==================== min8_arbiter
min8_arbiter, placed standard cells:
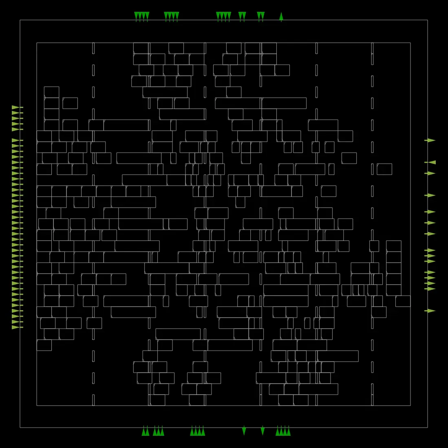

===== config.mk =====
export PLATFORM = sky130hd
export DESIGN_NAME = min8_arbiter
export DESIGN_NICKNAME = d
export VERILOG_FILES = /design/src/rtl/min8_arbiter.sv
export SDC_FILE = /design/constraint.sdc
export NUM_CORES = 1
export LEC_CHECK = 0
export CAP_MARGIN = 20
export CORE_MARGIN = 4
export CORE_UTILIZATION = 25
export CTS_BUF_LIST = sky130_fd_sc_hd__clkbuf_4 sky130_fd_sc_hd__clkbuf_8
export CTS_CLUSTER_SIZE = 16
export DETAILED_ROUTE_END_ITERATION = 16
export MAX_ROUTING_LAYER = met4
export PLACE_DENSITY = 0.57
export SYNTH_ARGS = -nofsm -noshare
export SYNTH_HDL_FRONTEND = slang
export SYNTH_SLANG_ARGS = --single-unit
export TNS_END_PERCENT = 1

===== constraint.sdc =====
create_clock -name clk -period 2.3 [get_ports clk]
set_clock_uncertainty 0.1 [all_clocks]
set_input_delay 0.23 -clock clk [delete_from_list [all_inputs] [get_ports clk]]
set_output_delay 0.23 -clock clk [all_outputs]
set_load 0.01 [all_outputs]

===== src/rtl/min8_arbiter.sv =====
// min8_arbiter
//   Shares one 8-bit subtractor (q = a - b) between NREQ requesters using
//   round-robin arbitration. Each operation runs a fixed IDLE -> EXEC -> DONE
//   sequence: operands are captured in IDLE, the difference is registered at
//   the end of EXEC, and a one-cycle done pulse identifies the served
//   requester in DONE.
//
//   Build option: define SUB_SAT_EN for a saturating subtract (result clamps
//   to 0x00 on underflow). Without it the result wraps modulo 256. The borrow
//   output always reports a < b.
//
// Ports
//   clk      in   rising-edge clock
//   rst      in   synchronous, active-high reset
//   req      in   [NREQ]        per-requester operation request
//   a_in     in   [NREQ*WIDTH]  minuends, requester i at [i*WIDTH +: WIDTH]
//   b_in     in   [NREQ*WIDTH]  subtrahends, same packing
//   grant    out  [NREQ]        one-hot, high during EXEC for the served requester
//   busy     out  high in EXEC and DONE
//   done     out  one-cycle pulse, result valid
//   done_id  out  [IDW]         served requester index while done=1
//   result   out  [WIDTH]       difference, held until the next DONE
//   borrow   out  a < b (unsigned) for the last op, held with result

module min8_arbiter #(
    parameter int NREQ  = 4,
    parameter int IDW   = 2,
    parameter int WIDTH = 8
) (
    input  logic                  clk,
    input  logic                  rst,
    input  logic [NREQ-1:0]       req,
    input  logic [NREQ*WIDTH-1:0] a_in,
    input  logic [NREQ*WIDTH-1:0] b_in,
    output logic [NREQ-1:0]       grant,
    output logic                  busy,
    output logic                  done,
    output logic [IDW-1:0]        done_id,
    output logic [WIDTH-1:0]      result,
    output logic                  borrow
);

    typedef enum logic [1:0] {
        IDLE = 2'd0,
        EXEC = 2'd1,
        DONE = 2'd2
    } state_t;

    state_t             state;
    state_t             state_nxt;
    logic [IDW-1:0]     ptr;
    logic [IDW-1:0]     winner;
    logic [IDW-1:0]     sel;
    logic [WIDTH-1:0]   a_op;
    logic [WIDTH-1:0]   b_op;
    logic [WIDTH-1:0]   q;
    logic               lt;

    // Result shaping: clamp on underflow when saturation is built in.
    function automatic logic [WIDTH-1:0] shape_result(input logic [WIDTH-1:0] diff,
                                                      input logic            under);
`ifdef SUB_SAT_EN
        return under ? '0 : diff;
`else
        return under ? diff : diff;
`endif
    endfunction

    // Round-robin pick: scan from ptr upward, wrapping at NREQ. Iterating
    // from the farthest offset down lets the nearest asserted request win.
    always_comb begin
        sel = '0;
        for (int k = NREQ - 1; k >= 0; k--) begin
            logic [IDW-1:0] idx;
            idx = IDW'((int'(ptr) + k) % NREQ);
            if (req[idx]) begin
                sel = idx;
            end
        end
    end

    // Shared subtractor, driven only by the captured operands so late
    // changes on a_in/b_in cannot disturb the op in flight.
    assign q  = a_op - b_op;
    assign lt = (a_op < b_op);

    // ---- IDLE -> EXEC boundary: operand capture ----
    always_ff @(posedge clk) begin
        if (state == IDLE && (|req)) begin
            a_op   <= a_in[sel*WIDTH +: WIDTH];
            b_op   <= b_in[sel*WIDTH +: WIDTH];
            winner <= sel;
        end
    end

    // ---- EXEC -> DONE boundary: result register; DONE -> IDLE: pointer ----
    always_ff @(posedge clk) begin
        if (rst) begin
            state  <= IDLE;
            ptr    <= '0;
            result <= '0;
            borrow <= 1'b0;
        end else begin
            state <= state_nxt;
            if (state == EXEC) begin
                result <= shape_result(q, lt);
                borrow <= lt;
            end
            if (state == DONE) begin
                ptr <= (winner == IDW'(NREQ - 1)) ? '0 : winner + 1'b1;
            end
        end
    end

    always_comb begin
        state_nxt = state;
        grant     = '0;
        busy      = 1'b0;
        done      = 1'b0;
        done_id   = '0;
        case (state)
            IDLE: begin
                if (|req) begin
                    state_nxt = EXEC;
                end
            end
            EXEC: begin
                grant     = NREQ'(1) << winner;
                busy      = 1'b1;
                state_nxt = DONE;
            end
            DONE: begin
                busy      = 1'b1;
                done      = 1'b1;
                done_id   = winner;
                state_nxt = IDLE;
            end
            default: begin
                state_nxt = IDLE;
            end
        endcase
    end

endmodule


==================== instr_encode_loader
**config.mk**
```make
export PLATFORM = sky130hd
export DESIGN_NAME = instr_encode_loader
export DESIGN_NICKNAME = d
export VERILOG_FILES = /design/src/rtl/instr_encode_loader.sv
export SDC_FILE = /design/constraint.sdc
export NUM_CORES = 1
export LEC_CHECK = 0
export ABC_CLOCK_PERIOD_IN_PS = 3750
export CAP_MARGIN = 10
export CORE_ASPECT_RATIO = 0.75
export CORE_MARGIN = 1
export CORE_UTILIZATION = 31
export DETAILED_ROUTE_END_ITERATION = 7
export HOLD_SLACK_MARGIN = 0.02
export PLACE_DENSITY_LB_ADDON = 0.1
export SYNTH_ARGS = -nofsm -noshare
export SYNTH_HDL_FRONTEND = slang
export SYNTH_SLANG_ARGS = --single-unit
```
**constraint.sdc**
```tcl
create_clock -name clk -period 3.75 [get_ports clk]
set_clock_uncertainty 0.15 [all_clocks]
set_input_delay 0.5625 -clock clk [delete_from_list [all_inputs] [get_ports clk]]
set_output_delay 0.5625 -clock clk [all_outputs]
set_load 0.01 [all_outputs]
```
**src/rtl/instr_encode_loader.sv**
```systemverilog
// Packs abstract instruction descriptors into RV32I words and streams them into instruction memory.
// Optional NOP padding of the remaining memory after finish is enabled by defining NOP_PAD_EN.
module instr_encode_loader #(
    parameter int ADDR_W      = 10,
    parameter int DEPTH_WORDS = 256
) (
    input  logic              clk,
    input  logic              rst_n,
    input  logic              start,
    input  logic [ADDR_W-1:0] base_addr,
    input  logic              finish,
    input  logic              in_valid,
    output logic              in_ready,
    input  logic [2:0]        in_type,
    input  logic [2:0]        in_alu_op,
    input  logic [4:0]        in_rd,
    input  logic [4:0]        in_rs1,
    input  logic [4:0]        in_rs2,
    input  logic [31:0]       in_imm,
    output logic              imem_wr_en,
    output logic [ADDR_W-1:0] imem_addr,
    output logic [31:0]       imem_wr_data,
    output logic [ADDR_W-2:0] word_count,
    output logic              illegal,
    output logic              done,
    output logic [1:0]        state_dbg
);

    // Handshake: a descriptor transfers on any rising edge where in_valid && in_ready;
    // in_valid may be held high for back-to-back transfers, in_ready is high only in RUN
    // until the last word address has been accepted.

    typedef enum logic [1:0] {S_IDLE, S_RUN, S_PAD, S_DONE} state_t;

    localparam logic [ADDR_W-1:0] LAST_ADDR = ADDR_W'((DEPTH_WORDS - 1) * 4);
    localparam logic [ADDR_W-1:0] STEP      = ADDR_W'(4);
    localparam logic [31:0]       NOP_WORD  = 32'h0000_0013;

    state_t              state, state_n;
    logic [ADDR_W-1:0]   addr, addr_n;
    logic                full, full_n;
    logic                wr_en_n;
    logic [ADDR_W-1:0]   wr_addr_n;
    logic [31:0]         wr_data_n;
    logic [ADDR_W-2:0]   wc_n;
    logic                illegal_n;

    logic [31:0] enc_word;
    logic        enc_ok;
    logic [2:0]  f3;
    logic [6:0]  f7;
    logic        alu_ok;
    logic        imm12_ok, imm13_ok, imm21_ok;
    logic        accept;

    assign in_ready  = (state == S_RUN) && !full;
    assign accept    = in_valid && in_ready;
    assign done      = (state == S_DONE);
    assign state_dbg = state;

    assign imm12_ok = (in_imm[31:11] == {21{in_imm[11]}});
    assign imm13_ok = (in_imm[31:12] == {20{in_imm[12]}}) && !in_imm[0];
    assign imm21_ok = (in_imm[31:20] == {12{in_imm[20]}}) && !in_imm[0];

    always_comb begin
        f3     = 3'b000;
        f7     = 7'b0000000;
        alu_ok = 1'b1;
        case (in_alu_op)
            3'b000:  f3 = 3'b000;
            3'b001:  f7 = 7'b0100000;
            3'b010:  f3 = 3'b111;
            3'b011:  f3 = 3'b110;
            3'b100:  f3 = 3'b010;
            default: alu_ok = 1'b0;
        endcase
    end

    always_comb begin
        enc_word = '0;
        enc_ok   = 1'b0;
        case (in_type)
            3'b000: begin
                enc_ok   = alu_ok;
                enc_word = {f7, in_rs2, in_rs1, f3, in_rd, 7'b0110011};
            end
            3'b001: begin
                // There is no subi; negative addi is the only way to subtract an immediate.
                enc_ok   = alu_ok && (in_alu_op != 3'b001) && imm12_ok;
                enc_word = {in_imm[11:0], in_rs1, f3, in_rd, 7'b0010011};
            end
            3'b010: begin
                enc_ok   = imm12_ok;
                enc_word = {in_imm[11:0], in_rs1, 3'b010, in_rd, 7'b0000011};
            end
            3'b011: begin
                enc_ok   = imm12_ok;
                enc_word = {in_imm[11:5], in_rs2, in_rs1, 3'b010, in_imm[4:0], 7'b0100011};
            end
            3'b101: begin
                enc_ok   = imm13_ok;
                enc_word = {in_imm[12], in_imm[10:5], in_rs2, in_rs1, 3'b000,
                            in_imm[4:1], in_imm[11], 7'b1100011};
            end
            3'b110: begin
                enc_ok   = imm21_ok;
                enc_word = {in_imm[20], in_imm[10:1], in_imm[11], in_imm[19:12],
                            in_rd, 7'b1101111};
            end
            default: enc_ok = 1'b0;
        endcase
    end

    always_comb begin
        state_n   = state;
        addr_n    = addr;
        full_n    = full;
        wr_en_n   = 1'b0;
        wr_addr_n = imem_addr;
        wr_data_n = imem_wr_data;
        wc_n      = word_count;
        illegal_n = illegal;
        if (start) begin
            // A descriptor accepted alongside start belongs to the abandoned session and is dropped.
            state_n   = S_RUN;
            addr_n    = {base_addr[ADDR_W-1:2], 2'b00};
            full_n    = 1'b0;
            wc_n      = '0;
            illegal_n = 1'b0;
        end else begin
            case (state)
                S_RUN: begin
                    if (accept) begin
                        if (enc_ok) begin
                            wr_en_n   = 1'b1;
                            wr_addr_n = addr;
                            wr_data_n = enc_word;
                            wc_n      = word_count + 1'b1;
                            addr_n    = addr + STEP;
                            full_n    = (addr == LAST_ADDR);
                        end else begin
                            illegal_n = 1'b1;
                        end
                    end
                    if (full) begin
                        state_n = S_DONE;
                    end else if (finish) begin
`ifdef NOP_PAD_EN
                        state_n = full_n ? S_DONE : S_PAD;
`else
                        state_n = S_DONE;
`endif
                    end
                end
`ifdef NOP_PAD_EN
                S_PAD: begin
                    wr_en_n   = 1'b1;
                    wr_addr_n = addr;
                    wr_data_n = NOP_WORD;
                    wc_n      = word_count + 1'b1;
                    addr_n    = addr + STEP;
                    if (addr == LAST_ADDR) begin
                        full_n  = 1'b1;
                        state_n = S_DONE;
                    end
                end
`endif
                default: ;
            endcase
        end
    end

    always_ff @(posedge clk or negedge rst_n) begin
        if (!rst_n) begin
            state        <= S_IDLE;
            addr         <= '0;
            full         <= 1'b0;
            imem_wr_en   <= 1'b0;
            imem_addr    <= '0;
            imem_wr_data <= '0;
            word_count   <= '0;
            illegal      <= 1'b0;
        end else begin
            state        <= state_n;
            addr         <= addr_n;
            full         <= full_n;
            imem_wr_en   <= wr_en_n;
            imem_addr    <= wr_addr_n;
            imem_wr_data <= wr_data_n;
            word_count   <= wc_n;
            illegal      <= illegal_n;
        end
    end

endmodule
```
==================== float_argmax
### src/rtl/float_argmax.sv
`default_nettype none

// ============================================================================
// Module   : float_argmax (with companion greater_than comparator)
// Purpose  : Streaming arg-max stage fed by the NN_CORE output layer. It reads
//            N_CLASS sign-magnitude floats in index order and returns the
//            largest value and its 0-based index.
// Ports    : clk, rst_n (async, active low)
//            start              - one-cycle run request, seen only when idle
//            in_data/in_valid   - element stream; in_ready high in S_FETCH
//            max_val/max_idx    - result, stable while out_valid
//            out_valid/out_ready- result handshake
//            busy               - high whenever not idle
// Revision : 1.0 - initial release
// ============================================================================

// Codebase float format; normally provided by extern.v.
`ifndef D_LEN
  `define D_LEN 16
`endif
`ifndef E_bit
  `define E_bit 5
`endif
`ifndef F_bit
  `define F_bit 10
`endif

// ----------------------------------------------------------------------------
// greater_than: registered sign-magnitude compare, gt = (float_a > float_b)
// with the codebase tie rules. One cycle of latency.
// ----------------------------------------------------------------------------
module greater_than #(
  parameter int D_LEN = `D_LEN
) (
  input  logic             clk,
  input  logic             rst_n,
  input  logic [D_LEN-1:0] float_a,
  input  logic [D_LEN-1:0] float_b,
  output logic             gt
);

  logic             w_sign_a;
  logic             w_sign_b;
  logic [D_LEN-2:0] w_mag_a;
  logic [D_LEN-2:0] w_mag_b;
  logic             w_gt;

  assign w_sign_a = float_a[D_LEN-1];
  assign w_sign_b = float_b[D_LEN-1];
  assign w_mag_a  = float_a[D_LEN-2:0];
  assign w_mag_b  = float_b[D_LEN-2:0];

  always_comb begin
    w_gt = 1'b0;
    if (w_sign_a != w_sign_b) begin
      // Differing signs: the non-negative operand wins, so +0 beats -0.
      w_gt = ~w_sign_a;
    end else if (!w_sign_a) begin
      w_gt = (w_mag_a > w_mag_b);
    end else begin
      // Both negative: an equal magnitude also counts as "greater".
      w_gt = (w_mag_a <= w_mag_b);
    end
  end

  always_ff @(posedge clk or negedge rst_n) begin
    if (!rst_n) begin
      gt <= 1'b0;
    end else begin
      gt <= w_gt;
    end
  end

endmodule

// ----------------------------------------------------------------------------
// float_argmax
// ----------------------------------------------------------------------------
module float_argmax #(
  parameter int N_CLASS = 10,
  parameter int IDX_W   = 4
) (
  input  logic              clk,
  input  logic              rst_n,
  input  logic              start,
  input  logic [`D_LEN-1:0] in_data,
  input  logic              in_valid,
  output logic              in_ready,
  output logic [`D_LEN-1:0] max_val,
  output logic [IDX_W-1:0]  max_idx,
  output logic              out_valid,
  input  logic              out_ready,
  output logic              busy
);

  localparam logic [2:0] S_IDLE  = 3'd0;
  localparam logic [2:0] S_FETCH = 3'd1;
  localparam logic [2:0] S_CMP   = 3'd2;
  localparam logic [2:0] S_UPD   = 3'd3;
  localparam logic [2:0] S_DONE  = 3'd4;

  localparam logic [IDX_W-1:0] C_LAST_IDX = IDX_W'(N_CLASS - 1);

  logic [2:0]        r_state;
  logic [IDX_W-1:0]  r_cnt;
  logic [`D_LEN-1:0] r_cand;
  logic [IDX_W-1:0]  r_cand_idx;
  logic              w_gt;

  // The comparator samples cand/max_val continuously; both are stable through
  // S_CMP, so its registered result is the decision needed in S_UPD.
  greater_than #(
    .D_LEN (`D_LEN)
  ) u_gt (
    .clk     (clk),
    .rst_n   (rst_n),
    .float_a (r_cand),
    .float_b (max_val),
    .gt      (w_gt)
  );

  assign in_ready  = (r_state == S_FETCH);
  assign out_valid = (r_state == S_DONE);
  assign busy      = (r_state != S_IDLE);

  always_ff @(posedge clk or negedge rst_n) begin
    if (!rst_n) begin
      r_state    <= S_IDLE;
      r_cnt      <= '0;
      r_cand     <= '0;
      r_cand_idx <= '0;
      max_val    <= '0;
      max_idx    <= '0;
    end else begin
      case (r_state)
        S_IDLE: begin
          if (start) begin
            r_cnt   <= '0;
            r_state <= S_FETCH;
          end
        end

        S_FETCH: begin
          if (in_valid) begin
            if (r_cnt == '0) begin
              // First element seeds the running maximum.
              max_val <= in_data;
              max_idx <= '0;
              r_cnt   <= IDX_W'(1);
              if (N_CLASS == 1) begin
                r_state <= S_DONE;
              end
            end else begin
              r_cand     <= in_data;
              r_cand_idx <= r_cnt;
              r_cnt      <= r_cnt + IDX_W'(1);
              r_state    <= S_CMP;
            end
          end
        end

        S_CMP: begin
          r_state <= S_UPD;
        end

        S_UPD: begin
          if (w_gt) begin
            max_val <= r_cand;
            max_idx <= r_cand_idx;
          end
          if (r_cand_idx == C_LAST_IDX) begin
            r_state <= S_DONE;
          end else begin
            r_state <= S_FETCH;
          end
        end

        S_DONE: begin
          if (out_ready) begin
            r_state <= S_IDLE;
          end
        end

        default: begin
          r_state <= S_IDLE;
        end
      endcase
    end
  end

endmodule

`default_nettype wire

### config.mk
export PLATFORM = sky130hd
export DESIGN_NAME = float_argmax
export DESIGN_NICKNAME = d
export VERILOG_FILES = /design/src/rtl/float_argmax.sv
export SDC_FILE = /design/constraint.sdc
export NUM_CORES = 1
export LEC_CHECK = 0
export ABC_AREA = 1
export CAP_MARGIN = 20
export CORE_AREA = 2 2 86 88
export CTS_CLUSTER_DIAMETER = 40
export DETAILED_ROUTE_END_ITERATION = 7
export DIE_AREA = 0 0 88 90
export DONT_BUFFER_PORTS = 1
export SLEW_MARGIN = 15
export SYNTH_ARGS = -nofsm -noshare
export SYNTH_HDL_FRONTEND = slang
export SYNTH_SLANG_ARGS = --single-unit
### constraint.sdc
create_clock -name clk -period 3.9 [get_ports clk]
set_clock_uncertainty 0.05 [all_clocks]
set_input_delay 0.585 -clock clk [delete_from_list [all_inputs] [get_ports clk]]
set_output_delay 0.585 -clock clk [all_outputs]
set_load 0.005 [all_outputs]

==> gallery <==
Cells coloured by class.
Scale bar: 20 um. Fill, decap, tap and diode cells in grey.
shot_01.png
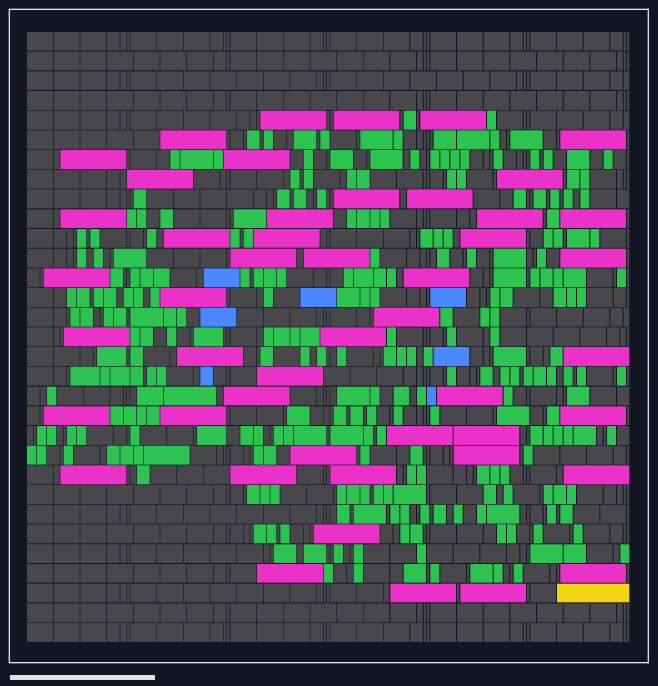
shot_02.png
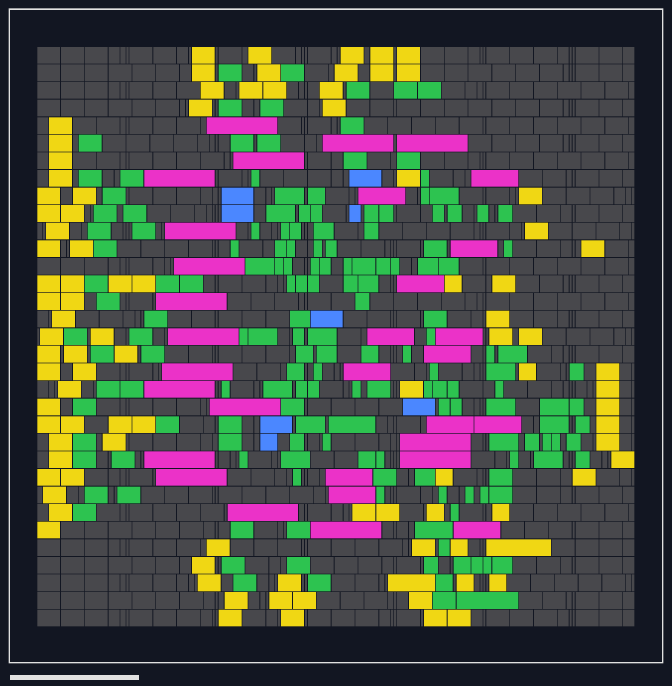
shot_03.png
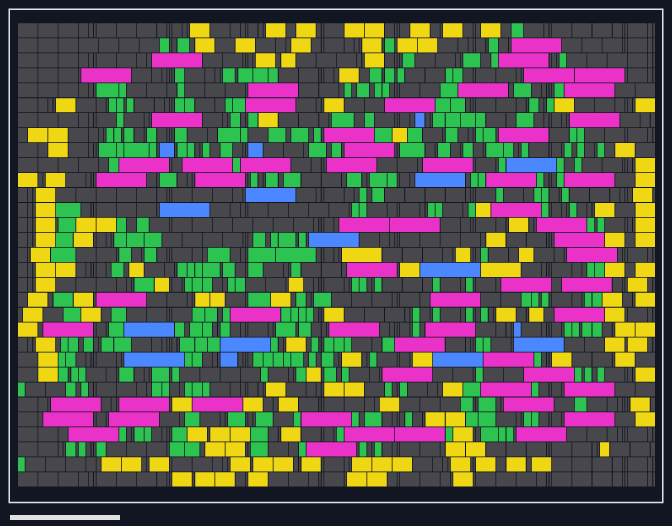
The one with the smallest die is shot_01.png.
The one with the fewest sequential cells is shot_02.png.
shot_02.png -> min8_arbiter
shot_01.png -> float_argmax
shot_03.png -> instr_encode_loader

Key to shot_01.png:
legend:
  magenta:
    class: registers
    cells: 48
  green:
    class: remaining logic cells
    cells: 265
  yellow:
    class: remaining buffers and delay cells
    cells: 1
  blue:
    class: clock drivers and dummy loads
    cells: 7

instr_encode_loader, clock distribution:
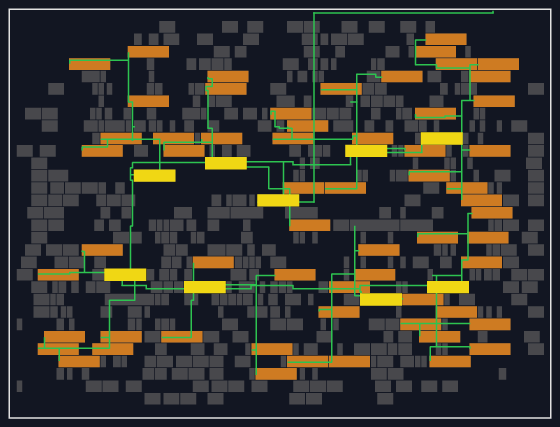
legend:
  orange:
    item: flip-flops
    count: 60
  yellow:
    item: clock-net drivers
    count: 9
  green:
    item: clock wires
    length: 859 um
routed clock nets: 10
flops lie: spread over the die

==> reports/metrics.cfg, instr_encode_loader <==
[status]
status = finished, final reports clean

[yosys]
syn_area_um2 = 3157
ys_sh_simple_pct = 25.13
yosys-stat-area_um2 = 3157

[global_route]
met3_usage_pct = 5.740
use_met1_pct = 24.56
use_met2_pct = 26.63

[finish]
buffer_area_share_pct = 27.27
diodes = 0
seq_cell_count = 60
largest_register = imem_wr_data
comb_area_um2 = 1519
regArea_um2 = 1501
drive_gt1_share_pct = 8.980
fillers = 945

[worst_setup_path]
worstRegToRegCells = 7
reg2reg_to = imem_wr_data[22]$_DFFE_PN0P_

[final_timing]
hold_ws_ns = 0.02317
setup_viol = 0

[drt]
drc_errors = 0
routed.top_layer = met4
drtAntennaViolNets = 0

[cts]
cts-root-buf = clkbuf_16
cts_sinks = 60
cts_setup_buffers = 0

[run]
warnings = 28

[die]
n_tap_cell = 132
die_h_um = 89.39

[min_path]
hold_class = in2async

[placement]
pre_cts_slack_ns = 0.05779
io_buffers = 120

instr_encode_loader: placed cells by master, fill, tap and decap left out, drive strengths merged, types with 2 or more instances in the layout:
cell type / synthesis / final
bufinv: 0 / 2
a211oi: 2 / 2
dfrtp: 60 / 60
mux2i: 2 / 2
nand2: 73 / 73
inv: 9 / 9
conb: 1 / 2
nor3: 5 / 5
a31o: 2 / 2
and4: 4 / 4
nand2b: 2 / 2
ha: 2 / 2
a221oi: 10 / 10
nand3: 11 / 11
and2: 4 / 4
xnor2: 4 / 4
o21ai: 27 / 27
buf: 11 / 15
a31oi: 4 / 4
nor2b: 5 / 5
a22oi: 5 / 5
clkbuf: 12 / 10
or3: 3 / 3
xor2: 6 / 6
a21oi: 15 / 15
nor2: 41 / 41
nand4: 7 / 7
mux2: 5 / 5
o211ai: 6 / 6
clkdlybuf4s50: 0 / 119
and3: 6 / 6
clkinv: 0 / 2
nor4: 5 / 5
clkinvlp: 0 / 2
a21o: 2 / 2
instr_encode_loader: report_power, final:
part	internal, uW	switching [uW]	leakage [uW]
clock network	581	293	0.000149
registers	736	54.4	0.000779
logic	269	201	0.00114
total	1590	549	0.00206
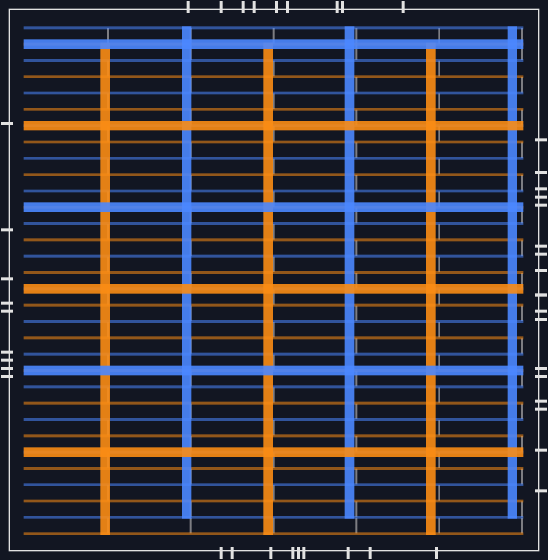
float_argmax: supply network
Pins as bars on the die edge. Tap cells in grey.
legend:
  blue:
    net: VDD
  orange:
    net: VSS
met5 straps: 6
rows: 31
met4 straps: 6
worst vdd ir: 311.9 uV
Die Ht: 90 um
Die X: 88 um
core region area: 7020 um2

==> reports/metrics.cfg, float_argmax <==
[status]
status = finished, final reports clean

[yosys]
synthDistinctLibCells = 27
yosysWarnings = 0

[final_timing]
setup_ws_ns = 2.049
setup_viol = 0

[finish]
fin_nets = 359
seq_cell_count = 48
area_growth_pct = 6.012
logic_gate_count = 208
seq-cell-share_pct = 42.53

[global_route]
antenna_found_initial = 0

[cts]
cts-root-buf = clkbuf_8
clk_latency_ns = 0.28
cts_sinks = 48

[power_and_ir_drop]
power.leakage_uw = 0.001420

[die]
fp_util_pct = 37.94

[worst_setup_path]
crit_slowest_cell = dfrtp_1

[drt]
wl_per_cell_um = 12.16
firstDrtPassIters = 4
drc_errors = 0

==> float_argmax: worst paths after layout <==
kind                       slack [ns]  cells after the start                         to              startpoint
setup / recovery                 2.05                      9     max_val[1]$_DFFE_PN0P_  r_state[2]$_DFFE_PN0P_
hold / removal                   0.08                      1     max_val[6]$_DFFE_PN0P_                   rst_n
setup reg to reg                 2.05                      9     max_val[1]$_DFFE_PN0P_  r_state[2]$_DFFE_PN0P_
hold reg to reg                  0.43                      2  r_cand_idx[2]$_DFFE_PN0P_    r_cnt[2]$_DFFE_PN0P_
max in group asynchronous        3.49                      1     r_state[2]$_DFFE_PN0P_                   rst_n
min in group clk                 0.37                      2      r_cand[3]$_DFFE_PN0P_              in_data[3]
==> float_argmax: state kept, by name, summed over array words and instances (netlist names) <==
name and count:
max_val 16, r_cand 16, max_idx 4, r_cand_idx 4, r_cnt 4, r_state 3
u_gt.gt 1
==> float_argmax: cells by family after synthesis <==
family,Yosys count,synth area share (%)
flops,48,45.09
buf+inv,66,10.80
compound gates,68,15.59
fa+ha+maj,17,7.985
simple gates,123,20.53
==> float_argmax: power by group <==
part / switching [uW] / internal, uW
sequential: 159 / 722
clock: 159 / 122
combinational: 710 / 396
total: 1030 / 1240
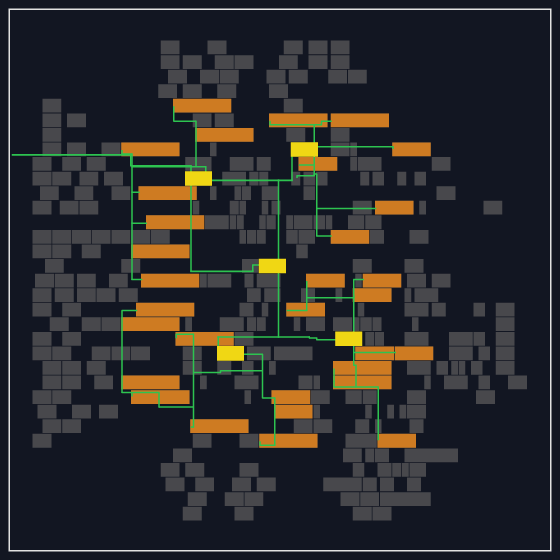
min8_arbiter: clock distribution
legend:
  green:
    item: clock wires
    length: 450 um
  yellow:
    item: clock-net drivers
    count: 5
  orange:
    item: flip-flops
    count: 31
routed clock nets: 6

Notes on 'placed standard cells' of min8_arbiter above:
final core occ: 39.65%
core region area: 8299 um2
Flops: 31
Taps Inserted: 105

==> reports/metrics.cfg, min8_arbiter <==
[finish]
area_growth_pct = 52.73
comb_area_um2 = 1231
drive_gt1_share_pct = 8.361
logic_gate_count = 147
final_common_cell = clkdlybuf4s50_1
nonClockBufferCount = 96
fin_cells = 404
fin_nets = 384
reg.largest.list = a_op: 8 flops, b_op: 8 flops, result: 8 flops

[worst_setup_path]
cp.depth = 9
worstPathBufferInverterCount = 2
required_ns = 2.40

[yosys]
ys_sh_xor_pct = 0.8130
ys_sh_aoi_pct = 10.10
fp_nets = 290
synth_top_area_share_pct = 25.09
ys_async_sr_fraction_pct = 0
yosysWarnings = 0
yosys-stat-area_um2 = 2155
yosysSeqAreaShare_pct = 37.17
topCellsByArea = edfxtp_1, mux2i_1, dfxtp_1

[drt]
drtIter0Drc = 52
wl_per_cell_um = 11.71
drc_errors = 0
dr_wl_met2_um = 2153

[status]
status = finished, final reports clean

[run]
cap_viol_max_count = 0

[power_and_ir_drop]
power.leakage_uw = 0.001265

[cts]
cts_buffers = 5
h-tree-depth = 2
clk_path_buf_depth = 2
cts_sinks = 31

[final_timing]
fmax_mhz = 499.1
fin_tns_setup_ns = 0
rsz0062_at_grt = no

[die]
die_h_um = 100.8
io_pins = 87

[global_route]
use_met2_pct = 15.70
grt_pass1_wl_um = 7679

[placement]
pre_cts_slack_ns = -0.2253

[min_path]
hold_class = reg2reg

==> min8_arbiter: worst paths after layout <==
| path | to | slack [ns] |
|---|---|---|
| setup reg to reg | borrow$_SDFFE_PP0P_ | 0.30 |
| hold reg to reg | borrow$_SDFFE_PP0P_ | 0.38 |
| hold / removal | borrow$_SDFFE_PP0P_ | 0.38 |
| setup / recovery | borrow$_SDFFE_PP0P_ | 0.30 |
==> min8_arbiter: where the power goes <==
| group | internal, uW | total, uW | switching, uW | leakage, uW |
|---|---|---|---|---|
| sequential | 695 | 733 | 38.4 | 0.000286 |
| clock | 253 | 447 | 194 | 0.0000517 |
| combinational | 433 | 790 | 357 | 0.000928 |
| total | 1380 | 1970 | 590 | 0.00127 |
==> min8_arbiter: cells by family (layout without fill, tap and decap cells) <==
kind of cell               after synthesis  count (layout)
AOI/OAI and AO/OA                       31              31
xor gates and xnor gates                 2               2
adders and majority gates               16              16
buffers and inverters                   26             121
DFF                                     31              31
muxes                                   54              54
and+or+nand+nor                         44              44
==> min8_arbiter: what timing repair did <==
item                                    4_1_cts  5_1_grt
resized                                       0        1
hold buffers                                  0        0
endpoints found under the setup margin        0        1

==================== mux_arb32
mux_arb32, clock distribution:
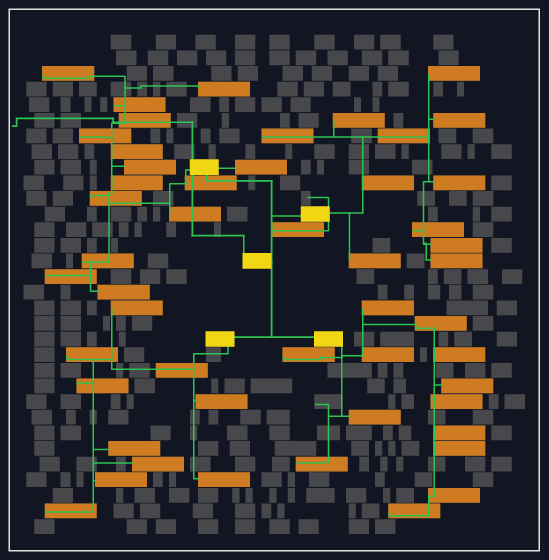

===== config.mk =====
export PLATFORM = sky130hd
export DESIGN_NAME = mux_arb32
export DESIGN_NICKNAME = d
export VERILOG_FILES = /design/src/rtl/mux_arb32.sv
export SDC_FILE = /design/constraint.sdc
export NUM_CORES = 1
export LEC_CHECK = 0
export CAP_MARGIN = 20
export CELL_PAD_IN_SITES_DETAIL_PLACEMENT = 1
export CELL_PAD_IN_SITES_GLOBAL_PLACEMENT = 1
export CORE_AREA = 2 2 90 92
export DETAILED_ROUTE_END_ITERATION = 7
export DIE_AREA = 0 0 92 94
export PLACE_DENSITY = 0.87
export SETUP_SLACK_MARGIN = 0.2
export SYNTH_ARGS = -nofsm -noshare
export SYNTH_HDL_FRONTEND = slang
export SYNTH_SLANG_ARGS = --single-unit

===== constraint.sdc =====
create_clock -name clk -period 2.5 [get_ports clk]
set_clock_uncertainty 0.15 [all_clocks]
set_input_delay 0.25 -clock clk [delete_from_list [all_inputs] [get_ports clk]]
set_output_delay 0.25 -clock clk [all_outputs]
set_load 0.01 [all_outputs]

===== src/rtl/mux_arb32.sv =====
// mux_arb32: two-requester arbiter and registered output for a shared 32-bit 2:1 operand mux.
//
// Requesters A and B present a word with a level request. When the output register can accept
// (empty, or being consumed this cycle), one requester gets a combinational grant. Its word is
// captured into a registered result with a valid/ready handshake, and the mux select is updated
// to match. Consumption and a new capture can happen on the same edge, so the block sustains
// one word per cycle.
//
// Build option:
//   MUX_ARB_RR_EN  defined   -> round-robin on ties (the requester other than last_src wins)
//                  undefined -> fixed priority on ties (A always wins)
//
// Ports:
//   clk, rst_n         rising-edge clock, asynchronous active-low reset
//   req_a/data_a/gnt_a requester A request, word, and accept strobe
//   req_b/data_b/gnt_b requester B request, word, and accept strobe
//   sel                registered mux select (0=A, 1=B)
//   result, result_src registered selected word and its source
//   result_valid       result holds an unconsumed word
//   result_ready       downstream consumes result when result_valid=1
//   xfer_cnt           wrapping count of words consumed downstream
module mux_arb32 #(
  parameter int unsigned WIDTH = 32,
  parameter int unsigned CNT_W = 16
) (
  input  logic             clk,
  input  logic             rst_n,
  input  logic             req_a,
  input  logic [WIDTH-1:0] data_a,
  output logic             gnt_a,
  input  logic             req_b,
  input  logic [WIDTH-1:0] data_b,
  output logic             gnt_b,
  output logic             sel,
  output logic [WIDTH-1:0] result,
  output logic             result_src,
  output logic             result_valid,
  input  logic             result_ready,
  output logic [CNT_W-1:0] xfer_cnt
);

  logic [WIDTH-1:0] result_q, result_d;
  logic             result_src_q, result_src_d;
  logic             sel_q, sel_d;
  logic             result_valid_q, result_valid_d;
  logic [CNT_W-1:0] xfer_cnt_q, xfer_cnt_d;
  // Source of the most recent grant; resets to B so that A wins the first tie.
  logic             last_src_q, last_src_d;

  logic can_accept;
  logic consume;
  logic tie_to_b;

  assign can_accept = !result_valid_q || result_ready;
  assign consume    = result_valid_q && result_ready;

`ifdef MUX_ARB_RR_EN
  // Round-robin: on a tie, B wins only if A was granted last.
  assign tie_to_b = !last_src_q;
`else
  assign tie_to_b = 1'b0;
`endif

  always_comb begin
    gnt_a = 1'b0;
    gnt_b = 1'b0;
    if (can_accept) begin
      if (req_a && req_b) begin
        gnt_a = !tie_to_b;
        gnt_b = tie_to_b;
      end else begin
        gnt_a = req_a;
        gnt_b = req_b;
      end
    end
  end

  always_comb begin
    result_d       = result_q;
    result_src_d   = result_src_q;
    sel_d          = sel_q;
    result_valid_d = result_valid_q;
    last_src_d     = last_src_q;
    xfer_cnt_d     = xfer_cnt_q;

    if (consume) begin
      result_valid_d = 1'b0;
      xfer_cnt_d     = xfer_cnt_q + CNT_W'(1);
    end

    // A grant overrides the clear above, giving back-to-back capture.
    if (gnt_a) begin
      result_d       = data_a;
      result_src_d   = 1'b0;
      sel_d          = 1'b0;
      result_valid_d = 1'b1;
      last_src_d     = 1'b0;
    end else if (gnt_b) begin
      result_d       = data_b;
      result_src_d   = 1'b1;
      sel_d          = 1'b1;
      result_valid_d = 1'b1;
      last_src_d     = 1'b1;
    end
  end

  always_ff @(posedge clk or negedge rst_n) begin
    if (!rst_n) begin
      result_q       <= '0;
      result_src_q   <= 1'b0;
      sel_q          <= 1'b0;
      result_valid_q <= 1'b0;
      last_src_q     <= 1'b1;
      xfer_cnt_q     <= '0;
    end else begin
      result_q       <= result_d;
      result_src_q   <= result_src_d;
      sel_q          <= sel_d;
      result_valid_q <= result_valid_d;
      last_src_q     <= last_src_d;
      xfer_cnt_q     <= xfer_cnt_d;
    end
  end

  assign result       = result_q;
  assign result_src   = result_src_q;
  assign sel          = sel_q;
  assign result_valid = result_valid_q;
  assign xfer_cnt     = xfer_cnt_q;

endmodule

==================== pipe_ctrl
## src/rtl/pipe_ctrl.sv

```systemverilog
// pipe_ctrl - pipeline sequencer for the 5-stage core.
//
// Produces the decode-stage bubble (hazard), the squash (flush), the global
// freeze on an outstanding data-memory access (stall_mem) and the PC hold
// (stall_if).  Sequences taken-branch and interrupt flushes, owns the
// mem_ack wait with a timeout, and tracks the in-handler state until rti
// retires.
//
// Ports
//   clk, rst                         clock, synchronous active-high reset
//   rd_en_ex, write_reg_ex           load in EX and its destination
//   rs1_if_id, rs2_if_id             sources of the instruction in IF/ID
//   branch_taken                     EX redirect pulse
//   mem_req, mem_ack                 MEM stage access / completion
//   irq, rti_ex                      level interrupt, return-from-interrupt
//   hazard, flush, stall_mem,        combinational pipeline controls
//   stall_if, int_take
//   int_active, mem_err              registered status
//
// state     | meaning
// ----------+----------------------------------------------------------
// RUN       | normal issue; redirects and interrupts are accepted here
// MEM_WAIT  | memory access outstanding, pipeline frozen until ack/timeout
// FLUSH     | squashing the wrong-path instructions after a redirect

module pipe_ctrl #(
    parameter int unsigned FLUSH_CYCLES = 1,
    parameter int unsigned MEM_TIMEOUT  = 255
) (
    input  logic       clk,
    input  logic       rst,
    input  logic       rd_en_ex,
    input  logic [4:0] write_reg_ex,
    input  logic [4:0] rs1_if_id,
    input  logic [4:0] rs2_if_id,
    input  logic       branch_taken,
    input  logic       mem_req,
    input  logic       mem_ack,
    input  logic       irq,
    input  logic       rti_ex,
    output logic       hazard,
    output logic       flush,
    output logic       stall_mem,
    output logic       stall_if,
    output logic       int_take,
    output logic       int_active,
    output logic       mem_err
);

    typedef enum logic [1:0] {
        ST_RUN      = 2'd0,
        ST_MEM_WAIT = 2'd1,
        ST_FLUSH    = 2'd2
    } state_t;

    // The redirect cycle itself is the first flushed cycle, so the FLUSH
    // state only has to cover the remaining FLUSH_CYCLES-1 cycles.
    localparam logic [2:0]  FLUSH_RELOAD = 3'(FLUSH_CYCLES - 1);
    localparam logic        FLUSH_EXTRA  = (FLUSH_CYCLES > 1) ? 1'b1 : 1'b0;
    localparam logic [15:0] WAIT_LAST    = 16'(MEM_TIMEOUT - 1);

    state_t      state_q, state_d;
    logic [2:0]  fcnt_q, fcnt_d;
    logic [15:0] wcnt_q, wcnt_d;
    logic        br_pend_q, br_pend_d;
    logic        int_active_q, int_active_d;
    logic        mem_err_q, mem_err_d;
    logic        hazard_q, hazard_d;

    logic is_run, is_wait, is_flush;
    logic timeout_hit, release_c;
    logic ld_use, redirect_run, redirect_rel;
    logic stall_mem_c, int_take_c, flush_c, hazard_c;

    // Output decode
    always_comb begin
        is_run      = (state_q == ST_RUN);
        is_wait     = (state_q == ST_MEM_WAIT);
        is_flush    = (state_q == ST_FLUSH);
        timeout_hit = is_wait & (wcnt_q == WAIT_LAST);

        stall_mem_c = (is_run & mem_req & ~mem_ack)
                    | (is_wait & ~mem_ack & ~timeout_hit);
        release_c   = is_wait & ~stall_mem_c;

        // hazard_q blocks a second bubble for the same load-use pair.
        ld_use = rd_en_ex & (write_reg_ex != 5'd0)
               & ((write_reg_ex == rs1_if_id) | (write_reg_ex == rs2_if_id))
               & ~hazard_q;

        // A pending load-use bubble wins over interrupt entry; using the raw
        // condition here also keeps int_take -> flush -> hazard acyclic.
        int_take_c = irq & ~int_active_q & is_run & ~stall_mem_c
                   & ~branch_taken & ~ld_use;

        redirect_run = is_run & ~stall_mem_c & (branch_taken | int_take_c);
        // A branch parked during the wait is flushed on the release cycle.
        redirect_rel = release_c & (br_pend_q | branch_taken);

        flush_c  = is_flush | redirect_run | redirect_rel;
        hazard_c = ld_use & ~flush_c & ~stall_mem_c;
    end

    // Next-state
    always_comb begin
        state_d      = state_q;
        fcnt_d       = fcnt_q;
        wcnt_d       = wcnt_q;
        br_pend_d    = br_pend_q;
        mem_err_d    = mem_err_q;
        int_active_d = int_active_q;
        hazard_d     = hazard_c;

        case (state_q)
            ST_RUN: begin
                if (stall_mem_c) begin
                    state_d   = ST_MEM_WAIT;
                    wcnt_d    = 16'd0;
                    br_pend_d = branch_taken;
                end else if (redirect_run && FLUSH_EXTRA) begin
                    state_d = ST_FLUSH;
                    fcnt_d  = FLUSH_RELOAD;
                end
            end
            ST_MEM_WAIT: begin
                if (release_c) begin
                    br_pend_d = 1'b0;
                    if (timeout_hit && !mem_ack) begin
                        mem_err_d = 1'b1;
                    end
                    if (redirect_rel && FLUSH_EXTRA) begin
                        state_d = ST_FLUSH;
                        fcnt_d  = FLUSH_RELOAD;
                    end else begin
                        state_d = ST_RUN;
                    end
                end else begin
                    if (wcnt_q != 16'hFFFF) begin
                        wcnt_d = wcnt_q + 16'd1;
                    end
                    br_pend_d = br_pend_q | branch_taken;
                end
            end
            ST_FLUSH: begin
                // fcnt holds the flush cycles still owed, this one included.
                if (branch_taken) begin
                    fcnt_d = FLUSH_RELOAD;
                end else begin
                    fcnt_d = fcnt_q - 3'd1;
                    if (fcnt_q == 3'd1) begin
                        state_d = ST_RUN;
                    end
                end
            end
            default: begin
                state_d = ST_RUN;
                fcnt_d  = 3'd0;
            end
        endcase

        if (int_take_c) begin
            int_active_d = 1'b1;
        end else if (rti_ex && !stall_mem_c) begin
            int_active_d = 1'b0;
        end
    end

    always_ff @(posedge clk) begin
        if (rst) begin
            state_q      <= ST_RUN;
            fcnt_q       <= 3'd0;
            wcnt_q       <= 16'd0;
            br_pend_q    <= 1'b0;
            int_active_q <= 1'b0;
            mem_err_q    <= 1'b0;
            hazard_q     <= 1'b0;
        end else begin
            state_q      <= state_d;
            fcnt_q       <= fcnt_d;
            wcnt_q       <= wcnt_d;
            br_pend_q    <= br_pend_d;
            int_active_q <= int_active_d;
            mem_err_q    <= mem_err_d;
            hazard_q     <= hazard_d;
        end
    end

    assign hazard     = hazard_c;
    assign flush      = flush_c;
    assign stall_mem  = stall_mem_c;
    assign stall_if   = hazard_c | stall_mem_c;
    assign int_take   = int_take_c;
    assign int_active = int_active_q;
    assign mem_err    = mem_err_q;

endmodule
```

## config.mk

```make
export PLATFORM = sky130hd
export DESIGN_NAME = pipe_ctrl
export DESIGN_NICKNAME = d
export VERILOG_FILES = /design/src/rtl/pipe_ctrl.sv
export SDC_FILE = /design/constraint.sdc
export NUM_CORES = 1
export LEC_CHECK = 0
export CAP_MARGIN = 40
export CORE_UTILIZATION = 30
export CTS_CLUSTER_DIAMETER = 200
export DETAILED_ROUTE_END_ITERATION = 6
export GPL_ROUTABILITY_DRIVEN = 0
export PLACE_DENSITY = 0.61
export SKIP_CTS_REPAIR_TIMING = 1
export SYNTH_ARGS = -nofsm -noshare
export SYNTH_HDL_FRONTEND = slang
export SYNTH_SLANG_ARGS = --single-unit
```

## constraint.sdc

```tcl
create_clock -name clk -period 2.6 [get_ports clk]
set_clock_uncertainty 0.05 [all_clocks]
set_input_delay 0.26 -clock clk [delete_from_list [all_inputs] [get_ports clk]]
set_output_delay 0.26 -clock clk [all_outputs]
set_load 0.005 [all_outputs]
```

==================== bfm_collector
## config.mk

```make
export PLATFORM = sky130hd
export DESIGN_NAME = bfm_collector
export DESIGN_NICKNAME = d
export VERILOG_FILES = /design/src/rtl/bfm_collector.sv
export SDC_FILE = /design/constraint.sdc
export NUM_CORES = 2
export LEC_CHECK = 0
export CAP_MARGIN = 10
export CORE_MARGIN = 3
export CORE_UTILIZATION = 40
export CTS_CLUSTER_DIAMETER = 80
export DETAILED_ROUTE_END_ITERATION = 8
export PLACE_DENSITY = 0.59
export REMOVE_ABC_BUFFERS = 1
export SLEW_MARGIN = 15
export SYNTH_ARGS = -nofsm -noshare
export SYNTH_HDL_FRONTEND = slang
export SYNTH_SLANG_ARGS = --single-unit
```

## constraint.sdc

```tcl
create_clock -name clk_i -period 6.5 [get_ports clk_i]
set_input_delay 1.3 -clock clk_i [delete_from_list [all_inputs] [get_ports clk_i]]
set_output_delay 1.3 -clock clk_i [all_outputs]
set_load 0.05 [all_outputs]
```

## src/rtl/bfm_collector.sv

```systemverilog
// bfm_collector: receive-side collector for the byte-streaming stimulus BFM.
// Samples the DUT result byte once per accepted stimulus byte, after a fixed
// pipeline delay. It packs NBYTES bytes LSB-first into a TOTAL_WIDTH vector and
// queues completed vectors in a small FIFO with a valid/ready output.
// Ports:
//   clk_i        clock, rising edge
//   reset_i      asynchronous active-low reset
//   res_i        DUT result byte
//   in_valid_i   stimulus byte accepted by the DUT this cycle
//   flush_i      push the current partial vector (pulse)
//   vec_ready_i  consumer accepts the head vector
//   vec_valid_o  FIFO non-empty
//   vec_data_o   head vector (holds last value when empty)
//   vec_len_o    valid byte count of the head vector
//   byte_cnt_o   bytes collected into the current partial vector
//   overflow_o   sticky: a completed vector was dropped
module bfm_collector #(
    parameter int unsigned TOTAL_WIDTH = 256,
    parameter int unsigned DUT_LATENCY = 1,
    parameter int unsigned FIFO_DEPTH  = 2
) (
    input  logic                   clk_i,
    input  logic                   reset_i,
    input  logic [7:0]             res_i,
    input  logic                   in_valid_i,
    input  logic                   flush_i,
    input  logic                   vec_ready_i,
    output logic                   vec_valid_o,
    output logic [TOTAL_WIDTH-1:0] vec_data_o,
    output logic [5:0]             vec_len_o,
    output logic [5:0]             byte_cnt_o,
    output logic                   overflow_o
);

    localparam int unsigned NBYTES = TOTAL_WIDTH / 8;
    localparam int unsigned CNT_W  = 6;
    localparam int unsigned PTR_W  = (FIFO_DEPTH > 1) ? $clog2(FIFO_DEPTH) : 1;
    localparam int unsigned OCC_W  = PTR_W + 1;

    logic sample_en;

    // Delay line: in_valid_i delayed by DUT_LATENCY cycles, gaps preserved.
    if (DUT_LATENCY == 0) begin : g_nodly
        assign sample_en = in_valid_i;
    end else begin : g_dly
        logic [DUT_LATENCY-1:0] dly_q;
        always_ff @(posedge clk_i or negedge reset_i) begin
            if (!reset_i) begin
                dly_q <= '0;
            end else begin
                dly_q[0] <= in_valid_i;
                for (int i = 1; i < int'(DUT_LATENCY); i++) begin
                    dly_q[i] <= dly_q[i-1];
                end
            end
        end
        assign sample_en = dly_q[DUT_LATENCY-1];
    end

    // Accumulator state
    logic [TOTAL_WIDTH-1:0] acc_q, acc_d, acc_w;
    logic [CNT_W-1:0]       cnt_q, cnt_d, cnt_inc;
    logic                   push_c;
    logic [CNT_W-1:0]       push_len_c;

    // Byte insertion, completion and flush. acc_w already contains this
    // cycle's sample, so a flush coinciding with a sample includes it.
    always_comb begin
        acc_w = acc_q;
        if (sample_en) begin
            for (int k = 0; k < int'(NBYTES); k++) begin
                if (cnt_q == CNT_W'(k)) begin
                    acc_w[8*k +: 8] = res_i;
                end
            end
        end
        cnt_inc    = sample_en ? (cnt_q + CNT_W'(1)) : cnt_q;
        push_c     = 1'b0;
        push_len_c = cnt_inc;
        acc_d      = acc_w;
        cnt_d      = cnt_inc;
        if (sample_en && (cnt_q == CNT_W'(NBYTES - 1))) begin
            push_c     = 1'b1;
            push_len_c = CNT_W'(NBYTES);
            acc_d      = '0;
            cnt_d      = '0;
        end else if (flush_i && (cnt_inc != '0)) begin
            push_c = 1'b1;
            acc_d  = '0;
            cnt_d  = '0;
        end
    end

    always_ff @(posedge clk_i or negedge reset_i) begin
        if (!reset_i) begin
            acc_q <= '0;
            cnt_q <= '0;
        end else begin
            acc_q <= acc_d;
            cnt_q <= cnt_d;
        end
    end

    assign byte_cnt_o = cnt_q;

    // Output FIFO
    logic [TOTAL_WIDTH-1:0] mem_data_q [FIFO_DEPTH];
    logic [CNT_W-1:0]       mem_len_q  [FIFO_DEPTH];
    logic [PTR_W-1:0]       wr_ptr_q, wr_ptr_d, rd_ptr_q, rd_ptr_d;
    logic [OCC_W-1:0]       occ_q, occ_d;
    logic                   do_pop, do_push, drop, full;
    logic                   vec_valid_d;
    logic [TOTAL_WIDTH-1:0] vec_data_d;
    logic [CNT_W-1:0]       vec_len_d;

    // Pointer/occupancy update and look-ahead of the next head entry, so the
    // head registers are loaded in the same edge as the push or pop.
    always_comb begin
        do_pop   = vec_valid_o && vec_ready_i;
        full     = (occ_q == OCC_W'(FIFO_DEPTH));
        do_push  = push_c && (!full || do_pop);
        drop     = push_c && full && !do_pop;
        rd_ptr_d = rd_ptr_q + PTR_W'(do_pop);
        wr_ptr_d = wr_ptr_q + PTR_W'(do_push);
        occ_d    = occ_q + OCC_W'(do_push) - OCC_W'(do_pop);
        vec_valid_d = (occ_d != '0);
        vec_data_d  = vec_data_o;
        vec_len_d   = vec_len_o;
        if (vec_valid_d) begin
            if (do_push && (wr_ptr_q == rd_ptr_d)) begin
                vec_data_d = acc_w;
                vec_len_d  = push_len_c;
            end else begin
                vec_data_d = mem_data_q[rd_ptr_d];
                vec_len_d  = mem_len_q[rd_ptr_d];
            end
        end
    end

    always_ff @(posedge clk_i or negedge reset_i) begin
        if (!reset_i) begin
            for (int i = 0; i < int'(FIFO_DEPTH); i++) begin
                mem_data_q[i] <= '0;
                mem_len_q[i]  <= '0;
            end
            wr_ptr_q    <= '0;
            rd_ptr_q    <= '0;
            occ_q       <= '0;
            vec_valid_o <= 1'b0;
            vec_data_o  <= '0;
            vec_len_o   <= '0;
            overflow_o  <= 1'b0;
        end else begin
            if (do_push) begin
                mem_data_q[wr_ptr_q] <= acc_w;
                mem_len_q[wr_ptr_q]  <= push_len_c;
            end
            wr_ptr_q    <= wr_ptr_d;
            rd_ptr_q    <= rd_ptr_d;
            occ_q       <= occ_d;
            vec_valid_o <= vec_valid_d;
            vec_data_o  <= vec_data_d;
            vec_len_o   <= vec_len_d;
            overflow_o  <= overflow_o | drop;
        end
    end

endmodule
```

mux_arb32, cells coloured by class:
Scale bar: 20 um. Fill, decap, tap and diode cells in grey.
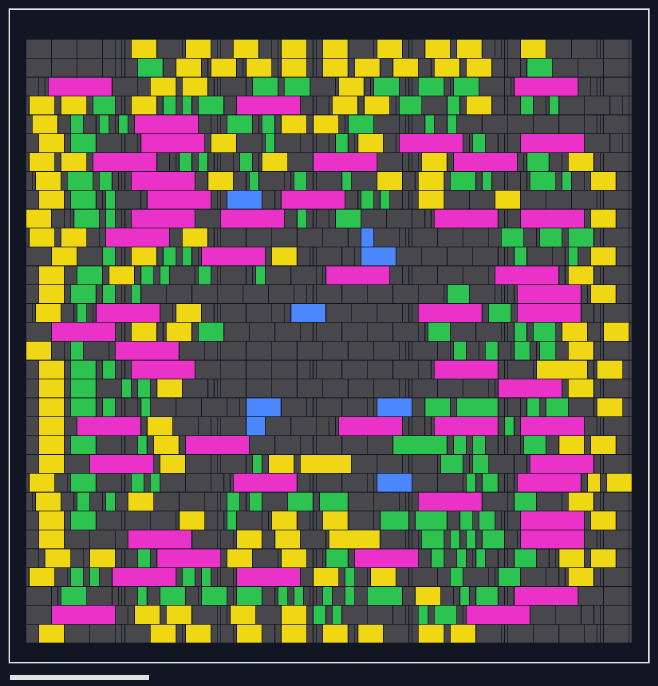
legend:
  blue:
    class: clock drivers and dummy loads
    cells: 8
  yellow:
    class: remaining buffers and delay cells
    cells: 125
  magenta:
    class: registers
    cells: 50
  green:
    class: remaining logic cells
    cells: 149

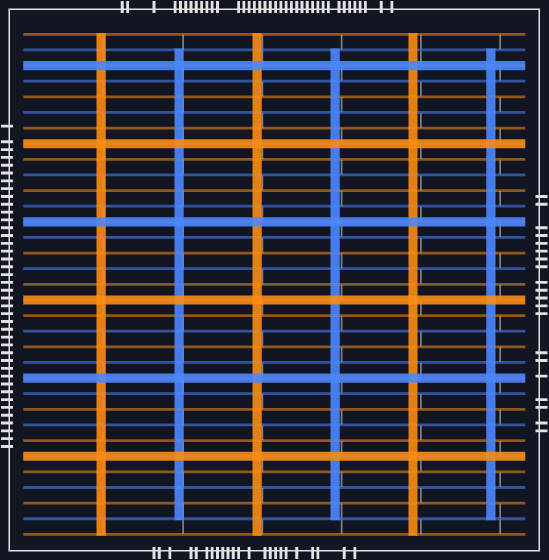
mux_arb32: supply network
Pins as bars on the die edge. Tap cells in grey.
legend:
  orange:
    net: VSS
  blue:
    net: VDD
tap cells: 102
met5 straps: 6
met4 straps: 6
signal pins: 122
rows: 32
core region area: 7607 um2
Die X: 92 um
Die Ht: 94 um

Notes on 'clock distribution' of mux_arb32 above:
legend:
  green:
    item: clock wires
    length: 610 um
  orange:
    item: flip-flops
    count: 50
  yellow:
    item: clock-net drivers
    count: 5
routed clock nets: 6
worst skew pair latency: 0.29 ns
P_clk: 485 uW
clock network power share: 20.9%

==> reports/metrics.cfg, mux_arb32 <==
[status]
status = finished, final reports clean

[placement]
dpl.cell_count = 425
place.gp.congestion = 0.8023

[yosys]
yosysWarnings = 0
netlist_instances = 210
ys_sh_xor_pct = 5.600
ys_cells = 210
yosys-stat-area_um2 = 2346
yosysSeqAreaShare_pct = 53.33
fp_nets = 280
ys_async_sr_fraction_pct = 100.0
numSynthFlops = 50

[die]
fp_util_pct = 30.84

[global_route]
grt_max_degree = 65
gr-total-overflow = 0
grt.total_usage_pct = 14.90
grt_pass1_vias = 2147
antenna_found_initial = 0

[drt]
vias = 1998
firstDrtPassIters = 3
drtIter0Drc = 22

[worst_setup_path]
path_max_fanout = 5
r2r-start = result_valid$_DFFE_PN0P_
crit_type = in2out
worstRegToRegCells = 5
worstPathArrival_ns = 1.73
startpoint_type = primary input
worstPathBufferInverterCount = 2
path_cells = clkdlybuf4s50_1, nand2b_4, nand2_1, nor2_1, clkdlybuf4s50_1
slowest_delay_ns = 0.58
cp_top_family = buffers and inverters
required_ns = 2.10

[cts]
clk_path_buf_depth = 2
clkTransAtPathRegs_ns = 0.09
h-tree-depth = 2
cts_tree = yes
cts-root-buf = clkbuf_8

[power_and_ir_drop]
cellPowerDensity_nw_per_um2 = 618.6
power.leakage_uw = 0.001658
total_power_uw = 2314

[final_timing]
fmax_mhz = 469.9
finalHoldViolations = 0
worst-slew-pin-transition_ns = 0.6065
layout_min_cycle_time_ns = 2.128

[finish]
utilization_pct = 49.18
layout_top_cells = clkdlybuf4s50_1, dfrtp_1, nor2_1, mux2i_1, a21oi_1

[min_path]
worstHoldStart = xfer_cnt[15]$_DFFE_PN0P_
hold_end = xfer_cnt[15]$_DFFE_PN0P_
hold_depth = 1

[run]
cap_viol_max_count = 0

## mux_arb32: report_power, final
part	internal, uW	total (uW)	switching, uW
registers	939	1070	131
clock network	223	485	262
logic	452	761	309
## mux_arb32: synthesized netlist by cell type (2+ instances only)
master   number  area (um2)
nand4_1       2       12.51
xor2_1        5       43.79
buf_4         2       15.01
a21oi_1      29       145.1
a21oi_2       4       35.03
buf_6         7       78.83
xnor2_1      10       87.58
buf_2         2       10.01
mux2i_1      32       320.3
nand2_1       7       26.28
dfrtp_1      50        1251
nand3_1       9       45.04
and3_1        3       18.77
nor2_1       38       142.6
## mux_arb32: cell type report
type	count	area, um2	area share [%]
flip-flops and latches	50	1251	33.44
clock buffers	6	82.58	2.207
clock inverters	2	12.51	0.3344
well taps	102	127.6	3.411
multi-input cells	148	987.2	26.39
inverters	1	3.754	0.1003
repair buffers	125	1276	34.11
## mux_arb32: metal layers
metal / routed length [um] / vias to the layer above / GRT usage (%)
li1: - / 957 / -
met1: 2356 / 969 / 16.53
met2: 3405 / 66 / 28.13
met3: 441 / 6 / 4.815
met4: 46 / 0 / 2.612
met5: 0 / - / 0
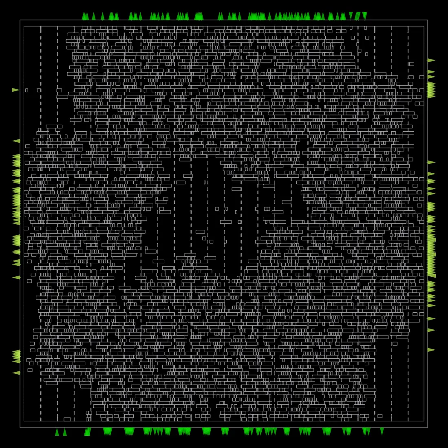
bfm_collector: placed standard cells
Filler cells: 9934
Seq area share: 51.15%

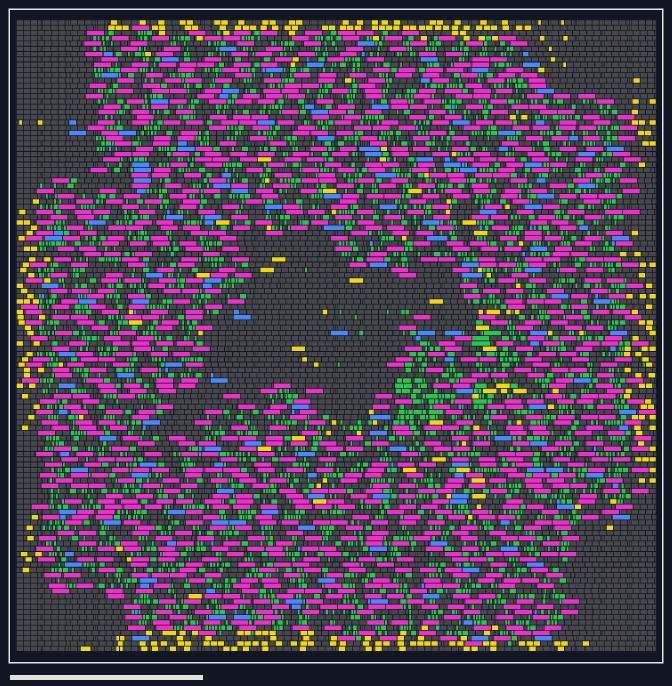
bfm_collector: cells coloured by class
Scale bar: 100 um. Fill, decap, tap and diode cells in grey.
legend:
  green:
    class: remaining logic cells
    cells: 2979
  magenta:
    class: registers
    cells: 1055
  blue:
    class: clock drivers and dummy loads
    cells: 205
  yellow:
    class: remaining buffers and delay cells
    cells: 357

==> reports/metrics.cfg, bfm_collector <==
[status]
status = finished, final reports clean

[worst_setup_path]
reg2reg_to = vec_data_o[126]$_DFFE_PN0P_
cp.depth = 17

[finish]
nonClockBufferCount = 357
largest_register = mem_data_q
layout_top_cells = dfrtp_1, nand2_1, nor2_1, a21oi_1, clkdlybuf4s50_1

[drt]
drtIter0Drc = 2673
firstDrtPassIters = 5
routed.top_layer = met4

[placement]
hpwl_um = 68660

[power_and_ir_drop]
pwr-share-comb_pct = 48.7

[die]
dieWidth_um = 337.0
io_pins = 283
dieArea_um2 = 113500

[cts]
cts_tree = yes
hold_buffers = 0

-- bfm_collector: synthesized netlist by cell type (4+ instances only) --
library cell / n / area, um2
nor2_1: 786 / 2950
dfrtp_1: 1055 / 26400
xnor2_1: 5 / 43.79
buf_6: 24 / 270.3
xor2_1: 5 / 43.79
mux2i_1: 258 / 2582
nand2_1: 794 / 2980
nor2_2: 5 / 31.28
buf_2: 54 / 270.3
buf_1: 12 / 45.04
a22o_1: 259 / 2268
nand2b_1: 9 / 56.30
o21ai_0: 4 / 20.02
nor3_1: 6 / 30.03
ha_1: 8 / 100.1
a21oi_1: 519 / 2597
inv_1: 7 / 26.28
and3_1: 9 / 56.30
a31oi_1: 260 / 1627
clkbuf_1: 262 / 983.4
mux2_2: 6 / 67.56
-- bfm_collector: metrics by stage --
| step | total power (uW) | std cells |
|---|---|---|
| after floorplan | 21410 | 4034 |
| after global placement | 27770 | 5794 |
| after detailed placement | 28200 | 5794 |
| after CTS | 34830 | 5999 |
| after global routing | 36880 | 5999 |
| final | 34520 | 6000 |
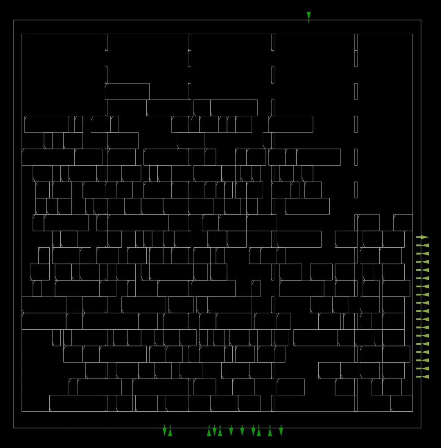
pipe_ctrl: placed standard cells
final core occ: 49.61%
Filler cells: 393
Cell Rows: 23
core region area: 4058 um2

==> reports/metrics.cfg, pipe_ctrl <==
[cts]
clk_latency_ns = 0.27
cts_tree = yes
clk_path_buf_depth = 2
cts_buffers = 3
h-tree-depth = 1

[finish]
final_common_cell = buf_4
stdcell_area_um2 = 2013
layout_top_cells = buf_4, clkdlybuf4s50_1, xnor2_1, nor2_1, dfxtp_1
fin_nets = 239
clockNetworkAreaShare_pct = 2.300
area_growth_pct = 55.91

[worst_setup_path]
crit_slowest_cell = or3_4
reg2reg_to = wcnt_q[15]$_SDFFE_PP0P_
crit_path_start = wcnt_q[0]$_SDFFE_PP0P_
reg2reg_slack_ns = 0.10

[final_timing]
slew_violations = 0
fin_tns_setup_ns = 0
layout_min_cycle_time_ns = 2.495
maxSlewHeadroom_pct = 45.86
fin_crit_sh_pct = 95.98
finalHoldViolations = 0
worst-slew-pin-transition_ns = 0.8078
fmax_mhz = 400.7

[power_and_ir_drop]
total_power_uw = 1072
pg_comb_uw = 492
seqPwrFrac_pct = 33.7

[placement]
dpl.cell_count = 255
pre_cts_slack_ns = -0.1124
hpwl_um = 2385

[status]
status = finished, final reports clean

[yosys]
ys_async_sr_fraction_pct = 0
yosys-stat-area_um2 = 1291
ys_cells = 155
yosys_most_used_dff = dfxtp_1
synthDistinctLibCells = 36
edf_count = 0
numSynthFlops = 21

[die]
die_h_um = 67.61
dieArea_um2 = 4570
fp_util_pct = 31.82

[global_route]
grt_pass1_vias = 1187

[drt]
vias_per_cell = 4.704
wl_um = 3193
drtIter0Drc = 20

[min_path]
hold_end = mem_err$_SDFFE_PP0P_

-- pipe_ctrl: cells in the mapped netlist, types with 4 or more instances --
cell      count
nor2_1       21
a211oi_1      7
nand2_1       5
nand3_1       8
ha_1          5
a21oi_1       6
inv_1        10
xnor2_1      20
nor3_1       10
xor2_1        4
dfxtp_1      21
o21ai_0       4
-- pipe_ctrl: state kept, by name (all words and copies together) (netlist names) --
| register | count |
|---|---|
| state_q | 1 |
| hazard_q | 1 |
| wcnt_q | 16 |
| int_active | 1 |
| mem_err | 1 |
| br_pend_q | 1 |
-- pipe_ctrl: kinds of logic after synthesis --
kind of cell / after synthesis / synth area share [%]
adder cells (fa/ha/maj): 5 / 4.845
buffers and inverters: 14 / 5.329
AND-OR/OR-AND: 25 / 14.34
AND/OR/NAND/NOR: 66 / 26.65
XOR/XNOR: 24 / 16.28
flip-flops: 21 / 32.56
-- pipe_ctrl: layer usage --
metal  part of all wire (%)  up-vias  track usage [%]  routed length (um)
li1                       -      651                -                   -
met1                     47      544            19.11                1501
met2                     45       23            24.38                1434
met3                    6.2        5            4.223                 197
met4                    1.9        0            6.383                  60
met5                      0        -                0                   0

==================== parity_frame_rx
parity_frame_rx, clock distribution:
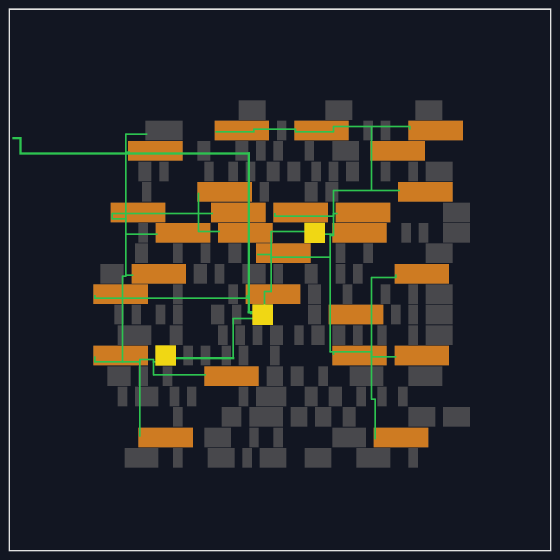

[src/rtl/parity_frame_rx.sv]
// Serial frame receiver: start bit (0), DATA_W data bits LSB first,
// one parity bit, stop bit (1). Only cycles with bit_vld=1 advance the
// receiver. Each completed frame produces a one-cycle data_vld pulse with
// the word and its parity/framing error flags.
//
// Handshake: bit_in is consumed on every rising edge where bit_vld=1; there
// is no back-pressure. data_vld is a single-cycle strobe with no ready, and
// data_out/parity_err/frame_err stay stable until the next frame completes.
module parity_frame_rx #(
    parameter int DATA_W     = 8,
    parameter bit PARITY_ODD = 1'b0
) (
    input  logic              clk,
    input  logic              rst,
    input  logic              bit_in,
    input  logic              bit_vld,
    output logic [DATA_W-1:0] data_out,
    output logic              data_vld,
    output logic              parity_err,
    output logic              frame_err,
    output logic              busy,
    output logic [1:0]        o_dbg_state
);

    localparam int CNT_W = (DATA_W > 1) ? $clog2(DATA_W) : 1;
    localparam logic [CNT_W-1:0] LAST_CNT = CNT_W'(DATA_W - 1);

    typedef enum logic [1:0] {
        S_IDLE = 2'd0,
        S_DATA = 2'd1,
        S_PAR  = 2'd2,
        S_STOP = 2'd3
    } state_t;

    state_t             r_state;
    logic [CNT_W-1:0]   r_cnt;
    logic               r_acc;
    logic               r_perr;
    logic [DATA_W-1:0]  r_shift;
    logic [DATA_W-1:0]  r_data_out;
    logic               r_data_vld;
    logic               r_parity_err;
    logic               r_frame_err;
    logic [DATA_W-1:0]  w_shift_next;

    // Right shift with the new bit entering at the MSB, so the first (LSB)
    // data bit ends up at bit 0 after DATA_W shifts. Written as shifts so it
    // stays legal for DATA_W=1.
    always_comb begin
        w_shift_next = (r_shift >> 1) | (DATA_W'(bit_in) << (DATA_W - 1));
    end

    // Receiver FSM and datapath; everything but the data_vld strobe holds
    // while bit_vld is low.
    always_ff @(posedge clk) begin
        if (rst) begin
            r_state      <= S_IDLE;
            r_cnt        <= '0;
            r_acc        <= 1'b0;
            r_perr       <= 1'b0;
            r_shift      <= '0;
            r_data_out   <= '0;
            r_data_vld   <= 1'b0;
            r_parity_err <= 1'b0;
            r_frame_err  <= 1'b0;
        end else begin
            r_data_vld <= 1'b0;
            if (bit_vld) begin
                case (r_state)
                    S_IDLE: begin
                        // A 1 on the line is idle; only a 0 opens a frame.
                        if (!bit_in) begin
                            r_state <= S_DATA;
                            r_shift <= '0;
                            r_cnt   <= '0;
                            r_acc   <= 1'b0;
                        end
                    end
                    S_DATA: begin
                        r_shift <= w_shift_next;
                        r_acc   <= r_acc ^ bit_in;
                        r_cnt   <= r_cnt + CNT_W'(1);
                        // r_cnt indexes the bit being received now.
                        if (r_cnt == LAST_CNT) begin
                            r_state <= S_PAR;
                        end
                    end
                    S_PAR: begin
                        r_perr  <= r_acc ^ bit_in ^ PARITY_ODD;
                        r_state <= S_STOP;
                    end
                    S_STOP: begin
                        // Word is delivered even with errors; flags qualify it.
                        r_data_out   <= r_shift;
                        r_parity_err <= r_perr;
                        r_frame_err  <= ~bit_in;
                        r_data_vld   <= 1'b1;
                        r_state      <= S_IDLE;
                    end
                    default: begin
                        r_state <= S_IDLE;
                    end
                endcase
            end
        end
    end

    assign data_out    = r_data_out;
    assign data_vld    = r_data_vld;
    assign parity_err  = r_parity_err;
    assign frame_err   = r_frame_err;
    assign busy        = (r_state != S_IDLE);
    assign o_dbg_state = r_state;

endmodule
[config.mk]
export PLATFORM = sky130hd
export DESIGN_NAME = parity_frame_rx
export DESIGN_NICKNAME = d
export VERILOG_FILES = /design/src/rtl/parity_frame_rx.sv
export SDC_FILE = /design/constraint.sdc
export NUM_CORES = 1
export LEC_CHECK = 0
export ABC_AREA = 1
export CELL_PAD_IN_SITES_DETAIL_PLACEMENT = 1
export CELL_PAD_IN_SITES_GLOBAL_PLACEMENT = 1
export CORE_MARGIN = 10
export CORE_UTILIZATION = 40
export CTS_CLUSTER_SIZE = 28
export DETAILED_ROUTE_END_ITERATION = 16
export GPL_ROUTABILITY_DRIVEN = 0
export PLACE_DENSITY = 0.82
export SYNTH_ARGS = -nofsm -noshare
export SYNTH_HDL_FRONTEND = slang
export SYNTH_SLANG_ARGS = --single-unit
[constraint.sdc]
create_clock -name clk -period 2.6 [get_ports clk]
set_input_delay 0.65 -clock clk [delete_from_list [all_inputs] [get_ports clk]]
set_output_delay 0.65 -clock clk [all_outputs]
set_load 0.03 [all_outputs]
==================== uparc_fetch_pq
--- src/rtl/uparc_fetch_pq.sv ---
// Ultiparc instruction prefetch queue.
// Streams sequential I-Port reads into a tagged FIFO for decode.
module uparc_fetch_pq #(
  parameter int ADDR_WIDTH = 32,
  parameter int DATA_WIDTH = 32,
  parameter int DEPTH = 4,
  parameter logic [ADDR_WIDTH-1:0] RESET_ADDR = '0
) (
  input  logic                       clk,
  input  logic                       rst,
  output logic [ADDR_WIDTH-1:0]      o_IAddr,
  output logic                       o_IRdC,
  input  logic [DATA_WIDTH-1:0]      i_IData,
  input  logic                       i_IRdy,
  input  logic                       i_IErr,
  input  logic                       i_redirect,
  input  logic [ADDR_WIDTH-1:0]      i_redirect_addr,
  output logic                       o_valid,
  output logic [DATA_WIDTH-1:0]      o_instr,
  output logic [ADDR_WIDTH-1:0]      o_pc,
  output logic                       o_bus_error,
  output logic                       o_addr_error,
  input  logic                       i_take,
  output logic [$clog2(DEPTH+1)-1:0] o_count
);

  localparam int PW = $clog2(DEPTH);
  localparam int CW = $clog2(DEPTH+1);

  typedef struct packed {
    logic [DATA_WIDTH-1:0] instr;
    logic [ADDR_WIDTH-1:0] pc;
    logic                  berr;
    logic                  aerr;
  } ent_t;

  ent_t                  mem [DEPTH];
  logic [PW-1:0]         rd_ptr;
  logic [PW-1:0]         wr_ptr;
  logic [CW-1:0]         count;
  logic [ADDR_WIDTH-1:0] fpc;
  logic                  busy;
  logic                  discard;
  logic                  halt;

  logic                  done;
  logic                  bus_ok;
  logic                  pop;
  logic                  mis_enq;
  logic                  enq;
  logic                  issue;
  logic                  halt_nxt;
  logic [CW-1:0]         count_pop;
  logic [CW-1:0]         count_nxt;
  logic [ADDR_WIDTH-1:0] fpc_nxt;
  ent_t                  ent_in;

  // Next-state decisions for queue, fetch PC and bus request
  always_comb begin
    done      = busy & (i_IRdy | i_IErr);
    bus_ok    = done & ~discard & ~i_redirect;
    pop       = i_take & (count != '0) & ~i_redirect;
    count_pop = count - CW'(pop);
    mis_enq   = ~busy & ~halt & (fpc[1:0] != 2'b00) &
                ~i_redirect & (count_pop < CW'(DEPTH));
    enq       = bus_ok | mis_enq;
    count_nxt = i_redirect ? '0 : count_pop + CW'(enq);
    fpc_nxt   = fpc;
    unique case (1'b1)
      i_redirect:         fpc_nxt = i_redirect_addr;
      bus_ok & ~i_IErr:   fpc_nxt = fpc + ADDR_WIDTH'(4);
      default:            fpc_nxt = fpc;
    endcase
    halt_nxt  = ~i_redirect &
                (halt | (bus_ok & i_IErr) | mis_enq);
    issue     = (~busy | done) & ~halt_nxt &
                (fpc_nxt[1:0] == 2'b00) &
                (count_nxt < CW'(DEPTH));
    ent_in    = '0;
    if (mis_enq) begin
      ent_in.pc   = fpc;
      ent_in.aerr = 1'b1;
    end else begin
      ent_in.instr = i_IData;
      ent_in.pc    = fpc;
      ent_in.berr  = i_IErr;
    end
  end

  // Control state: pointers, count, fetch PC and bus handshake
  always_ff @(posedge clk or posedge rst) begin
    if (rst) begin
      rd_ptr  <= '0;
      wr_ptr  <= '0;
      count   <= '0;
      fpc     <= RESET_ADDR;
      busy    <= 1'b0;
      discard <= 1'b0;
      halt    <= 1'b0;
      o_IAddr <= RESET_ADDR;
    end else begin
      rd_ptr  <= i_redirect ? '0 : rd_ptr + PW'(pop);
      wr_ptr  <= i_redirect ? '0 : wr_ptr + PW'(enq);
      count   <= count_nxt;
      fpc     <= fpc_nxt;
      halt    <= halt_nxt;
      busy    <= issue | (busy & ~done);
      if (done)
        discard <= 1'b0;
      else if (i_redirect & busy)
        discard <= 1'b1;
      if (issue)
        o_IAddr <= fpc_nxt;
    end
  end

  // Entry storage, cleared on reset so head outputs start at zero
  always_ff @(posedge clk or posedge rst) begin
    if (rst) begin
      for (int i = 0; i < DEPTH; i++)
        mem[i] <= '0;
    end else if (enq) begin
      mem[wr_ptr] <= ent_in;
    end
  end

  assign o_IRdC       = busy;
  assign o_valid      = (count != '0);
  assign o_count      = count;
  assign o_instr      = mem[rd_ptr].instr;
  assign o_pc         = mem[rd_ptr].pc;
  assign o_bus_error  = mem[rd_ptr].berr;
  assign o_addr_error = mem[rd_ptr].aerr;

endmodule
--- config.mk ---
export PLATFORM = sky130hd
export DESIGN_NAME = uparc_fetch_pq
export DESIGN_NICKNAME = d
export VERILOG_FILES = /design/src/rtl/uparc_fetch_pq.sv
export SDC_FILE = /design/constraint.sdc
export NUM_CORES = 1
export LEC_CHECK = 0
export CORE_MARGIN = 2
export CORE_UTILIZATION = 43
export CTS_CLUSTER_DIAMETER = 150
export DETAILED_ROUTE_END_ITERATION = 8
export GPL_TIMING_DRIVEN = 0
export PLACE_DENSITY = 0.66
export SLEW_MARGIN = 20
export SYNTH_ARGS = -nofsm -noshare
export SYNTH_HDL_FRONTEND = slang
export SYNTH_SLANG_ARGS = --single-unit
export TNS_END_PERCENT = 50
--- constraint.sdc ---
create_clock -name clk -period 18.9 [get_ports clk]
set_input_delay 1.89 -clock clk [delete_from_list [all_inputs] [get_ports clk]]
set_output_delay 1.89 -clock clk [all_outputs]
set_load 0.03 [all_outputs]
==================== pipeline_perf_monitor
## config.mk

```make
export PLATFORM = sky130hd
export DESIGN_NAME = pipeline_perf_monitor
export DESIGN_NICKNAME = d
export VERILOG_FILES = /design/src/rtl/pipeline_monitor_pkg.sv /design/src/rtl/trace_fifo.sv /design/src/rtl/pipeline_perf_monitor.sv
export SDC_FILE = /design/constraint.sdc
export NUM_CORES = 1
export LEC_CHECK = 0
export ABC_CLOCK_PERIOD_IN_PS = 12500
export CORE_UTILIZATION = 61
export DETAILED_ROUTE_END_ITERATION = 12
export PLACE_DENSITY = 0.8
export SYNTH_ARGS = -nofsm -noshare
export SYNTH_HDL_FRONTEND = slang
export SYNTH_SLANG_ARGS = --single-unit
```

## constraint.sdc

```tcl
create_clock -name i_clk -period 12.5 [get_ports i_clk]
set_clock_uncertainty 0.1 [all_clocks]
set_input_delay 1.25 -clock i_clk [delete_from_list [all_inputs] [get_ports i_clk]]
set_output_delay 1.25 -clock i_clk [all_outputs]
set_load 0.05 [all_outputs]
```

## src/rtl/pipeline_monitor_pkg.sv

```systemverilog
// Shared state encoding, counter indices and saturating arithmetic for the
// pipeline performance monitor.
package pipeline_monitor_pkg;

  typedef enum logic [1:0] {
    ST_IDLE  = 2'd0,
    ST_RUN   = 2'd1,
    ST_DRAIN = 2'd2,
    ST_DONE  = 2'd3
  } monState_t;

  localparam logic [3:0] CNT_CYCLES  = 4'd0;
  localparam logic [3:0] CNT_RETIRED = 4'd1;
  localparam logic [3:0] CNT_STALL   = 4'd2;
  localparam logic [3:0] CNT_FLUSH   = 4'd3;
  localparam logic [3:0] CNT_EVT0    = 4'd4;

  // Callers zero-extend into this width, so counters up to 64 bits are supported.
  localparam int SAT_MAX_W = 64;

  function automatic logic [SAT_MAX_W-1:0] satInc(
    input logic [SAT_MAX_W-1:0] value,
    input logic [SAT_MAX_W-1:0] maxValue,
    input logic                 inc
  );
    if (inc && (value != maxValue)) begin
      return value + 64'd1;
    end
    return value;
  endfunction

endpackage

```

## src/rtl/trace_fifo.sv

```systemverilog
// First-word-fall-through FIFO for retired-instruction trace entries.
// i_reset is asynchronous and active-low; i_clear empties it synchronously.
module trace_fifo #(
  parameter int WIDTH = 8,
  parameter int DEPTH = 4
) (
  input  logic             i_clk,
  input  logic             i_reset,
  input  logic             i_clear,
  input  logic             i_push,
  input  logic [WIDTH-1:0] i_data,
  input  logic             i_pop,
  output logic [WIDTH-1:0] o_data,
  output logic             o_full,
  output logic             o_empty
);

  localparam int AW = (DEPTH > 1) ? $clog2(DEPTH) : 1;
  localparam logic [AW:0] FULL_CNT = DEPTH[AW:0];

  logic [WIDTH-1:0] r_mem [DEPTH];
  logic [AW-1:0]    r_wrPtr;
  logic [AW-1:0]    r_rdPtr;
  logic [AW:0]      r_count;
  logic             w_doPush;
  logic             w_doPop;

  assign o_empty  = (r_count == '0);
  assign o_full   = (r_count == FULL_CNT);
  assign w_doPop  = i_pop && !o_empty;
  // A full FIFO still accepts a push when the head leaves in the same cycle.
  assign w_doPush = i_push && (!o_full || w_doPop);
  assign o_data   = o_empty ? '0 : r_mem[r_rdPtr];

  always_ff @(posedge i_clk or negedge i_reset) begin
    if (!i_reset) begin
      r_wrPtr <= '0;
      r_rdPtr <= '0;
      r_count <= '0;
    end else if (i_clear) begin
      r_wrPtr <= '0;
      r_rdPtr <= '0;
      r_count <= '0;
    end else begin
      if (w_doPush) r_wrPtr <= r_wrPtr + 1'b1;
      if (w_doPop)  r_rdPtr <= r_rdPtr + 1'b1;
      case ({w_doPush, w_doPop})
        2'b10:   r_count <= r_count + 1'b1;
        2'b01:   r_count <= r_count - 1'b1;
        default: r_count <= r_count;
      endcase
    end
  end

  always_ff @(posedge i_clk) begin
    if (w_doPush) r_mem[r_wrPtr] <= i_data;
  end

endmodule

```

## src/rtl/pipeline_perf_monitor.sv

```systemverilog
// Saturating event counters, retirement trace FIFO and end-of-program drain
// sequencer for the pipelined CPU. i_reset is asynchronous and active-low.
module pipeline_perf_monitor #(
  parameter int CNT_W        = 32,
  parameter int NUM_EVT      = 4,
  parameter int TRACE_DEPTH  = 8,
  parameter int PC_W         = 32,
  parameter int INSTR_W      = 32,
  parameter int DRAIN_CYCLES = 5
) (
  input  logic               i_clk,
  input  logic               i_reset,
  input  logic               i_enable,
  input  logic               i_clear,
  input  logic               i_wb_valid,
  input  logic [PC_W-1:0]    i_wb_pc,
  input  logic [INSTR_W-1:0] i_wb_instr,
  input  logic               i_stall,
  input  logic               i_flush,
  input  logic [NUM_EVT-1:0] i_evt,
  input  logic               i_end_program,
  input  logic [3:0]         i_cnt_sel,
  output logic [CNT_W-1:0]   o_cnt_out,
  output logic               o_trace_valid,
  input  logic               i_trace_ready,
  output logic [PC_W-1:0]    o_trace_pc,
  output logic [INSTR_W-1:0] o_trace_instr,
  output logic [CNT_W-1:0]   o_trace_cycle,
  output logic               o_trace_overflow,
  output logic               o_done,
  output logic [1:0]         o_state
);

  import pipeline_monitor_pkg::*;

  localparam int NUM_CNT = 4 + NUM_EVT;
  localparam int DRAIN_W = $clog2(DRAIN_CYCLES + 1);
  localparam int ENTRY_W = PC_W + INSTR_W + CNT_W;
  localparam logic [DRAIN_W-1:0] DRAIN_LAST = DRAIN_W'(DRAIN_CYCLES - 1);

  monState_t          r_state;
  monState_t          w_nextState;
  logic [DRAIN_W-1:0] r_drainCnt;
  logic               r_done;
  logic [CNT_W-1:0]   r_cnt [NUM_CNT];
  logic [CNT_W-1:0]   r_cntOut;
  logic [CNT_W-1:0]   w_cntMux;
  logic [NUM_CNT-1:0] w_evtVec;
  logic               r_overflow;
  logic               w_active;
  logic               w_push;
  logic               w_pop;
  logic               w_fifoFull;
  logic               w_fifoEmpty;
  logic [ENTRY_W-1:0] w_headData;

  assign w_active = (r_state == ST_RUN) || (r_state == ST_DRAIN);
  // Bit order follows the counter map: cycles, retired, stall, flush, evt[0..].
  assign w_evtVec = {i_evt, i_flush, i_stall, i_wb_valid, 1'b1};

  always_comb begin
    w_nextState = r_state;
    case (r_state)
      ST_IDLE:  if (i_enable) w_nextState = ST_RUN;
      ST_RUN: begin
        if (i_end_program)  w_nextState = ST_DRAIN;
        else if (!i_enable) w_nextState = ST_IDLE;
      end
      ST_DRAIN: if (r_drainCnt == DRAIN_LAST) w_nextState = ST_DONE;
      ST_DONE:  w_nextState = ST_DONE;
      default:  w_nextState = ST_IDLE;
    endcase
    if (i_clear) w_nextState = ST_IDLE;
  end

  always_ff @(posedge i_clk or negedge i_reset) begin
    if (!i_reset) begin
      r_state    <= ST_IDLE;
      r_drainCnt <= '0;
      r_done     <= 1'b0;
    end else begin
      r_state    <= w_nextState;
      r_done     <= (w_nextState == ST_DONE);
      r_drainCnt <= (!i_clear && r_state == ST_DRAIN) ? r_drainCnt + 1'b1 : '0;
    end
  end

  always_ff @(posedge i_clk or negedge i_reset) begin
    if (!i_reset) begin
      for (int i = 0; i < NUM_CNT; i++) r_cnt[i] <= '0;
    end else if (i_clear) begin
      for (int i = 0; i < NUM_CNT; i++) r_cnt[i] <= '0;
    end else if (w_active) begin
      for (int i = 0; i < NUM_CNT; i++) begin
        r_cnt[i] <= CNT_W'(satInc(SAT_MAX_W'(r_cnt[i]),
                                  SAT_MAX_W'({CNT_W{1'b1}}),
                                  w_evtVec[i]));
      end
    end
  end

  always_comb begin
    w_cntMux = '0;
    for (int i = 0; i < NUM_CNT; i++) begin
      if (i_cnt_sel == 4'(i)) w_cntMux = r_cnt[i];
    end
  end

  always_ff @(posedge i_clk or negedge i_reset) begin
    if (!i_reset) r_cntOut <= '0;
    else          r_cntOut <= w_cntMux;
  end

  assign w_pop  = !w_fifoEmpty && i_trace_ready;
  assign w_push = w_active && i_wb_valid && !i_clear;

  // Overflow only when the entry is truly lost: full and nothing leaving.
  always_ff @(posedge i_clk or negedge i_reset) begin
    if (!i_reset)                              r_overflow <= 1'b0;
    else if (i_clear)                          r_overflow <= 1'b0;
    else if (w_push && w_fifoFull && !w_pop)   r_overflow <= 1'b1;
  end

  trace_fifo #(
    .WIDTH(ENTRY_W),
    .DEPTH(TRACE_DEPTH)
  ) u_traceFifo (
    .i_clk  (i_clk),
    .i_reset(i_reset),
    .i_clear(i_clear),
    .i_push (w_push),
    .i_data ({i_wb_pc, i_wb_instr, r_cnt[CNT_CYCLES]}),
    .i_pop  (w_pop),
    .o_data (w_headData),
    .o_full (w_fifoFull),
    .o_empty(w_fifoEmpty)
  );

  assign {o_trace_pc, o_trace_instr, o_trace_cycle} = w_headData;
  assign o_trace_valid    = !w_fifoEmpty;
  assign o_trace_overflow = r_overflow;
  assign o_cnt_out        = r_cntOut;
  assign o_done           = r_done;
  assign o_state          = r_state;

endmodule

```

pipeline_perf_monitor, supply network:
Pins as bars on the die edge. Tap cells in grey.
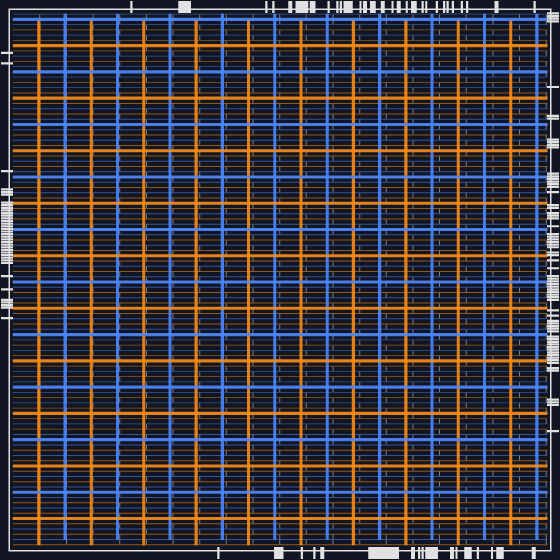
legend:
  blue:
    net: VDD
  orange:
    net: VSS
met4 straps: 20
rows: 101
met5 straps: 20

==> reports/metrics.cfg, pipeline_perf_monitor <==
[status]
status = finished, final reports clean

[global_route]
use_met2_pct = 52.17
grt_max_degree = 117
grt_pass1_vias = 30660

[finish]
n_clock_buffer = 152
seq-cell-share_pct = 57.11
final_common_cell = edfxtp_1
utilization_pct = 70.68
nonClockBufferCount = 264
seq_cell_count = 1073
n_all_inverters = 43
buffer_area_share_pct = 4.689

[power_and_ir_drop]
vdd_ir_drop_max_uv = 158.2
powerClk_uw = 3250
total_power_uw = 9141
pg_comb_uw = 1930

[cts]
clk_path_buf_depth = 3
cts-root-buf = clkbuf_16
clkTransAtPathRegs_ns = 0.07
cts_setup_buffers = 0
hold_buffers = 0

[drt]
wl_per_cell_um = 26.29
firstDrtPassIters = 6

[final_timing]
fin_tns_setup_ns = 0
slew_violations = 0
finalHoldViolations = 0
worst-slew-pin-transition_ns = 1.322
hold_ws_ns = 0.3667

[run]
warnings = 34
cap_viol_max_count = 0

[die]
n_tap_cell = 1030
dieArea_um2 = 78160
coreArea_um2 = 76080
dieWidth_um = 279.6

[worst_setup_path]
reg2reg_to = u_traceFifo.r_mem[5][30]$_DFFE_PP_
required_ns = 11.15
crit_type = reg2out
r2r-start = o_state[1]$_DFF_PN0_
startpoint_type = flip-flop
crit_end = o_trace_pc[31]
path_max_fanout = 80

[yosys]
fp_nets = 3352
synthDistinctLibCells = 60
yosysSeqAreaShare_pct = 65.31

[placement]
pre_cts_slack_ns = 6.755

[pipeline_perf_monitor: state kept, by name, indices dropped and copies added, names as in the netlist]
signal	cells
o_cnt_out	32
o_done	1
o_state	2
o_trace_overflow	1
r_cnt	256
r_drainCnt	3
u_traceFifo.r_count	4
u_traceFifo.r_mem	768
u_traceFifo.r_rdPtr	3
u_traceFifo.r_wrPtr	3
[pipeline_perf_monitor: cell usage after synthesis (76+ instances only)]
master	n
edfxtp_1	768
dfrtp_1	305
nor2_1	226
a21oi_1	201
mux4_2	192
clkbuf_1	157
mux2i_1	150
nand2_1	139
o21ai_0	123
nand3_1	105
or3_1	104
or4_1	76
[pipeline_perf_monitor: cell families (layout without fill, tap and decap cells)]
group	after synthesis	in the layout	synth area share, %
AOI/OAI and AO/OA	550	550	7.321
and+or+nand+nor	961	961	11.05
DFF	1073	1073	65.31
muxes	376	376	13.21
other	0	3	0
xor gates and xnor gates	39	39	0.7268
buffers and inverters	236	504	1.898
adders and majority gates	18	18	0.4792
[pipeline_perf_monitor: critical path, stage by stage (launching register included)]
cell,delay (ns)
dfrtp_4,0.95
buf_4,0.79
buf_4,0.95
mux4_2,0.40
mux2i_1,0.10
nor2_1,0.19
clkdlybuf4s50_1,0.91
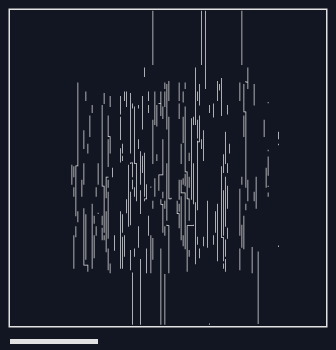
parity_frame_rx: the metal 2 layer
Scale bar: 20 um.
nets with wire on the layer: 138
wire length on this layer: 1120 um
longest straight run: 18.9 um
main direction: vertical
share of all routed wire: 47%

## Picture notes: 'clock distribution' of parity_frame_rx
legend:
  orange:
    item: flip-flops
    count: 26
  green:
    item: clock wires
    length: 329 um
  yellow:
    item: clock-net drivers
    count: 3
routed clock nets: 4
clock network power share: 26.8%
Clock Skew: 0.002963 ns

==> reports/metrics.cfg, parity_frame_rx <==
[status]
status = finished, final reports clean

[die]
n_tap_cell = 30
dieArea_um2 = 5152
fp_util_pct = 42.51
die_h_um = 71.78

[power_and_ir_drop]
seqPwrFrac_pct = 55.1
swShare_pct = 28.36
pg_comb_uw = 138
vdd_ir_drop_max_uv = 457.0

[final_timing]
worst-slew-pin-transition_ns = 0.3254
maxSlewHeadroom_pct = 78.27
finalHoldViolations = 0
setup_viol = 0

[worst_setup_path]
path_cells = clkdlybuf4s50_1
cp_top_family = buffers and inverters
worstPathBufferInverterCount = 1
worstPathArrival_ns = 1.46
startpoint_type = flip-flop

[yosys]
synthDistinctLibCells = 18
fp_nets = 147
yosysWarnings = 0
ys_sh_xor_pct = 0
largest_area_cell = dfxtp_1
yosys_most_used_dff = dfxtp_1
synth.avg_cell_area_um2 = 7.827

[finish]
fin_nets = 164
fillers = 322
seq-cell-share_pct = 40.31
seq_cell_count = 26

[drt]
firstDrtPassIters = 4

[run]
warnings = 29

[global_route]
use_met1_pct = 11.98

[placement]
hpwl_um = 1825
io_buffers = 17
place_area_um2 = 1252

[cts]
clk_path_buf_depth = 2

-- parity_frame_rx: tightest hold or removal path: stages (launching register included) --
cell and delay [ns]:
dfxtp_1 0.34, nand2_1 0.06, a21oi_1 0.05
-- parity_frame_rx: worst paths after layout --
kind,slack [ns],end,depth (start not counted),start
worst max register to register,1.12,r_acc$_SDFFE_PP0P_,7,o_dbg_state[0]$_SDFFE_PP0P_
worst min register to register,0.49,r_shift[0]$_SDFFE_PP0P_,2,r_shift[0]$_SDFFE_PP0P_
worst min-delay path,0.49,r_shift[0]$_SDFFE_PP0P_,2,r_shift[0]$_SDFFE_PP0P_
worst max-delay path,0.49,o_dbg_state[1],1,o_dbg_state[1]$_SDFFE_PP0P_
-- parity_frame_rx: layout by cell type (no fill, tap or decap), types with 2 or more instances in the layout --
cell type	Yosys	final
nor2_1	29	29
nand2_1	27	27
dfxtp_1	26	26
clkdlybuf4s50_1	0	16
o21ai_0	14	14
inv_1	11	11
a21oi_1	8	8
ha_1	6	6
a21oi_2	4	4
clkbuf_4	0	3
nand2_2	2	2
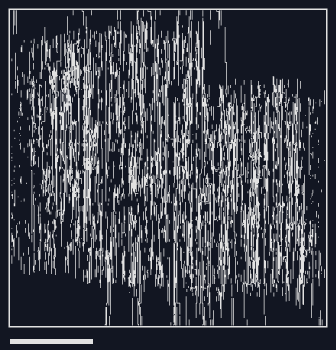
uparc_fetch_pq: the metal 2 layer
Scale bar: 50 um.
longest straight run: 89.8 um
share of all routed wire: 47%
nets with wire on the layer: 1307
main direction: vertical
Post-Route WL: 38810 um
via count: 10.64k
GR Util met2: 35.26%

==> reports/metrics.cfg, uparc_fetch_pq <==
[status]
status = finished, final reports clean

[power_and_ir_drop]
clockPowerShare_pct = 23.5
total_power_uw = 3006
power-top-group = registers
seqPwrFrac_pct = 38.3
cellPowerDensity_nw_per_um2 = 162.4
vdd_ir_drop_max_uv = 88.69

[worst_setup_path]
cp_top_family = buffers and inverters
crit_path_start = i_redirect
required_ns = 19.30
cp.depth = 19
worstPathBufferInverterCount = 7
startpoint_type = primary input
r2r-start = o_count[2]$_DFF_PP0_

[final_timing]
setup_viol = 0
worst-slew-pin-transition_ns = 1.039
skew_ns = 0.01354
hold_ws_ns = 0.4753

[placement]
io_buffers = 172
place.gp.congestion = 0.8101
hpwl_um = 27250

[yosys]
yosys-stat-area_um2 = 14920
yosys_most_used_dff = dfrtp_1
edf_count = 0
mux_area_share_pct = 19.54
syn_area_um2 = 14920
ys_async_sr_fraction_pct = 100.0
ys_sh_simple_pct = 10.51
synth.avg_cell_area_um2 = 12.02

[cts]
h-tree-depth = 2
clk_path_buf_depth = 3
clkTransAtPathRegs_ns = 0.06
ctsResizeCount = 0
cts_sinks = 338

[finish]
fillers = 2984
fin_cells = 1938
largest_register = mem

[die]
io_pins = 173
die_h_um = 190.3

[global_route]
met3_usage_pct = 3.791
grt.total_usage_pct = 21.92

[drt]
drtIter0Drc = 661
drtAntennaViolNets = 0
met1_length_um = 17000

[run]
cap_viol_max_count = 0

[min_path]
hold_depth = 2

==> uparc_fetch_pq: area by class of cell <==
cell class	count	area share, %
Sequential cell	338	45.71
Clock inverter	8	0.4057
Buffer	95	2.015
Clock buffer	59	6.059
Multi-Input combinational cell	787	32.52
Inverter	21	0.4666
Tap cell	455	3.077
Timing Repair Buffer	175	9.750
==> uparc_fetch_pq: Yosys cell counts, types with 5 or more instances <==
cell type  instances  area share, %
and3_1             7           0.29
nand3_1           11           0.37
a21oi_1           13           0.44
and2_1             5           0.21
nor2_1            28           0.70
nand2_1          222            5.6
buf_2             12           0.40
dfrtp_1          338             57
nand4_1           13           0.55
mux2_2           126            9.5
nor4_1             7           0.29
nor2b_1            6           0.25
mux4_2            66             10
xor2_1             6           0.35
inv_1             20           0.50
and4_1             7           0.41
o211ai_1           6           0.30
o31ai_1           11           0.55
o21ai_0          169            5.7
xnor2_1            8           0.47
buf_1             14           0.35
ha_1               7           0.59
a21boi_0           5           0.25
nor3_1             9           0.30
or4_1              6           0.30
clkbuf_1          68            1.7

## Gallery

Cells coloured by class.
picture 1
Scale bar: 50 um. Fill, decap, tap and diode cells in grey.
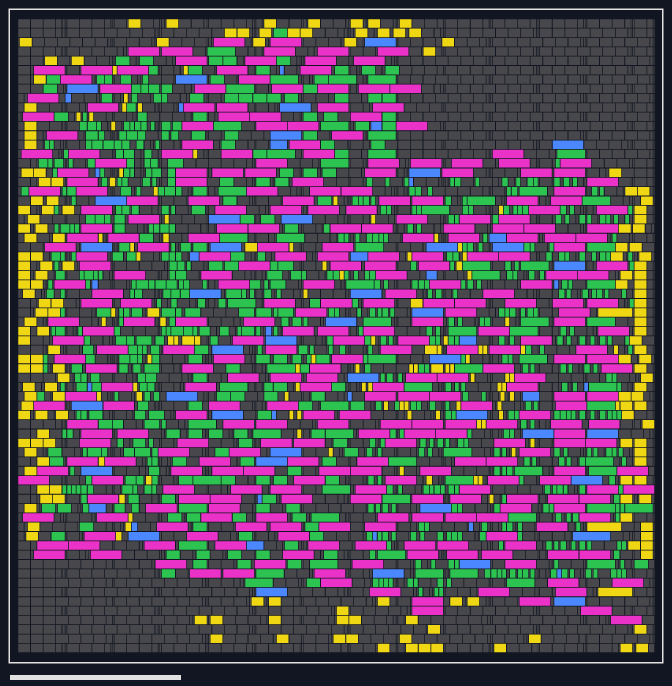
picture 2
Scale bar: 100 um. Fill, decap, tap and diode cells in grey.
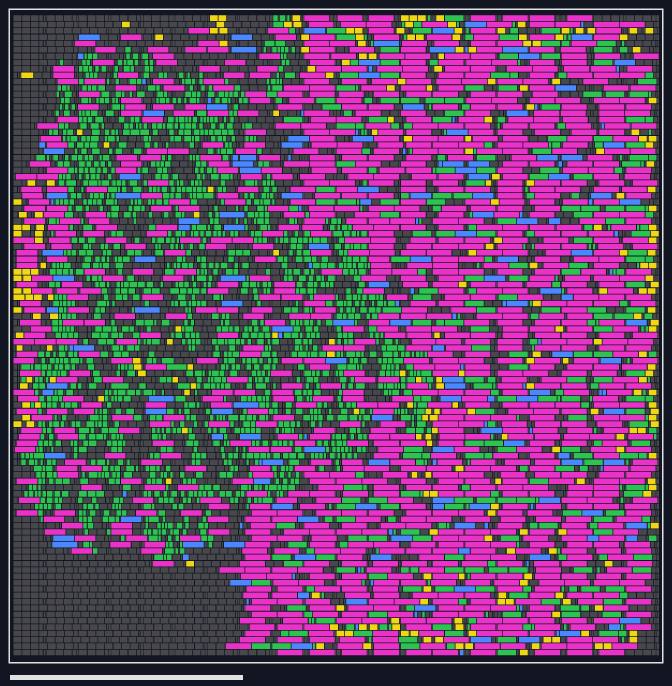
picture 3
Scale bar: 20 um. Fill, decap, tap and diode cells in grey.
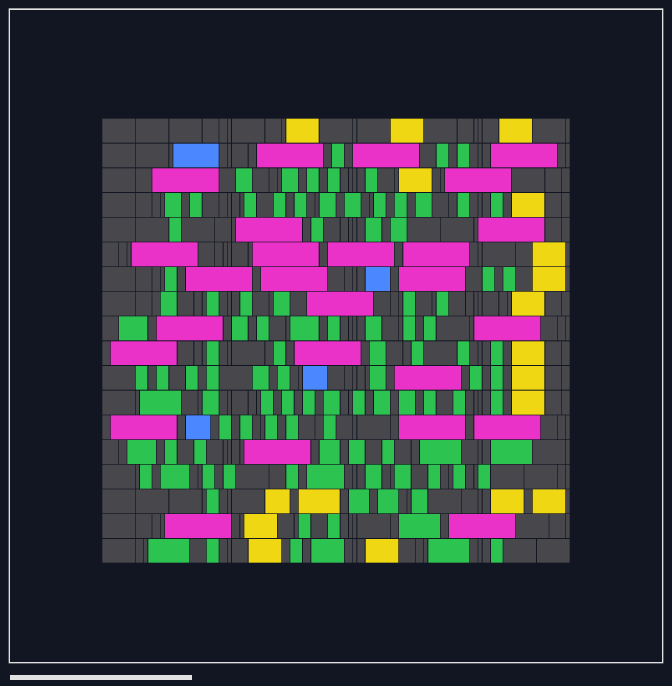
- picture 1 = uparc_fetch_pq
- picture 3 = parity_frame_rx
- picture 2 = pipeline_perf_monitor


==================== mem_stage_flat
### config.mk
export PLATFORM = sky130hd
export DESIGN_NAME = mem_stage_flat
export DESIGN_NICKNAME = d
export VERILOG_FILES = /design/src/rtl/mem_stage_pkg.sv /design/src/rtl/mem_stage_if.sv /design/src/rtl/mem_stage_load_align.sv /design/src/rtl/mem_stage.sv /design/src/flat_wrapper.sv
export SDC_FILE = /design/constraint.sdc
export NUM_CORES = 1
export LEC_CHECK = 0
export CAP_MARGIN = 10
export CORE_MARGIN = 3
export CORE_UTILIZATION = 33
export DETAILED_ROUTE_END_ITERATION = 6
export GPL_ROUTABILITY_DRIVEN = 0
export SLEW_MARGIN = 5
export SYNTH_ARGS = -nofsm -noshare
export SYNTH_HDL_FRONTEND = slang
export SYNTH_SLANG_ARGS = --single-unit
export TNS_END_PERCENT = 20
### constraint.sdc
create_clock -name clk -period 3 [get_ports clk]
set_input_delay 0.3 -clock clk [delete_from_list [all_inputs] [get_ports clk]]
set_output_delay 0.3 -clock clk [all_outputs]
set_load 0.01 [all_outputs]
### src/rtl/mem_stage_pkg.sv
// Shared definitions for the memory stage: width default, FSM state
// encodings, access-size decode and alignment helpers.
package mem_stage_pkg;

  localparam int DEF_XLEN = 64;

  // FSM state encodings
  typedef logic [1:0] state_t;
  localparam state_t ST_IDLE = 2'd0;
  localparam state_t ST_REQ  = 2'd1;
  localparam state_t ST_WAIT = 2'd2;

  // Access size carried in funct3[1:0]; funct3[2] selects zero-extension.
  typedef enum logic [1:0] {
    SZ_B = 2'd0,
    SZ_H = 2'd1,
    SZ_W = 2'd2,
    SZ_D = 2'd3
  } size_e;

  function automatic size_e f3_size(input logic [2:0] funct3);
    return size_e'(funct3[1:0]);
  endfunction

  function automatic logic f3_is_unsigned(input logic [2:0] funct3);
    return funct3[2];
  endfunction

  // Byte-enable pattern for an access of the given size at lane 0.
  function automatic logic [7:0] size_mask(input size_e sz);
    case (sz)
      SZ_B:    return 8'h01;
      SZ_H:    return 8'h03;
      SZ_W:    return 8'h0F;
      default: return 8'hFF;
    endcase
  endfunction

  // True when the low address bits do not match the natural alignment.
  function automatic logic is_misaligned(input size_e sz, input logic [2:0] off);
    case (sz)
      SZ_B:    return 1'b0;
      SZ_H:    return off[0];
      SZ_W:    return |off[1:0];
      default: return |off;
    endcase
  endfunction

endpackage

### src/rtl/mem_stage_if.sv
// Data-memory request/response bus: req/gnt address phase, rvalid response.
interface mem_stage_if #(
  parameter int XLEN = 64
);
  logic              req;
  logic              we;
  logic [XLEN-1:0]   addr;
  logic [XLEN-1:0]   wdata;
  logic [XLEN/8-1:0] be;
  logic              gnt;
  logic              rvalid;
  logic [XLEN-1:0]   rdata;

  modport master (
    output req, we, addr, wdata, be,
    input  gnt, rvalid, rdata
  );

  modport slave (
    input  req, we, addr, wdata, be,
    output gnt, rvalid, rdata
  );
endinterface

### src/rtl/mem_stage_load_align.sv
// Load data alignment: pick the addressed bytes out of the aligned
// doubleword and sign- or zero-extend them to XLEN.
module load_align
  import mem_stage_pkg::*;
#(
  parameter int XLEN = DEF_XLEN
) (
  input  logic [XLEN-1:0] rdata,
  input  logic [2:0]      offset,
  input  logic [2:0]      funct3,
  output logic [XLEN-1:0] data
);

  logic [XLEN-1:0] shifted;
  logic            ext_bit_b;
  logic            ext_bit_h;
  logic            ext_bit_w;

  assign shifted   = rdata >> {offset, 3'b000};
  assign ext_bit_b = ~f3_is_unsigned(funct3) & shifted[7];
  assign ext_bit_h = ~f3_is_unsigned(funct3) & shifted[15];
  assign ext_bit_w = ~f3_is_unsigned(funct3) & shifted[31];

  // Extend the low bytes of the shifted doubleword according to access size.
  always_comb begin
    data = shifted;
    case (f3_size(funct3))
      SZ_B:    data = {{(XLEN-8){ext_bit_b}}, shifted[7:0]};
      SZ_H:    data = {{(XLEN-16){ext_bit_h}}, shifted[15:0]};
      SZ_W:    data = {{(XLEN-32){ext_bit_w}}, shifted[31:0]};
      default: data = shifted;
    endcase
  end

endmodule

### src/rtl/mem_stage.sv
// Memory pipeline stage: issues one data-memory transaction per load/store,
// stalls upstream while it is outstanding, and registers the MEM/WB result.
module mem_stage
  import mem_stage_pkg::*;
#(
  parameter int XLEN    = DEF_XLEN,
  parameter int TIMEOUT = 15
) (
  input  logic              clk,
  input  logic              rst,
  input  logic              em_valid,
  input  logic              em_memRead,
  input  logic              em_memWrite,
  input  logic              em_memToReg,
  input  logic              em_regWrite,
  input  logic [4:0]        em_rd,
  input  logic [2:0]        em_funct3,
  input  logic [XLEN-1:0]   em_aluRes,
  input  logic [XLEN-1:0]   em_storeData,
  mem_stage_if.master       dmem,
  output logic              mw_valid,
  output logic              mw_regWrite,
  output logic [4:0]        mw_rd,
  output logic [XLEN-1:0]   mw_rdOut,
  output logic              mw_exc,
  output logic              mem_stall
);

  state_t          state_reg, state_next;
  logic [15:0]     timer_reg, timer_next;
  logic            timeout_hit;

  // Transaction captured at launch; upstream is frozen but this keeps the
  // request stable independent of the EX/MEM register.
  logic            t_we_reg;
  logic [XLEN-1:0] t_alu_reg;
  logic [XLEN-1:0] t_wdata_reg;
  logic [7:0]      t_be_reg;
  logic [2:0]      t_funct3_reg;
  logic [4:0]      t_rd_reg;
  logic            t_regwrite_reg;
  logic            t_memtoreg_reg;

  logic            mw_valid_reg;
  logic            mw_regwrite_reg;
  logic [4:0]      mw_rd_reg;
  logic [XLEN-1:0] mw_rdout_reg;
  logic            mw_exc_reg;

  // Decode of the instruction currently in EX/MEM
  size_e           em_size;
  logic [2:0]      em_off;
  logic            em_mem_op;
  logic            em_misaligned;
  logic [7:0]      em_be;
  logic [XLEN-1:0] em_wdata;

  assign em_size       = f3_size(em_funct3);
  assign em_off        = em_aluRes[2:0];
  assign em_mem_op     = em_memRead | em_memWrite;
  assign em_misaligned = is_misaligned(em_size, em_off);
  assign em_be         = size_mask(em_size) << em_off;
  assign em_wdata      = em_storeData << {em_off, 3'b000};

  // The watchdog fires on the cycle the REQ+WAIT count reaches TIMEOUT.
  assign timeout_hit = (TIMEOUT != 0) && (timer_reg == 16'(TIMEOUT - 1));

  // Retirement source: live EX/MEM fields in IDLE, captured fields otherwise.
  logic            r_is_load;
  logic            r_is_store;
  logic            r_memtoreg;
  logic            r_regwrite;
  logic [4:0]      r_rd;
  logic [XLEN-1:0] r_alu;
  logic [2:0]      r_funct3;
  logic [XLEN-1:0] load_data;

  // Select the instruction whose result is being retired this cycle.
  always_comb begin
    if (state_reg == ST_IDLE) begin
      r_is_load  = em_memRead;
      r_is_store = em_memWrite;
      r_memtoreg = em_memToReg;
      r_regwrite = em_regWrite;
      r_rd       = em_rd;
      r_alu      = em_aluRes;
      r_funct3   = em_funct3;
    end else begin
      r_is_load  = ~t_we_reg;
      r_is_store = t_we_reg;
      r_memtoreg = t_memtoreg_reg;
      r_regwrite = t_regwrite_reg;
      r_rd       = t_rd_reg;
      r_alu      = t_alu_reg;
      r_funct3   = t_funct3_reg;
    end
  end

  load_align #(.XLEN(XLEN)) u_load_align (
    .rdata  (dmem.rdata),
    .offset (r_alu[2:0]),
    .funct3 (r_funct3),
    .data   (load_data)
  );

  logic            req_c;
  logic            we_c;
  logic [XLEN-1:0] addr_c;
  logic [XLEN-1:0] wdata_c;
  logic [7:0]      be_c;
  logic            stall_c;
  logic            launch;
  logic            retire;
  logic            retire_exc;

  // Next-state, request drive, stall and retirement decisions.
  always_comb begin
    state_next = state_reg;
    timer_next = timer_reg;
    req_c      = 1'b0;
    we_c       = 1'b0;
    addr_c     = '0;
    wdata_c    = '0;
    be_c       = '0;
    stall_c    = 1'b0;
    launch     = 1'b0;
    retire     = 1'b0;
    retire_exc = 1'b0;
    case (state_reg)
      ST_IDLE: begin
        if (em_valid) begin
          if (!em_mem_op) begin
            retire = 1'b1;
          end else if (em_misaligned) begin
            retire     = 1'b1;
            retire_exc = 1'b1;
          end else begin
            launch  = 1'b1;
            req_c   = 1'b1;
            we_c    = em_memWrite;
            addr_c  = {em_aluRes[XLEN-1:3], 3'b000};
            wdata_c = em_wdata;
            be_c    = em_be;
            if (dmem.gnt && dmem.rvalid) begin
              retire = 1'b1;
            end else begin
              stall_c    = 1'b1;
              timer_next = '0;
              state_next = dmem.gnt ? ST_WAIT : ST_REQ;
            end
          end
        end
      end
      ST_REQ: begin
        if (timeout_hit) begin
          retire     = 1'b1;
          retire_exc = 1'b1;
          state_next = ST_IDLE;
        end else begin
          req_c   = 1'b1;
          we_c    = t_we_reg;
          addr_c  = {t_alu_reg[XLEN-1:3], 3'b000};
          wdata_c = t_wdata_reg;
          be_c    = t_be_reg;
          if (dmem.gnt && dmem.rvalid) begin
            retire     = 1'b1;
            state_next = ST_IDLE;
          end else begin
            stall_c    = 1'b1;
            timer_next = timer_reg + 16'd1;
            if (dmem.gnt) state_next = ST_WAIT;
          end
        end
      end
      ST_WAIT: begin
        if (dmem.rvalid) begin
          retire     = 1'b1;
          state_next = ST_IDLE;
        end else if (timeout_hit) begin
          retire     = 1'b1;
          retire_exc = 1'b1;
          state_next = ST_IDLE;
        end else begin
          stall_c    = 1'b1;
          timer_next = timer_reg + 16'd1;
        end
      end
      default: state_next = ST_IDLE;
    endcase
    if (rst) begin
      req_c   = 1'b0;
      stall_c = 1'b0;
    end
  end

  assign dmem.req   = req_c;
  assign dmem.we    = req_c & we_c;
  assign dmem.addr  = req_c ? addr_c  : '0;
  assign dmem.wdata = req_c ? wdata_c : '0;
  assign dmem.be    = req_c ? be_c    : '0;
  assign mem_stall  = stall_c;

  // State, watchdog, transaction capture and MEM/WB registers.
  always_ff @(posedge clk) begin
    if (rst) begin
      state_reg       <= ST_IDLE;
      timer_reg       <= '0;
      t_we_reg        <= 1'b0;
      t_alu_reg       <= '0;
      t_wdata_reg     <= '0;
      t_be_reg        <= '0;
      t_funct3_reg    <= '0;
      t_rd_reg        <= '0;
      t_regwrite_reg  <= 1'b0;
      t_memtoreg_reg  <= 1'b0;
      mw_valid_reg    <= 1'b0;
      mw_regwrite_reg <= 1'b0;
      mw_rd_reg       <= '0;
      mw_rdout_reg    <= '0;
      mw_exc_reg      <= 1'b0;
    end else begin
      state_reg    <= state_next;
      timer_reg    <= timer_next;
      mw_valid_reg <= retire;
      if (launch) begin
        t_we_reg       <= em_memWrite;
        t_alu_reg      <= em_aluRes;
        t_wdata_reg    <= em_wdata;
        t_be_reg       <= em_be;
        t_funct3_reg   <= em_funct3;
        t_rd_reg       <= em_rd;
        t_regwrite_reg <= em_regWrite;
        t_memtoreg_reg <= em_memToReg;
      end
      if (retire) begin
        mw_rd_reg       <= r_rd;
        mw_exc_reg      <= retire_exc;
        mw_regwrite_reg <= r_regwrite & ~r_is_store & ~retire_exc;
        mw_rdout_reg    <= (r_is_load && r_memtoreg && !retire_exc) ? load_data : r_alu;
      end
    end
  end

  assign mw_valid    = mw_valid_reg;
  assign mw_regWrite = mw_regwrite_reg;
  assign mw_rd       = mw_rd_reg;
  assign mw_rdOut    = mw_rdout_reg;
  assign mw_exc      = mw_exc_reg;

endmodule
### src/flat_wrapper.sv
// flat-port wrapper written by rule: the top's interface ports become plain ports
module mem_stage_flat import mem_stage_pkg::*;
#(
  parameter int XLEN    = DEF_XLEN,
  parameter int TIMEOUT = 15
)
  (clk, rst, em_valid, em_memRead, em_memWrite, em_memToReg, em_regWrite, em_rd, em_funct3, em_aluRes, em_storeData, mw_valid, mw_regWrite, mw_rd, mw_rdOut, mw_exc, mem_stall, dmem_req, dmem_we, dmem_addr, dmem_wdata, dmem_be, dmem_gnt, dmem_rvalid, dmem_rdata);
  mem_stage_if #(.XLEN(XLEN)) dmem_i ();
  input  logic clk;
  input  logic rst;
  input  logic em_valid;
  input  logic em_memRead;
  input  logic em_memWrite;
  input  logic em_memToReg;
  input  logic em_regWrite;
  input  logic [4:0] em_rd;
  input  logic [2:0] em_funct3;
  input  logic [XLEN-1:0] em_aluRes;
  input  logic [XLEN-1:0] em_storeData;
  output logic mw_valid;
  output logic mw_regWrite;
  output logic [4:0] mw_rd;
  output logic [XLEN-1:0] mw_rdOut;
  output logic mw_exc;
  output logic mem_stall;
  output wire logic [$bits(dmem_i.req)-1:0] dmem_req;
  output wire logic [$bits(dmem_i.we)-1:0] dmem_we;
  output wire logic [$bits(dmem_i.addr)-1:0] dmem_addr;
  output wire logic [$bits(dmem_i.wdata)-1:0] dmem_wdata;
  output wire logic [$bits(dmem_i.be)-1:0] dmem_be;
  input wire logic [$bits(dmem_i.gnt)-1:0] dmem_gnt;
  input wire logic [$bits(dmem_i.rvalid)-1:0] dmem_rvalid;
  input wire logic [$bits(dmem_i.rdata)-1:0] dmem_rdata;
  assign dmem_req = dmem_i.req;
  assign dmem_we = dmem_i.we;
  assign dmem_addr = dmem_i.addr;
  assign dmem_wdata = dmem_i.wdata;
  assign dmem_be = dmem_i.be;
  assign dmem_i.gnt = dmem_gnt;
  assign dmem_i.rvalid = dmem_rvalid;
  assign dmem_i.rdata = dmem_rdata;
  mem_stage #(.XLEN(XLEN), .TIMEOUT(TIMEOUT)) u_core (.clk(clk), .rst(rst), .em_valid(em_valid), .em_memRead(em_memRead), .em_memWrite(em_memWrite), .em_memToReg(em_memToReg), .em_regWrite(em_regWrite), .em_rd(em_rd), .em_funct3(em_funct3), .em_aluRes(em_aluRes), .em_storeData(em_storeData), .dmem(dmem_i), .mw_valid(mw_valid), .mw_regWrite(mw_regWrite), .mw_rd(mw_rd), .mw_rdOut(mw_rdOut), .mw_exc(mw_exc), .mem_stall(mem_stall));
endmodule
==================== dmem_arbiter
$ cat src/rtl/dmem_arb_pkg.sv
// Shared definitions for the DMem two-port arbiter.
//   - arb_state_t : arbiter FSM state encoding (2 bits)
//   - ARB_PORT_*  : requester port indices
//   - FUNCT3_*    : load/store size codes, identical to the core's funct3
//                   encoding so they pass straight through to DMem.
package dmem_arb_pkg;

  typedef enum logic [1:0] {
    ARB_IDLE   = 2'd0,
    ARB_ACCESS = 2'd1,
    ARB_RESP   = 2'd2
  } arb_state_t;

  localparam logic ARB_PORT_CPU = 1'b0;
  localparam logic ARB_PORT_DBG = 1'b1;

  localparam logic [2:0] FUNCT3_BYTE          = 3'b000;
  localparam logic [2:0] FUNCT3_HALF          = 3'b001;
  localparam logic [2:0] FUNCT3_WORD          = 3'b010;
  localparam logic [2:0] FUNCT3_BYTE_UNSIGNED = 3'b100;
  localparam logic [2:0] FUNCT3_HALF_UNSIGNED = 3'b101;

endpackage

$ cat src/rtl/rr_arbiter2.sv
// Combinational two-way round-robin grant.
//   valid0, valid1 : request present on port 0 / port 1
//   lastGrant      : port granted at the previous acceptance
//   grantValid     : at least one request present
//   grant          : winning port index (meaningful when grantValid)
module rr_arbiter2
  import dmem_arb_pkg::*;
(
  input  logic valid0,
  input  logic valid1,
  input  logic lastGrant,
  output logic grantValid,
  output logic grant
);

  assign grantValid = valid0 | valid1;

  // Under contention the port that did not win last time goes next;
  // otherwise the only requester wins.
  always_comb begin
    grant = ARB_PORT_CPU;
    if (valid0 && valid1) begin
      grant = ~lastGrant;
    end else if (valid1) begin
      grant = ARB_PORT_DBG;
    end
  end

endmodule

$ cat src/rtl/dmem_arbiter.sv
// Two-port arbiter/sequencer in front of the single-ported data memory.
// Port 0 is the load/store unit, port 1 the debug/DMA loader.
//
// Handshake: a request transfers on a rising edge where reqNValid and
// reqNReady are both 1. Ready is combinational from the valids and is only
// offered in IDLE or RESP, and only to the granted port. Requesters keep
// their fields stable while Valid & !Ready. Each accepted request yields
// exactly one respNValid pulse two cycles after acceptance.
//
// Ports:
//   clk, rstn                 clock, async active-low reset
//   req{0,1}*                 request handshake and fields
//   resp{0,1}Valid/ReadData   completion pulse and registered load data
//   mem*                      DMem interface (readData is combinational)
//   dbgState                  current FSM state, for observation only
module dmem_arbiter
  import dmem_arb_pkg::*;
#(
  parameter int ADDR_SIZE = 32,
  parameter int WORD_LEN  = 32
) (
  input  logic                 clk,
  input  logic                 rstn,
  input  logic                 req0Valid,
  output logic                 req0Ready,
  input  logic                 req0Write,
  input  logic [ADDR_SIZE-1:0] req0Addr,
  input  logic [2:0]           req0UnitSize,
  input  logic [WORD_LEN-1:0]  req0WriteData,
  output logic                 resp0Valid,
  output logic [WORD_LEN-1:0]  resp0ReadData,
  input  logic                 req1Valid,
  output logic                 req1Ready,
  input  logic                 req1Write,
  input  logic [ADDR_SIZE-1:0] req1Addr,
  input  logic [2:0]           req1UnitSize,
  input  logic [WORD_LEN-1:0]  req1WriteData,
  output logic                 resp1Valid,
  output logic [WORD_LEN-1:0]  resp1ReadData,
  output logic                 memWriteEnable,
  output logic [ADDR_SIZE-1:0] memAddr,
  output logic [2:0]           memUnitSize,
  output logic [WORD_LEN-1:0]  memWriteData,
  input  logic [WORD_LEN-1:0]  memReadData,
  output logic [1:0]           dbgState
);

  arb_state_t           state;
  logic                 lastGrant;
  logic                 latGrant;
  logic                 latWrite;
  logic [ADDR_SIZE-1:0] latAddr;
  logic [2:0]           latUnitSize;
  logic [WORD_LEN-1:0]  latWriteData;

  logic grantValid;
  logic grant;
  logic canAccept;
  logic accept;

  rr_arbiter2 u_rr (
    .valid0     (req0Valid),
    .valid1     (req1Valid),
    .lastGrant  (lastGrant),
    .grantValid (grantValid),
    .grant      (grant)
  );

  // RESP overlaps the next acceptance to sustain one access per two cycles.
  assign canAccept = (state == ARB_IDLE) || (state == ARB_RESP);
  assign accept    = canAccept && grantValid;
  assign req0Ready = accept && (grant == ARB_PORT_CPU);
  assign req1Ready = accept && (grant == ARB_PORT_DBG);

  // Address/size/data stay on the latched values outside ACCESS so DMem's
  // combinational read path never sees a request still being set up.
  // Write enable is decoded from the state register, so it falls with reset.
  assign memWriteEnable = (state == ARB_ACCESS) && latWrite;
  assign memAddr        = latAddr;
  assign memUnitSize    = latUnitSize;
  assign memWriteData   = latWriteData;
  assign dbgState       = state;

  always_ff @(posedge clk or negedge rstn) begin
    if (!rstn) begin
      state         <= ARB_IDLE;
      lastGrant     <= ARB_PORT_DBG;
      latGrant      <= ARB_PORT_CPU;
      latWrite      <= 1'b0;
      latAddr       <= '0;
      latUnitSize   <= '0;
      latWriteData  <= '0;
      resp0Valid    <= 1'b0;
      resp1Valid    <= 1'b0;
      resp0ReadData <= '0;
      resp1ReadData <= '0;
    end else begin
      resp0Valid <= 1'b0;
      resp1Valid <= 1'b0;
      case (state)
        ARB_IDLE, ARB_RESP: begin
          if (accept) begin
            lastGrant <= grant;
            latGrant  <= grant;
            if (grant == ARB_PORT_DBG) begin
              latWrite     <= req1Write;
              latAddr      <= req1Addr;
              latUnitSize  <= req1UnitSize;
              latWriteData <= req1WriteData;
            end else begin
              latWrite     <= req0Write;
              latAddr      <= req0Addr;
              latUnitSize  <= req0UnitSize;
              latWriteData <= req0WriteData;
            end
            state <= ARB_ACCESS;
          end else begin
            state <= ARB_IDLE;
          end
        end
        ARB_ACCESS: begin
          // The response pulse is registered here so it appears in RESP.
          resp0Valid <= (latGrant == ARB_PORT_CPU);
          resp1Valid <= (latGrant == ARB_PORT_DBG);
          if (!latWrite) begin
            if (latGrant == ARB_PORT_DBG) resp1ReadData <= memReadData;
            else                          resp0ReadData <= memReadData;
          end
          state <= ARB_RESP;
        end
        default: state <= ARB_IDLE;
      endcase
    end
  end

endmodule

$ cat config.mk
export PLATFORM = sky130hd
export DESIGN_NAME = dmem_arbiter
export DESIGN_NICKNAME = d
export VERILOG_FILES = /design/src/rtl/dmem_arb_pkg.sv /design/src/rtl/rr_arbiter2.sv /design/src/rtl/dmem_arbiter.sv
export SDC_FILE = /design/constraint.sdc
export NUM_CORES = 1
export LEC_CHECK = 0
export ABC_CLOCK_PERIOD_IN_PS = 1650
export CELL_PAD_IN_SITES_DETAIL_PLACEMENT = 1
export CELL_PAD_IN_SITES_GLOBAL_PLACEMENT = 1
export CORE_MARGIN = 2
export CORE_UTILIZATION = 29
export DETAILED_ROUTE_END_ITERATION = 10
export PLACE_DENSITY = 0.82
export SYNTH_ARGS = -nofsm -noshare
export SYNTH_HDL_FRONTEND = slang
export SYNTH_SLANG_ARGS = --single-unit
export TNS_END_PERCENT = 20
$ cat constraint.sdc
create_clock -name clk -period 1.65 [get_ports clk]
set_input_delay 0.165 -clock clk [delete_from_list [all_inputs] [get_ports clk]]
set_output_delay 0.165 -clock clk [all_outputs]
set_load 0.05 [all_outputs]
==================== raster_rx
<file path="src/rtl/raster_pkg.sv">
// raster_pkg: shared types and constants for the raster stream receiver.
//   state_e    : receiver sync state (SYNC waits for start-of-frame, ACTIVE tracks x/y)
//   err_code_e : framing error classification reported on err_code
//   ERR_W      : width of err_code
//   cw()       : $clog2 clamped to a minimum of 1 bit, so WIDTH/HEIGHT of 1 still
//                give legal (non-zero-width) vectors.
package raster_pkg;

  localparam int ERR_W = 2;

  typedef enum logic {
    SYNC   = 1'b0,
    ACTIVE = 1'b1
  } state_e;

  typedef enum logic [ERR_W-1:0] {
    ERR_NONE        = 2'd0,
    ERR_EARLY_EOL   = 2'd1,
    ERR_MISSING_EOL = 2'd2,
    ERR_EARLY_SOF   = 2'd3
  } err_code_e;

  function automatic int cw(input int n);
    return (n > 1) ? $clog2(n) : 1;
  endfunction

endpackage

</file>
<file path="src/rtl/raster_err_counter.sv">
// raster_err_counter: 16-bit saturating event counter.
//   clock   : system clock
//   resetn  : asynchronous active-low reset, clears the count
//   en_i    : count one event this cycle
//   count_o : current count, sticks at 16'hFFFF
module raster_err_counter (
  input  logic        clock,
  input  logic        resetn,
  input  logic        en_i,
  output logic [15:0] count_o
);

  logic [15:0] cnt_q;

  always_ff @(posedge clock or negedge resetn) begin
    if (!resetn)                         cnt_q <= '0;
    else if (en_i && cnt_q != 16'hFFFF)  cnt_q <= cnt_q + 16'd1;
  end

  assign count_o = cnt_q;

endmodule

</file>
<file path="src/rtl/raster_rx.sv">
// raster_rx: receiving end of the pixel raster stream. Recovers (x, y) of each
// accepted beat, issues one registered frame-buffer write per pixel at linear
// address y*WIDTH+x, flags framing errors and resyncs on the next start-of-frame.
//   clock, resetn            : rising-edge clock, async active-low reset
//   s_valid/s_ready          : input handshake; s_data pixel, s_sof pixel (0,0), s_eol last of line
//   wr_ready                 : frame-buffer port can take a write (stalls acceptance only)
//   wr_en/wr_addr/wr_data    : write strobe, linear address, pixel value (1-cycle latency)
//   x, y                     : coordinate of the pixel currently on wr_*
//   frame_done               : pulses with the write of the last pixel of a frame
//   err/err_code             : error pulse; code held until the next error
//   err_count                : saturating error count, only with RASTER_RX_ERRCNT_EN
//                              defined (otherwise tied to 0)
module raster_rx
  import raster_pkg::*;
#(
  parameter int WIDTH  = 640,
  parameter int HEIGHT = 480,
  parameter int DATA_W = 4
) (
  input  logic                          clock,
  input  logic                          resetn,
  input  logic                          s_valid,
  output logic                          s_ready,
  input  logic [DATA_W-1:0]             s_data,
  input  logic                          s_sof,
  input  logic                          s_eol,
  input  logic                          wr_ready,
  output logic                          wr_en,
  output logic [cw(WIDTH*HEIGHT)-1:0]   wr_addr,
  output logic [DATA_W-1:0]             wr_data,
  output logic [cw(WIDTH)-1:0]          x,
  output logic [cw(HEIGHT)-1:0]         y,
  output logic                          frame_done,
  output logic                          err,
  output logic [ERR_W-1:0]              err_code,
  output logic [15:0]                   err_count
);

  localparam int XW = cw(WIDTH);
  localparam int YW = cw(HEIGHT);
  localparam int AW = cw(WIDTH*HEIGHT);

  state_e            state_q;
  logic [XW-1:0]     cx_q, px;
  logic [YW-1:0]     cy_q, py;
  logic [AW-1:0]     addr_q, pa;
  logic              wr_en_q, fd_q, err_q;
  logic [AW-1:0]     wr_addr_q;
  logic [DATA_W-1:0] wr_data_q;
  logic [XW-1:0]     x_q;
  logic [YW-1:0]     y_q;
  err_code_e         err_code_q, code_d;
  logic              accept, take, early_sof, eol_err, last_col, last_row;
  logic              err_d, wr_d;

  assign s_ready = (state_q == SYNC) || wr_ready;

  always_comb begin
    accept    = s_valid && s_ready;
    // In SYNC only a start-of-frame beat takes part; everything else is dropped silently.
    take      = accept && (state_q == ACTIVE || s_sof);
    early_sof = (state_q == ACTIVE) && s_sof && (cx_q != '0 || cy_q != '0);
    // A sof beat always restarts at (0,0), whatever the tracked position was.
    px        = s_sof ? '0 : cx_q;
    py        = s_sof ? '0 : cy_q;
    pa        = s_sof ? '0 : addr_q;
    last_col  = (px == XW'(WIDTH-1));
    last_row  = (py == YW'(HEIGHT-1));
    // EARLY_SOF wins: the beat is still written as (0,0) and EOL is not checked.
    eol_err   = !early_sof && (s_eol != last_col);
    code_d    = early_sof ? ERR_EARLY_SOF : (s_eol ? ERR_EARLY_EOL : ERR_MISSING_EOL);
    err_d     = take && (early_sof || eol_err);
    wr_d      = take && !eol_err;
  end

  always_ff @(posedge clock or negedge resetn) begin
    if (!resetn) begin
      state_q    <= SYNC;
      cx_q       <= '0;
      cy_q       <= '0;
      addr_q     <= '0;
      wr_en_q    <= 1'b0;
      fd_q       <= 1'b0;
      err_q      <= 1'b0;
      err_code_q <= ERR_NONE;
      wr_addr_q  <= '0;
      wr_data_q  <= '0;
      x_q        <= '0;
      y_q        <= '0;
    end else begin
      wr_en_q <= wr_d;
      fd_q    <= wr_d && last_col && last_row;
      err_q   <= err_d;
      if (err_d) err_code_q <= code_d;
      if (wr_d) begin
        wr_addr_q <= pa;
        wr_data_q <= s_data;
        x_q       <= px;
        y_q       <= py;
      end
      if (take) begin
        if (eol_err) begin
          state_q <= SYNC;
        end else begin
          state_q <= (last_col && last_row) ? SYNC : ACTIVE;
          cx_q    <= last_col ? '0 : px + XW'(1);
          cy_q    <= last_col ? (last_row ? '0 : py + YW'(1)) : py;
          // Linear address advances by one per written pixel, no multiply needed.
          addr_q  <= pa + AW'(1);
        end
      end
    end
  end

  assign wr_en      = wr_en_q;
  assign wr_addr    = wr_addr_q;
  assign wr_data    = wr_data_q;
  assign x          = x_q;
  assign y          = y_q;
  assign frame_done = fd_q;
  assign err        = err_q;
  assign err_code   = err_code_q;

`ifdef RASTER_RX_ERRCNT_EN
  // Enabled from err_d so the count steps in the same cycle err is seen.
  raster_err_counter u_err_cnt (
    .clock   (clock),
    .resetn  (resetn),
    .en_i    (err_d),
    .count_o (err_count)
  );
`else
  assign err_count = '0;
`endif

endmodule
</file>
<file path="config.mk">
export PLATFORM = sky130hd
export DESIGN_NAME = raster_rx
export DESIGN_NICKNAME = d
export VERILOG_FILES = /design/src/rtl/raster_pkg.sv /design/src/rtl/raster_err_counter.sv /design/src/rtl/raster_rx.sv
export SDC_FILE = /design/constraint.sdc
export NUM_CORES = 1
export LEC_CHECK = 0
export CORE_MARGIN = 2
export CORE_UTILIZATION = 45
export CTS_CLUSTER_SIZE = 24
export DETAILED_ROUTE_END_ITERATION = 8
export PLACE_DENSITY = 0.74
export SYNTH_ARGS = -nofsm -noshare
export SYNTH_HDL_FRONTEND = slang
export SYNTH_SLANG_ARGS = --single-unit
export TNS_END_PERCENT = 30
</file>
<file path="constraint.sdc">
create_clock -name clock -period 2.9 [get_ports clock]
set_clock_uncertainty 0.1 [all_clocks]
set_input_delay 0.58 -clock clock [delete_from_list [all_inputs] [get_ports clock]]
set_output_delay 0.58 -clock clock [all_outputs]
set_load 0.05 [all_outputs]
</file>
==================== fetch_stage_pipeline_flat
===== src/rtl/fetch_stage_pipeline_if.sv =====
// Instruction memory bus between the fetch stage and a
// zero-latency instruction memory.
interface fetch_stage_pipeline_if #(
  parameter int ADDR_W  = 20,
  parameter int INSTR_W = 20
);
  logic [ADDR_W-1:0]  addr;
  logic [INSTR_W-1:0] instr;

  modport master (
    output addr,
    input  instr
  );

  modport slave (
    input  addr,
    output instr
  );
endinterface


===== src/rtl/fetch_stage_pipeline.sv =====
// IF stage: program counter, imem address, IF/ID register,
// stall / redirect-with-flush / end-of-program handling.
module fetch_stage_pipeline #(
  parameter int                 ADDR_W   = 20,
  parameter int                 INSTR_W  = 20,
  parameter logic [ADDR_W-1:0]  RESET_PC = '0,
  parameter logic [ADDR_W-1:0]  PC_MAX   = ADDR_W'(12),
  parameter logic [INSTR_W-1:0] NOP      = '0,
  parameter int                 CNT_W    = 16
) (
  input  logic               clk,
  input  logic               rst_n,
  input  logic               stall,
  input  logic               redirect_valid,
  input  logic [ADDR_W-1:0]  redirect_target,
  fetch_stage_pipeline_if.master imem,
  output logic [INSTR_W-1:0] ifid_instr,
  output logic [ADDR_W-1:0]  ifid_pc,
  output logic [ADDR_W-1:0]  ifid_pc_plus1,
  output logic               ifid_valid,
  output logic               end_of_prog,
  output logic [CNT_W-1:0]   fetch_count
);

  typedef enum logic [1:0] {
    ACT_REDIR,
    ACT_STALL,
    ACT_END,
    ACT_ADV
  } act_e;

  logic [ADDR_W-1:0] pc;
  logic [ADDR_W-1:0] pc_inc;
  logic              cnt_sat;
  act_e              act;

  assign imem.addr   = pc;
  assign pc_inc      = pc + ADDR_W'(1);
  assign end_of_prog = pc > PC_MAX;
  assign cnt_sat     = &fetch_count;

  // Redirect outranks stall so a resolved branch is never lost.
  always_comb begin
    act = ACT_ADV;
    priority case (1'b1)
      redirect_valid: act = ACT_REDIR;
      stall:          act = ACT_STALL;
      end_of_prog:    act = ACT_END;
      default:        act = ACT_ADV;
    endcase
  end

  always_ff @(posedge clk or negedge rst_n) begin
    if (!rst_n) begin
      pc            <= RESET_PC;
      ifid_instr    <= NOP;
      ifid_pc       <= '0;
      ifid_pc_plus1 <= '0;
      ifid_valid    <= 1'b0;
      fetch_count   <= '0;
    end else begin
      unique case (act)
        ACT_REDIR: begin
          pc         <= redirect_target;
          ifid_instr <= NOP;
          ifid_valid <= 1'b0;
        end
        ACT_STALL: begin
        end
        ACT_END: begin
          ifid_instr <= NOP;
          ifid_valid <= 1'b0;
        end
        ACT_ADV: begin
          pc            <= pc_inc;
          ifid_instr    <= imem.instr;
          ifid_pc       <= pc;
          ifid_pc_plus1 <= pc_inc;
          ifid_valid    <= 1'b1;
          if (!cnt_sat)
            fetch_count <= fetch_count + CNT_W'(1);
        end
        default: begin
        end
      endcase
    end
  end

endmodule


===== src/flat_wrapper.sv =====
// flat-port wrapper written by rule: the top's interface ports become plain ports
module fetch_stage_pipeline_flat 
#(
  parameter int                 ADDR_W   = 20,
  parameter int                 INSTR_W  = 20,
  parameter logic [ADDR_W-1:0]  RESET_PC = '0,
  parameter logic [ADDR_W-1:0]  PC_MAX   = ADDR_W'(12),
  parameter logic [INSTR_W-1:0] NOP      = '0,
  parameter int                 CNT_W    = 16
)
  (clk, rst_n, stall, redirect_valid, redirect_target, ifid_instr, ifid_pc, ifid_pc_plus1, ifid_valid, end_of_prog, fetch_count, imem_addr, imem_instr);
  fetch_stage_pipeline_if #(.ADDR_W(ADDR_W), .INSTR_W(INSTR_W)) imem_i ();
  input  logic clk;
  input  logic rst_n;
  input  logic stall;
  input  logic redirect_valid;
  input  logic [ADDR_W-1:0] redirect_target;
  output logic [INSTR_W-1:0] ifid_instr;
  output logic [ADDR_W-1:0] ifid_pc;
  output logic [ADDR_W-1:0] ifid_pc_plus1;
  output logic ifid_valid;
  output logic end_of_prog;
  output logic [CNT_W-1:0] fetch_count;
  output wire logic [$bits(imem_i.addr)-1:0] imem_addr;
  input wire logic [$bits(imem_i.instr)-1:0] imem_instr;
  assign imem_addr = imem_i.addr;
  assign imem_i.instr = imem_instr;
  fetch_stage_pipeline #(.ADDR_W(ADDR_W), .INSTR_W(INSTR_W), .RESET_PC(RESET_PC), .PC_MAX(PC_MAX), .NOP(NOP), .CNT_W(CNT_W)) u_core (.clk(clk), .rst_n(rst_n), .stall(stall), .redirect_valid(redirect_valid), .redirect_target(redirect_target), .imem(imem_i), .ifid_instr(ifid_instr), .ifid_pc(ifid_pc), .ifid_pc_plus1(ifid_pc_plus1), .ifid_valid(ifid_valid), .end_of_prog(end_of_prog), .fetch_count(fetch_count));
endmodule

===== config.mk =====
export PLATFORM = sky130hd
export DESIGN_NAME = fetch_stage_pipeline_flat
export DESIGN_NICKNAME = d
export VERILOG_FILES = /design/src/rtl/fetch_stage_pipeline_if.sv /design/src/rtl/fetch_stage_pipeline.sv /design/src/flat_wrapper.sv
export SDC_FILE = /design/constraint.sdc
export NUM_CORES = 1
export LEC_CHECK = 0
export CORE_UTILIZATION = 53
export CTS_BUF_LIST = sky130_fd_sc_hd__clkbuf_4 sky130_fd_sc_hd__clkbuf_8
export CTS_CLUSTER_DIAMETER = 150
export DETAILED_ROUTE_END_ITERATION = 6
export PLACE_DENSITY = 0.91
export SETUP_SLACK_MARGIN = 0.4
export SLEW_MARGIN = 20
export SYNTH_ARGS = -nofsm -noshare
export SYNTH_HDL_FRONTEND = slang
export SYNTH_SLANG_ARGS = --single-unit
export TNS_END_PERCENT = 20

===== constraint.sdc =====
create_clock -name clk -period 8.1 [get_ports clk]
set_clock_uncertainty 0.15 [all_clocks]
set_input_delay 1.215 -clock clk [delete_from_list [all_inputs] [get_ports clk]]
set_output_delay 1.215 -clock clk [all_outputs]
set_load 0.05 [all_outputs]

raster_rx, clock distribution:
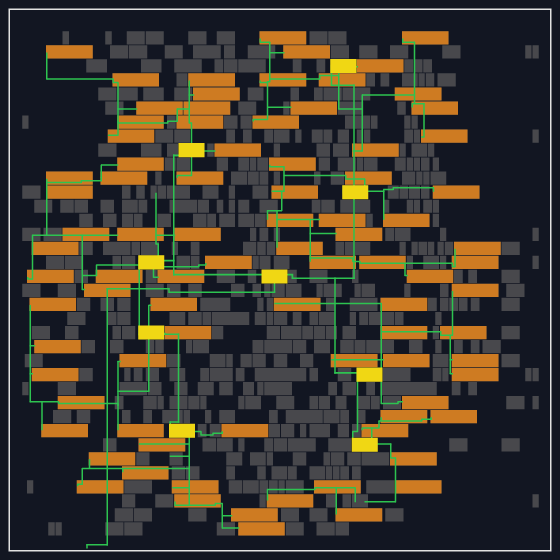
legend:
  orange:
    item: flip-flops
    count: 86
  green:
    item: clock wires
    length: 1040 um
  yellow:
    item: clock-net drivers
    count: 9
flops lie: spread over the die

==> reports/metrics.cfg, raster_rx <==
[status]
status = finished, final reports clean

[finish]
fillers = 907
final_common_cell = dfrtp_1
utilization_pct = 56.29
comb_share_pct = 39.25
n_clock_buffer = 11
clockNetworkAreaShare_pct = 3.622
largest_cell_class = combinational gates

[drt]
wl_um = 11270
drtIter0Drc = 397
firstDrtPassIters = 5

[die]
num_rows = 36
dieWidth_um = 104.7
dieArea_um2 = 10960

[final_timing]
hold_ws_ns = 0.06076
fin_tns_setup_ns = 0
setup_viol = 0

[run]
warnings = 27

[yosys]
yosys-stat-area_um2 = 4562
synthDistinctLibCells = 57
synth_top_area_share_pct = 47.17
synth_dominant_cell_count = dfrtp_1
edf_count = 0

[worst_setup_path]
required_ns = 3.05
cp.depth = 8
worstPathBufferInverterCount = 1
reg2reg_slack_ns = 0.22

[global_route]
grt_pass1_wl_um = 18590

[placement]
io_buffers = 57
hpwl_um = 7683

[cts]
cts_buffers = 9
cts_tree = yes
ctsResizeCount = 0

-- raster_rx: routing by layer --
metal	vias up	global-route usage [%]	wire length (um)	share of wire (%)
li1	1796	-	-	-
met1	1916	29.90	5196	46
met5	-	0	0	0
met2	125	31.93	5242	47
met3	20	2.994	618	5.5
met4	0	9.048	208	1.8
-- raster_rx: cells by family after synthesis --
family,count (synthesis),share of synthesized area [%]
AND-OR/OR-AND,107,17.20
flip-flops,86,47.17
buffers and inverters,62,7.350
adder cells (fa/ha/maj),3,0.8229
XOR/XNOR,2,0.7955
AND/OR/NAND/NOR,178,20.46
other,1,0.08220
multiplexers,21,6.116
-- raster_rx: flip-flops by register name, summed over array words and instances (netlist names) --
name        count
wr_addr        19
y               9
frame_done      1
cx_q           10
err_code        2
cy_q            9
err             1
wr_en           1
state_q         1
x              10
wr_data         4
addr_q         19
-- raster_rx: where the power goes --
part / internal, uW / switching [uW] / total, uW
clock: 422 / 429 / 850
combinational: 460 / 822 / 1280
sequential: 1390 / 173 / 1560
total: 2270 / 1420 / 3690
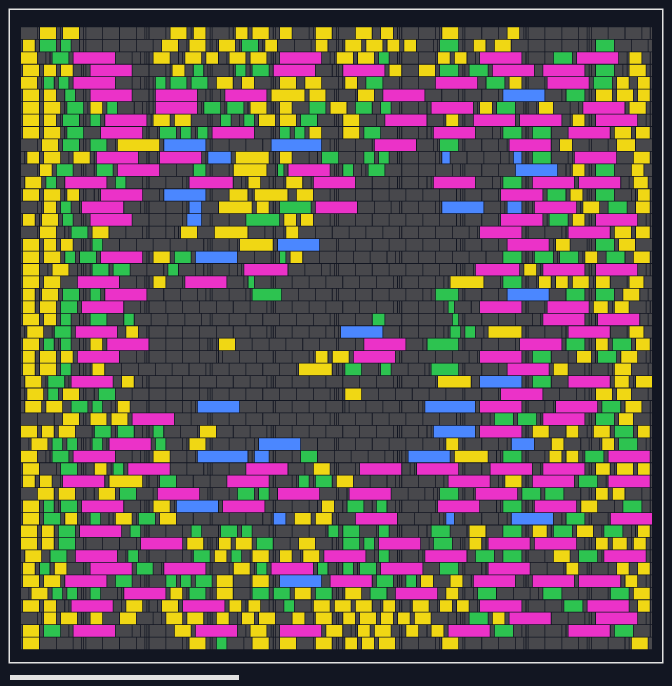
dmem_arbiter: cells coloured by class
Scale bar: 50 um. Fill, decap, tap and diode cells in grey.
legend:
  green:
    class: remaining logic cells
    cells: 215
  blue:
    class: clock drivers and dummy loads
    cells: 30
  magenta:
    class: registers
    cells: 138
  yellow:
    class: remaining buffers and delay cells
    cells: 334

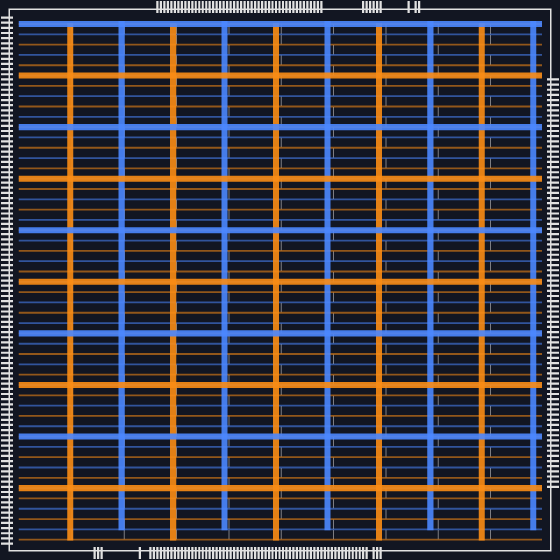
dmem_arbiter: supply network
Pins as bars on the die edge. Tap cells in grey.
legend:
  blue:
    net: VDD
  orange:
    net: VSS
tap cells: 234
met1 rails: 51
signal pins: 310
rows: 50

==> reports/metrics.cfg, dmem_arbiter <==
[cts]
h-tree-depth = 4
clk_path_buf_depth = 2
cts_tree = yes

[final_timing]
hold_ws_ns = 0.2363
maxSlewHeadroom_pct = 65.00
worst-slew-pin-transition_ns = 0.5272
finalHoldViolations = 0
rsz0062_at_grt = yes

[yosys]
synth.avg_cell_area_um2 = 14.58
mux_area_share_pct = 12.97
ys_sh_aoi_pct = 13.06
synthDistinctLibCells = 21
yosys-stat-area_um2 = 5555
syn_area_um2 = 5555
adder_share_pct = 0
ys_sh_simple_pct = 8.581
yosysSeqAreaShare_pct = 62.18
ys_cells = 381
largest_area_cell = dfrtp_1
synth_top_area_share_pct = 61.71

[status]
status = finished, final reports clean

[worst_setup_path]
required_ns = 1.48
cp_top_family = flip-flops
reg2reg_slack_ns = 0.06
startpoint_type = flip-flop
path_cells = a211oi_4, buf_12, buf_12
worstPathArrival_ns = 1.46

[power_and_ir_drop]
pwr-share-comb_pct = 48.5
swShare_pct = 43.95
clockPowerShare_pct = 21.8
total_power_uw = 17830

[die]
io_pins = 310
die_h_um = 142.4
dieWidth_um = 142.4

[finish]
fin_nets = 878
fillers = 1908
stdcell_area_um2 = 9480
largest_cell_class = registers
nonClockBufferCount = 334
logic_gate_count = 211
area_growth_pct = 70.65
buffer_area_share_pct = 33.21
regArea_um2 = 3457

[global_route]
grt_max_degree = 48
grt_pass1_wl_um = 29350
grt_pass1_vias = 5238
grt.total_usage_pct = 19.02

[drt]
drc_errors = 0

-- dmem_arbiter: synth_stat cells --
master,n
dfrtp_1,137
a221o_1,68
mux2_2,61
and2_1,39
and2_0,31
clkbuf_1,12
buf_2,7
buf_6,5
inv_1,4
buf_4,3
mux2_1,3
a21o_1,2
a211oi_2,1
buf_1,1
dfstp_2,1
nand2b_1,1
nor2_1,1
nor3_2,1
nor3b_4,1
o211a_1,1
o21bai_1,1
-- dmem_arbiter: power by group through the flow --
stage / Clock (uW) / Sequential (uW) / Combinational, uW
finish: 3890 / 5290 / 8640
global placement: 0 / 5280 / 8680
CTS: 4010 / 5310 / 8680
detailed placement: 0 / 5340 / 8850
floorplan: 0 / 9360 / 1520
global route: 4170 / 5470 / 9020
-- dmem_arbiter: metal layers --
layer	GRT usage (%)	part of all wire (%)
met3	6.427	8.1
met1	21.49	39
met4	7.504	2.1
met2	33.16	51
met5	0	0.067
-- dmem_arbiter: what timing repair did --
action	4_1_cts	5_1_grt
endpoints found under the setup margin	22	3
buffers inserted	0	4
pin swaps	0	2
resized	20	2
hold buffers	1	0
hold endpoints to repair	54	0
gates cloned	0	1
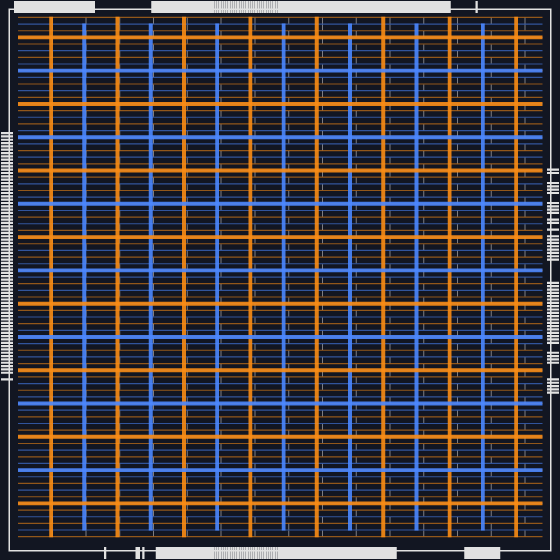
mem_stage_flat: supply network
Pins as bars on the die edge. Tap cells in grey.
legend:
  orange:
    net: VSS
  blue:
    net: VDD
signal pins: 420
met1 rails: 79
worst vdd ir: 495.8 uV
Die X: 220.6 um
core region area: 45480 um2

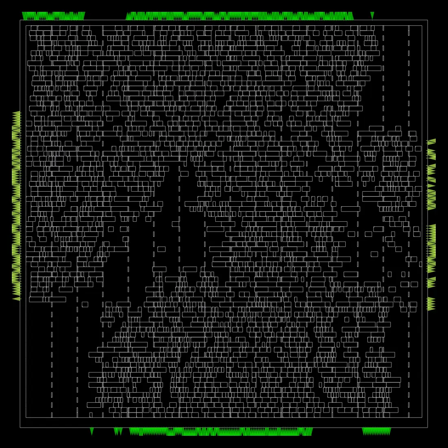
mem_stage_flat: placed standard cells
Flops: 237
Filler cells: 4461
Seq area share: 20.98%
Taps Inserted: 600

==> reports/metrics.cfg, mem_stage_flat <==
[global_route]
grt_pass1_wl_um = 97720
gr-total-overflow = 0

[yosys]
synth_dominant_cell_count = nand2_1
yosysSeqAreaShare_pct = 31.21
mux_area_share_pct = 17.01
synthTopCellsByCount = nand2_1, a21oi_1, dfxtp_1
yosys-stat-area_um2 = 15200
ys_sh_simple_pct = 19.73
yosys_most_used_dff = dfxtp_1
numSynthFlops = 237

[power_and_ir_drop]
seqPwrFrac_pct = 24.2
powerClk_uw = 4110
powerSeq_uw = 3970

[finish]
n_clock_buffer = 40
regArea_um2 = 4747
nonClockBufferCount = 636
comb_area_um2 = 9841
area_growth_pct = 48.86
drive_gt1_share_pct = 19.27
logic_gate_count = 1542
buffer_area_share_pct = 26.78

[min_path]
hold_end = u_core.t_memtoreg_reg$_SDFFE_PP0P_
hold_depth = 2
hold_class = in2reg

[cts]
cts_tree = yes
clk_path_buf_depth = 3
cts_buffers = 31

[worst_setup_path]
cp_top_family = buffers and inverters
cp.depth = 10
path_cells = inv_1, ha_4, buf_12, nand3_2, nor2_4, buf_12, buf_12, o211ai_1, a21oi_2, clkdlybuf4s15_2
crit_slowest_cell = dfxtp_1
cp_common_cell = buf_12

[final_timing]
slew_violations = 0
maxSlewHeadroom_pct = 27.42
skew_ns = 0.02025

[run]
cap_viol_max_count = 0

[die]
fp_util_pct = 33.42

[drt]
drc_errors = 0
vias = 17290

[placement]
io_buffers = 416
hpwl_um = 48680

[status]
status = finished, final reports clean

-- mem_stage_flat: timing repair --
item | in CTS | in global routing
hold endpoints to repair | 0 | 0
hold buffers | 0 | 0
pin swaps | 9 | 9
endpoints found under the setup margin | 166 | 110
gates cloned | 3 | 1
buffers inserted | 12 | 1
gates resized | 202 | 66
-- mem_stage_flat: metrics by stage --
stage / TNS, ns / setup slack [ns] / util (%)
after floorplan: 0 / 0.3743 / -
after global placement: -1.633 / -0.3880 / 46.63
after detailed placement: -4.023 / -0.4202 / 46.63
after CTS: -0.003411 / -0.002413 / 49.63
after global routing: -0.1352 / -0.03301 / 49.74
final: 0 / 0.06177 / 49.76
-- mem_stage_flat: metal layers --
| metal | wire (um) | share of wire (%) | up-vias | global-route usage [%] |
|---|---|---|---|---|
| met2 | 29990 | 45 | 752 | 39.33 |
| met3 | 5614 | 8.5 | 104 | 5.507 |
| met5 | 34 | 0.051 | - | 0 |
| met4 | 2044 | 3.1 | 4 | 7.528 |
| met1 | 28670 | 43 | 8272 | 35.98 |
| li1 | - | - | 8153 | - |
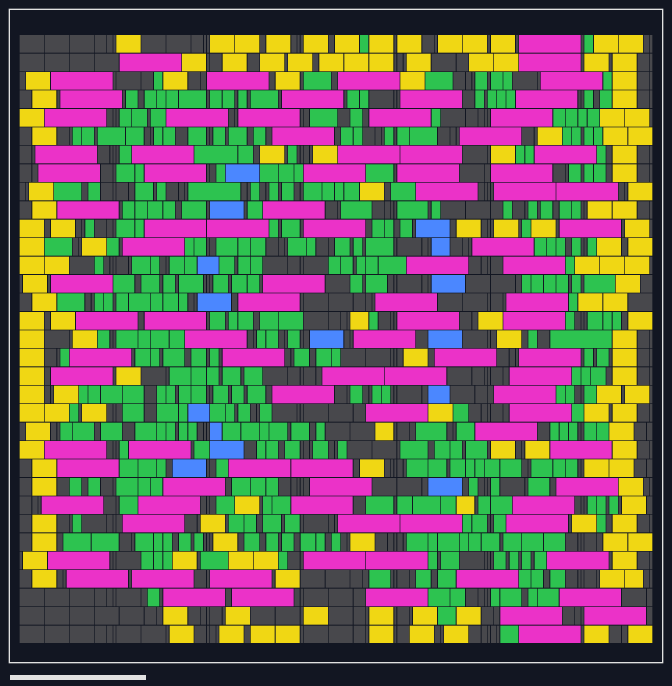
fetch_stage_pipeline_flat: cells coloured by class
Scale bar: 20 um. Fill, decap, tap and diode cells in grey.
legend:
  blue:
    class: clock drivers and dummy loads
    cells: 15
  green:
    class: remaining logic cells
    cells: 356
  yellow:
    class: remaining buffers and delay cells
    cells: 144
  magenta:
    class: registers
    cells: 97
final core occ: 74.79%
final instance area: 6269 um2
Seq area share: 38.72%

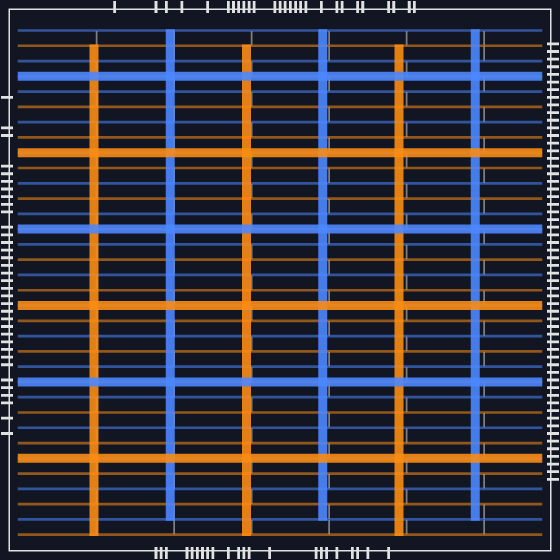
fetch_stage_pipeline_flat: supply network
Pins as bars on the die edge. Tap cells in grey.
legend:
  blue:
    net: VDD
  orange:
    net: VSS
tap cells: 105
met4 straps: 6
core region area: 8382 um2
worst vdd ir: 146.5 uV

==> reports/metrics.cfg, fetch_stage_pipeline_flat <==
[finish]
layout_top_cells = clkdlybuf4s50_1, dfrtp_1, nand2_1, nand3_1, nor2_1
n_clock_buffer = 10
logic_gate_count = 337

[yosys]
syn_area_um2 = 4696
ys_sh_simple_pct = 21.00
netlist_instances = 490
fp_nets = 539
yosys-stat-area_um2 = 4696
ys_sh_aoi_pct = 11.67
synthDistinctLibCells = 47

[final_timing]
setup_viol = 0
fmax_mhz = 241.4
worst-slew-pin-transition_ns = 1.033
rsz0062_at_grt = no

[placement]
hpwl_um = 8357
place.gp.congestion = 0.8371

[worst_setup_path]
r2r-start = u_core.imem.addr[15]$_DFFE_PN0P_
path_max_fanout = 74
worstPathBufferInverterCount = 1

[cts]
cts_setup_buffers = 0
h-tree-depth = 3

[die]
dieWidth_um = 96.13

[status]
status = finished, final reports clean

[min_path]
hold_end = u_core.ifid_instr[15]$_DFFE_PN0P_

[drt]
drtAntennaViolNets = 0

[fetch_stage_pipeline_flat: report_power, final]
part           internal, uW  total, uW  leakage [uW]  switching [uW]
clock network           121        292     0.0000891             171
registers               563        651       0.00121            88.1
logic                   218        629       0.00141             411
total                   902       1570       0.00271             670
[fetch_stage_pipeline_flat: per-stage QoR]
stage               hold WS, ns  cell area (um2)  std cells  utilization, %  power, uW
floorplan                0.5856             4696        490               -       1054
global placement         0.2985             6090        702           72.65       1273
detailed placement       0.3048             6092        702           72.68       1289
CTS                      0.3288             6269        717           74.79       1580
global route             0.3540             6269        717           74.79       1637
finish                   0.3261             6269        717           74.79       1572
[fetch_stage_pipeline_flat: layer usage]
| metal | up-vias | track usage, % | wire length [um] |
|---|---|---|---|
| li1 | 1946 | - | - |
| met1 | 2008 | 34.91 | 4936 |
| met2 | 188 | 44.50 | 5837 |
| met3 | 10 | 3.633 | 922 |
| met4 | 0 | 7.463 | 111 |
| met5 | - | 0 | 0 |
[fetch_stage_pipeline_flat: state kept, by name (all words and copies together), names as in the netlist]
name / flops
u_core.imem.addr: 20
u_core.ifid_pc: 20
u_core.ifid_valid: 1
u_core.ifid_instr: 20
u_core.fetch_count: 16
u_core.ifid_pc_plus1: 20

==================== write_back_buffer
write_back_buffer, cells coloured by class:
Scale bar: 200 um. Fill, decap, tap and diode cells in grey.
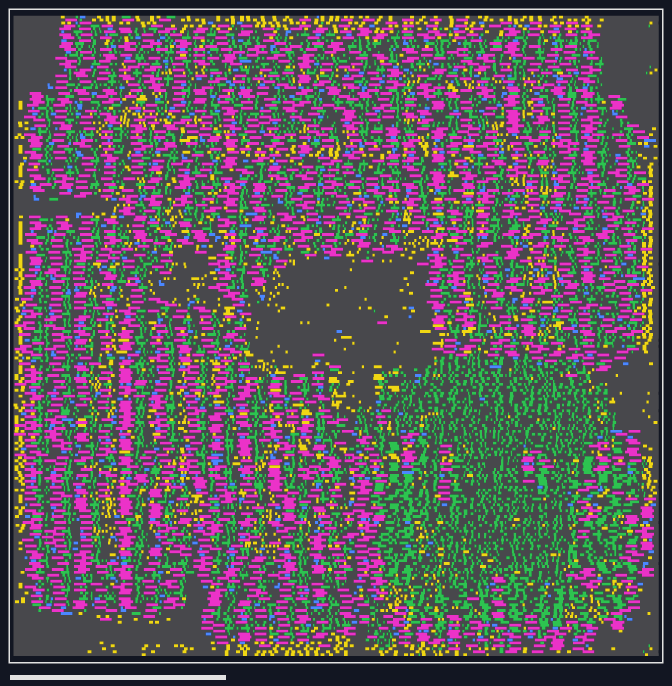

`config.mk`:
```
export PLATFORM = sky130hd
export DESIGN_NAME = write_back_buffer
export DESIGN_NICKNAME = d
export VERILOG_FILES = /design/src/rtl/write_back_buffer.sv
export SDC_FILE = /design/constraint.sdc
export NUM_CORES = 2
export LEC_CHECK = 0
export CAP_MARGIN = 20
export CELL_PAD_IN_SITES_DETAIL_PLACEMENT = 2
export CELL_PAD_IN_SITES_GLOBAL_PLACEMENT = 2
export CORE_MARGIN = 3
export CORE_UTILIZATION = 35
export CTS_BUF_LIST = sky130_fd_sc_hd__clkbuf_4 sky130_fd_sc_hd__clkbuf_8
export DETAILED_ROUTE_END_ITERATION = 10
export GPL_ROUTABILITY_DRIVEN = 0
export GPL_TIMING_DRIVEN = 0
export PLACE_DENSITY_LB_ADDON = 0.2
export RECOVER_POWER = 25
export SYNTH_ARGS = -nofsm -noshare
export SYNTH_HDL_FRONTEND = slang
export SYNTH_SLANG_ARGS = --single-unit
```
`constraint.sdc`:
```
create_clock -name clk -period 33.1 [get_ports clk]
set_input_delay 4.965 -clock clk [delete_from_list [all_inputs] [get_ports clk]]
set_output_delay 4.965 -clock clk [all_outputs]
set_load 0.005 [all_outputs]
```
`src/rtl/write_back_buffer.sv`:
```
// write_back_buffer: coalescing FIFO of evicted cache lines drained to memory.
// Ports:
//   clk, rst                  clock, async active-high reset
//   valid_i/addr_i/data_i     eviction offer; ready_o accepts it
//   lookup_i/lookup_tag_i     tag probe; hit_o/hit_data_o answer it
//   flush_i/flush_done_o      drain-to-empty request and completion pulse
//   mem_write_o/mem_addr_o/
//   mem_wdata_o/mem_resp_i    memory write channel (held until response)
//   count_o/empty_o/full_o    occupancy status
module write_back_buffer #(
    parameter int WIDTH    = 256,
    parameter int DEPTH    = 8,
    parameter int OFFSET   = 5,
    parameter int DRAIN_WM = 1
) (
    input  logic                   clk,
    input  logic                   rst,
    input  logic                   valid_i,
    input  logic [31:0]            addr_i,
    input  logic [WIDTH-1:0]       data_i,
    output logic                   ready_o,
    input  logic                   lookup_i,
    input  logic [31-OFFSET:0]     lookup_tag_i,
    output logic                   hit_o,
    output logic [WIDTH-1:0]       hit_data_o,
    input  logic                   flush_i,
    output logic                   flush_done_o,
    output logic                   mem_write_o,
    output logic [31:0]            mem_addr_o,
    output logic [WIDTH-1:0]       mem_wdata_o,
    input  logic                   mem_resp_i,
    output logic [$clog2(DEPTH):0] count_o,
    output logic                   empty_o,
    output logic                   full_o
);

    localparam int PW = $clog2(DEPTH);
    localparam int CW = PW + 1;
    localparam int TW = 32 - OFFSET;

    typedef enum logic {
        S_IDLE,
        S_WRITE
    } state_t;

    state_t           state;
    state_t           state_nxt;

    logic [DEPTH-1:0] vld;
    logic [TW-1:0]    tags  [DEPTH];
    logic [WIDTH-1:0] lines [DEPTH];

    logic [PW-1:0]    head;
    logic [PW-1:0]    tail;
    logic [CW-1:0]    count;
    logic [CW-1:0]    count_nxt;

    logic             flush_pend;
    logic             flush_done;
    logic             pend_any;

    logic [TW-1:0]    in_tag;
    logic             coal_hit;
    logic [PW-1:0]    coal_idx;
    logic             look_hit;
    logic [PW-1:0]    look_idx;
    logic [PW-1:0]    scan;

    logic             enq;
    logic             coal;
    logic             deq;

    assign in_tag = addr_i[31:OFFSET];

    // Walk the live entries oldest to newest so the last match seen
    // is the newest one. The head is off-limits for coalescing while
    // it is being written, since its data must stay stable.
    always_comb begin
        coal_hit = 1'b0;
        coal_idx = head;
        look_hit = 1'b0;
        look_idx = head;
        scan     = head;
        for (int k = 0; k < DEPTH; k++) begin
            scan = head + PW'(k);
            if (vld[scan] && (tags[scan] == in_tag) &&
                !((state == S_WRITE) && (scan == head))) begin
                coal_hit = 1'b1;
                coal_idx = scan;
            end
            if (vld[scan] && (tags[scan] == lookup_tag_i)) begin
                look_hit = 1'b1;
                look_idx = scan;
            end
        end
    end

    assign count_o = count;
    assign empty_o = (count == '0);
    assign full_o  = (count == CW'(DEPTH));

    // A full buffer still absorbs a line it can merge in place.
    assign ready_o = !full_o || coal_hit;

    assign coal = valid_i && coal_hit;
    assign enq  = valid_i && !coal_hit && !full_o;

    assign hit_o      = lookup_i && look_hit;
    assign hit_data_o = hit_o ? lines[look_idx] : '0;

    assign count_nxt = count + CW'(enq) - CW'(deq);

    assign pend_any     = flush_pend || flush_i;
    assign flush_done_o = flush_done;

    always_comb begin
        state_nxt   = state;
        mem_write_o = 1'b0;
        mem_addr_o  = '0;
        mem_wdata_o = '0;
        deq         = 1'b0;
        unique case (state)
            S_IDLE: begin
                if (!empty_o &&
                    ((count >= CW'(DRAIN_WM)) || flush_pend)) begin
                    state_nxt = S_WRITE;
                end
            end
            S_WRITE: begin
                mem_write_o = 1'b1;
                mem_addr_o  = {tags[head], {OFFSET{1'b0}}};
                mem_wdata_o = lines[head];
                if (mem_resp_i) begin
                    deq       = 1'b1;
                    state_nxt = S_IDLE;
                end
            end
        endcase
    end

    // Line storage carries no reset; the valid bits guard it.
    always_ff @(posedge clk) begin
        if (enq) begin
            tags[tail]  <= in_tag;
            lines[tail] <= data_i;
        end else if (coal) begin
            lines[coal_idx] <= data_i;
        end
    end

    always_ff @(posedge clk or posedge rst) begin
        if (rst) begin
            state      <= S_IDLE;
            head       <= '0;
            tail       <= '0;
            count      <= '0;
            vld        <= '0;
            flush_pend <= 1'b0;
            flush_done <= 1'b0;
        end else begin
            state <= state_nxt;
            count <= count_nxt;
            if (enq) begin
                vld[tail] <= 1'b1;
                tail      <= tail + PW'(1);
            end
            if (deq) begin
                vld[head] <= 1'b0;
                head      <= head + PW'(1);
            end
            // Completion lands on the edge that leaves the buffer empty,
            // so the pulse coincides with the first empty cycle.
            flush_done <= pend_any && (count_nxt == '0);
            flush_pend <= pend_any && (count_nxt != '0);
        end
    end

endmodule

```
==================== eth_mdio_master
`src/rtl/eth_mdio_master.sv`:
```
// MDIO (clause 22) management master.
// Serialises one 64-bit management frame per request: a 32-bit preamble,
// then ST, OP, PHYAD, REGAD, TA and 16 data bits. MDC is generated locally
// from clk_i. On reads the master releases the line for TA and data, and
// samples mdio_i on each rising MDC edge.
module eth_mdio_master #(
    parameter int CLK_DIV = 25  // clk_i cycles per MDC half-period, 2..255
) (
    input  logic        clk_i,
    input  logic        rst_i,
    input  logic        req_i,
    input  logic        we_i,
    input  logic [4:0]  phy_addr_i,
    input  logic [4:0]  reg_addr_i,
    input  logic [15:0] wdata_i,
    output logic        ready_o,
    output logic        done_o,
    output logic [15:0] rdata_o,
    output logic        rd_err_o,
    output logic        mdc_o,
    output logic        mdio_o,
    output logic        mdio_oe_o,
    input  logic        mdio_i
);

    typedef enum logic [1:0] {IDLE, SHIFT, DONE} state_t;

    localparam logic [7:0] HALF_MAX = 8'(CLK_DIV - 1);
    localparam logic [5:0] LAST_BIT = 6'd63;
    localparam logic [5:0] TA_START = 6'd46;  // first bit a read leaves undriven
    localparam logic [5:0] TA_BIT   = 6'd47;  // PHY pulls this low when present
    localparam logic [5:0] DATA_BIT = 6'd48;

    state_t      state, state_nxt;
    logic        we_q;
    logic [62:0] frame_q;    // bits 1..63 still to be sent, next one at [62]
    logic [5:0]  bit_cnt;
    logic [7:0]  half_cnt;
    logic        mdc_q, mdio_q, oe_q;
    logic [15:0] rdata_q;
    logic        rd_err_q;

    logic        accept;
    logic        half_end;
    logic        mdc_rise;
    logic        mdc_fall;
    logic        last_bit;
    logic [5:0]  bit_nxt;
    logic        drive_nxt;

    assign accept    = req_i && (state == IDLE);
    assign half_end  = (state == SHIFT) && (half_cnt == HALF_MAX);
    assign mdc_rise  = half_end && !mdc_q;
    assign mdc_fall  = half_end && mdc_q;
    assign last_bit  = (bit_cnt == LAST_BIT);
    assign bit_nxt   = bit_cnt + 6'd1;
    // Writes drive the whole frame; reads hand the line to the PHY at TA.
    assign drive_nxt = we_q || (bit_nxt < TA_START);

    // Frame bits 1..63. Bit 0 is always a preamble 1 and is emitted at
    // accept directly. The read TA/data bits are placeholders (line is
    // released there) and are kept at 1 so mdio_o idles high.
    function automatic logic [62:0] build_tail(input logic        we,
                                               input logic [4:0]  phy,
                                               input logic [4:0]  rg,
                                               input logic [15:0] wd);
        return {31'h7FFF_FFFF, 2'b01, (we ? 2'b01 : 2'b10), phy, rg,
                (we ? 2'b10 : 2'b11), (we ? wd : 16'hFFFF)};
    endfunction

    // FSM state register
    always_ff @(posedge clk_i or posedge rst_i) begin
        if (rst_i) state <= IDLE;
        else       state <= state_nxt;
    end

    // FSM next state: leave SHIFT only at the end of bit 63's high phase
    always_comb begin
        state_nxt = state;
        case (state)
            IDLE:    if (req_i) state_nxt = SHIFT;
            SHIFT:   if (mdc_fall && last_bit) state_nxt = DONE;
            DONE:    state_nxt = IDLE;
            default: state_nxt = IDLE;
        endcase
    end

    // Half-period and bit counters; both are held at 0 outside SHIFT so
    // every frame starts from a clean preamble
    always_ff @(posedge clk_i or posedge rst_i) begin
        if (rst_i) begin
            half_cnt <= 8'd0;
            bit_cnt  <= 6'd0;
        end else if (state == SHIFT) begin
            if (half_end) begin
                half_cnt <= 8'd0;
                if (mdc_q) bit_cnt <= bit_nxt;
            end else begin
                half_cnt <= half_cnt + 8'd1;
            end
        end else begin
            half_cnt <= 8'd0;
            bit_cnt  <= 6'd0;
        end
    end

    // Request capture: everything the frame needs is frozen at accept
    always_ff @(posedge clk_i or posedge rst_i) begin
        if (rst_i) begin
            we_q    <= 1'b0;
            frame_q <= '1;
        end else if (accept) begin
            we_q    <= we_i;
            frame_q <= build_tail(we_i, phy_addr_i, reg_addr_i, wdata_i);
        end else if (mdc_fall && !last_bit) begin
            frame_q <= {frame_q[61:0], 1'b1};
        end
    end

    // Line drivers: mdio/oe only move at the start of a low phase
    always_ff @(posedge clk_i or posedge rst_i) begin
        if (rst_i) begin
            mdc_q  <= 1'b0;
            mdio_q <= 1'b1;
            oe_q   <= 1'b0;
        end else if (accept) begin
            mdc_q  <= 1'b0;
            mdio_q <= 1'b1;
            oe_q   <= 1'b1;
        end else if (mdc_rise) begin
            mdc_q  <= 1'b1;
        end else if (mdc_fall) begin
            mdc_q <= 1'b0;
            if (last_bit) begin
                oe_q   <= 1'b0;
                mdio_q <= 1'b1;
            end else begin
                oe_q   <= drive_nxt;
                mdio_q <= drive_nxt ? frame_q[62] : 1'b1;
            end
        end
    end

    // Read capture on rising MDC: TA bit into rd_err, data MSB first
    always_ff @(posedge clk_i or posedge rst_i) begin
        if (rst_i) begin
            rdata_q  <= 16'd0;
            rd_err_q <= 1'b0;
        end else if (accept) begin
            rdata_q  <= 16'd0;
            rd_err_q <= 1'b0;
        end else if (mdc_rise && !we_q) begin
            if (bit_cnt == TA_BIT)   rd_err_q <= mdio_i;
            if (bit_cnt >= DATA_BIT) rdata_q  <= {rdata_q[14:0], mdio_i};
        end
    end

    assign ready_o   = (state == IDLE);
    assign done_o    = (state == DONE);
    assign rdata_o   = rdata_q;
    assign rd_err_o  = rd_err_q;
    assign mdc_o     = mdc_q;
    assign mdio_o    = mdio_q;
    assign mdio_oe_o = oe_q;

endmodule

```
`config.mk`:
```
export PLATFORM = sky130hd
export DESIGN_NAME = eth_mdio_master
export DESIGN_NICKNAME = d
export VERILOG_FILES = /design/src/rtl/eth_mdio_master.sv
export SDC_FILE = /design/constraint.sdc
export NUM_CORES = 1
export LEC_CHECK = 0
export CAP_MARGIN = 20
export CORE_AREA = 8 8 84 123
export CTS_CLUSTER_SIZE = 25
export DETAILED_ROUTE_END_ITERATION = 8
export DIE_AREA = 0 0 92 131
export PLACE_DENSITY = 0.8
export SLEW_MARGIN = 20
export SYNTH_ARGS = -nofsm -noshare
export SYNTH_HDL_FRONTEND = slang
export SYNTH_SLANG_ARGS = --single-unit
```
`constraint.sdc`:
```
create_clock -name clk_i -period 3.5 [get_ports clk_i]
set_input_delay 0.7 -clock clk_i [delete_from_list [all_inputs] [get_ports clk_i]]
set_output_delay 0.7 -clock clk_i [all_outputs]
set_load 0.01 [all_outputs]
```

==> layout pictures side by side <==
Clock distribution.
panel A
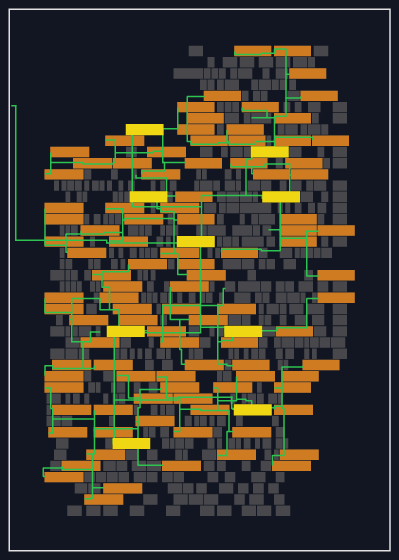
panel B
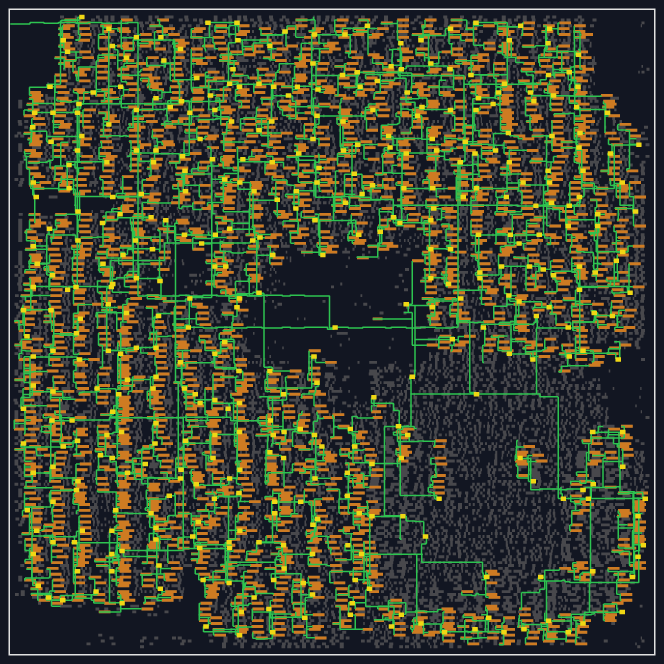
Of these, most sequential cells: panel B
eth_mdio_master: panel A
write_back_buffer: panel B

write_back_buffer, the metal 2 layer:
Scale bar: 200 um.
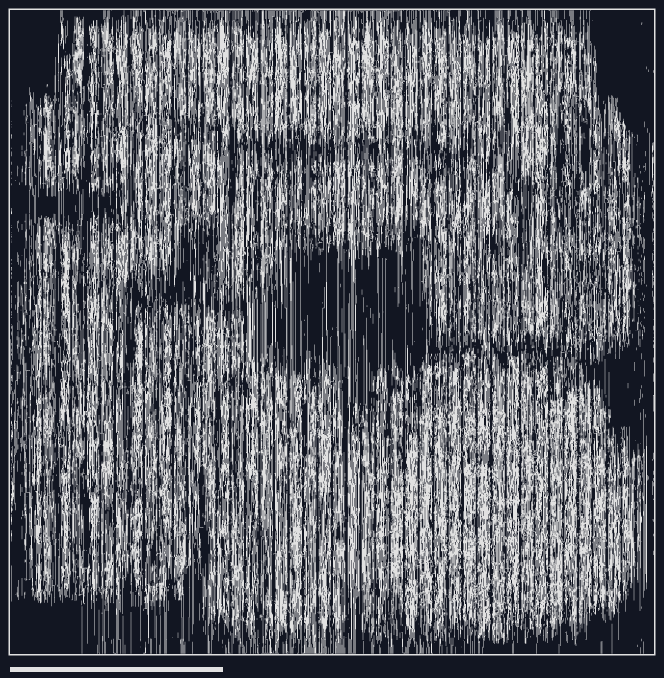
longest straight run: 215 um
wire length on this layer: 307 mm
share of all routed wire: 45%

## Picture notes: 'cells coloured by class' of write_back_buffer
legend:
  yellow:
    class: remaining buffers and delay cells
    cells: 1996
  blue:
    class: clock drivers and dummy loads
    cells: 750
  magenta:
    class: registers
    cells: 2285
  green:
    class: remaining logic cells
    cells: 6170

==> reports/metrics.cfg, write_back_buffer <==
[yosys]
ys_sh_simple_pct = 9.713
synth_dominant_cell_count = edfxtp_1
synthDistinctLibCells = 82
syn_area_um2 = 125000
ys_sh_aoi_pct = 13.08
adder_share_pct = 0.1561
yosys-stat-area_um2 = 125000

[global_route]
grt_max_degree = 47
use_met1_pct = 44.20
busiest_layer = met2

[cts]
ctsResizeCount = 0
cts-root-buf = clkbuf_8
clkTransAtPathRegs_ns = 0.07
hold_buffers = 0

[worst_setup_path]
worstPathArrival_ns = 14.43
crit_path_start = head[1]$_DFFE_PP0P_
reg2reg_slack_ns = 20.66
cp.depth = 26
worstSetupEndpointType = primary output
r2r-start = head[1]$_DFFE_PP0P_
cp_common_cell = buf_2

[final_timing]
fin_tns_setup_ns = 0
slew_violations = 0
fin_crit_sh_pct = 58.60

[finish]
final_common_cell = edfxtp_1
fin_nets = 11200

[die]
dieWidth_um = 603.6

[drt]
wl_met3_um = 74910
routed.top_layer = met5
met1_length_um = 250300

[status]
status = finished, final reports clean

[power_and_ir_drop]
vdd_ir_drop_max_uv = 67.55

[min_path]
hold_class = reg2reg

[placement]
pre_cts_slack_ns = 14.80

==> write_back_buffer: worst register-to-register path: cells and delay by family, from the launching register on <==
kind	cells	cell delay, ns
XOR/XNOR	2	0.41
adder cells (fa/ha/maj)	4	1.40
buffers and inverters	14	4.88
flip-flops	1	0.63
multiplexers	2	1.08
AND/OR/NAND/NOR	8	3.79
==> write_back_buffer: power by group <==
group | internal [uW] | switching (uW)
registers | 3650 | 221
logic | 3130 | 5870
clock network | 1430 | 1320
==> write_back_buffer: final cells by class <==
type,count,area (um2)
Timing Repair Buffer,1068,12080
Clock buffer,539,6686
Sequential cell,2285,68510
Antenna cell,137,342.8
Fill cell,35150,202400
Buffer,928,4051
Inverter,52,195.2
Clock inverter,211,1428
Tap cell,4730,5918
Multi-Input combinational cell,6118,52450
==> write_back_buffer: sequential cells by signal, summed over array words and instances (netlist names) <==
signal	count
lines	2048
tags	216
vld	8
count_o	4
head	3
tail	3
flush_done_o	1
flush_pend	1
state	1
==> write_back_buffer: cells by family after synthesis <==
family          after synthesis
compound gates             2412
xor+xnor                    335
fa+ha+maj                    15
buf+inv                     980
flops                      2285
mux                        1116
other cells                   1
simple gates               2235
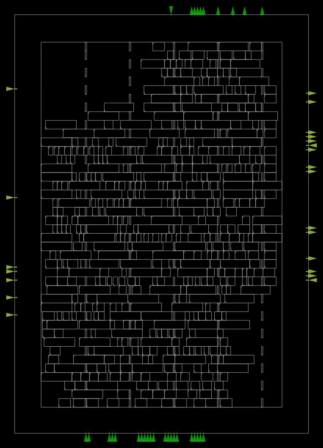
eth_mdio_master: placed standard cells
Filler cells: 718
final non-filler cell total: 626
Flops: 100
final core occ: 63.75%

==> reports/metrics.cfg, eth_mdio_master <==
[status]
status = finished, final reports clean

[worst_setup_path]
slowest_delay_ns = 0.58
required_ns = 3.78
startpoint_type = flip-flop
crit_slowest_cell = o2111a_1
r2r-start = half_cnt[0]$_DFF_PP0_

[yosys]
edf_count = 0
top_logic_kind = simple AND/OR/NAND/NOR gates
synth_top_area_share_pct = 36.03
yosysSeqAreaShare_pct = 55.34

[cts]
cts-root-buf = clkbuf_16
hold_buffers = 0
cts_sinks = 100
ctsResizeCount = 0

[min_path]
hold_depth = 2
hold_end = frame_q[45]$_DFFE_PP1P_

[power_and_ir_drop]
pwr-share-comb_pct = 3.0
total_power_uw = 2130
powerClk_uw = 908
pg_comb_uw = 63.3

[final_timing]
skew_ns = 0.008056
fin_crit_sh_pct = 72.25
layout_min_cycle_time_ns = 2.529
fin_tns_setup_ns = 0
fmax_mhz = 395.5

[die]
coreArea_um2 = 8618
die_h_um = 131

[run]
warnings = 29

[global_route]
grt.total_usage_pct = 17.14

[drt]
wl_um = 9751
met1_length_um = 4174
wl_per_cell_um = 15.58

[eth_mdio_master: through the flow]
step	util [%]	cell area, um2	hold WS (ns)	setup WS, ns
6_report	63.75	5494	0.4487	0.9713
5_1_grt	63.75	5494	0.4673	0.6820
4_1_cts	63.75	5494	0.4519	0.9718
3_5_place_dp	60.60	5223	0.4443	1.014
3_3_place_gp	60.60	5223	0.4377	1.075
2_1_floorplan	-	4667	0.4326	0.2871
[eth_mdio_master: worst min-delay path, delay by kind of cell (launching register included)]
family | cells | cell delay, ns
flip-flops | 1 | 0.37
AND/OR/NAND/NOR | 2 | 0.09
[eth_mdio_master: state kept, by name (all words and copies together) (netlist names)]
register / count
bit_cnt: 6
frame_q: 63
half_cnt: 8
mdc_o: 1
mdio_o: 1
mdio_oe_o: 1
rd_err_o: 1
rdata_o: 16
state: 2
we_q: 1
[eth_mdio_master: layout make-up]
class,count,share of cell area [%]
clock buffer,13,4.555
clock inverter,3,0.3872
multi-input combinational,334,34.46
tap,110,2.505
inverter,8,0.5693
sequential,100,47.01
timing repair buffer,58,10.52

==================== uniq_set_serializer
uniq_set_serializer, clock distribution:
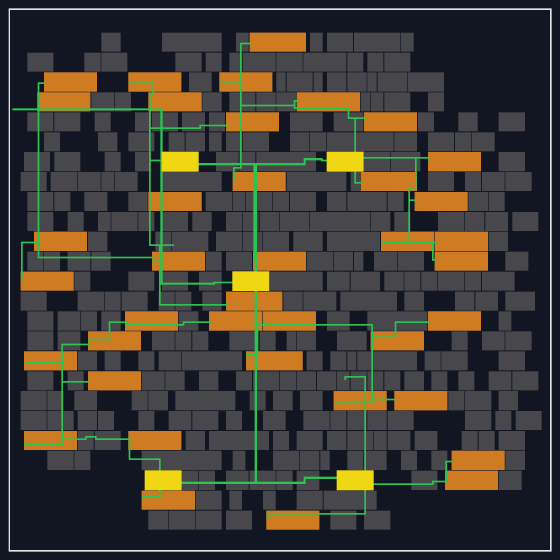

### config.mk
export PLATFORM = sky130hd
export DESIGN_NAME = uniq_set_serializer
export DESIGN_NICKNAME = d
export VERILOG_FILES = /design/src/rtl/uniq_pkg.sv /design/src/rtl/uniq_set_cmp.sv /design/src/rtl/uniq_set_serializer.sv
export SDC_FILE = /design/constraint.sdc
export NUM_CORES = 1
export LEC_CHECK = 0
export CAP_MARGIN = 40
export CORE_UTILIZATION = 46
export DETAILED_ROUTE_END_ITERATION = 10
export PLACE_DENSITY = 0.82
export SYNTH_ARGS = -nofsm -noshare
export SYNTH_HDL_FRONTEND = slang
export SYNTH_SLANG_ARGS = --single-unit
### constraint.sdc
create_clock -name clk_in -period 1.8 [get_ports clk_in]
set_input_delay 0.18 -clock clk_in [delete_from_list [all_inputs] [get_ports clk_in]]
set_output_delay 0.18 -clock clk_in [all_outputs]
set_load 0.01 [all_outputs]
### src/rtl/uniq_pkg.sv
// Shared constants and FSM state type for the unique-value set serializer.
// Pure declarations: no logic, no latency, no flow control.
package uniq_pkg;
  localparam int UNIQ_DATA_W  = 8;
  localparam int UNIQ_N_SLOTS = 4;
  localparam int IDX_W        = 2;

  typedef enum logic [0:0] {
    IDLE = 1'b0,
    SEND = 1'b1
  } state_t;
endpackage

### src/rtl/uniq_set_cmp.sv
// Flags a new set: slot 0 valid and any valid bit or valid slot value differs from the snapshot.
// Purely combinational, zero latency; no flow control of its own.
module uniq_set_cmp #(
  parameter int DATA_W  = 8,
  parameter int N_SLOTS = 4
) (
  input  logic [N_SLOTS-1:0][DATA_W-1:0] i_in_data,
  input  logic [N_SLOTS-1:0]             i_in_valid,
  input  logic [N_SLOTS-1:0][DATA_W-1:0] i_snap_data,
  input  logic [N_SLOTS-1:0]             i_snap_valid,
  output logic                           o_change
);
  logic w_diff;

  // Data in slots that are invalid on both sides is ignored.
  always_comb begin
    w_diff = 1'b0;
    for (int k = 0; k < N_SLOTS; k++) begin
      if ((i_in_valid[k] != i_snap_valid[k]) ||
          (i_in_valid[k] && (i_in_data[k] != i_snap_data[k]))) begin
        w_diff = 1'b1;
      end
    end
  end

  assign o_change = i_in_valid[0] & w_diff;
endmodule

### src/rtl/uniq_set_serializer.sv
// Emits each new set of unique values as one beat per valid slot; optional UNIQ_SER_COALESCE_CNT_EN adds coalesce_cnt.
// Latency: first beat valid one cycle after a set change is sampled; one IDLE cycle between sets.
// Backpressure: beats hold while m_ready=0; input sets arriving meanwhile are coalesced (latest wins).
module uniq_set_serializer
  import uniq_pkg::*;
#(
  parameter int DATA_W  = UNIQ_DATA_W,
  parameter int N_SLOTS = UNIQ_N_SLOTS
) (
  input  logic              clk_in,
  input  logic              reset_in,
  input  logic [DATA_W-1:0] in_0,
  input  logic [DATA_W-1:0] in_1,
  input  logic [DATA_W-1:0] in_2,
  input  logic [DATA_W-1:0] in_3,
  input  logic              in_valid_0,
  input  logic              in_valid_1,
  input  logic              in_valid_2,
  input  logic              in_valid_3,
  output logic [DATA_W-1:0] m_data,
  output logic [IDX_W-1:0]  m_idx,
  output logic              m_last,
  output logic              m_valid,
  input  logic              m_ready
`ifdef UNIQ_SER_COALESCE_CNT_EN
  ,
  output logic [15:0]       coalesce_cnt
`endif
);
  logic [N_SLOTS-1:0][DATA_W-1:0] w_in_data;
  logic [N_SLOTS-1:0]             w_in_valid;
  logic [N_SLOTS-1:0][DATA_W-1:0] r_snap_data;
  logic [N_SLOTS-1:0]             r_snap_valid;
  state_t                         r_state;
  logic [IDX_W-1:0]               r_idx;
  logic [IDX_W-1:0]               w_next_idx;
  logic                           w_change;
  logic                           w_last;

  assign w_in_data  = {in_3, in_2, in_1, in_0};
  assign w_in_valid = {in_valid_3, in_valid_2, in_valid_1, in_valid_0};

  uniq_set_cmp #(
    .DATA_W  (DATA_W),
    .N_SLOTS (N_SLOTS)
  ) u_cmp (
    .i_in_data    (w_in_data),
    .i_in_valid   (w_in_valid),
    .i_snap_data  (r_snap_data),
    .i_snap_valid (r_snap_valid),
    .o_change     (w_change)
  );

  // Valid bits are thermometer coded, so the beat is last when the next slot is empty.
  assign w_next_idx = r_idx + 1'b1;
  assign w_last     = (r_idx == IDX_W'(N_SLOTS - 1)) || !r_snap_valid[w_next_idx];

  assign m_valid = (r_state == SEND);
  assign m_data  = r_snap_data[r_idx];
  assign m_idx   = r_idx;
  assign m_last  = m_valid & w_last;

  always_ff @(posedge clk_in) begin
    if (reset_in) begin
      r_state      <= IDLE;
      r_idx        <= '0;
      r_snap_data  <= '0;
      r_snap_valid <= '0;
    end else begin
      case (r_state)
        IDLE: begin
          if (w_change) begin
            r_snap_data  <= w_in_data;
            r_snap_valid <= w_in_valid;
            r_idx        <= '0;
            r_state      <= SEND;
          end
        end
        SEND: begin
          if (m_ready) begin
            if (w_last) begin
              r_state <= IDLE;
            end else begin
              r_idx <= w_next_idx;
            end
          end
        end
        default: r_state <= IDLE;
      endcase
    end
  end

`ifdef UNIQ_SER_COALESCE_CNT_EN
  logic [N_SLOTS-1:0][DATA_W-1:0] r_prev_data;
  logic [N_SLOTS-1:0]             r_prev_valid;
  logic [15:0]                    r_coalesce_cnt;

  // Any input movement while busy is a set that will never be emitted as such.
  always_ff @(posedge clk_in) begin
    if (reset_in) begin
      r_prev_data    <= '0;
      r_prev_valid   <= '0;
      r_coalesce_cnt <= '0;
    end else begin
      r_prev_data  <= w_in_data;
      r_prev_valid <= w_in_valid;
      if ((r_state == SEND) &&
          ((w_in_data != r_prev_data) || (w_in_valid != r_prev_valid)) &&
          (r_coalesce_cnt != 16'hFFFF)) begin
        r_coalesce_cnt <= r_coalesce_cnt + 16'd1;
      end
    end
  end

  assign coalesce_cnt = r_coalesce_cnt;
`endif
endmodule
==================== gshare_predictor
==> config.mk <==
export PLATFORM = sky130hd
export DESIGN_NAME = gshare_predictor
export DESIGN_NICKNAME = d
export VERILOG_FILES = /design/src/rtl/bp_pkg.sv /design/src/rtl/sat_counter2.sv /design/src/rtl/gshare_predictor.sv
export SDC_FILE = /design/constraint.sdc
export NUM_CORES = 2
export LEC_CHECK = 0
export ABC_CLOCK_PERIOD_IN_PS = 3980
export CORE_MARGIN = 8
export CORE_UTILIZATION = 56
export DETAILED_ROUTE_END_ITERATION = 8
export HOLD_SLACK_MARGIN = 0.03
export PLACE_DENSITY = 0.75
export SLEW_MARGIN = 20
export SYNTH_ARGS = -nofsm -noshare
export SYNTH_HDL_FRONTEND = slang
export SYNTH_SLANG_ARGS = --single-unit
export TNS_END_PERCENT = 50
==> constraint.sdc <==
create_clock -name clk -period 3.98 [get_ports clk]
set_input_delay 0.398 -clock clk [delete_from_list [all_inputs] [get_ports clk]]
set_output_delay 0.398 -clock clk [all_outputs]
set_load 0.005 [all_outputs]
==> src/rtl/bp_pkg.sv <==
// Shared types and constants for the gshare branch predictor.
package bp_pkg;

    localparam int BHSR_WIDTH_DEF = 5;

    // Tag storage is sized for the smallest legal history (pc[31:2]);
    // wider histories leave the upper tag bits zero.
    localparam int TAG_W = 30;

    typedef enum logic [1:0] {
        SNT = 2'b00,
        WNT = 2'b01,
        WT  = 2'b10,
        ST  = 2'b11
    } ctr_t;

    typedef struct packed {
        logic             valid;
        logic [TAG_W-1:0] tag;
        logic [31:0]      target;
        logic             is_jump;
    } btb_entry_t;

    // Upper PC bits above the index field, zero-extended to TAG_W.
    function automatic logic [TAG_W-1:0] tag_of(input logic [31:0] pc, input int hist_w);
        return TAG_W'(pc >> (hist_w + 2));
    endfunction

endpackage

==> src/rtl/sat_counter2.sv <==
// Two-bit saturating counter step: move towards taken or not-taken, clamp at the ends.
module sat_counter2
    import bp_pkg::*;
(
    input  ctr_t cnt_i,
    input  logic taken_i,
    output ctr_t cnt_o
);

    // Next counter value for one resolved outcome.
    always_comb begin
        cnt_o = cnt_i;
        case (cnt_i)
            SNT: cnt_o = taken_i ? WNT : SNT;
            WNT: cnt_o = taken_i ? WT  : SNT;
            WT:  cnt_o = taken_i ? ST  : WNT;
            ST:  cnt_o = taken_i ? ST  : WT;
            default: cnt_o = cnt_i;
        endcase
    end

endmodule

==> src/rtl/gshare_predictor.sv <==
// Gshare direction predictor (history-XOR-indexed PHT) with a direct-mapped BTB.
// Prediction is purely combinational over the registered tables, so an update
// in the same cycle is only visible from the following cycle.
module gshare_predictor
    import bp_pkg::*;
#(
    parameter int BHSR_WIDTH = BHSR_WIDTH_DEF
) (
    input  logic                  clk,
    input  logic                  reset,
    input  logic [31:0]           pc_if,
    input  logic [BHSR_WIDTH-1:0] bhsr_in,
    output logic                  pred_taken,
    output logic [31:0]           next_pc,
    input  logic                  upd_en,
    input  logic [31:0]           upd_pc,
    input  logic [BHSR_WIDTH-1:0] upd_bhsr,
    input  logic                  upd_taken,
    input  logic [31:0]           upd_target,
    input  logic                  upd_is_jump,
    output logic                  bhsr_upd_en,
    output logic                  bhsr_taken
);

    localparam int ENTRIES = 1 << BHSR_WIDTH;

    typedef logic [BHSR_WIDTH-1:0] idx_t;

    ctr_t       pht_q [ENTRIES];
    btb_entry_t btb_q [ENTRIES];

    idx_t             if_idx, if_pht_idx, upd_idx, upd_pht_idx;
    logic [TAG_W-1:0] if_tag, upd_tag;
    btb_entry_t       if_entry;
    ctr_t             if_ctr, upd_ctr;
    logic             if_hit;

    ctr_t       pht_d;
    btb_entry_t btb_d;
    logic       pht_we, btb_we;

    // Byte-offset bits never participate in indexing or tagging.
    logic unused_pc_lsb;
    assign unused_pc_lsb = ^{pc_if[1:0], upd_pc[1:0]};

    assign if_idx      = pc_if[BHSR_WIDTH+1:2];
    assign if_pht_idx  = if_idx ^ bhsr_in;
    assign if_tag      = tag_of(pc_if, BHSR_WIDTH);
    assign upd_idx     = upd_pc[BHSR_WIDTH+1:2];
    assign upd_pht_idx = upd_idx ^ upd_bhsr;
    assign upd_tag     = tag_of(upd_pc, BHSR_WIDTH);

    assign if_entry = btb_q[if_idx];
    assign if_ctr   = pht_q[if_pht_idx];
    assign upd_ctr  = pht_q[upd_pht_idx];

    // Fetch-side prediction over the current (pre-update) table contents.
    always_comb begin
        if_hit     = if_entry.valid && (if_entry.tag == if_tag);
        pred_taken = if_hit && (if_entry.is_jump || if_ctr[1]);
        next_pc    = pred_taken ? if_entry.target : (pc_if + 32'd4);
    end

    // History shift control mirrors the resolved conditional branch.
    always_comb begin
        bhsr_upd_en = upd_en && !upd_is_jump;
        bhsr_taken  = upd_taken;
    end

    sat_counter2 u_sat (
        .cnt_i   (upd_ctr),
        .taken_i (upd_taken),
        .cnt_o   (pht_d)
    );

    // Write enables and the BTB entry to install for this update.
    always_comb begin
        pht_we        = upd_en && !upd_is_jump;
        btb_we        = upd_en && (upd_is_jump || upd_taken);
        btb_d.valid   = 1'b1;
        btb_d.tag     = upd_tag;
        btb_d.target  = upd_target;
        btb_d.is_jump = upd_is_jump;
    end

    // Table storage; reset wins over any update presented in the same cycle.
    always_ff @(posedge clk) begin
        if (reset) begin
            for (int i = 0; i < ENTRIES; i++) begin
                pht_q[i]       <= WNT;
                btb_q[i].valid <= 1'b0;
            end
        end else begin
            if (pht_we) pht_q[upd_pht_idx] <= pht_d;
            if (btb_we) btb_q[upd_idx]     <= btb_d;
        end
    end

endmodule

==================== lc3_mar_unit
[src/rtl/lc3_pkg.sv]
// Shared encodings for the LC-3 MAR/address path: MARMUX source select and memory FSM states.
// Pure type/constant package; no logic, no latency, no flow control.
package lc3_pkg;

  typedef enum logic [1:0] {
    MARMUX_TRAPVECT = 2'd0,
    MARMUX_ADDR     = 2'd1,
    MARMUX_PC       = 2'd2,
    MARMUX_ZERO     = 2'd3
  } marmux_sel_e;

  typedef enum logic {
    ST_IDLE = 1'b0,
    ST_REQ  = 1'b1
  } mem_state_e;

endpackage

[src/rtl/lc3_addr_sel.sv]
// MARMUX source selector: trap vector (zero-extended), adder result, PC or zero.
// Purely combinational, zero latency, no backpressure.
module lc3_addr_sel
  import lc3_pkg::*;
#(
  parameter int W   = 16,
  parameter int TVW = 8
) (
  input  logic [1:0]     sel,
  input  logic [TVW-1:0] trapvect,
  input  logic [W-1:0]   addr_out,
  input  logic [W-1:0]   pc,
  output logic [W-1:0]   sel_dat
);

  always_comb begin
    sel_dat = '0;
    case (marmux_sel_e'(sel))
      MARMUX_TRAPVECT: sel_dat = {{(W-TVW){1'b0}}, trapvect};
      MARMUX_ADDR:     sel_dat = addr_out;
      MARMUX_PC:       sel_dat = pc;
      default:         sel_dat = '0;
    endcase
  end

endmodule

[src/rtl/lc3_mar_unit.sv]
// LC-3 MARMUX bus driver, MAR register and single-outstanding memory request FSM with timeout.
// Request issues one cycle after mem_start; mem_start while busy is dropped (no queuing).
module lc3_mar_unit
  import lc3_pkg::*;
#(
  parameter int W       = 16,
  parameter int TVW     = 8,
  parameter int TIMEOUT = 15
) (
  input  logic         clk,
  input  logic         rst_n,
  input  logic [1:0]   marmux_sel,
  input  logic [W-1:0] ir,
  input  logic [W-1:0] addr_out,
  input  logic [W-1:0] pc,
  input  logic         gate_marmux,
  output logic [W-1:0] marmux_out,
  output logic         marmux_drive,
  input  logic [W-1:0] bus_in,
  input  logic         ld_mar,
  output logic [W-1:0] mar,
  input  logic         mem_start,
  input  logic         mem_we,
  output logic         mem_req,
  output logic         mem_we_o,
  output logic [W-1:0] mem_addr,
  input  logic         mem_ready,
  output logic         mem_done,
  output logic         mem_timeout,
  output logic         busy
);

  // TIMEOUT=0 still needs a 1-bit counter; it just saturates and is never compared.
  localparam int CW = (TIMEOUT > 0) ? $clog2(TIMEOUT + 1) : 1;
  localparam logic [CW-1:0] LAST = CW'((TIMEOUT > 0) ? TIMEOUT - 1 : 0);

  mem_state_e    state;
  logic [CW-1:0] cnt;
  logic [W-1:0]  sel_dat;
  logic          unused_ir;

  assign unused_ir = ^ir[W-1:TVW];

  lc3_addr_sel #(.W(W), .TVW(TVW)) u_addr_sel (
    .sel      (marmux_sel),
    .trapvect (ir[TVW-1:0]),
    .addr_out (addr_out),
    .pc       (pc),
    .sel_dat  (sel_dat)
  );

  // Undriven bus contribution must be zero, not X, for the wired-OR system bus.
  assign marmux_out   = gate_marmux ? sel_dat : '0;
  assign marmux_drive = gate_marmux;

  assign mem_req  = (state == ST_REQ);
  assign busy     = (state == ST_REQ);
  assign mem_addr = mar;

  always_ff @(posedge clk or negedge rst_n) begin
    if (!rst_n) begin
      state       <= ST_IDLE;
      mar         <= '0;
      mem_we_o    <= 1'b0;
      cnt         <= '0;
      mem_done    <= 1'b0;
      mem_timeout <= 1'b0;
    end else begin
      mem_done    <= 1'b0;
      mem_timeout <= 1'b0;
      case (state)
        ST_IDLE: begin
          if (ld_mar) mar <= bus_in;
          if (mem_start) begin
            state    <= ST_REQ;
            mem_we_o <= mem_we;
            cnt      <= '0;
          end
        end
        ST_REQ: begin
          // Completion on the final allowed cycle beats the timeout.
          if (mem_ready) begin
            state    <= ST_IDLE;
            mem_done <= 1'b1;
          end else if ((TIMEOUT > 0) && (cnt == LAST)) begin
            state       <= ST_IDLE;
            mem_timeout <= 1'b1;
          end else if (cnt != '1) begin
            cnt <= cnt + 1'b1;
          end
        end
        default: state <= ST_IDLE;
      endcase
    end
  end

endmodule
[config.mk]
export PLATFORM = sky130hd
export DESIGN_NAME = lc3_mar_unit
export DESIGN_NICKNAME = d
export VERILOG_FILES = /design/src/rtl/lc3_pkg.sv /design/src/rtl/lc3_addr_sel.sv /design/src/rtl/lc3_mar_unit.sv
export SDC_FILE = /design/constraint.sdc
export NUM_CORES = 1
export LEC_CHECK = 0
export ABC_CLOCK_PERIOD_IN_PS = 1300
export CORE_AREA = 2 2 77 79
export DETAILED_ROUTE_END_ITERATION = 6
export DIE_AREA = 0 0 79 81
export PLACE_DENSITY = 0.83
export SYNTH_ARGS = -nofsm -noshare
export SYNTH_HDL_FRONTEND = slang
export SYNTH_SLANG_ARGS = --single-unit
export TNS_END_PERCENT = 20
[constraint.sdc]
create_clock -name clk -period 1.3 [get_ports clk]
set_input_delay 0.195 -clock clk [delete_from_list [all_inputs] [get_ports clk]]
set_output_delay 0.195 -clock clk [all_outputs]
set_load 0.05 [all_outputs]
==================== vga_frame_reader
===== src/rtl/vga_frame_reader.sv =====
// VGA raster generator that reads the Sobel frame buffer one pixel ahead and shows
// the captured edge magnitude as grayscale inside the top-left W x H window.
module vga_frame_reader #(
  parameter int CLK_DIV  = 4,
  parameter int READ_LAT = 2,
  parameter int H_VIS    = 640,
  parameter int H_FP     = 16,
  parameter int H_SYNC   = 96,
  parameter int H_BP     = 48,
  parameter int V_VIS    = 480,
  parameter int V_FP     = 10,
  parameter int V_SYNC   = 2,
  parameter int V_BP     = 33
) (
  input  logic        clk,
  input  logic        reset,
  input  logic        sobel_ready,
  input  logic [15:0] H,
  input  logic [15:0] W,
  input  logic [7:0]  bram_data,
  output logic [15:0] VGA_Hread,
  output logic [15:0] VGA_Wread,
  output logic        hsync,
  output logic        vsync,
  output logic [3:0]  vga_r,
  output logic [3:0]  vga_g,
  output logic [3:0]  vga_b,
  output logic        frame_start
);

  localparam int DIV_W = $clog2(CLK_DIV);
  localparam logic [DIV_W-1:0] DIV_LAST = DIV_W'(CLK_DIV - 1);
  localparam logic [15:0] H_LAST  = 16'(H_VIS + H_FP + H_SYNC + H_BP - 1);
  localparam logic [15:0] V_LAST  = 16'(V_VIS + V_FP + V_SYNC + V_BP - 1);
  localparam logic [15:0] H_VIS_L = 16'(H_VIS);
  localparam logic [15:0] V_VIS_L = 16'(V_VIS);
  localparam logic [15:0] HS_BEG  = 16'(H_VIS + H_FP);
  localparam logic [15:0] HS_END  = 16'(H_VIS + H_FP + H_SYNC - 1);
  localparam logic [15:0] VS_BEG  = 16'(V_VIS + V_FP);
  localparam logic [15:0] VS_END  = 16'(V_VIS + V_FP + V_SYNC - 1);

  typedef struct packed {
    logic [15:0] x;
    logic [15:0] y;
  } pos_t;

  typedef enum logic [1:0] {WAIT_READY, WAIT_FRAME, DISPLAY} state_t;

  function automatic pos_t step(input pos_t p);
    pos_t n;
    n.x = (p.x == H_LAST) ? 16'd0 : p.x + 16'd1;
    n.y = (p.x != H_LAST) ? p.y : (p.y == V_LAST) ? 16'd0 : p.y + 16'd1;
    return n;
  endfunction

  state_t             state;
  logic [DIV_W-1:0]   div_cnt;
  logic [15:0]        h_cnt, v_cnt;
  logic               pix_tick;
  pos_t               cur, nxt, pf;
  logic [15:0]        weff, heff;
  logic               pf_in, nxt_vis, nxt_home, show;
  logic               pf_img;
  logic [READ_LAT-1:0] vld_pipe;
  logic [7:0]         cap_reg;
  logic               cap_img;
  logic               cap_lsb_unused;

  // Only the high nibble reaches the 12-bit DAC.
  assign cap_lsb_unused = ^cap_reg[3:0];

  always_comb begin
    pix_tick = (div_cnt == DIV_LAST);
    weff     = (W > H_VIS_L) ? H_VIS_L : W;
    heff     = (H > V_VIS_L) ? V_VIS_L : H;
    cur.x    = h_cnt;
    cur.y    = v_cnt;
    nxt      = step(cur);
    pf       = step(nxt);
    pf_in    = (pf.x < weff) && (pf.y < heff);
    nxt_vis  = (nxt.x < H_VIS_L) && (nxt.y < V_VIS_L);
    nxt_home = (nxt.x == 16'd0) && (nxt.y == 16'd0);
    // WAIT_FRAME arms on the same tick that enters (0,0), so that pixel is shown.
    show     = sobel_ready && nxt_vis && cap_img &&
               ((state == DISPLAY) || (state == WAIT_FRAME && nxt_home));
  end

  always_ff @(posedge clk or posedge reset) begin
    if (reset) begin
      state       <= WAIT_READY;
      div_cnt     <= '0;
      h_cnt       <= '0;
      v_cnt       <= '0;
      hsync       <= 1'b1;
      vsync       <= 1'b1;
      frame_start <= 1'b0;
      VGA_Wread   <= '0;
      VGA_Hread   <= '0;
      pf_img      <= 1'b0;
      vga_r       <= '0;
      vga_g       <= '0;
      vga_b       <= '0;
    end else begin
      div_cnt     <= pix_tick ? '0 : div_cnt + DIV_W'(1);
      frame_start <= 1'b0;
      case (state)
        WAIT_READY: if (sobel_ready) state <= WAIT_FRAME;
        WAIT_FRAME: if (!sobel_ready) state <= WAIT_READY;
                    else if (pix_tick && nxt_home) state <= DISPLAY;
        DISPLAY:    if (!sobel_ready) state <= WAIT_READY;
        default:    state <= WAIT_READY;
      endcase
      if (pix_tick) begin
        h_cnt       <= nxt.x;
        v_cnt       <= nxt.y;
        hsync       <= !((nxt.x >= HS_BEG) && (nxt.x <= HS_END));
        vsync       <= !((nxt.y >= VS_BEG) && (nxt.y <= VS_END));
        frame_start <= nxt_home;
        // Address the pixel after the one being entered; park at 0,0 outside the image.
        VGA_Wread   <= pf_in ? pf.x : 16'd0;
        VGA_Hread   <= pf_in ? pf.y : 16'd0;
        pf_img      <= pf_in;
        vga_r       <= show ? cap_reg[7:4] : 4'd0;
        vga_g       <= show ? cap_reg[7:4] : 4'd0;
        vga_b       <= show ? cap_reg[7:4] : 4'd0;
      end
    end
  end

  // vld_pipe[i] marks the clock i+1 edges after a pixel tick.
  always_ff @(posedge clk or posedge reset) begin
    if (reset) begin
      vld_pipe <= '0;
      cap_reg  <= '0;
      cap_img  <= 1'b0;
    end else begin
      vld_pipe[0] <= pix_tick;
      for (int i = 1; i < READ_LAT; i++) vld_pipe[i] <= vld_pipe[i-1];
      if (vld_pipe[READ_LAT-1]) begin
        cap_reg <= bram_data;
        cap_img <= pf_img;
      end
    end
  end

endmodule

===== config.mk =====
export PLATFORM = sky130hd
export DESIGN_NAME = vga_frame_reader
export DESIGN_NICKNAME = d
export VERILOG_FILES = /design/src/rtl/vga_frame_reader.sv
export SDC_FILE = /design/constraint.sdc
export NUM_CORES = 1
export LEC_CHECK = 0
export CORE_MARGIN = 3
export CORE_UTILIZATION = 25
export DETAILED_ROUTE_END_ITERATION = 7
export GPL_TIMING_DRIVEN = 0
export PLACE_DENSITY = 0.47
export SYNTH_ARGS = -nofsm -noshare
export SYNTH_HDL_FRONTEND = slang
export SYNTH_SLANG_ARGS = --single-unit

===== constraint.sdc =====
create_clock -name clk -period 12.6 [get_ports clk]
set_input_delay 3.15 -clock clk [delete_from_list [all_inputs] [get_ports clk]]
set_output_delay 3.15 -clock clk [all_outputs]
set_load 0.03 [all_outputs]

==================== ball_ctrl
**src/rtl/ball_pkg.sv**
```systemverilog
// Shared playfield defaults, FSM state encoding and the per-axis bounce step.
package ball_pkg;

    localparam int unsigned X_MAX_DEF = 160;
    localparam int unsigned Y_MAX_DEF = 120;
    localparam int unsigned SIZE_DEF  = 4;
    localparam int unsigned POS_W     = 10;
    localparam int unsigned COL_W     = 3;

    typedef enum logic [1:0] {
        S_IDLE   = 2'd0,
        S_ERASE  = 2'd1,
        S_UPDATE = 2'd2,
        S_DRAW   = 2'd3
    } state_e;

    // One step along an axis; returns {new_dir, new_pos}. The wall rule overrides a flipped direction.
    function automatic logic [POS_W:0] axis_step(
        input logic [POS_W-1:0] pos,
        input logic             dir,
        input logic             flip,
        input logic [POS_W-1:0] lim
    );
        logic d;
        d = dir ^ flip;
        if (d && (pos == lim)) begin
            return {1'b0, pos - POS_W'(1)};
        end
        if (!d && (pos == '0)) begin
            return {1'b1, pos + POS_W'(1)};
        end
        return d ? {1'b1, pos + POS_W'(1)} : {1'b0, pos - POS_W'(1)};
    endfunction

endpackage

```
**src/rtl/ball_ctrl_square_sweep.sv**
```systemverilog
// Row-major SIZE x SIZE offset counter; steps only when the current pixel is accepted.
module square_sweep
    import ball_pkg::*;
#(
    parameter int unsigned SIZE = SIZE_DEF
) (
    input  logic             clk,
    input  logic             resetn,
    input  logic             start,
    input  logic             advance,
    output logic [POS_W-1:0] cx,
    output logic [POS_W-1:0] cy,
    output logic             done
);

    localparam int unsigned CNT_W = (SIZE > 1) ? $clog2(SIZE) : 1;

    logic [CNT_W-1:0] r_cx;
    logic [CNT_W-1:0] r_cy;
    logic             w_last_cx;
    logic             w_last_cy;

    assign w_last_cx = (r_cx == CNT_W'(SIZE - 1));
    assign w_last_cy = (r_cy == CNT_W'(SIZE - 1));

    always_ff @(posedge clk) begin
        if (!resetn || start) begin
            r_cx <= '0;
            r_cy <= '0;
        end else if (advance) begin
            if (w_last_cx) begin
                r_cx <= '0;
                r_cy <= w_last_cy ? '0 : r_cy + CNT_W'(1);
            end else begin
                r_cx <= r_cx + CNT_W'(1);
            end
        end
    end

    assign cx   = POS_W'(r_cx);
    assign cy   = POS_W'(r_cy);
    assign done = advance && w_last_cx && w_last_cy;

endmodule

```
**src/rtl/ball_ctrl.sv**
```systemverilog
// Bouncing-ball controller: erase old square, step position with wall/brick bounces, draw new square.
module ball_ctrl
    import ball_pkg::*;
#(
    parameter int unsigned       X_MAX       = X_MAX_DEF,
    parameter int unsigned       Y_MAX       = Y_MAX_DEF,
    parameter int unsigned       SIZE        = SIZE_DEF,
    parameter logic [COL_W-1:0]  BALL_COLOUR = 3'b111
) (
    input  logic             clk,
    input  logic             resetn,
    input  logic             enable,
    input  logic             frame_tick,
    input  logic             hit_x,
    input  logic             hit_y,
    input  logic             plot_ready,
    output logic [POS_W-1:0] x,
    output logic [POS_W-1:0] y,
    output logic [POS_W-1:0] plot_x,
    output logic [POS_W-1:0] plot_y,
    output logic [COL_W-1:0] plot_colour,
    output logic             plot,
    output logic             busy
);

    localparam logic [POS_W-1:0] LIM_X = POS_W'(X_MAX - SIZE);
    localparam logic [POS_W-1:0] LIM_Y = POS_W'(Y_MAX - SIZE);
    localparam logic [POS_W-1:0] X_RST = POS_W'((X_MAX - SIZE) / 2);
    localparam logic [POS_W-1:0] Y_RST = POS_W'(Y_MAX - SIZE - 1);

    state_e           r_state;
    state_e           w_next;
    logic [POS_W-1:0] r_x;
    logic [POS_W-1:0] r_y;
    logic             r_x_dir;
    logic             r_y_dir;
    logic             r_hit_x;
    logic             r_hit_y;
    logic             w_go;
    logic             w_xfer;
    logic             w_sweep_start;
    logic             w_sweep_done;
    logic [POS_W-1:0] w_cx;
    logic [POS_W-1:0] w_cy;

    assign w_go          = frame_tick && enable;
    assign w_xfer        = plot && plot_ready;
    assign w_sweep_start = (r_state == S_IDLE) || (r_state == S_UPDATE);

    square_sweep #(.SIZE(SIZE)) u_sweep (
        .clk     (clk),
        .resetn  (resetn),
        .start   (w_sweep_start),
        .advance (w_xfer),
        .cx      (w_cx),
        .cy      (w_cy),
        .done    (w_sweep_done)
    );

    always_ff @(posedge clk) begin
        if (!resetn) begin
            r_state <= S_IDLE;
        end else begin
            r_state <= w_next;
        end
    end

    always_comb begin
        w_next = r_state;
        case (r_state)
            S_IDLE:   if (w_go)         w_next = S_ERASE;
            S_ERASE:  if (w_sweep_done) w_next = S_UPDATE;
            S_UPDATE:                   w_next = S_DRAW;
            S_DRAW:   if (w_sweep_done) w_next = S_IDLE;
            default:                    w_next = S_IDLE;
        endcase
    end

    always_comb begin
        plot        = 1'b0;
        busy        = 1'b1;
        plot_colour = '0;
        case (r_state)
            S_IDLE:  busy = 1'b0;
            S_ERASE: plot = 1'b1;
            S_DRAW: begin
                plot        = 1'b1;
                plot_colour = BALL_COLOUR;
            end
            default: ;
        endcase
    end

    // Hit flags accumulate until UPDATE consumes them; a hit landing in UPDATE itself is kept for next move.
    always_ff @(posedge clk) begin
        if (!resetn) begin
            r_x     <= X_RST;
            r_y     <= Y_RST;
            r_x_dir <= 1'b1;
            r_y_dir <= 1'b0;
            r_hit_x <= 1'b0;
            r_hit_y <= 1'b0;
        end else begin
            r_hit_x <= ((r_state == S_UPDATE) ? 1'b0 : r_hit_x) | hit_x;
            r_hit_y <= ((r_state == S_UPDATE) ? 1'b0 : r_hit_y) | hit_y;
            if (r_state == S_UPDATE) begin
                {r_x_dir, r_x} <= axis_step(r_x, r_x_dir, r_hit_x, LIM_X);
                {r_y_dir, r_y} <= axis_step(r_y, r_y_dir, r_hit_y, LIM_Y);
            end
        end
    end

    assign x      = r_x;
    assign y      = r_y;
    assign plot_x = r_x + w_cx;
    assign plot_y = r_y + w_cy;

endmodule

```
**config.mk**
```make
export PLATFORM = sky130hd
export DESIGN_NAME = ball_ctrl
export DESIGN_NICKNAME = d
export VERILOG_FILES = /design/src/rtl/ball_pkg.sv /design/src/rtl/ball_ctrl_square_sweep.sv /design/src/rtl/ball_ctrl.sv
export SDC_FILE = /design/constraint.sdc
export NUM_CORES = 1
export LEC_CHECK = 0
export CAP_MARGIN = 20
export CORE_MARGIN = 2
export CORE_UTILIZATION = 35
export CTS_CLUSTER_SIZE = 24
export DETAILED_ROUTE_END_ITERATION = 8
export SYNTH_ARGS = -nofsm -noshare
export SYNTH_HDL_FRONTEND = slang
export SYNTH_HIERARCHICAL = 1
export SYNTH_SLANG_ARGS = --single-unit
```
**constraint.sdc**
```tcl
create_clock -name clk -period 3.05 [get_ports clk]
set_input_delay 0.305 -clock clk [delete_from_list [all_inputs] [get_ports clk]]
set_output_delay 0.305 -clock clk [all_outputs]
set_load 0.1 [all_outputs]
```

==> screenshots <==
Supply network.
Pins as bars on the die edge. Tap cells in grey.
image #1
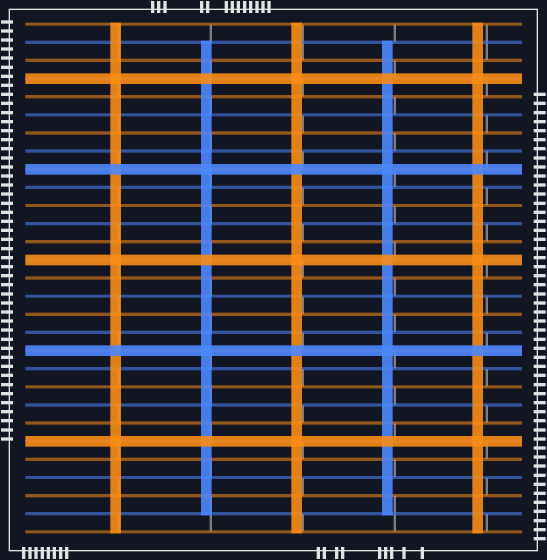
image #2
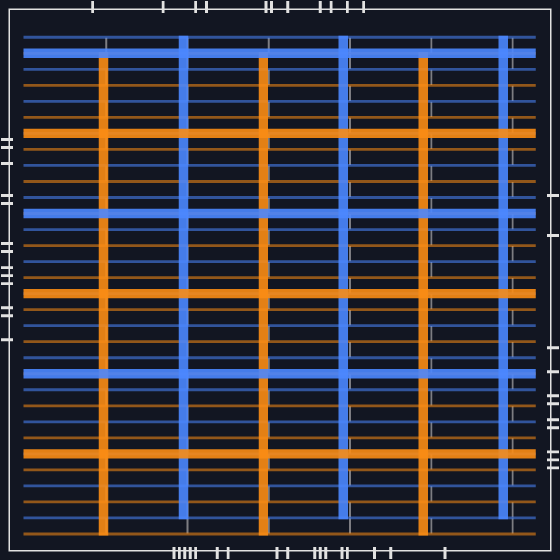
image #3
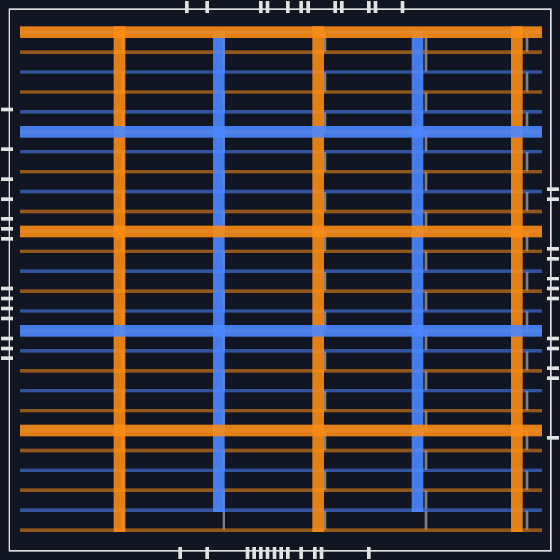
image #4
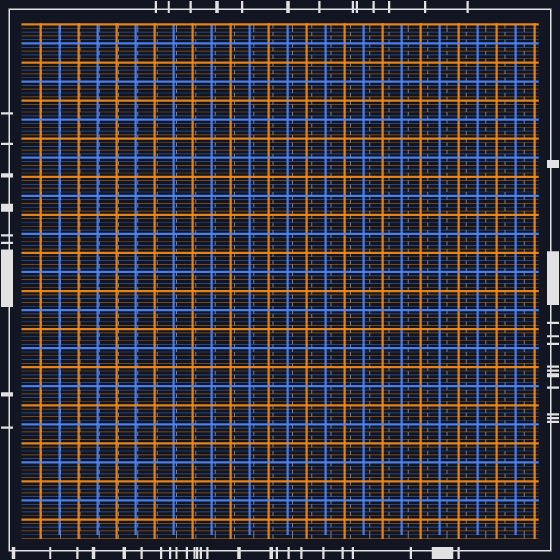
image #5
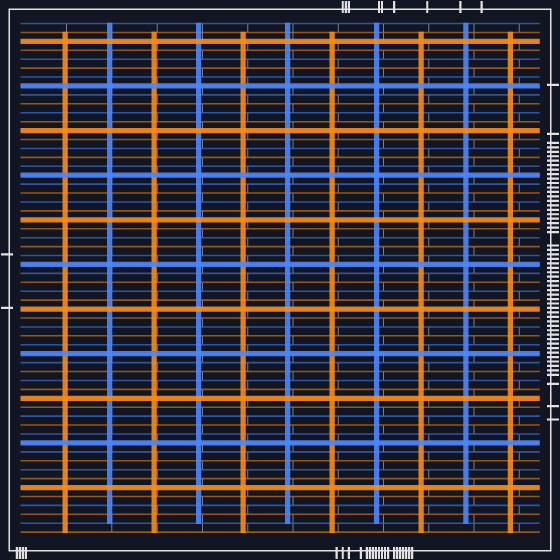
Image #2 comes from ball_ctrl.
Image #3 comes from uniq_set_serializer.
Image #1 comes from lc3_mar_unit.
Image #5 comes from vga_frame_reader.
Image #4 comes from gshare_predictor.

uniq_set_serializer, the metal 2 layer:
Scale bar: 20 um.
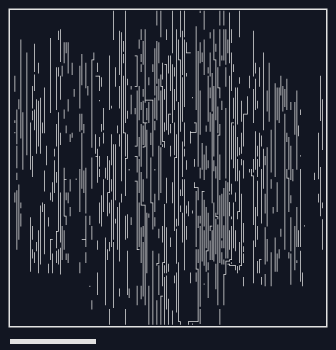
share of all routed wire: 51%
main direction: vertical
wire length on this layer: 3200 um

About 'clock distribution' of uniq_set_serializer:
legend:
  green:
    item: clock wires
    length: 547 um
  yellow:
    item: clock-net drivers
    count: 5
  orange:
    item: flip-flops
    count: 39
flops lie: spread over the die
P_clk: 780 uW
Clock Skew: 0.009229 ns
clock network power share: 33.6%

==> reports/metrics.cfg, uniq_set_serializer <==
[final_timing]
setup_viol = 39
slew_violations = 0
setup_ws_ns = -0.1977

[power_and_ir_drop]
pwr-share-comb_pct = 25.0
total_power_uw = 2325
swShare_pct = 26.17
p_sw_uw = 608.3

[status]
status = finished, violations left
violations = setup timing

[yosys]
synth_top_area_share_pct = 32.96
synthTopCellsByCount = nand2b_1, dfxtp_1, mux2i_1

[global_route]
grt.total_usage_pct = 25.09

[worst_setup_path]
path_max_fanout = 2
worstSetupEndpointType = primary output

[run]
cap_viol_max_count = 0

[cts]
cts_tree = yes

[finish]
fin_cells = 404

[drt]
vias = 2074
drc_errors = 0
firstDrtPassIters = 4

## uniq_set_serializer: area by class of cell
cell class / instances / area (um2)
Clock buffer: 6 / 82.58
Clock inverter: 2 / 35.03
Fill cell: 354 / 1308
Inverter: 3 / 11.26
Multi-Input combinational cell: 182 / 1597
Sequential cell: 39 / 789.5
Tap cell: 67 / 83.83
Timing Repair Buffer: 105 / 942.2
## uniq_set_serializer: worst max-delay path: stages, from the launching register on
cell and delay, ns:
dfxtp_4 0.36, ha_4 0.27, mux4_2 0.51, nor2b_4 0.15, nor2b_1 0.10, buf_2 0.14
## uniq_set_serializer: what timing repair did
item / in CTS / in global routing
gates cloned: 1 / 0
resized: 58 / 11
pin swaps: 3 / 3
hold buffers: 0 / 0
setup endpoints to repair: 47 / 44
buffers inserted: 7 / 2
## uniq_set_serializer: cell families (layout without fill, tap and decap cells)
logic type	Yosys count	after routing	synth area share (%)
buffers and inverters	17	116	3.697
multiplexers	45	45	23.77
AND/OR/NAND/NOR	96	96	24.46
adder cells (fa/ha/maj)	1	1	0.5282
XOR/XNOR	29	29	10.72
flip-flops	39	39	32.96
AND-OR/OR-AND	11	11	3.856
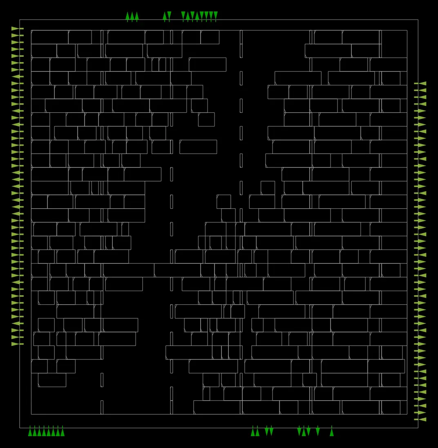
lc3_mar_unit: placed standard cells
Cell Rows: 28
core region area: 5675 um2
final core occ: 64.81%
Seq area share: 16.36%
Taps Inserted: 75

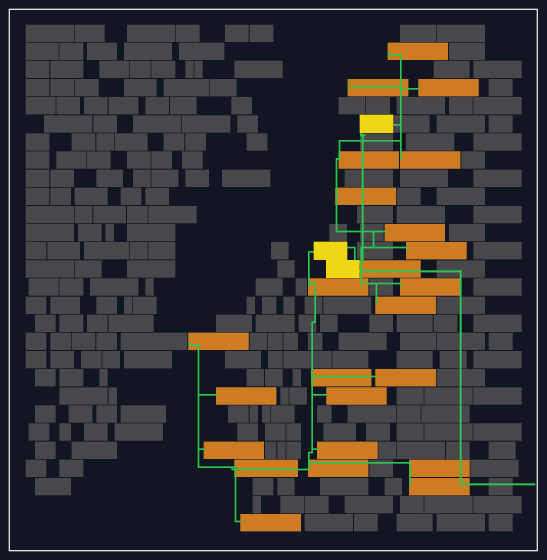
lc3_mar_unit: clock distribution
legend:
  yellow:
    item: clock-net drivers
    count: 3
  orange:
    item: flip-flops
    count: 24
  green:
    item: clock wires
    length: 301 um
routed clock nets: 4

==> reports/metrics.cfg, lc3_mar_unit <==
[placement]
hpwl_um = 4650
io_buffers = 118

[yosys]
yosys-stat-area_um2 = 1638
yosysWarnings = 0
edf_count = 0

[final_timing]
layout_min_cycle_time_ns = 1.394
setup_ws_ns = -0.09448
worst-slew-pin-transition_ns = 0.2545
maxSlewHeadroom_pct = 83.04
fmax_mhz = 717.1
rsz0062_at_grt = yes
setup_viol = 17

[global_route]
grt_pass1_wl_um = 8956
met3_usage_pct = 6.111
use_met2_pct = 35.25

[status]
violations = setup timing
status = finished, violations left

[cts]
cts-root-buf = clkbuf_8

[worst_setup_path]
crit_slowest_cell = dfrtp_1
crit_type = reg2reg
worstPathBufferInverterCount = 1

[drt]
drtAntennaViolNets = 0
drc_errors = 0
firstDrtPassIters = 4

[finish]
n_all_inverters = 4
fillers = 421
regArea_um2 = 601.8
drive_gt1_share_pct = 53.58
nonClockBufferCount = 138
area_growth_pct = 124.6

[die]
fp_util_pct = 28.86
die_h_um = 81

[run]
cap_viol_max_count = 0
warnings = 38

[power_and_ir_drop]
cellPowerDensity_nw_per_um2 = 1429

==> lc3_mar_unit: synth_stat cells, types with 3 or more instances <==
master	n	share of area (%)
mux2i_1	8	4.9
nor2b_1	8	3.1
nand2_1	10	2.3
o211ai_1	4	1.8
mux2_4	10	9.2
mux2_2	7	4.8
buf_6	4	2.7
a22oi_1	8	3.7
dfrtp_1	24	37
buf_4	18	8.3
a21boi_2	8	5.5
inv_1	4	0.92
and3_1	3	1.1
or2_2	8	3.1
==> lc3_mar_unit: where the power goes <==
group | leakage [uW] | switching [uW] | internal, uW
combinational | 0.00131 | 1680 | 1800
sequential | 0.000288 | 348 | 942
clock | 0.0000288 | 224 | 270
==> lc3_mar_unit: through the flow <==
step	utilization, %	power [uW]	hold WS, ns	instances
after floorplan	-	2969	-0.1006	149
after global placement	60.45	4570	0.5212	332
after detailed placement	60.45	4670	0.5325	332
after CTS	64.24	5263	0.2363	339
after global routing	64.81	5457	0.2554	340
final	64.81	5258	0.2442	340
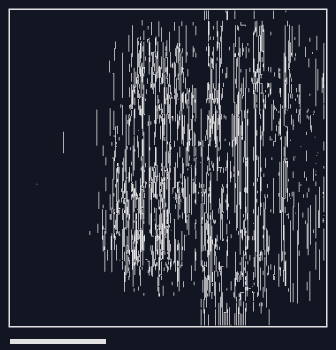
vga_frame_reader: the metal 2 layer
Scale bar: 50 um.
nets with wire on the layer: 694
main direction: vertical
share of all routed wire: 45%

==> reports/metrics.cfg, vga_frame_reader <==
[final_timing]
hold_ws_ns = 0.3485
rsz0062_at_grt = no
skew_ns = 0.009919
setup_ws_ns = 6.064
finalHoldViolations = 0

[global_route]
use_met2_pct = 23.26
grt_max_degree = 66
antenna_found_initial = 0

[drt]
routed.top_layer = met4
drtIter0Drc = 279
wl_per_cell_um = 17.32

[finish]
fin_cells = 1150
nonClockBufferCount = 140
fillers = 2605
logic_gate_count = 575
stdcell_area_um2 = 7883

[yosys]
numSynthFlops = 83
yosysWarnings = 0
synth.avg_cell_area_um2 = 8.832
syn_area_um2 = 6289
ys_cells = 712

[cts]
cts-root-buf = clkbuf_16
clk_path_buf_depth = 2

[power_and_ir_drop]
p_sw_uw = 128.2
vdd_ir_drop_max_uv = 60.63
seqPwrFrac_pct = 49.4
power-top-group = registers

[status]
status = finished, final reports clean

[vga_frame_reader: cells by family (layout without fill, tap and decap cells)]
kind of cell / Yosys count / in the layout
AND-OR/OR-AND: 149 / 149
XOR/XNOR: 69 / 69
adder cells (fa/ha/maj): 38 / 38
buffers and inverters: 66 / 168
flip-flops: 83 / 83
multiplexers: 8 / 8
other: 1 / 13
AND/OR/NAND/NOR: 298 / 298
[vga_frame_reader: worst paths after layout]
check | cells after the start | slack [ns] | from | to
max in group asynchronous | 3 | 8.85 | reset | hsync$_DFFE_PP1P_
worst min-delay path | 0 | 0.35 | vld_pipe[0]$_DFF_PP0_ | vld_pipe[1]$_DFF_PP0_
min in group asynchronous | 2 | 3.10 | reset | VGA_Wread[8]$_DFFE_PP0P_
worst min register to register | 0 | 0.35 | vld_pipe[0]$_DFF_PP0_ | vld_pipe[1]$_DFF_PP0_
worst max register to register | 27 | 6.06 | h_cnt[0]$_DFFE_PP0P_ | VGA_Hread[1]$_DFFE_PP0P_
worst max-delay path | 27 | 6.06 | h_cnt[0]$_DFFE_PP0P_ | VGA_Hread[1]$_DFFE_PP0P_
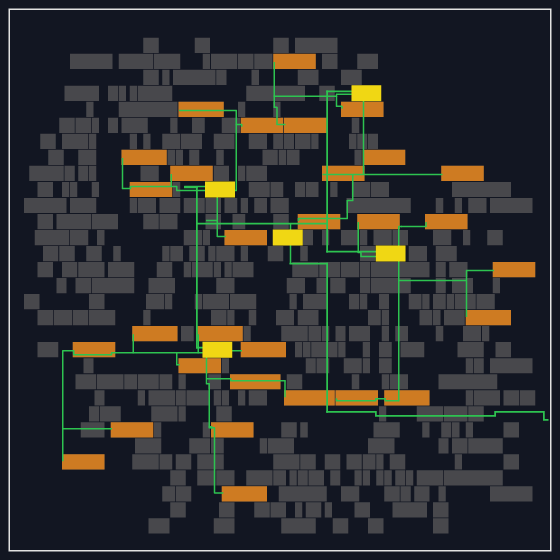
ball_ctrl: clock distribution
legend:
  green:
    item: clock wires
    length: 523 um
  orange:
    item: flip-flops
    count: 30
  yellow:
    item: clock-net drivers
    count: 5
routed clock nets: 6
clock network power share: 19.7%
P_clk: 414 uW

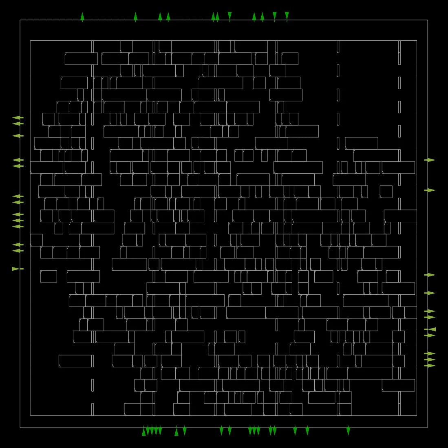
ball_ctrl: placed standard cells
Taps Inserted: 99
Flops: 30
core region area: 7331 um2
Filler cells: 723

==> reports/metrics.cfg, ball_ctrl <==
[final_timing]
skew_ns = 0.007469
worst-slew-pin-transition_ns = 0.5164

[finish]
regArea_um2 = 618.1

[worst_setup_path]
reg2reg_to = x[8]$_SDFFE_PN0P_
cp_top_family = AND-OR/OR-AND gates
reg2reg_slack_ns = 0.44
worstPathBufferInverterCount = 1

[drt]
vias_per_cell = 4.814

[status]
status = finished, final reports clean

[cts]
cts_buffers = 5
cts_setup_buffers = 0
cts_tree = yes

[min_path]
hold_class = reg2reg
hold_end = u_sweep/r_cx[0]$_SDFFE_PP0P_

[yosys]
largest_area_cell = dfxtp_1
ys_sh_simple_pct = 21.72
top_logic_kind = simple AND/OR/NAND/NOR gates
numSynthFlops = 30
synthTopCellsByCount = nor2_1, nand2_1, dfxtp_1, ha_1, xor2_1

[die]
dieWidth_um = 91.67

ball_ctrl: registers in the layout (all words and copies together), names as in the netlist:
signal,cells
y,10
r_hit_x,1
u_sweep/r_cy,2
r_state,2
u_sweep/r_cx,2
r_y_dir,1
r_x_dir,1
r_hit_y,1
x,10
ball_ctrl: layer usage:
layer  up-vias  track usage (%)  part of all wire (%)
li1       1186                -                     -
met1      1066            18.77                    46
met2        41            24.63                    48
met3         8            3.615                   4.6
met4         0            4.798                   1.3
met5         -                0                     0
ball_ctrl: layout make-up:
type / count / area share [%]
tap: 99 / 3.503
clock inverter: 3 / 1.274
clock buffer: 5 / 1.946
timing repair buffer: 59 / 15.43
inverter: 14 / 1.486
multi-input combinational: 268 / 58.88
sequential: 30 / 17.48
ball_ctrl: per-stage QoR:
stage | power (uW) | cells | setup TNS (ns) | util (%) | hold slack [ns]
3_3_place_gp | 1691 | 470 | 0 | 46.27 | 0.4988
5_1_grt | 2221 | 478 | 0 | 48.23 | 0.5329
4_1_cts | 2120 | 478 | 0 | 47.93 | 0.5317
2_1_floorplan | 1481 | 340 | -0.02345 | - | 0.4224
3_5_place_dp | 1700 | 470 | 0 | 46.27 | 0.5196
6_report | 2107 | 478 | 0 | 48.23 | 0.5092
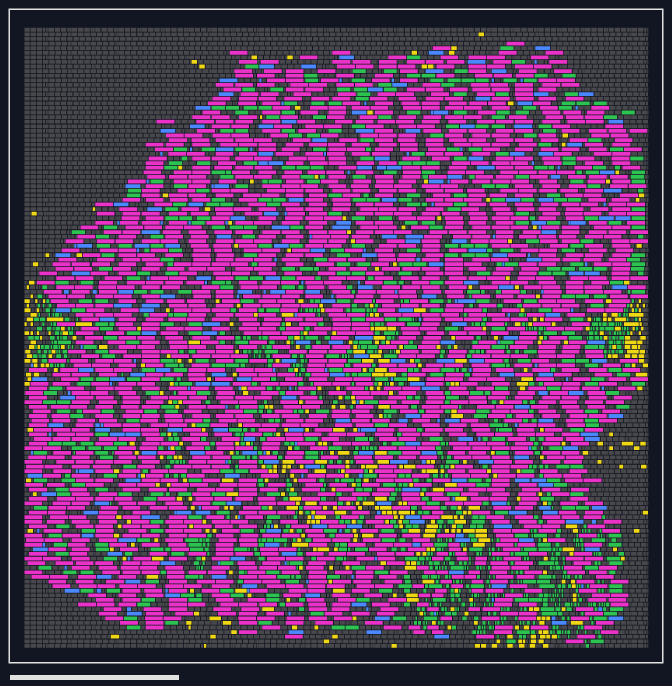
gshare_predictor: cells coloured by class
Scale bar: 100 um. Fill, decap, tap and diode cells in grey.
legend:
  yellow:
    class: remaining buffers and delay cells
    cells: 519
  blue:
    class: clock drivers and dummy loads
    cells: 353
  magenta:
    class: registers
    cells: 1952
  green:
    class: remaining logic cells
    cells: 1384

==> reports/metrics.cfg, gshare_predictor <==
[status]
violations = setup timing
status = finished, violations left

[yosys]
mux_area_share_pct = 17.15
ys_sh_aoi_pct = 2.155
ys_cells = 3534

[finish]
largest_register_ffs = 1888
utilization_pct = 66.15

[die]
num_rows = 135

[final_timing]
setup_viol = 33
setup_ws_ns = -1.104
slew_violations = 0
rsz0062_at_grt = yes

[power_and_ir_drop]
p_sw_uw = 9307
pg_comb_uw = 2640

[global_route]
grt_pass1_vias = 41010

[drt]
wl_um = 209700

[worst_setup_path]
reg2reg_to = pht_q[6][0]$_SDFFCE_PN1P_

[placement]
hpwl_um = 112200
place.gp.congestion = 0.8474

[run]
warnings = 33

-- gshare_predictor: cell usage in the layout, fill, tap and decap left out, types with 8 or more instances in the layout --
cell / n
o21ai_0: 8
clkdlybuf4s50_1: 101
o221ai_1: 26
bufinv_16: 27
mux4_2: 504
buf_12: 74
inv_1: 37
nand3_1: 27
a22o_1: 13
clkbuf_1: 37
clkinv_2: 36
nor3_1: 44
mux2i_1: 156
or2_2: 32
buf_4: 296
xnor2_1: 32
nand3b_1: 9
a21oi_2: 9
a21oi_1: 40
and3_1: 11
mux2_2: 8
o22ai_1: 49
dfxtp_1: 32
a22oi_1: 33
diode_2: 11
nor2_1: 91
edfxtp_1: 1920
a211oi_1: 12
nor2_4: 32
buf_2: 30
nand2b_1: 11
nand2_1: 84
clkinv_1: 37
clkbuf_16: 192
xor2_1: 20
-- gshare_predictor: metrics by stage --
step / hold WS [ns] / cell area, um2 / instances / power, uW
after detailed placement: 0.4488 / 83060 / 5625 / 25760
after global placement: 0.4437 / 83060 / 5625 / 25710
after floorplan: 0.4352 / 76540 / 3534 / 24490
after CTS: 0.2267 / 89590 / 5985 / 43900
after global routing: 0.08795 / 89700 / 5991 / 44800
final: 0.1160 / 89730 / 6000 / 43800

==================== vga_fb_ctrl
vga_fb_ctrl, clock distribution:
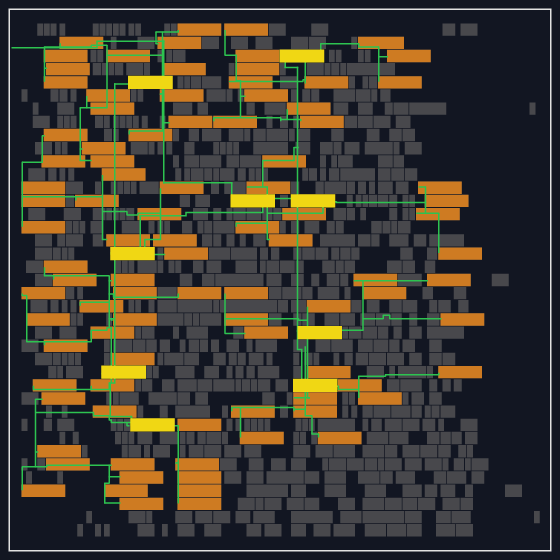

[src/rtl/vga_fb_pkg.sv]
// Shared constants and types for the 80x60 framebuffer MMIO controller.
// The optional completion interrupt is enabled with VGA_FB_DONE_IRQ_EN.
package vga_fb_pkg;

  localparam logic [31:0] BASE_AD    = 32'h1100_0120;
  localparam logic [31:0] OFF_ADDR   = 32'h00;
  localparam logic [31:0] OFF_COLOR  = 32'h20;
  localparam logic [31:0] OFF_READ   = 32'h40;
  localparam logic [31:0] OFF_RECT   = 32'h60;
  localparam logic [31:0] OFF_STATUS = 32'h80;

  localparam int unsigned FB_COLS = 80;
  localparam int unsigned FB_ROWS = 60;

  typedef enum logic [1:0] {IDLE, FILL, DONE} fill_state_t;

  typedef struct packed {
    logic [6:0] col;
    logic [5:0] row;
  } fb_coord_t;

  // Framebuffer addresses are {row, col}; the struct orders fields col-first.
  function automatic fb_coord_t addr_to_coord(input logic [12:0] addr);
    fb_coord_t c;
    c.col = addr[6:0];
    c.row = addr[12:7];
    return c;
  endfunction

endpackage

[src/rtl/vga_fb_ctrl_rect_fill_engine.sv]
// Rectangle-fill engine: walks a W x H block one pixel per cycle, clipping
// pixels outside the visible area and holding its counters while stalled.
module rect_fill_engine #(
  parameter int unsigned FB_COLS = vga_fb_pkg::FB_COLS,
  parameter int unsigned FB_ROWS = vga_fb_pkg::FB_ROWS
) (
  input  logic        clk,
  input  logic        rst_n,
  input  logic        start,
  input  logic        stall,
  input  logic [12:0] origin,
  input  logic [7:0]  color,
  input  logic [6:0]  width,
  input  logic [5:0]  height,
  output logic        busy,
  output logic        done,
  output logic        pix_valid,
  output logic        pix_we,
  output logic [12:0] pix_addr,
  output logic [7:0]  pix_color
);
  import vga_fb_pkg::*;

  localparam logic [7:0] COL_LIM = 8'(FB_COLS);
  localparam logic [7:0] ROW_LIM = 8'(FB_ROWS);

  fill_state_t state, state_next;
  fb_coord_t   org;
  logic [7:0]  color_q;
  logic [6:0]  w_q, c_q;
  logic [5:0]  h_q, r_q;
  logic [7:0]  col8, row8;
  logic        last_col, last_pix;

  assign last_col = (c_q == w_q - 7'd1);
  assign last_pix = last_col && (r_q == h_q - 6'd1);

  always_ff @(posedge clk or negedge rst_n) begin
    if (!rst_n) begin
      state   <= IDLE;
      org     <= '0;
      color_q <= '0;
      w_q     <= '0;
      h_q     <= '0;
      c_q     <= '0;
      r_q     <= '0;
    end else begin
      state <= state_next;
      if (state == IDLE && start) begin
        org     <= addr_to_coord(origin);
        color_q <= color;
        w_q     <= width;
        h_q     <= height;
        c_q     <= '0;
        r_q     <= '0;
      end else if (state == FILL && !stall) begin
        if (last_col) begin
          c_q <= '0;
          r_q <= r_q + 6'd1;
        end else begin
          c_q <= c_q + 7'd1;
        end
      end
    end
  end

  always_comb begin
    state_next = state;
    case (state)
      IDLE: if (start) state_next = (width == '0 || height == '0) ? DONE : FILL;
      FILL: if (!stall && last_pix) state_next = DONE;
      DONE: state_next = IDLE;
      default: state_next = IDLE;
    endcase
  end

  // 8-bit sums so that overflow past column 127 / row 63 clips instead of wrapping.
  assign col8      = {1'b0, org.col} + {1'b0, c_q};
  assign row8      = {2'b0, org.row} + {2'b0, r_q};
  assign pix_valid = (state == FILL) && !stall;
  assign pix_we    = pix_valid && (col8 < COL_LIM) && (row8 < ROW_LIM);
  assign pix_addr  = {row8[5:0], col8[6:0]};
  assign pix_color = color_q;
  assign busy      = (state != IDLE);
  assign done      = (state == DONE);

endmodule

[src/rtl/vga_fb_ctrl.sv]
// MMIO front end sharing the framebuffer write/read port between CPU pixel
// writes and the rectangle-fill engine. DONE_IRQ is live only with VGA_FB_DONE_IRQ_EN.
module vga_fb_ctrl #(
  parameter int unsigned FB_COLS = vga_fb_pkg::FB_COLS,
  parameter int unsigned FB_ROWS = vga_fb_pkg::FB_ROWS,
  parameter logic [31:0] BASE_AD = vga_fb_pkg::BASE_AD
) (
  input  logic        CLK,
  input  logic        RST_N,
  input  logic [31:0] IOBUS_ADDR,
  input  logic [31:0] IOBUS_OUT,
  input  logic        IOBUS_WR,
  output logic [31:0] IOBUS_IN,
  output logic [12:0] FB_WA,
  output logic [7:0]  FB_WD,
  output logic        FB_WE,
  input  logic [7:0]  FB_RD,
  output logic        BUSY,
  output logic        DONE_IRQ
);
  import vga_fb_pkg::*;

  logic [12:0] addr_q;
  logic [7:0]  color_q;
  logic        err_q;
  logic        wr_addr, wr_color, wr_rect, wr_status;
  logic        busy, done, pix_valid, pix_we;
  logic [12:0] pix_addr;
  logic [7:0]  pix_color;

  assign wr_addr   = IOBUS_WR && (IOBUS_ADDR == BASE_AD + OFF_ADDR);
  assign wr_color  = IOBUS_WR && (IOBUS_ADDR == BASE_AD + OFF_COLOR);
  assign wr_rect   = IOBUS_WR && (IOBUS_ADDR == BASE_AD + OFF_RECT);
  assign wr_status = IOBUS_WR && (IOBUS_ADDR == BASE_AD + OFF_STATUS);

  rect_fill_engine #(
    .FB_COLS (FB_COLS),
    .FB_ROWS (FB_ROWS)
  ) u_engine (
    .clk       (CLK),
    .rst_n     (RST_N),
    .start     (wr_rect),
    .stall     (wr_color),
    .origin    (addr_q),
    .color     (color_q),
    .width     (IOBUS_OUT[6:0]),
    .height    (IOBUS_OUT[13:8]),
    .busy      (busy),
    .done      (done),
    .pix_valid (pix_valid),
    .pix_we    (pix_we),
    .pix_addr  (pix_addr),
    .pix_color (pix_color)
  );

  always_ff @(posedge CLK or negedge RST_N) begin
    if (!RST_N) begin
      addr_q  <= '0;
      color_q <= '0;
      err_q   <= 1'b0;
      FB_WA   <= '0;
      FB_WD   <= '0;
      FB_WE   <= 1'b0;
    end else begin
      if (wr_addr)  addr_q  <= IOBUS_OUT[12:0];
      if (wr_color) color_q <= IOBUS_OUT[7:0];
      if (wr_status) err_q <= 1'b0;
      if (wr_rect && busy) err_q <= 1'b1;
      // CPU pixel wins; otherwise the engine; otherwise park on ADDR for READ.
      if (wr_color) begin
        FB_WA <= addr_q;
        FB_WD <= IOBUS_OUT[7:0];
        FB_WE <= 1'b1;
      end else if (pix_valid) begin
        FB_WA <= pix_addr;
        FB_WD <= pix_color;
        FB_WE <= pix_we;
      end else begin
        FB_WA <= wr_addr ? IOBUS_OUT[12:0] : addr_q;
        FB_WE <= 1'b0;
      end
    end
  end

  always_comb begin
    IOBUS_IN = '0;
    if (IOBUS_ADDR == BASE_AD + OFF_READ)
      IOBUS_IN = busy ? '0 : {24'h0, FB_RD};
    else if (IOBUS_ADDR == BASE_AD + OFF_STATUS)
      IOBUS_IN = {30'h0, err_q, busy};
  end

  assign BUSY = busy;

`ifdef VGA_FB_DONE_IRQ_EN
  assign DONE_IRQ = done;
  logic unused_bits;
  assign unused_bits = ^IOBUS_OUT[31:14];
`else
  assign DONE_IRQ = 1'b0;
  logic unused_bits;
  assign unused_bits = ^{IOBUS_OUT[31:14], done};
`endif

endmodule

[config.mk]
export PLATFORM = sky130hd
export DESIGN_NAME = vga_fb_ctrl
export DESIGN_NICKNAME = d
export VERILOG_FILES = /design/src/rtl/vga_fb_pkg.sv /design/src/rtl/vga_fb_ctrl_rect_fill_engine.sv /design/src/rtl/vga_fb_ctrl.sv
export SDC_FILE = /design/constraint.sdc
export NUM_CORES = 1
export LEC_CHECK = 0
export ABC_AREA = 0
export CAP_MARGIN = 40
export CORE_MARGIN = 2
export CORE_UTILIZATION = 45
export DETAILED_ROUTE_END_ITERATION = 16
export PLACE_DENSITY_LB_ADDON = 0.3
export SKIP_LAST_GASP = 1
export SLEW_MARGIN = 25
export SYNTH_ARGS = -nofsm -noshare
export SYNTH_HDL_FRONTEND = slang
export SYNTH_HIERARCHICAL = 1
export SYNTH_SLANG_ARGS = --single-unit
[constraint.sdc]
create_clock -name CLK -period 2.32 [get_ports CLK]
set_input_delay 0.232 -clock CLK [delete_from_list [all_inputs] [get_ports CLK]]
set_output_delay 0.232 -clock CLK [all_outputs]
set_load 0.02 [all_outputs]
==================== fx_ln_arbiter
**src/rtl/fpga_cfg_pkg.sv**
```systemverilog
// Shared fixed-point configuration: datapath width and ln-arbiter sizing/tag types.
package fpga_cfg_pkg;

    localparam int unsigned FP_WIDTH               = 32;
    localparam int unsigned FP_FRAC                = 16;

    localparam int unsigned LN_ARB_N_REQ           = 4;
    localparam int unsigned LN_ARB_MAX_OUTSTANDING = 4;
    localparam int unsigned LN_ARB_ID_W            = $clog2(LN_ARB_N_REQ);

    typedef logic [LN_ARB_ID_W-1:0] ln_tag_t;

    // Pointer width that stays legal for a depth of 1.
    function automatic int unsigned clog2_min1(input int unsigned n);
        return (n <= 1) ? 1 : $clog2(n);
    endfunction

endpackage

```
**src/rtl/fx_ln_arbiter_tag_fifo.sv**
```systemverilog
// In-order requester-tag FIFO; push and pop may occur in the same cycle, push allowed when full only with a pop.
module fx_tag_fifo
    import fpga_cfg_pkg::*;
#(
    parameter int unsigned DEPTH = LN_ARB_MAX_OUTSTANDING,
    parameter int unsigned W     = LN_ARB_ID_W
) (
    input  logic         clk,
    input  logic         rst,
    input  logic         push,
    input  logic [W-1:0] push_data,
    input  logic         pop,
    output logic [W-1:0] head,
    output logic         full,
    output logic         empty
);

    localparam int unsigned PTR_W = clog2_min1(DEPTH);
    localparam int unsigned CNT_W = $clog2(DEPTH + 1);

    logic [W-1:0]     mem_q [DEPTH];
    logic [W-1:0]     mem_d [DEPTH];
    logic [PTR_W-1:0] wr_ptr_q, wr_ptr_d;
    logic [PTR_W-1:0] rd_ptr_q, rd_ptr_d;
    logic [CNT_W-1:0] count_q, count_d;
    logic             do_push, do_pop;

    function automatic logic [PTR_W-1:0] ptr_inc(input logic [PTR_W-1:0] p);
        return (32'(p) == DEPTH - 1) ? '0 : p + PTR_W'(1);
    endfunction

    assign full  = (count_q == CNT_W'(DEPTH));
    assign empty = (count_q == '0);
    assign head  = mem_q[rd_ptr_q];

    always_comb begin
        do_pop   = pop && !empty;
        do_push  = push && (!full || do_pop);
        mem_d    = mem_q;
        wr_ptr_d = wr_ptr_q;
        rd_ptr_d = rd_ptr_q;
        count_d  = count_q + CNT_W'(do_push) - CNT_W'(do_pop);
        if (do_push) begin
            mem_d[wr_ptr_q] = push_data;
            wr_ptr_d        = ptr_inc(wr_ptr_q);
        end
        if (do_pop) begin
            rd_ptr_d = ptr_inc(rd_ptr_q);
        end
    end

    always_ff @(posedge clk or posedge rst) begin
        if (rst) begin
            mem_q    <= '{default: '0};
            wr_ptr_q <= '0;
            rd_ptr_q <= '0;
            count_q  <= '0;
        end else begin
            mem_q    <= mem_d;
            wr_ptr_q <= wr_ptr_d;
            rd_ptr_q <= rd_ptr_d;
            count_q  <= count_d;
        end
    end

endmodule

```
**src/rtl/fx_ln_arbiter.sv**
```systemverilog
// Shares one fixed-point ln unit between N_REQ requesters and routes results back in issue order.
// Build option FX_LN_ARB_FIXED_PRIO_EN: lowest index always wins (no round-robin pointer).
module fx_ln_arbiter
    import fpga_cfg_pkg::*;
#(
    parameter int unsigned WIDTH           = FP_WIDTH,
    parameter int unsigned N_REQ           = LN_ARB_N_REQ,
    parameter int unsigned MAX_OUTSTANDING = LN_ARB_MAX_OUTSTANDING,
    parameter int unsigned ID_W            = $clog2(N_REQ)
) (
    input  logic                                 clk,
    input  logic                                 rst,
    input  logic [N_REQ-1:0]                     req_valid,
    output logic [N_REQ-1:0]                     req_ready,
    input  logic [N_REQ-1:0][WIDTH-1:0]          req_a,
    output logic [N_REQ-1:0]                     rsp_valid,
    input  logic [N_REQ-1:0]                     rsp_ready,
    output logic [WIDTH-1:0]                     rsp_result,
    output logic                                 ln_valid,
    input  logic                                 ln_ready,
    output logic [WIDTH-1:0]                     ln_a,
    input  logic                                 ln_valid_out,
    output logic                                 ln_ready_in,
    input  logic [WIDTH-1:0]                     ln_result,
    output logic [$clog2(MAX_OUTSTANDING+1)-1:0] outstanding,
    output logic                                 err_orphan
);

    localparam int unsigned CNT_W = $clog2(MAX_OUTSTANDING + 1);

    logic [CNT_W-1:0] outstanding_q, outstanding_d;
    logic             err_orphan_q, err_orphan_d;
    logic [ID_W-1:0]  prio_start;
    logic [ID_W-1:0]  gnt_idx;
    int unsigned      cand;
    logic             any_req;
    logic             can_issue;
    logic             issue;
    logic             ret;
    logic             orphan_hit;
    logic             tag_full, tag_empty;
    logic [ID_W-1:0]  tag_head;

`ifdef FX_LN_ARB_FIXED_PRIO_EN
    assign prio_start = '0;
`else
    logic [ID_W-1:0] rr_ptr_q, rr_ptr_d;

    assign prio_start = rr_ptr_q;

    // Pointer advances past the winner only on an accepted issue.
    always_comb begin
        rr_ptr_d = rr_ptr_q;
        if (issue) begin
            rr_ptr_d = ID_W'((32'(gnt_idx) + 32'd1) % N_REQ);
        end
    end

    always_ff @(posedge clk or posedge rst) begin
        if (rst) begin
            rr_ptr_q <= '0;
        end else begin
            rr_ptr_q <= rr_ptr_d;
        end
    end
`endif

    // First asserted request at or after prio_start, wrapping.
    always_comb begin
        any_req = 1'b0;
        gnt_idx = '0;
        cand    = 0;
        for (int unsigned i = 0; i < N_REQ; i++) begin
            cand = (32'(prio_start) + i) % N_REQ;
            if (!any_req && req_valid[ID_W'(cand)]) begin
                any_req = 1'b1;
                gnt_idx = ID_W'(cand);
            end
        end
    end

    // Eligibility uses registered state only, so rsp_ready never reaches req_ready.
    always_comb begin
        can_issue = !rst && (outstanding_q < CNT_W'(MAX_OUTSTANDING)) && !tag_full;
        ln_valid  = can_issue && any_req;
        ln_a      = ln_valid ? req_a[gnt_idx] : '0;
        issue     = ln_valid && ln_ready;
        req_ready = issue ? (N_REQ'(1) << gnt_idx) : '0;
    end

    always_comb begin
        rsp_valid   = '0;
        ln_ready_in = 1'b1;
        ret         = 1'b0;
        orphan_hit  = 1'b0;
        rsp_result  = ln_result;
        if (tag_empty) begin
            orphan_hit = ln_valid_out;
        end else begin
            ln_ready_in         = rsp_ready[tag_head];
            rsp_valid[tag_head] = ln_valid_out && !rst;
            ret                 = ln_valid_out && rsp_ready[tag_head];
        end
    end

    always_comb begin
        outstanding_d = outstanding_q + CNT_W'(issue) - CNT_W'(ret);
        err_orphan_d  = err_orphan_q | orphan_hit;
    end

    always_ff @(posedge clk or posedge rst) begin
        if (rst) begin
            outstanding_q <= '0;
            err_orphan_q  <= 1'b0;
        end else begin
            outstanding_q <= outstanding_d;
            err_orphan_q  <= err_orphan_d;
        end
    end

    assign outstanding = outstanding_q;
    assign err_orphan  = err_orphan_q;

    fx_tag_fifo #(
        .DEPTH (MAX_OUTSTANDING),
        .W     (ID_W)
    ) u_tag_fifo (
        .clk       (clk),
        .rst       (rst),
        .push      (issue),
        .push_data (gnt_idx),
        .pop       (ret),
        .head      (tag_head),
        .full      (tag_full),
        .empty     (tag_empty)
    );

endmodule
```
**config.mk**
```make
export PLATFORM = sky130hd
export DESIGN_NAME = fx_ln_arbiter
export DESIGN_NICKNAME = d
export VERILOG_FILES = /design/src/rtl/fpga_cfg_pkg.sv /design/src/rtl/fx_ln_arbiter_tag_fifo.sv /design/src/rtl/fx_ln_arbiter.sv
export SDC_FILE = /design/constraint.sdc
export NUM_CORES = 1
export LEC_CHECK = 0
export CAP_MARGIN = 20
export CORE_ASPECT_RATIO = 0.5
export CORE_MARGIN = 2
export CORE_UTILIZATION = 34
export CTS_CLUSTER_DIAMETER = 120
export DETAILED_ROUTE_END_ITERATION = 12
export PLACE_DENSITY = 0.87
export SYNTH_ARGS = -nofsm -noshare
export SYNTH_HDL_FRONTEND = slang
export SYNTH_SLANG_ARGS = --single-unit
```
**constraint.sdc**
```tcl
create_clock -name clk -period 5.55 [get_ports clk]
set_input_delay 1.11 -clock clk [delete_from_list [all_inputs] [get_ports clk]]
set_output_delay 1.11 -clock clk [all_outputs]
set_load 0.02 [all_outputs]
```
==================== rr_grant_scheduler_flat
===== src/rtl/rr_grant_scheduler_if.sv =====
// Request/grant bundle between requesters (master) and the round-robin scheduler (slave).
interface rr_grant_scheduler_if;
    localparam int unsigned N_REQ = 8;
    localparam int unsigned IDX_W = 3;

    logic              enb;
    logic [N_REQ-1:0]  req;
    logic              rel;
    logic [N_REQ-1:0]  gnt;
    logic [IDX_W-1:0]  gnt_idx;
    logic              gnt_vld;
    logic              tmo;

    modport master (output enb, req, rel, input gnt, gnt_idx, gnt_vld, tmo);
    modport slave  (input enb, req, rel, output gnt, gnt_idx, gnt_vld, tmo);
endinterface


===== src/rtl/rr_grant_scheduler.sv =====
// Eight-way round-robin grant scheduler with a bounded hold time and a one-cycle
// idle gap between successive grants.
module rr_grant_scheduler #(
    parameter int unsigned HOLD_MAX = 8
) (
    input  logic                 clk,
    input  logic                 rst_n,
    rr_grant_scheduler_if.slave  bus
);
    localparam int unsigned N_REQ = 8;
    localparam int unsigned IDX_W = 3;
    localparam int unsigned CNT_W = 4;
    localparam logic [CNT_W-1:0] HOLD_LAST = CNT_W'(HOLD_MAX - 1);

    localparam logic [1:0] ST_IDLE  = 2'd0;
    localparam logic [1:0] ST_GRANT = 2'd1;
    localparam logic [1:0] ST_GAP   = 2'd2;

    logic [1:0]       state_q,  state_d;
    logic [N_REQ-1:0] gnt_q,    gnt_d;
    logic [IDX_W-1:0] idx_q,    idx_d;
    logic             vld_q,    vld_d;
    logic             tmo_q,    tmo_d;
    logic [CNT_W-1:0] hold_q,   hold_d;
    logic [IDX_W-1:0] last_q,   last_d;

    logic [IDX_W-1:0] cand;
    logic [IDX_W-1:0] win_idx;
    logic             win_found;
    logic             holder_req;
    logic             others_req;
    logic             hold_expired;

    // Lowest rotated position wins: scan downward so the nearest candidate is written last.
    always_comb begin
        cand      = '0;
        win_idx   = last_q;
        win_found = 1'b0;
        for (int k = N_REQ - 1; k >= 0; k--) begin
            cand = last_q + IDX_W'(k) + IDX_W'(1);
            if (bus.req[cand]) begin
                win_idx   = cand;
                win_found = 1'b1;
            end
        end
    end

    assign holder_req   = bus.req[idx_q];
    assign others_req   = |(bus.req & ~gnt_q);
    assign hold_expired = (hold_q == HOLD_LAST) && others_req;

    always_comb begin
        state_d = state_q;
        gnt_d   = gnt_q;
        idx_d   = idx_q;
        vld_d   = vld_q;
        tmo_d   = 1'b0;
        hold_d  = hold_q;
        last_d  = last_q;
        case (state_q)
            ST_IDLE, ST_GAP: begin
                if (bus.enb && win_found) begin
                    state_d = ST_GRANT;
                    gnt_d   = N_REQ'(1) << win_idx;
                    idx_d   = win_idx;
                    vld_d   = 1'b1;
                    last_d  = win_idx;
                    hold_d  = '0;
                end else begin
                    state_d = ST_IDLE;
                    gnt_d   = '0;
                    vld_d   = 1'b0;
                end
            end
            ST_GRANT: begin
                if (bus.rel || !holder_req || hold_expired) begin
                    state_d = ST_GAP;
                    gnt_d   = '0;
                    vld_d   = 1'b0;
                    hold_d  = '0;
                    tmo_d   = !bus.rel && holder_req;
                end else if (hold_q != HOLD_LAST) begin
                    hold_d  = hold_q + CNT_W'(1);
                end
            end
            default: begin
                state_d = ST_IDLE;
                gnt_d   = '0;
                vld_d   = 1'b0;
                hold_d  = '0;
            end
        endcase
    end

    always_ff @(posedge clk or negedge rst_n) begin
        if (!rst_n) begin
            state_q <= ST_IDLE;
            gnt_q   <= '0;
            idx_q   <= '0;
            vld_q   <= 1'b0;
            tmo_q   <= 1'b0;
            hold_q  <= '0;
            last_q  <= IDX_W'(N_REQ - 1);
        end else begin
            state_q <= state_d;
            gnt_q   <= gnt_d;
            idx_q   <= idx_d;
            vld_q   <= vld_d;
            tmo_q   <= tmo_d;
            hold_q  <= hold_d;
            last_q  <= last_d;
        end
    end

    assign bus.gnt     = gnt_q;
    assign bus.gnt_idx = idx_q;
    assign bus.gnt_vld = vld_q;
    assign bus.tmo     = tmo_q;
endmodule


===== src/flat_wrapper.sv =====
// flat-port wrapper written by rule: the top's interface ports become plain ports
module rr_grant_scheduler_flat 
#(
    parameter int unsigned HOLD_MAX = 8
)
  (clk, rst_n, bus_enb, bus_req, bus_rel, bus_gnt, bus_gnt_idx, bus_gnt_vld, bus_tmo);
  rr_grant_scheduler_if bus_i ();
  input  logic clk;
  input  logic rst_n;
  input wire logic [$bits(bus_i.enb)-1:0] bus_enb;
  input wire logic [$bits(bus_i.req)-1:0] bus_req;
  input wire logic [$bits(bus_i.rel)-1:0] bus_rel;
  output wire logic [$bits(bus_i.gnt)-1:0] bus_gnt;
  output wire logic [$bits(bus_i.gnt_idx)-1:0] bus_gnt_idx;
  output wire logic [$bits(bus_i.gnt_vld)-1:0] bus_gnt_vld;
  output wire logic [$bits(bus_i.tmo)-1:0] bus_tmo;
  assign bus_i.enb = bus_enb;
  assign bus_i.req = bus_req;
  assign bus_i.rel = bus_rel;
  assign bus_gnt = bus_i.gnt;
  assign bus_gnt_idx = bus_i.gnt_idx;
  assign bus_gnt_vld = bus_i.gnt_vld;
  assign bus_tmo = bus_i.tmo;
  rr_grant_scheduler #(.HOLD_MAX(HOLD_MAX)) u_core (.clk(clk), .rst_n(rst_n), .bus(bus_i));
endmodule

===== config.mk =====
export PLATFORM = sky130hd
export DESIGN_NAME = rr_grant_scheduler_flat
export DESIGN_NICKNAME = d
export VERILOG_FILES = /design/src/rtl/rr_grant_scheduler_if.sv /design/src/rtl/rr_grant_scheduler.sv /design/src/flat_wrapper.sv
export SDC_FILE = /design/constraint.sdc
export NUM_CORES = 1
export LEC_CHECK = 0
export CAP_MARGIN = 20
export CORE_MARGIN = 4
export CORE_UTILIZATION = 25
export DETAILED_ROUTE_END_ITERATION = 7
export GPL_TIMING_DRIVEN = 0
export PLACE_DENSITY = 0.49
export SYNTH_ARGS = -nofsm -noshare
export SYNTH_HDL_FRONTEND = slang
export SYNTH_SLANG_ARGS = --single-unit

===== constraint.sdc =====
create_clock -name clk -period 3.1 [get_ports clk]
set_input_delay 0.31 -clock clk [delete_from_list [all_inputs] [get_ports clk]]
set_output_delay 0.31 -clock clk [all_outputs]
set_load 0.02 [all_outputs]


==> gallery <==
Supply network.
Pins as bars on the die edge. Tap cells in grey.
Plate I
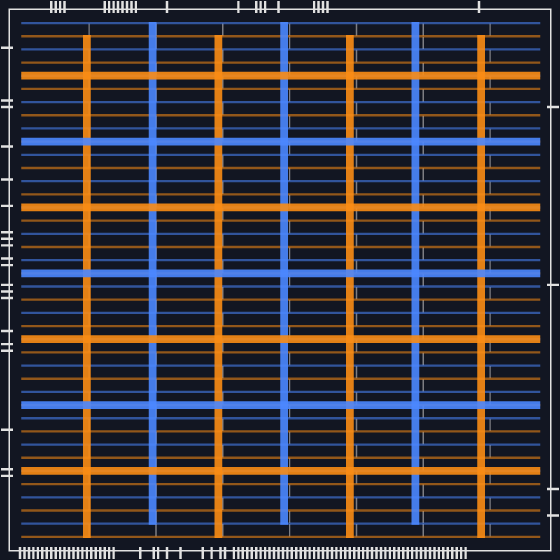
Plate II
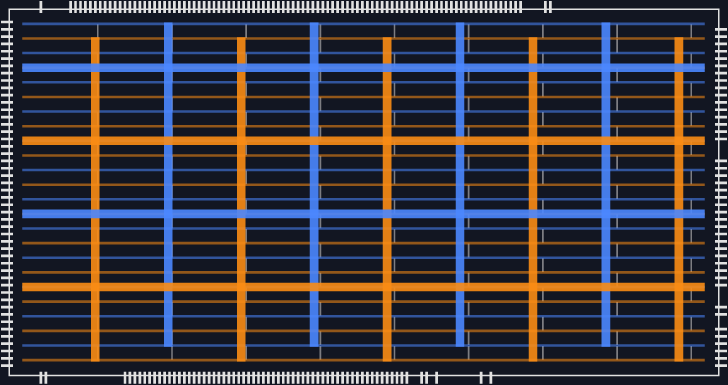
Plate III
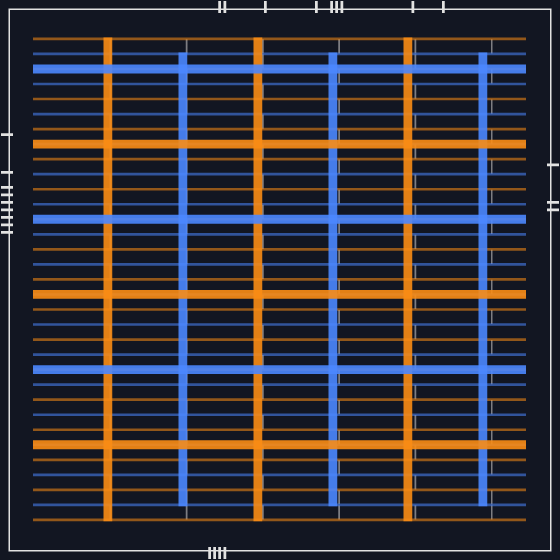
The one with the fewest pins is Plate III.
The one with the largest die is Plate I.
| from | picture |
|---|---|
| rr_grant_scheduler_flat | Plate III |
| vga_fb_ctrl | Plate I |
| fx_ln_arbiter | Plate II |

fx_ln_arbiter, cells coloured by class:
Scale bar: 50 um. Fill, decap, tap and diode cells in grey.
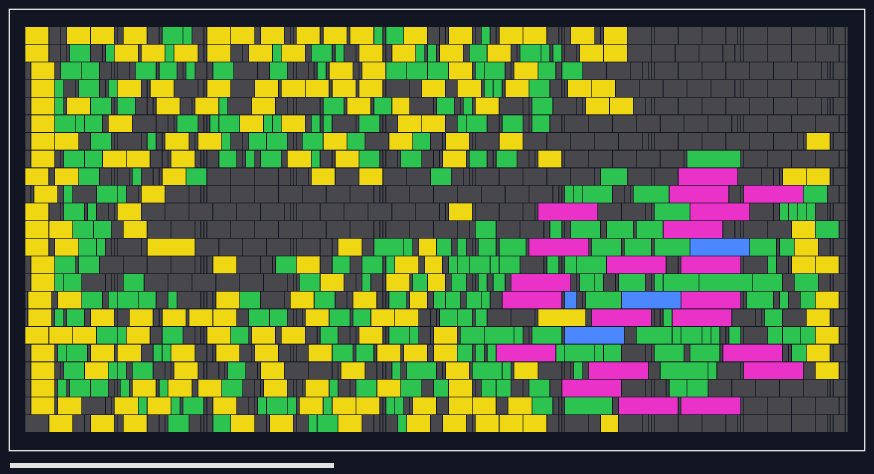
legend:
  blue:
    class: clock drivers and dummy loads
    cells: 4
  magenta:
    class: registers
    cells: 21
  green:
    class: remaining logic cells
    cells: 260
  yellow:
    class: remaining buffers and delay cells
    cells: 193
core region area: 7943 um2
final core occ: 57.20%
final instance area: 4543 um2
Seq area share: 11.57%
Cell Rows: 23

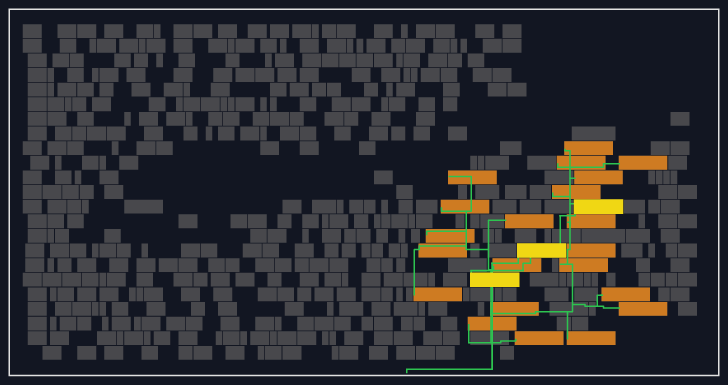
fx_ln_arbiter: clock distribution
legend:
  orange:
    item: flip-flops
    count: 21
  yellow:
    item: clock-net drivers
    count: 3
  green:
    item: clock wires
    length: 268 um
routed clock nets: 4

==> reports/metrics.cfg, fx_ln_arbiter <==
[power_and_ir_drop]
cellPowerDensity_nw_per_um2 = 367.7
seqPwrFrac_pct = 17.9

[finish]
fin_nets = 666

[drt]
wl_per_cell_um = 16.33

[worst_setup_path]
crit_end = ln_a[13]

[final_timing]
slew_violations = 0
setup_ws_ns = 0.5182
hold_ws_ns = 0.4606

[yosys]
ys_sh_simple_pct = 26.85

[status]
status = finished, final reports clean

[run]
cap_viol_max_count = 0

==> fx_ln_arbiter: per-layer routing <==
| metal | share of wire (%) | up-vias |
|---|---|---|
| met3 | 6.2 | 24 |
| met2 | 49 | 122 |
| met4 | 2.0 | 0 |
| met1 | 43 | 1435 |
| li1 | - | 1512 |
| met5 | 0 | - |
==> fx_ln_arbiter: through the flow <==
step                std cells  power (uW)
floorplan                 345        1100
global placement          586        1486
CTS                       590        1683
detailed placement        586        1526
finish                    590        1671
global route              590        1814
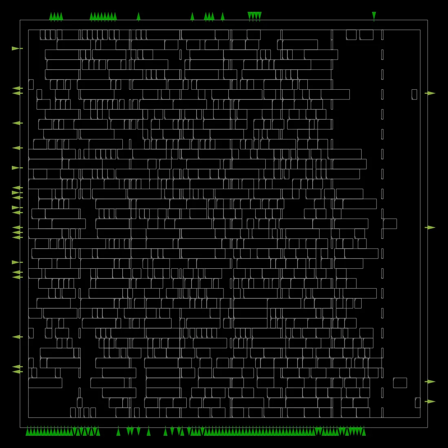
vga_fb_ctrl: placed standard cells
Flops: 93
core region area: 11370 um2
Taps Inserted: 143
final non-filler cell total: 866

About 'clock distribution' of vga_fb_ctrl:
legend:
  orange:
    item: flip-flops
    count: 93
  yellow:
    item: clock-net drivers
    count: 9
  green:
    item: clock wires
    length: 1060 um
routed clock nets: 10
Clock Skew: 0.006696 ns
clock network power share: 42.2%
P_clk: 1350 uW
worst skew pair latency: 0.35 ns

==> reports/metrics.cfg, vga_fb_ctrl <==
[status]
status = finished, final reports clean

[run]
cap_viol_max_count = 0
warnings = 46

[power_and_ir_drop]
pwr-share-comb_pct = 6.9
vdd_ir_drop_max_uv = 379.4

[cts]
cts_tree = yes
clk_path_buf_depth = 2
cts_sinks = 93
cts_buffers = 9
cts_setup_buffers = 3

[drt]
wl_met3_um = 490
wl_per_cell_um = 16.20
drtIter0Drc = 386
met1_length_um = 6019
drc_errors = 0

[worst_setup_path]
crit_type = in2reg
worstPathArrival_ns = 2.50
startpoint_type = primary input

[die]
dieWidth_um = 111.5
dieArea_um2 = 12430
die_h_um = 111.5
num_rows = 39

[yosys]
synth.avg_cell_area_um2 = 9.028
netlist_instances = 576
syn_area_um2 = 5200

[global_route]
grt.total_usage_pct = 22.89

[min_path]
hold_class = in2async

[final_timing]
hold_ws_ns = 0.4377
worst-slew-pin-transition_ns = 0.6119
layout_min_cycle_time_ns = 2.270

[finish]
buffer_area_share_pct = 20.76
final_common_cell = nand2_1
n_clock_buffer = 11
fillers = 925

[placement]
dpl.cell_count = 837
place_area_um2 = 6571
io_buffers = 87

vga_fb_ctrl: worst max-delay path, cell delays in order:
cell             delay (ns)
clkdlybuf4s50_1        0.51
nor4_4                 0.05
nand4_1                0.10
buf_4                  0.14
buf_4                  0.12
nor3_4                 0.04
nand2b_4               0.14
or2_4                  0.29
inv_6                  0.10
inv_8                  0.04
buf_6                  0.12
buf_6                  0.11
or3_1                  0.36
o221a_1                0.13
vga_fb_ctrl: final timing paths:
kind                                                     end                        start  depth (start not counted)  slack, ns
hold reg to reg            u_engine/pix_color[7]$_DFFE_PN0P_       color_q[7]$_DFFE_PN0P_                          2       0.47
setup / recovery                          FB_WA[8]$_DFF_PN0_               IOBUS_ADDR[17]                         14       0.05
max in group asynchronous        u_engine/c_q[5]$_DFFE_PN0P_                        RST_N                          3       1.18
min in group CLK                 u_engine/h_q[5]$_DFFE_PN0P_                IOBUS_OUT[13]                          3       0.46
setup reg to reg                 u_engine/r_q[5]$_DFFE_PN0P_  u_engine/w_q[0]$_DFFE_PN0P_                          7       0.11
hold / removal                   u_engine/w_q[3]$_DFFE_PN0P_                        RST_N                          2       0.44
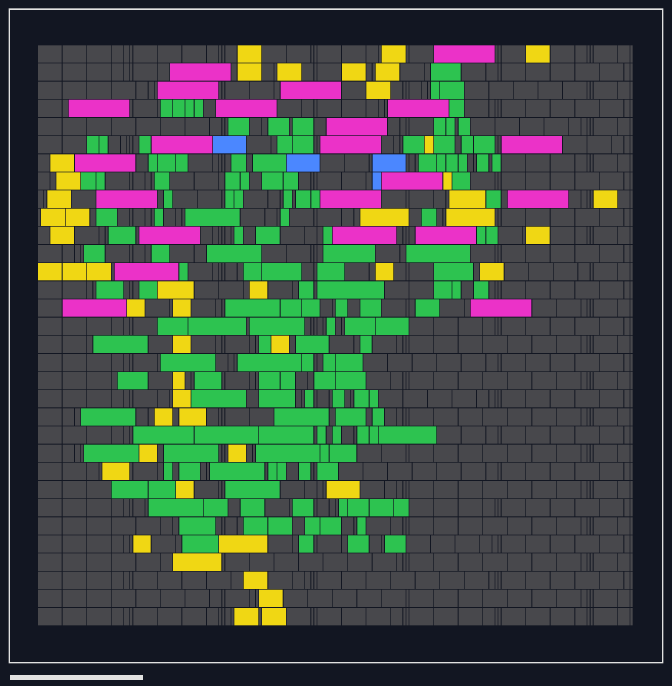
rr_grant_scheduler_flat: cells coloured by class
Scale bar: 20 um. Fill, decap, tap and diode cells in grey.
legend:
  yellow:
    class: remaining buffers and delay cells
    cells: 48
  magenta:
    class: registers
    cells: 22
  green:
    class: remaining logic cells
    cells: 155
  blue:
    class: clock drivers and dummy loads
    cells: 4
Seq area share: 20.30%
core region area: 7767 um2

==> reports/metrics.cfg, rr_grant_scheduler_flat <==
[finish]
regArea_um2 = 554.3
fin_nets = 246
buffer_area_share_pct = 17.92

[power_and_ir_drop]
power-top-group = combinational cells
powerClk_uw = 184
swShare_pct = 45.61

[yosys]
synth.avg_cell_area_um2 = 10.82
yosysSeqAreaShare_pct = 27.55
mux_area_share_pct = 28.11
synthDistinctLibCells = 58
topCellsByArea = dfrtp_1, mux4_2, mux4_1

[cts]
cts_setup_buffers = 11

[worst_setup_path]
slowest_delay_ns = 0.58
crit_path_start = u_core.last_q[1]$_DFFE_PN1P_
startpoint_type = flip-flop
reg2reg_slack_ns = -0.1
path_max_fanout = 5
worstPathBufferInverterCount = 3

[status]
violations = setup timing
status = finished, violations left

[final_timing]
hold_ws_ns = 0.3593
setup_ws_ns = -0.09872
worst-slew-pin-transition_ns = 0.6144
setup_viol = 10

[die]
io_pins = 25

[global_route]
grt.total_usage_pct = 11.94

[placement]
hpwl_um = 4014

## rr_grant_scheduler_flat: state kept, by name, indices dropped and copies added, names as in the netlist
signal,count
u_core.bus.tmo,1
u_core.bus.gnt_idx,3
u_core.bus.gnt,8
u_core.state_q,2
u_core.last_q,3
u_core.bus.gnt_vld,1
u_core.hold_q,4
## rr_grant_scheduler_flat: per-layer routing
metal	vias to the layer above	share of wire (%)
li1	800	-
met1	875	46
met2	45	49
met3	2	4.3
met4	0	0.35
met5	-	0
## rr_grant_scheduler_flat: stage by stage
step           setup WS (ns)  utilization, %  TNS (ns)  instance area [um2]  instances
2_1_floorplan        -0.1074               -   -0.7368                 2024        186
3_3_place_gp         -0.5431           30.80    -8.100                 2392        312
3_5_place_dp         -0.4829           30.80    -7.509                 2392        312
4_1_cts              -0.1882           33.91    -1.833                 2634        327
5_1_grt              -0.2408           35.15    -2.684                 2730        331
6_report            -0.09872           35.15   -0.6472                 2730        331


==> gallery <==
The metal 2 layer.
(a)
Scale bar: 20 um.
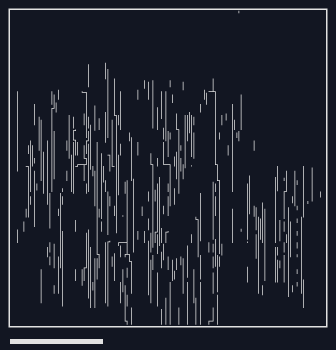
(b)
Scale bar: 100 um.
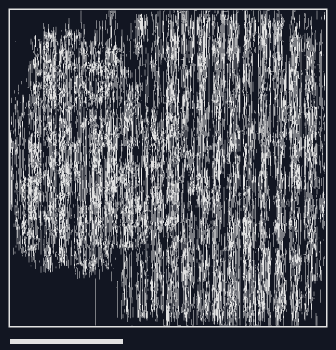
(c)
Scale bar: 20 um.
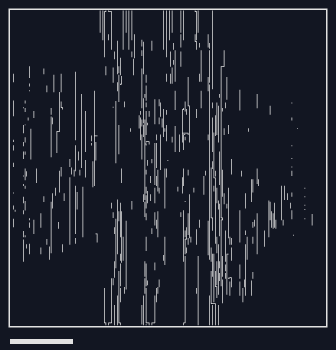
(d)
Scale bar: 20 um.
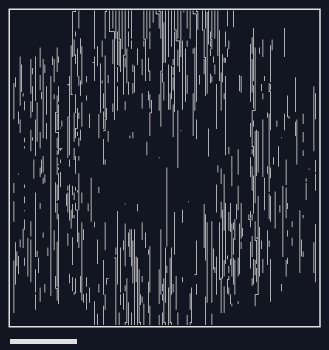
(e)
Scale bar: 20 um.
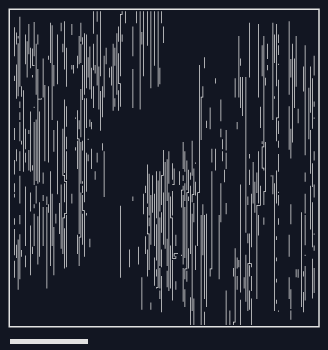
(f)
Scale bar: 20 um.
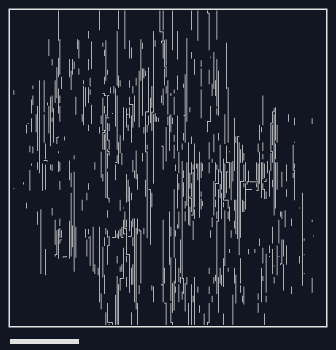
mux_arb32: (d)
pipe_ctrl: (a)
ball_ctrl: (f)
min8_arbiter: (c)
lc3_mar_unit: (e)
pipeline_perf_monitor: (b)
The one with the largest die is (b).
The one with the smallest die is (a).


==> notes/layouts.md <==
Pictures saved along the way, in no particular order.

Placed standard cells.
shot_01.png
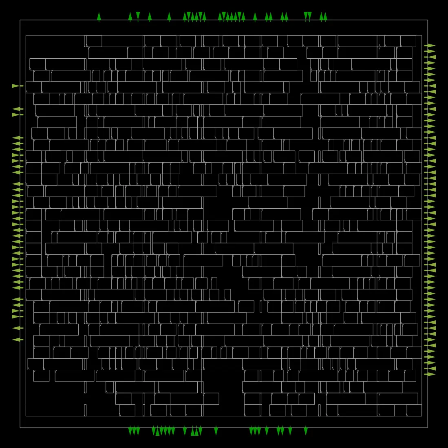
shot_02.png
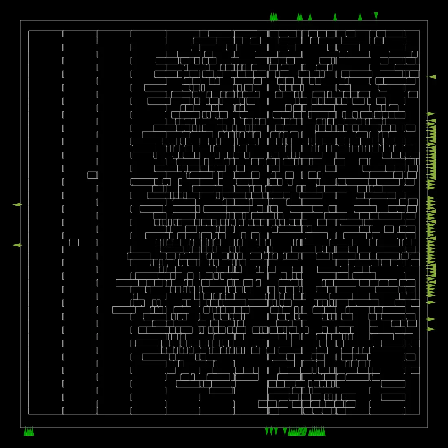
shot_03.png
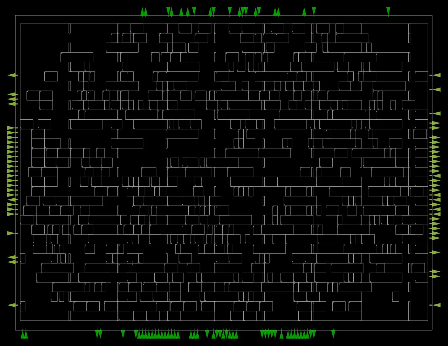
shot_04.png
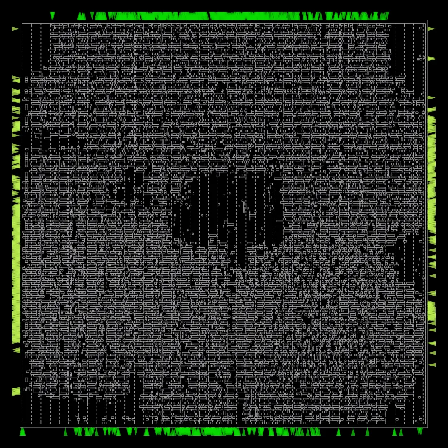
shot_05.png
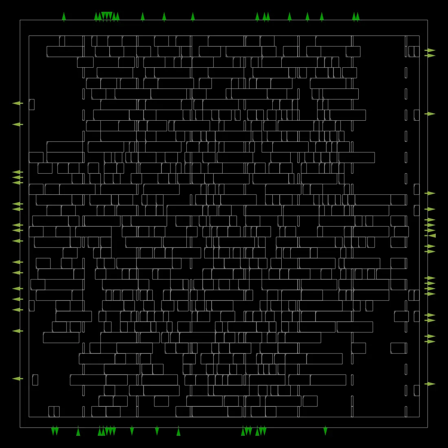
shot_06.png
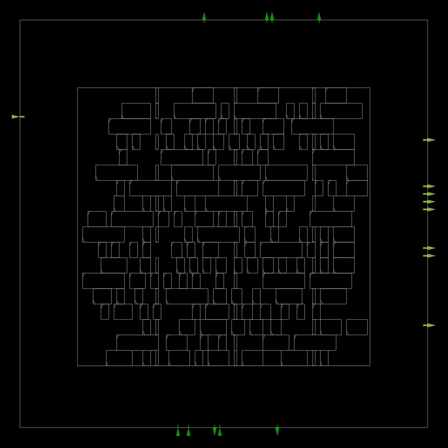
- most sequential cells: shot_04.png
- highest utilization: shot_01.png
| picture | from |
|---|---|
| shot_04.png | write_back_buffer |
| shot_01.png | fetch_stage_pipeline_flat |
| shot_03.png | instr_encode_loader |
| shot_05.png | raster_rx |
| shot_02.png | vga_frame_reader |
| shot_06.png | parity_frame_rx |

No activity file was given, so power comes from the tool's default toggle rates.
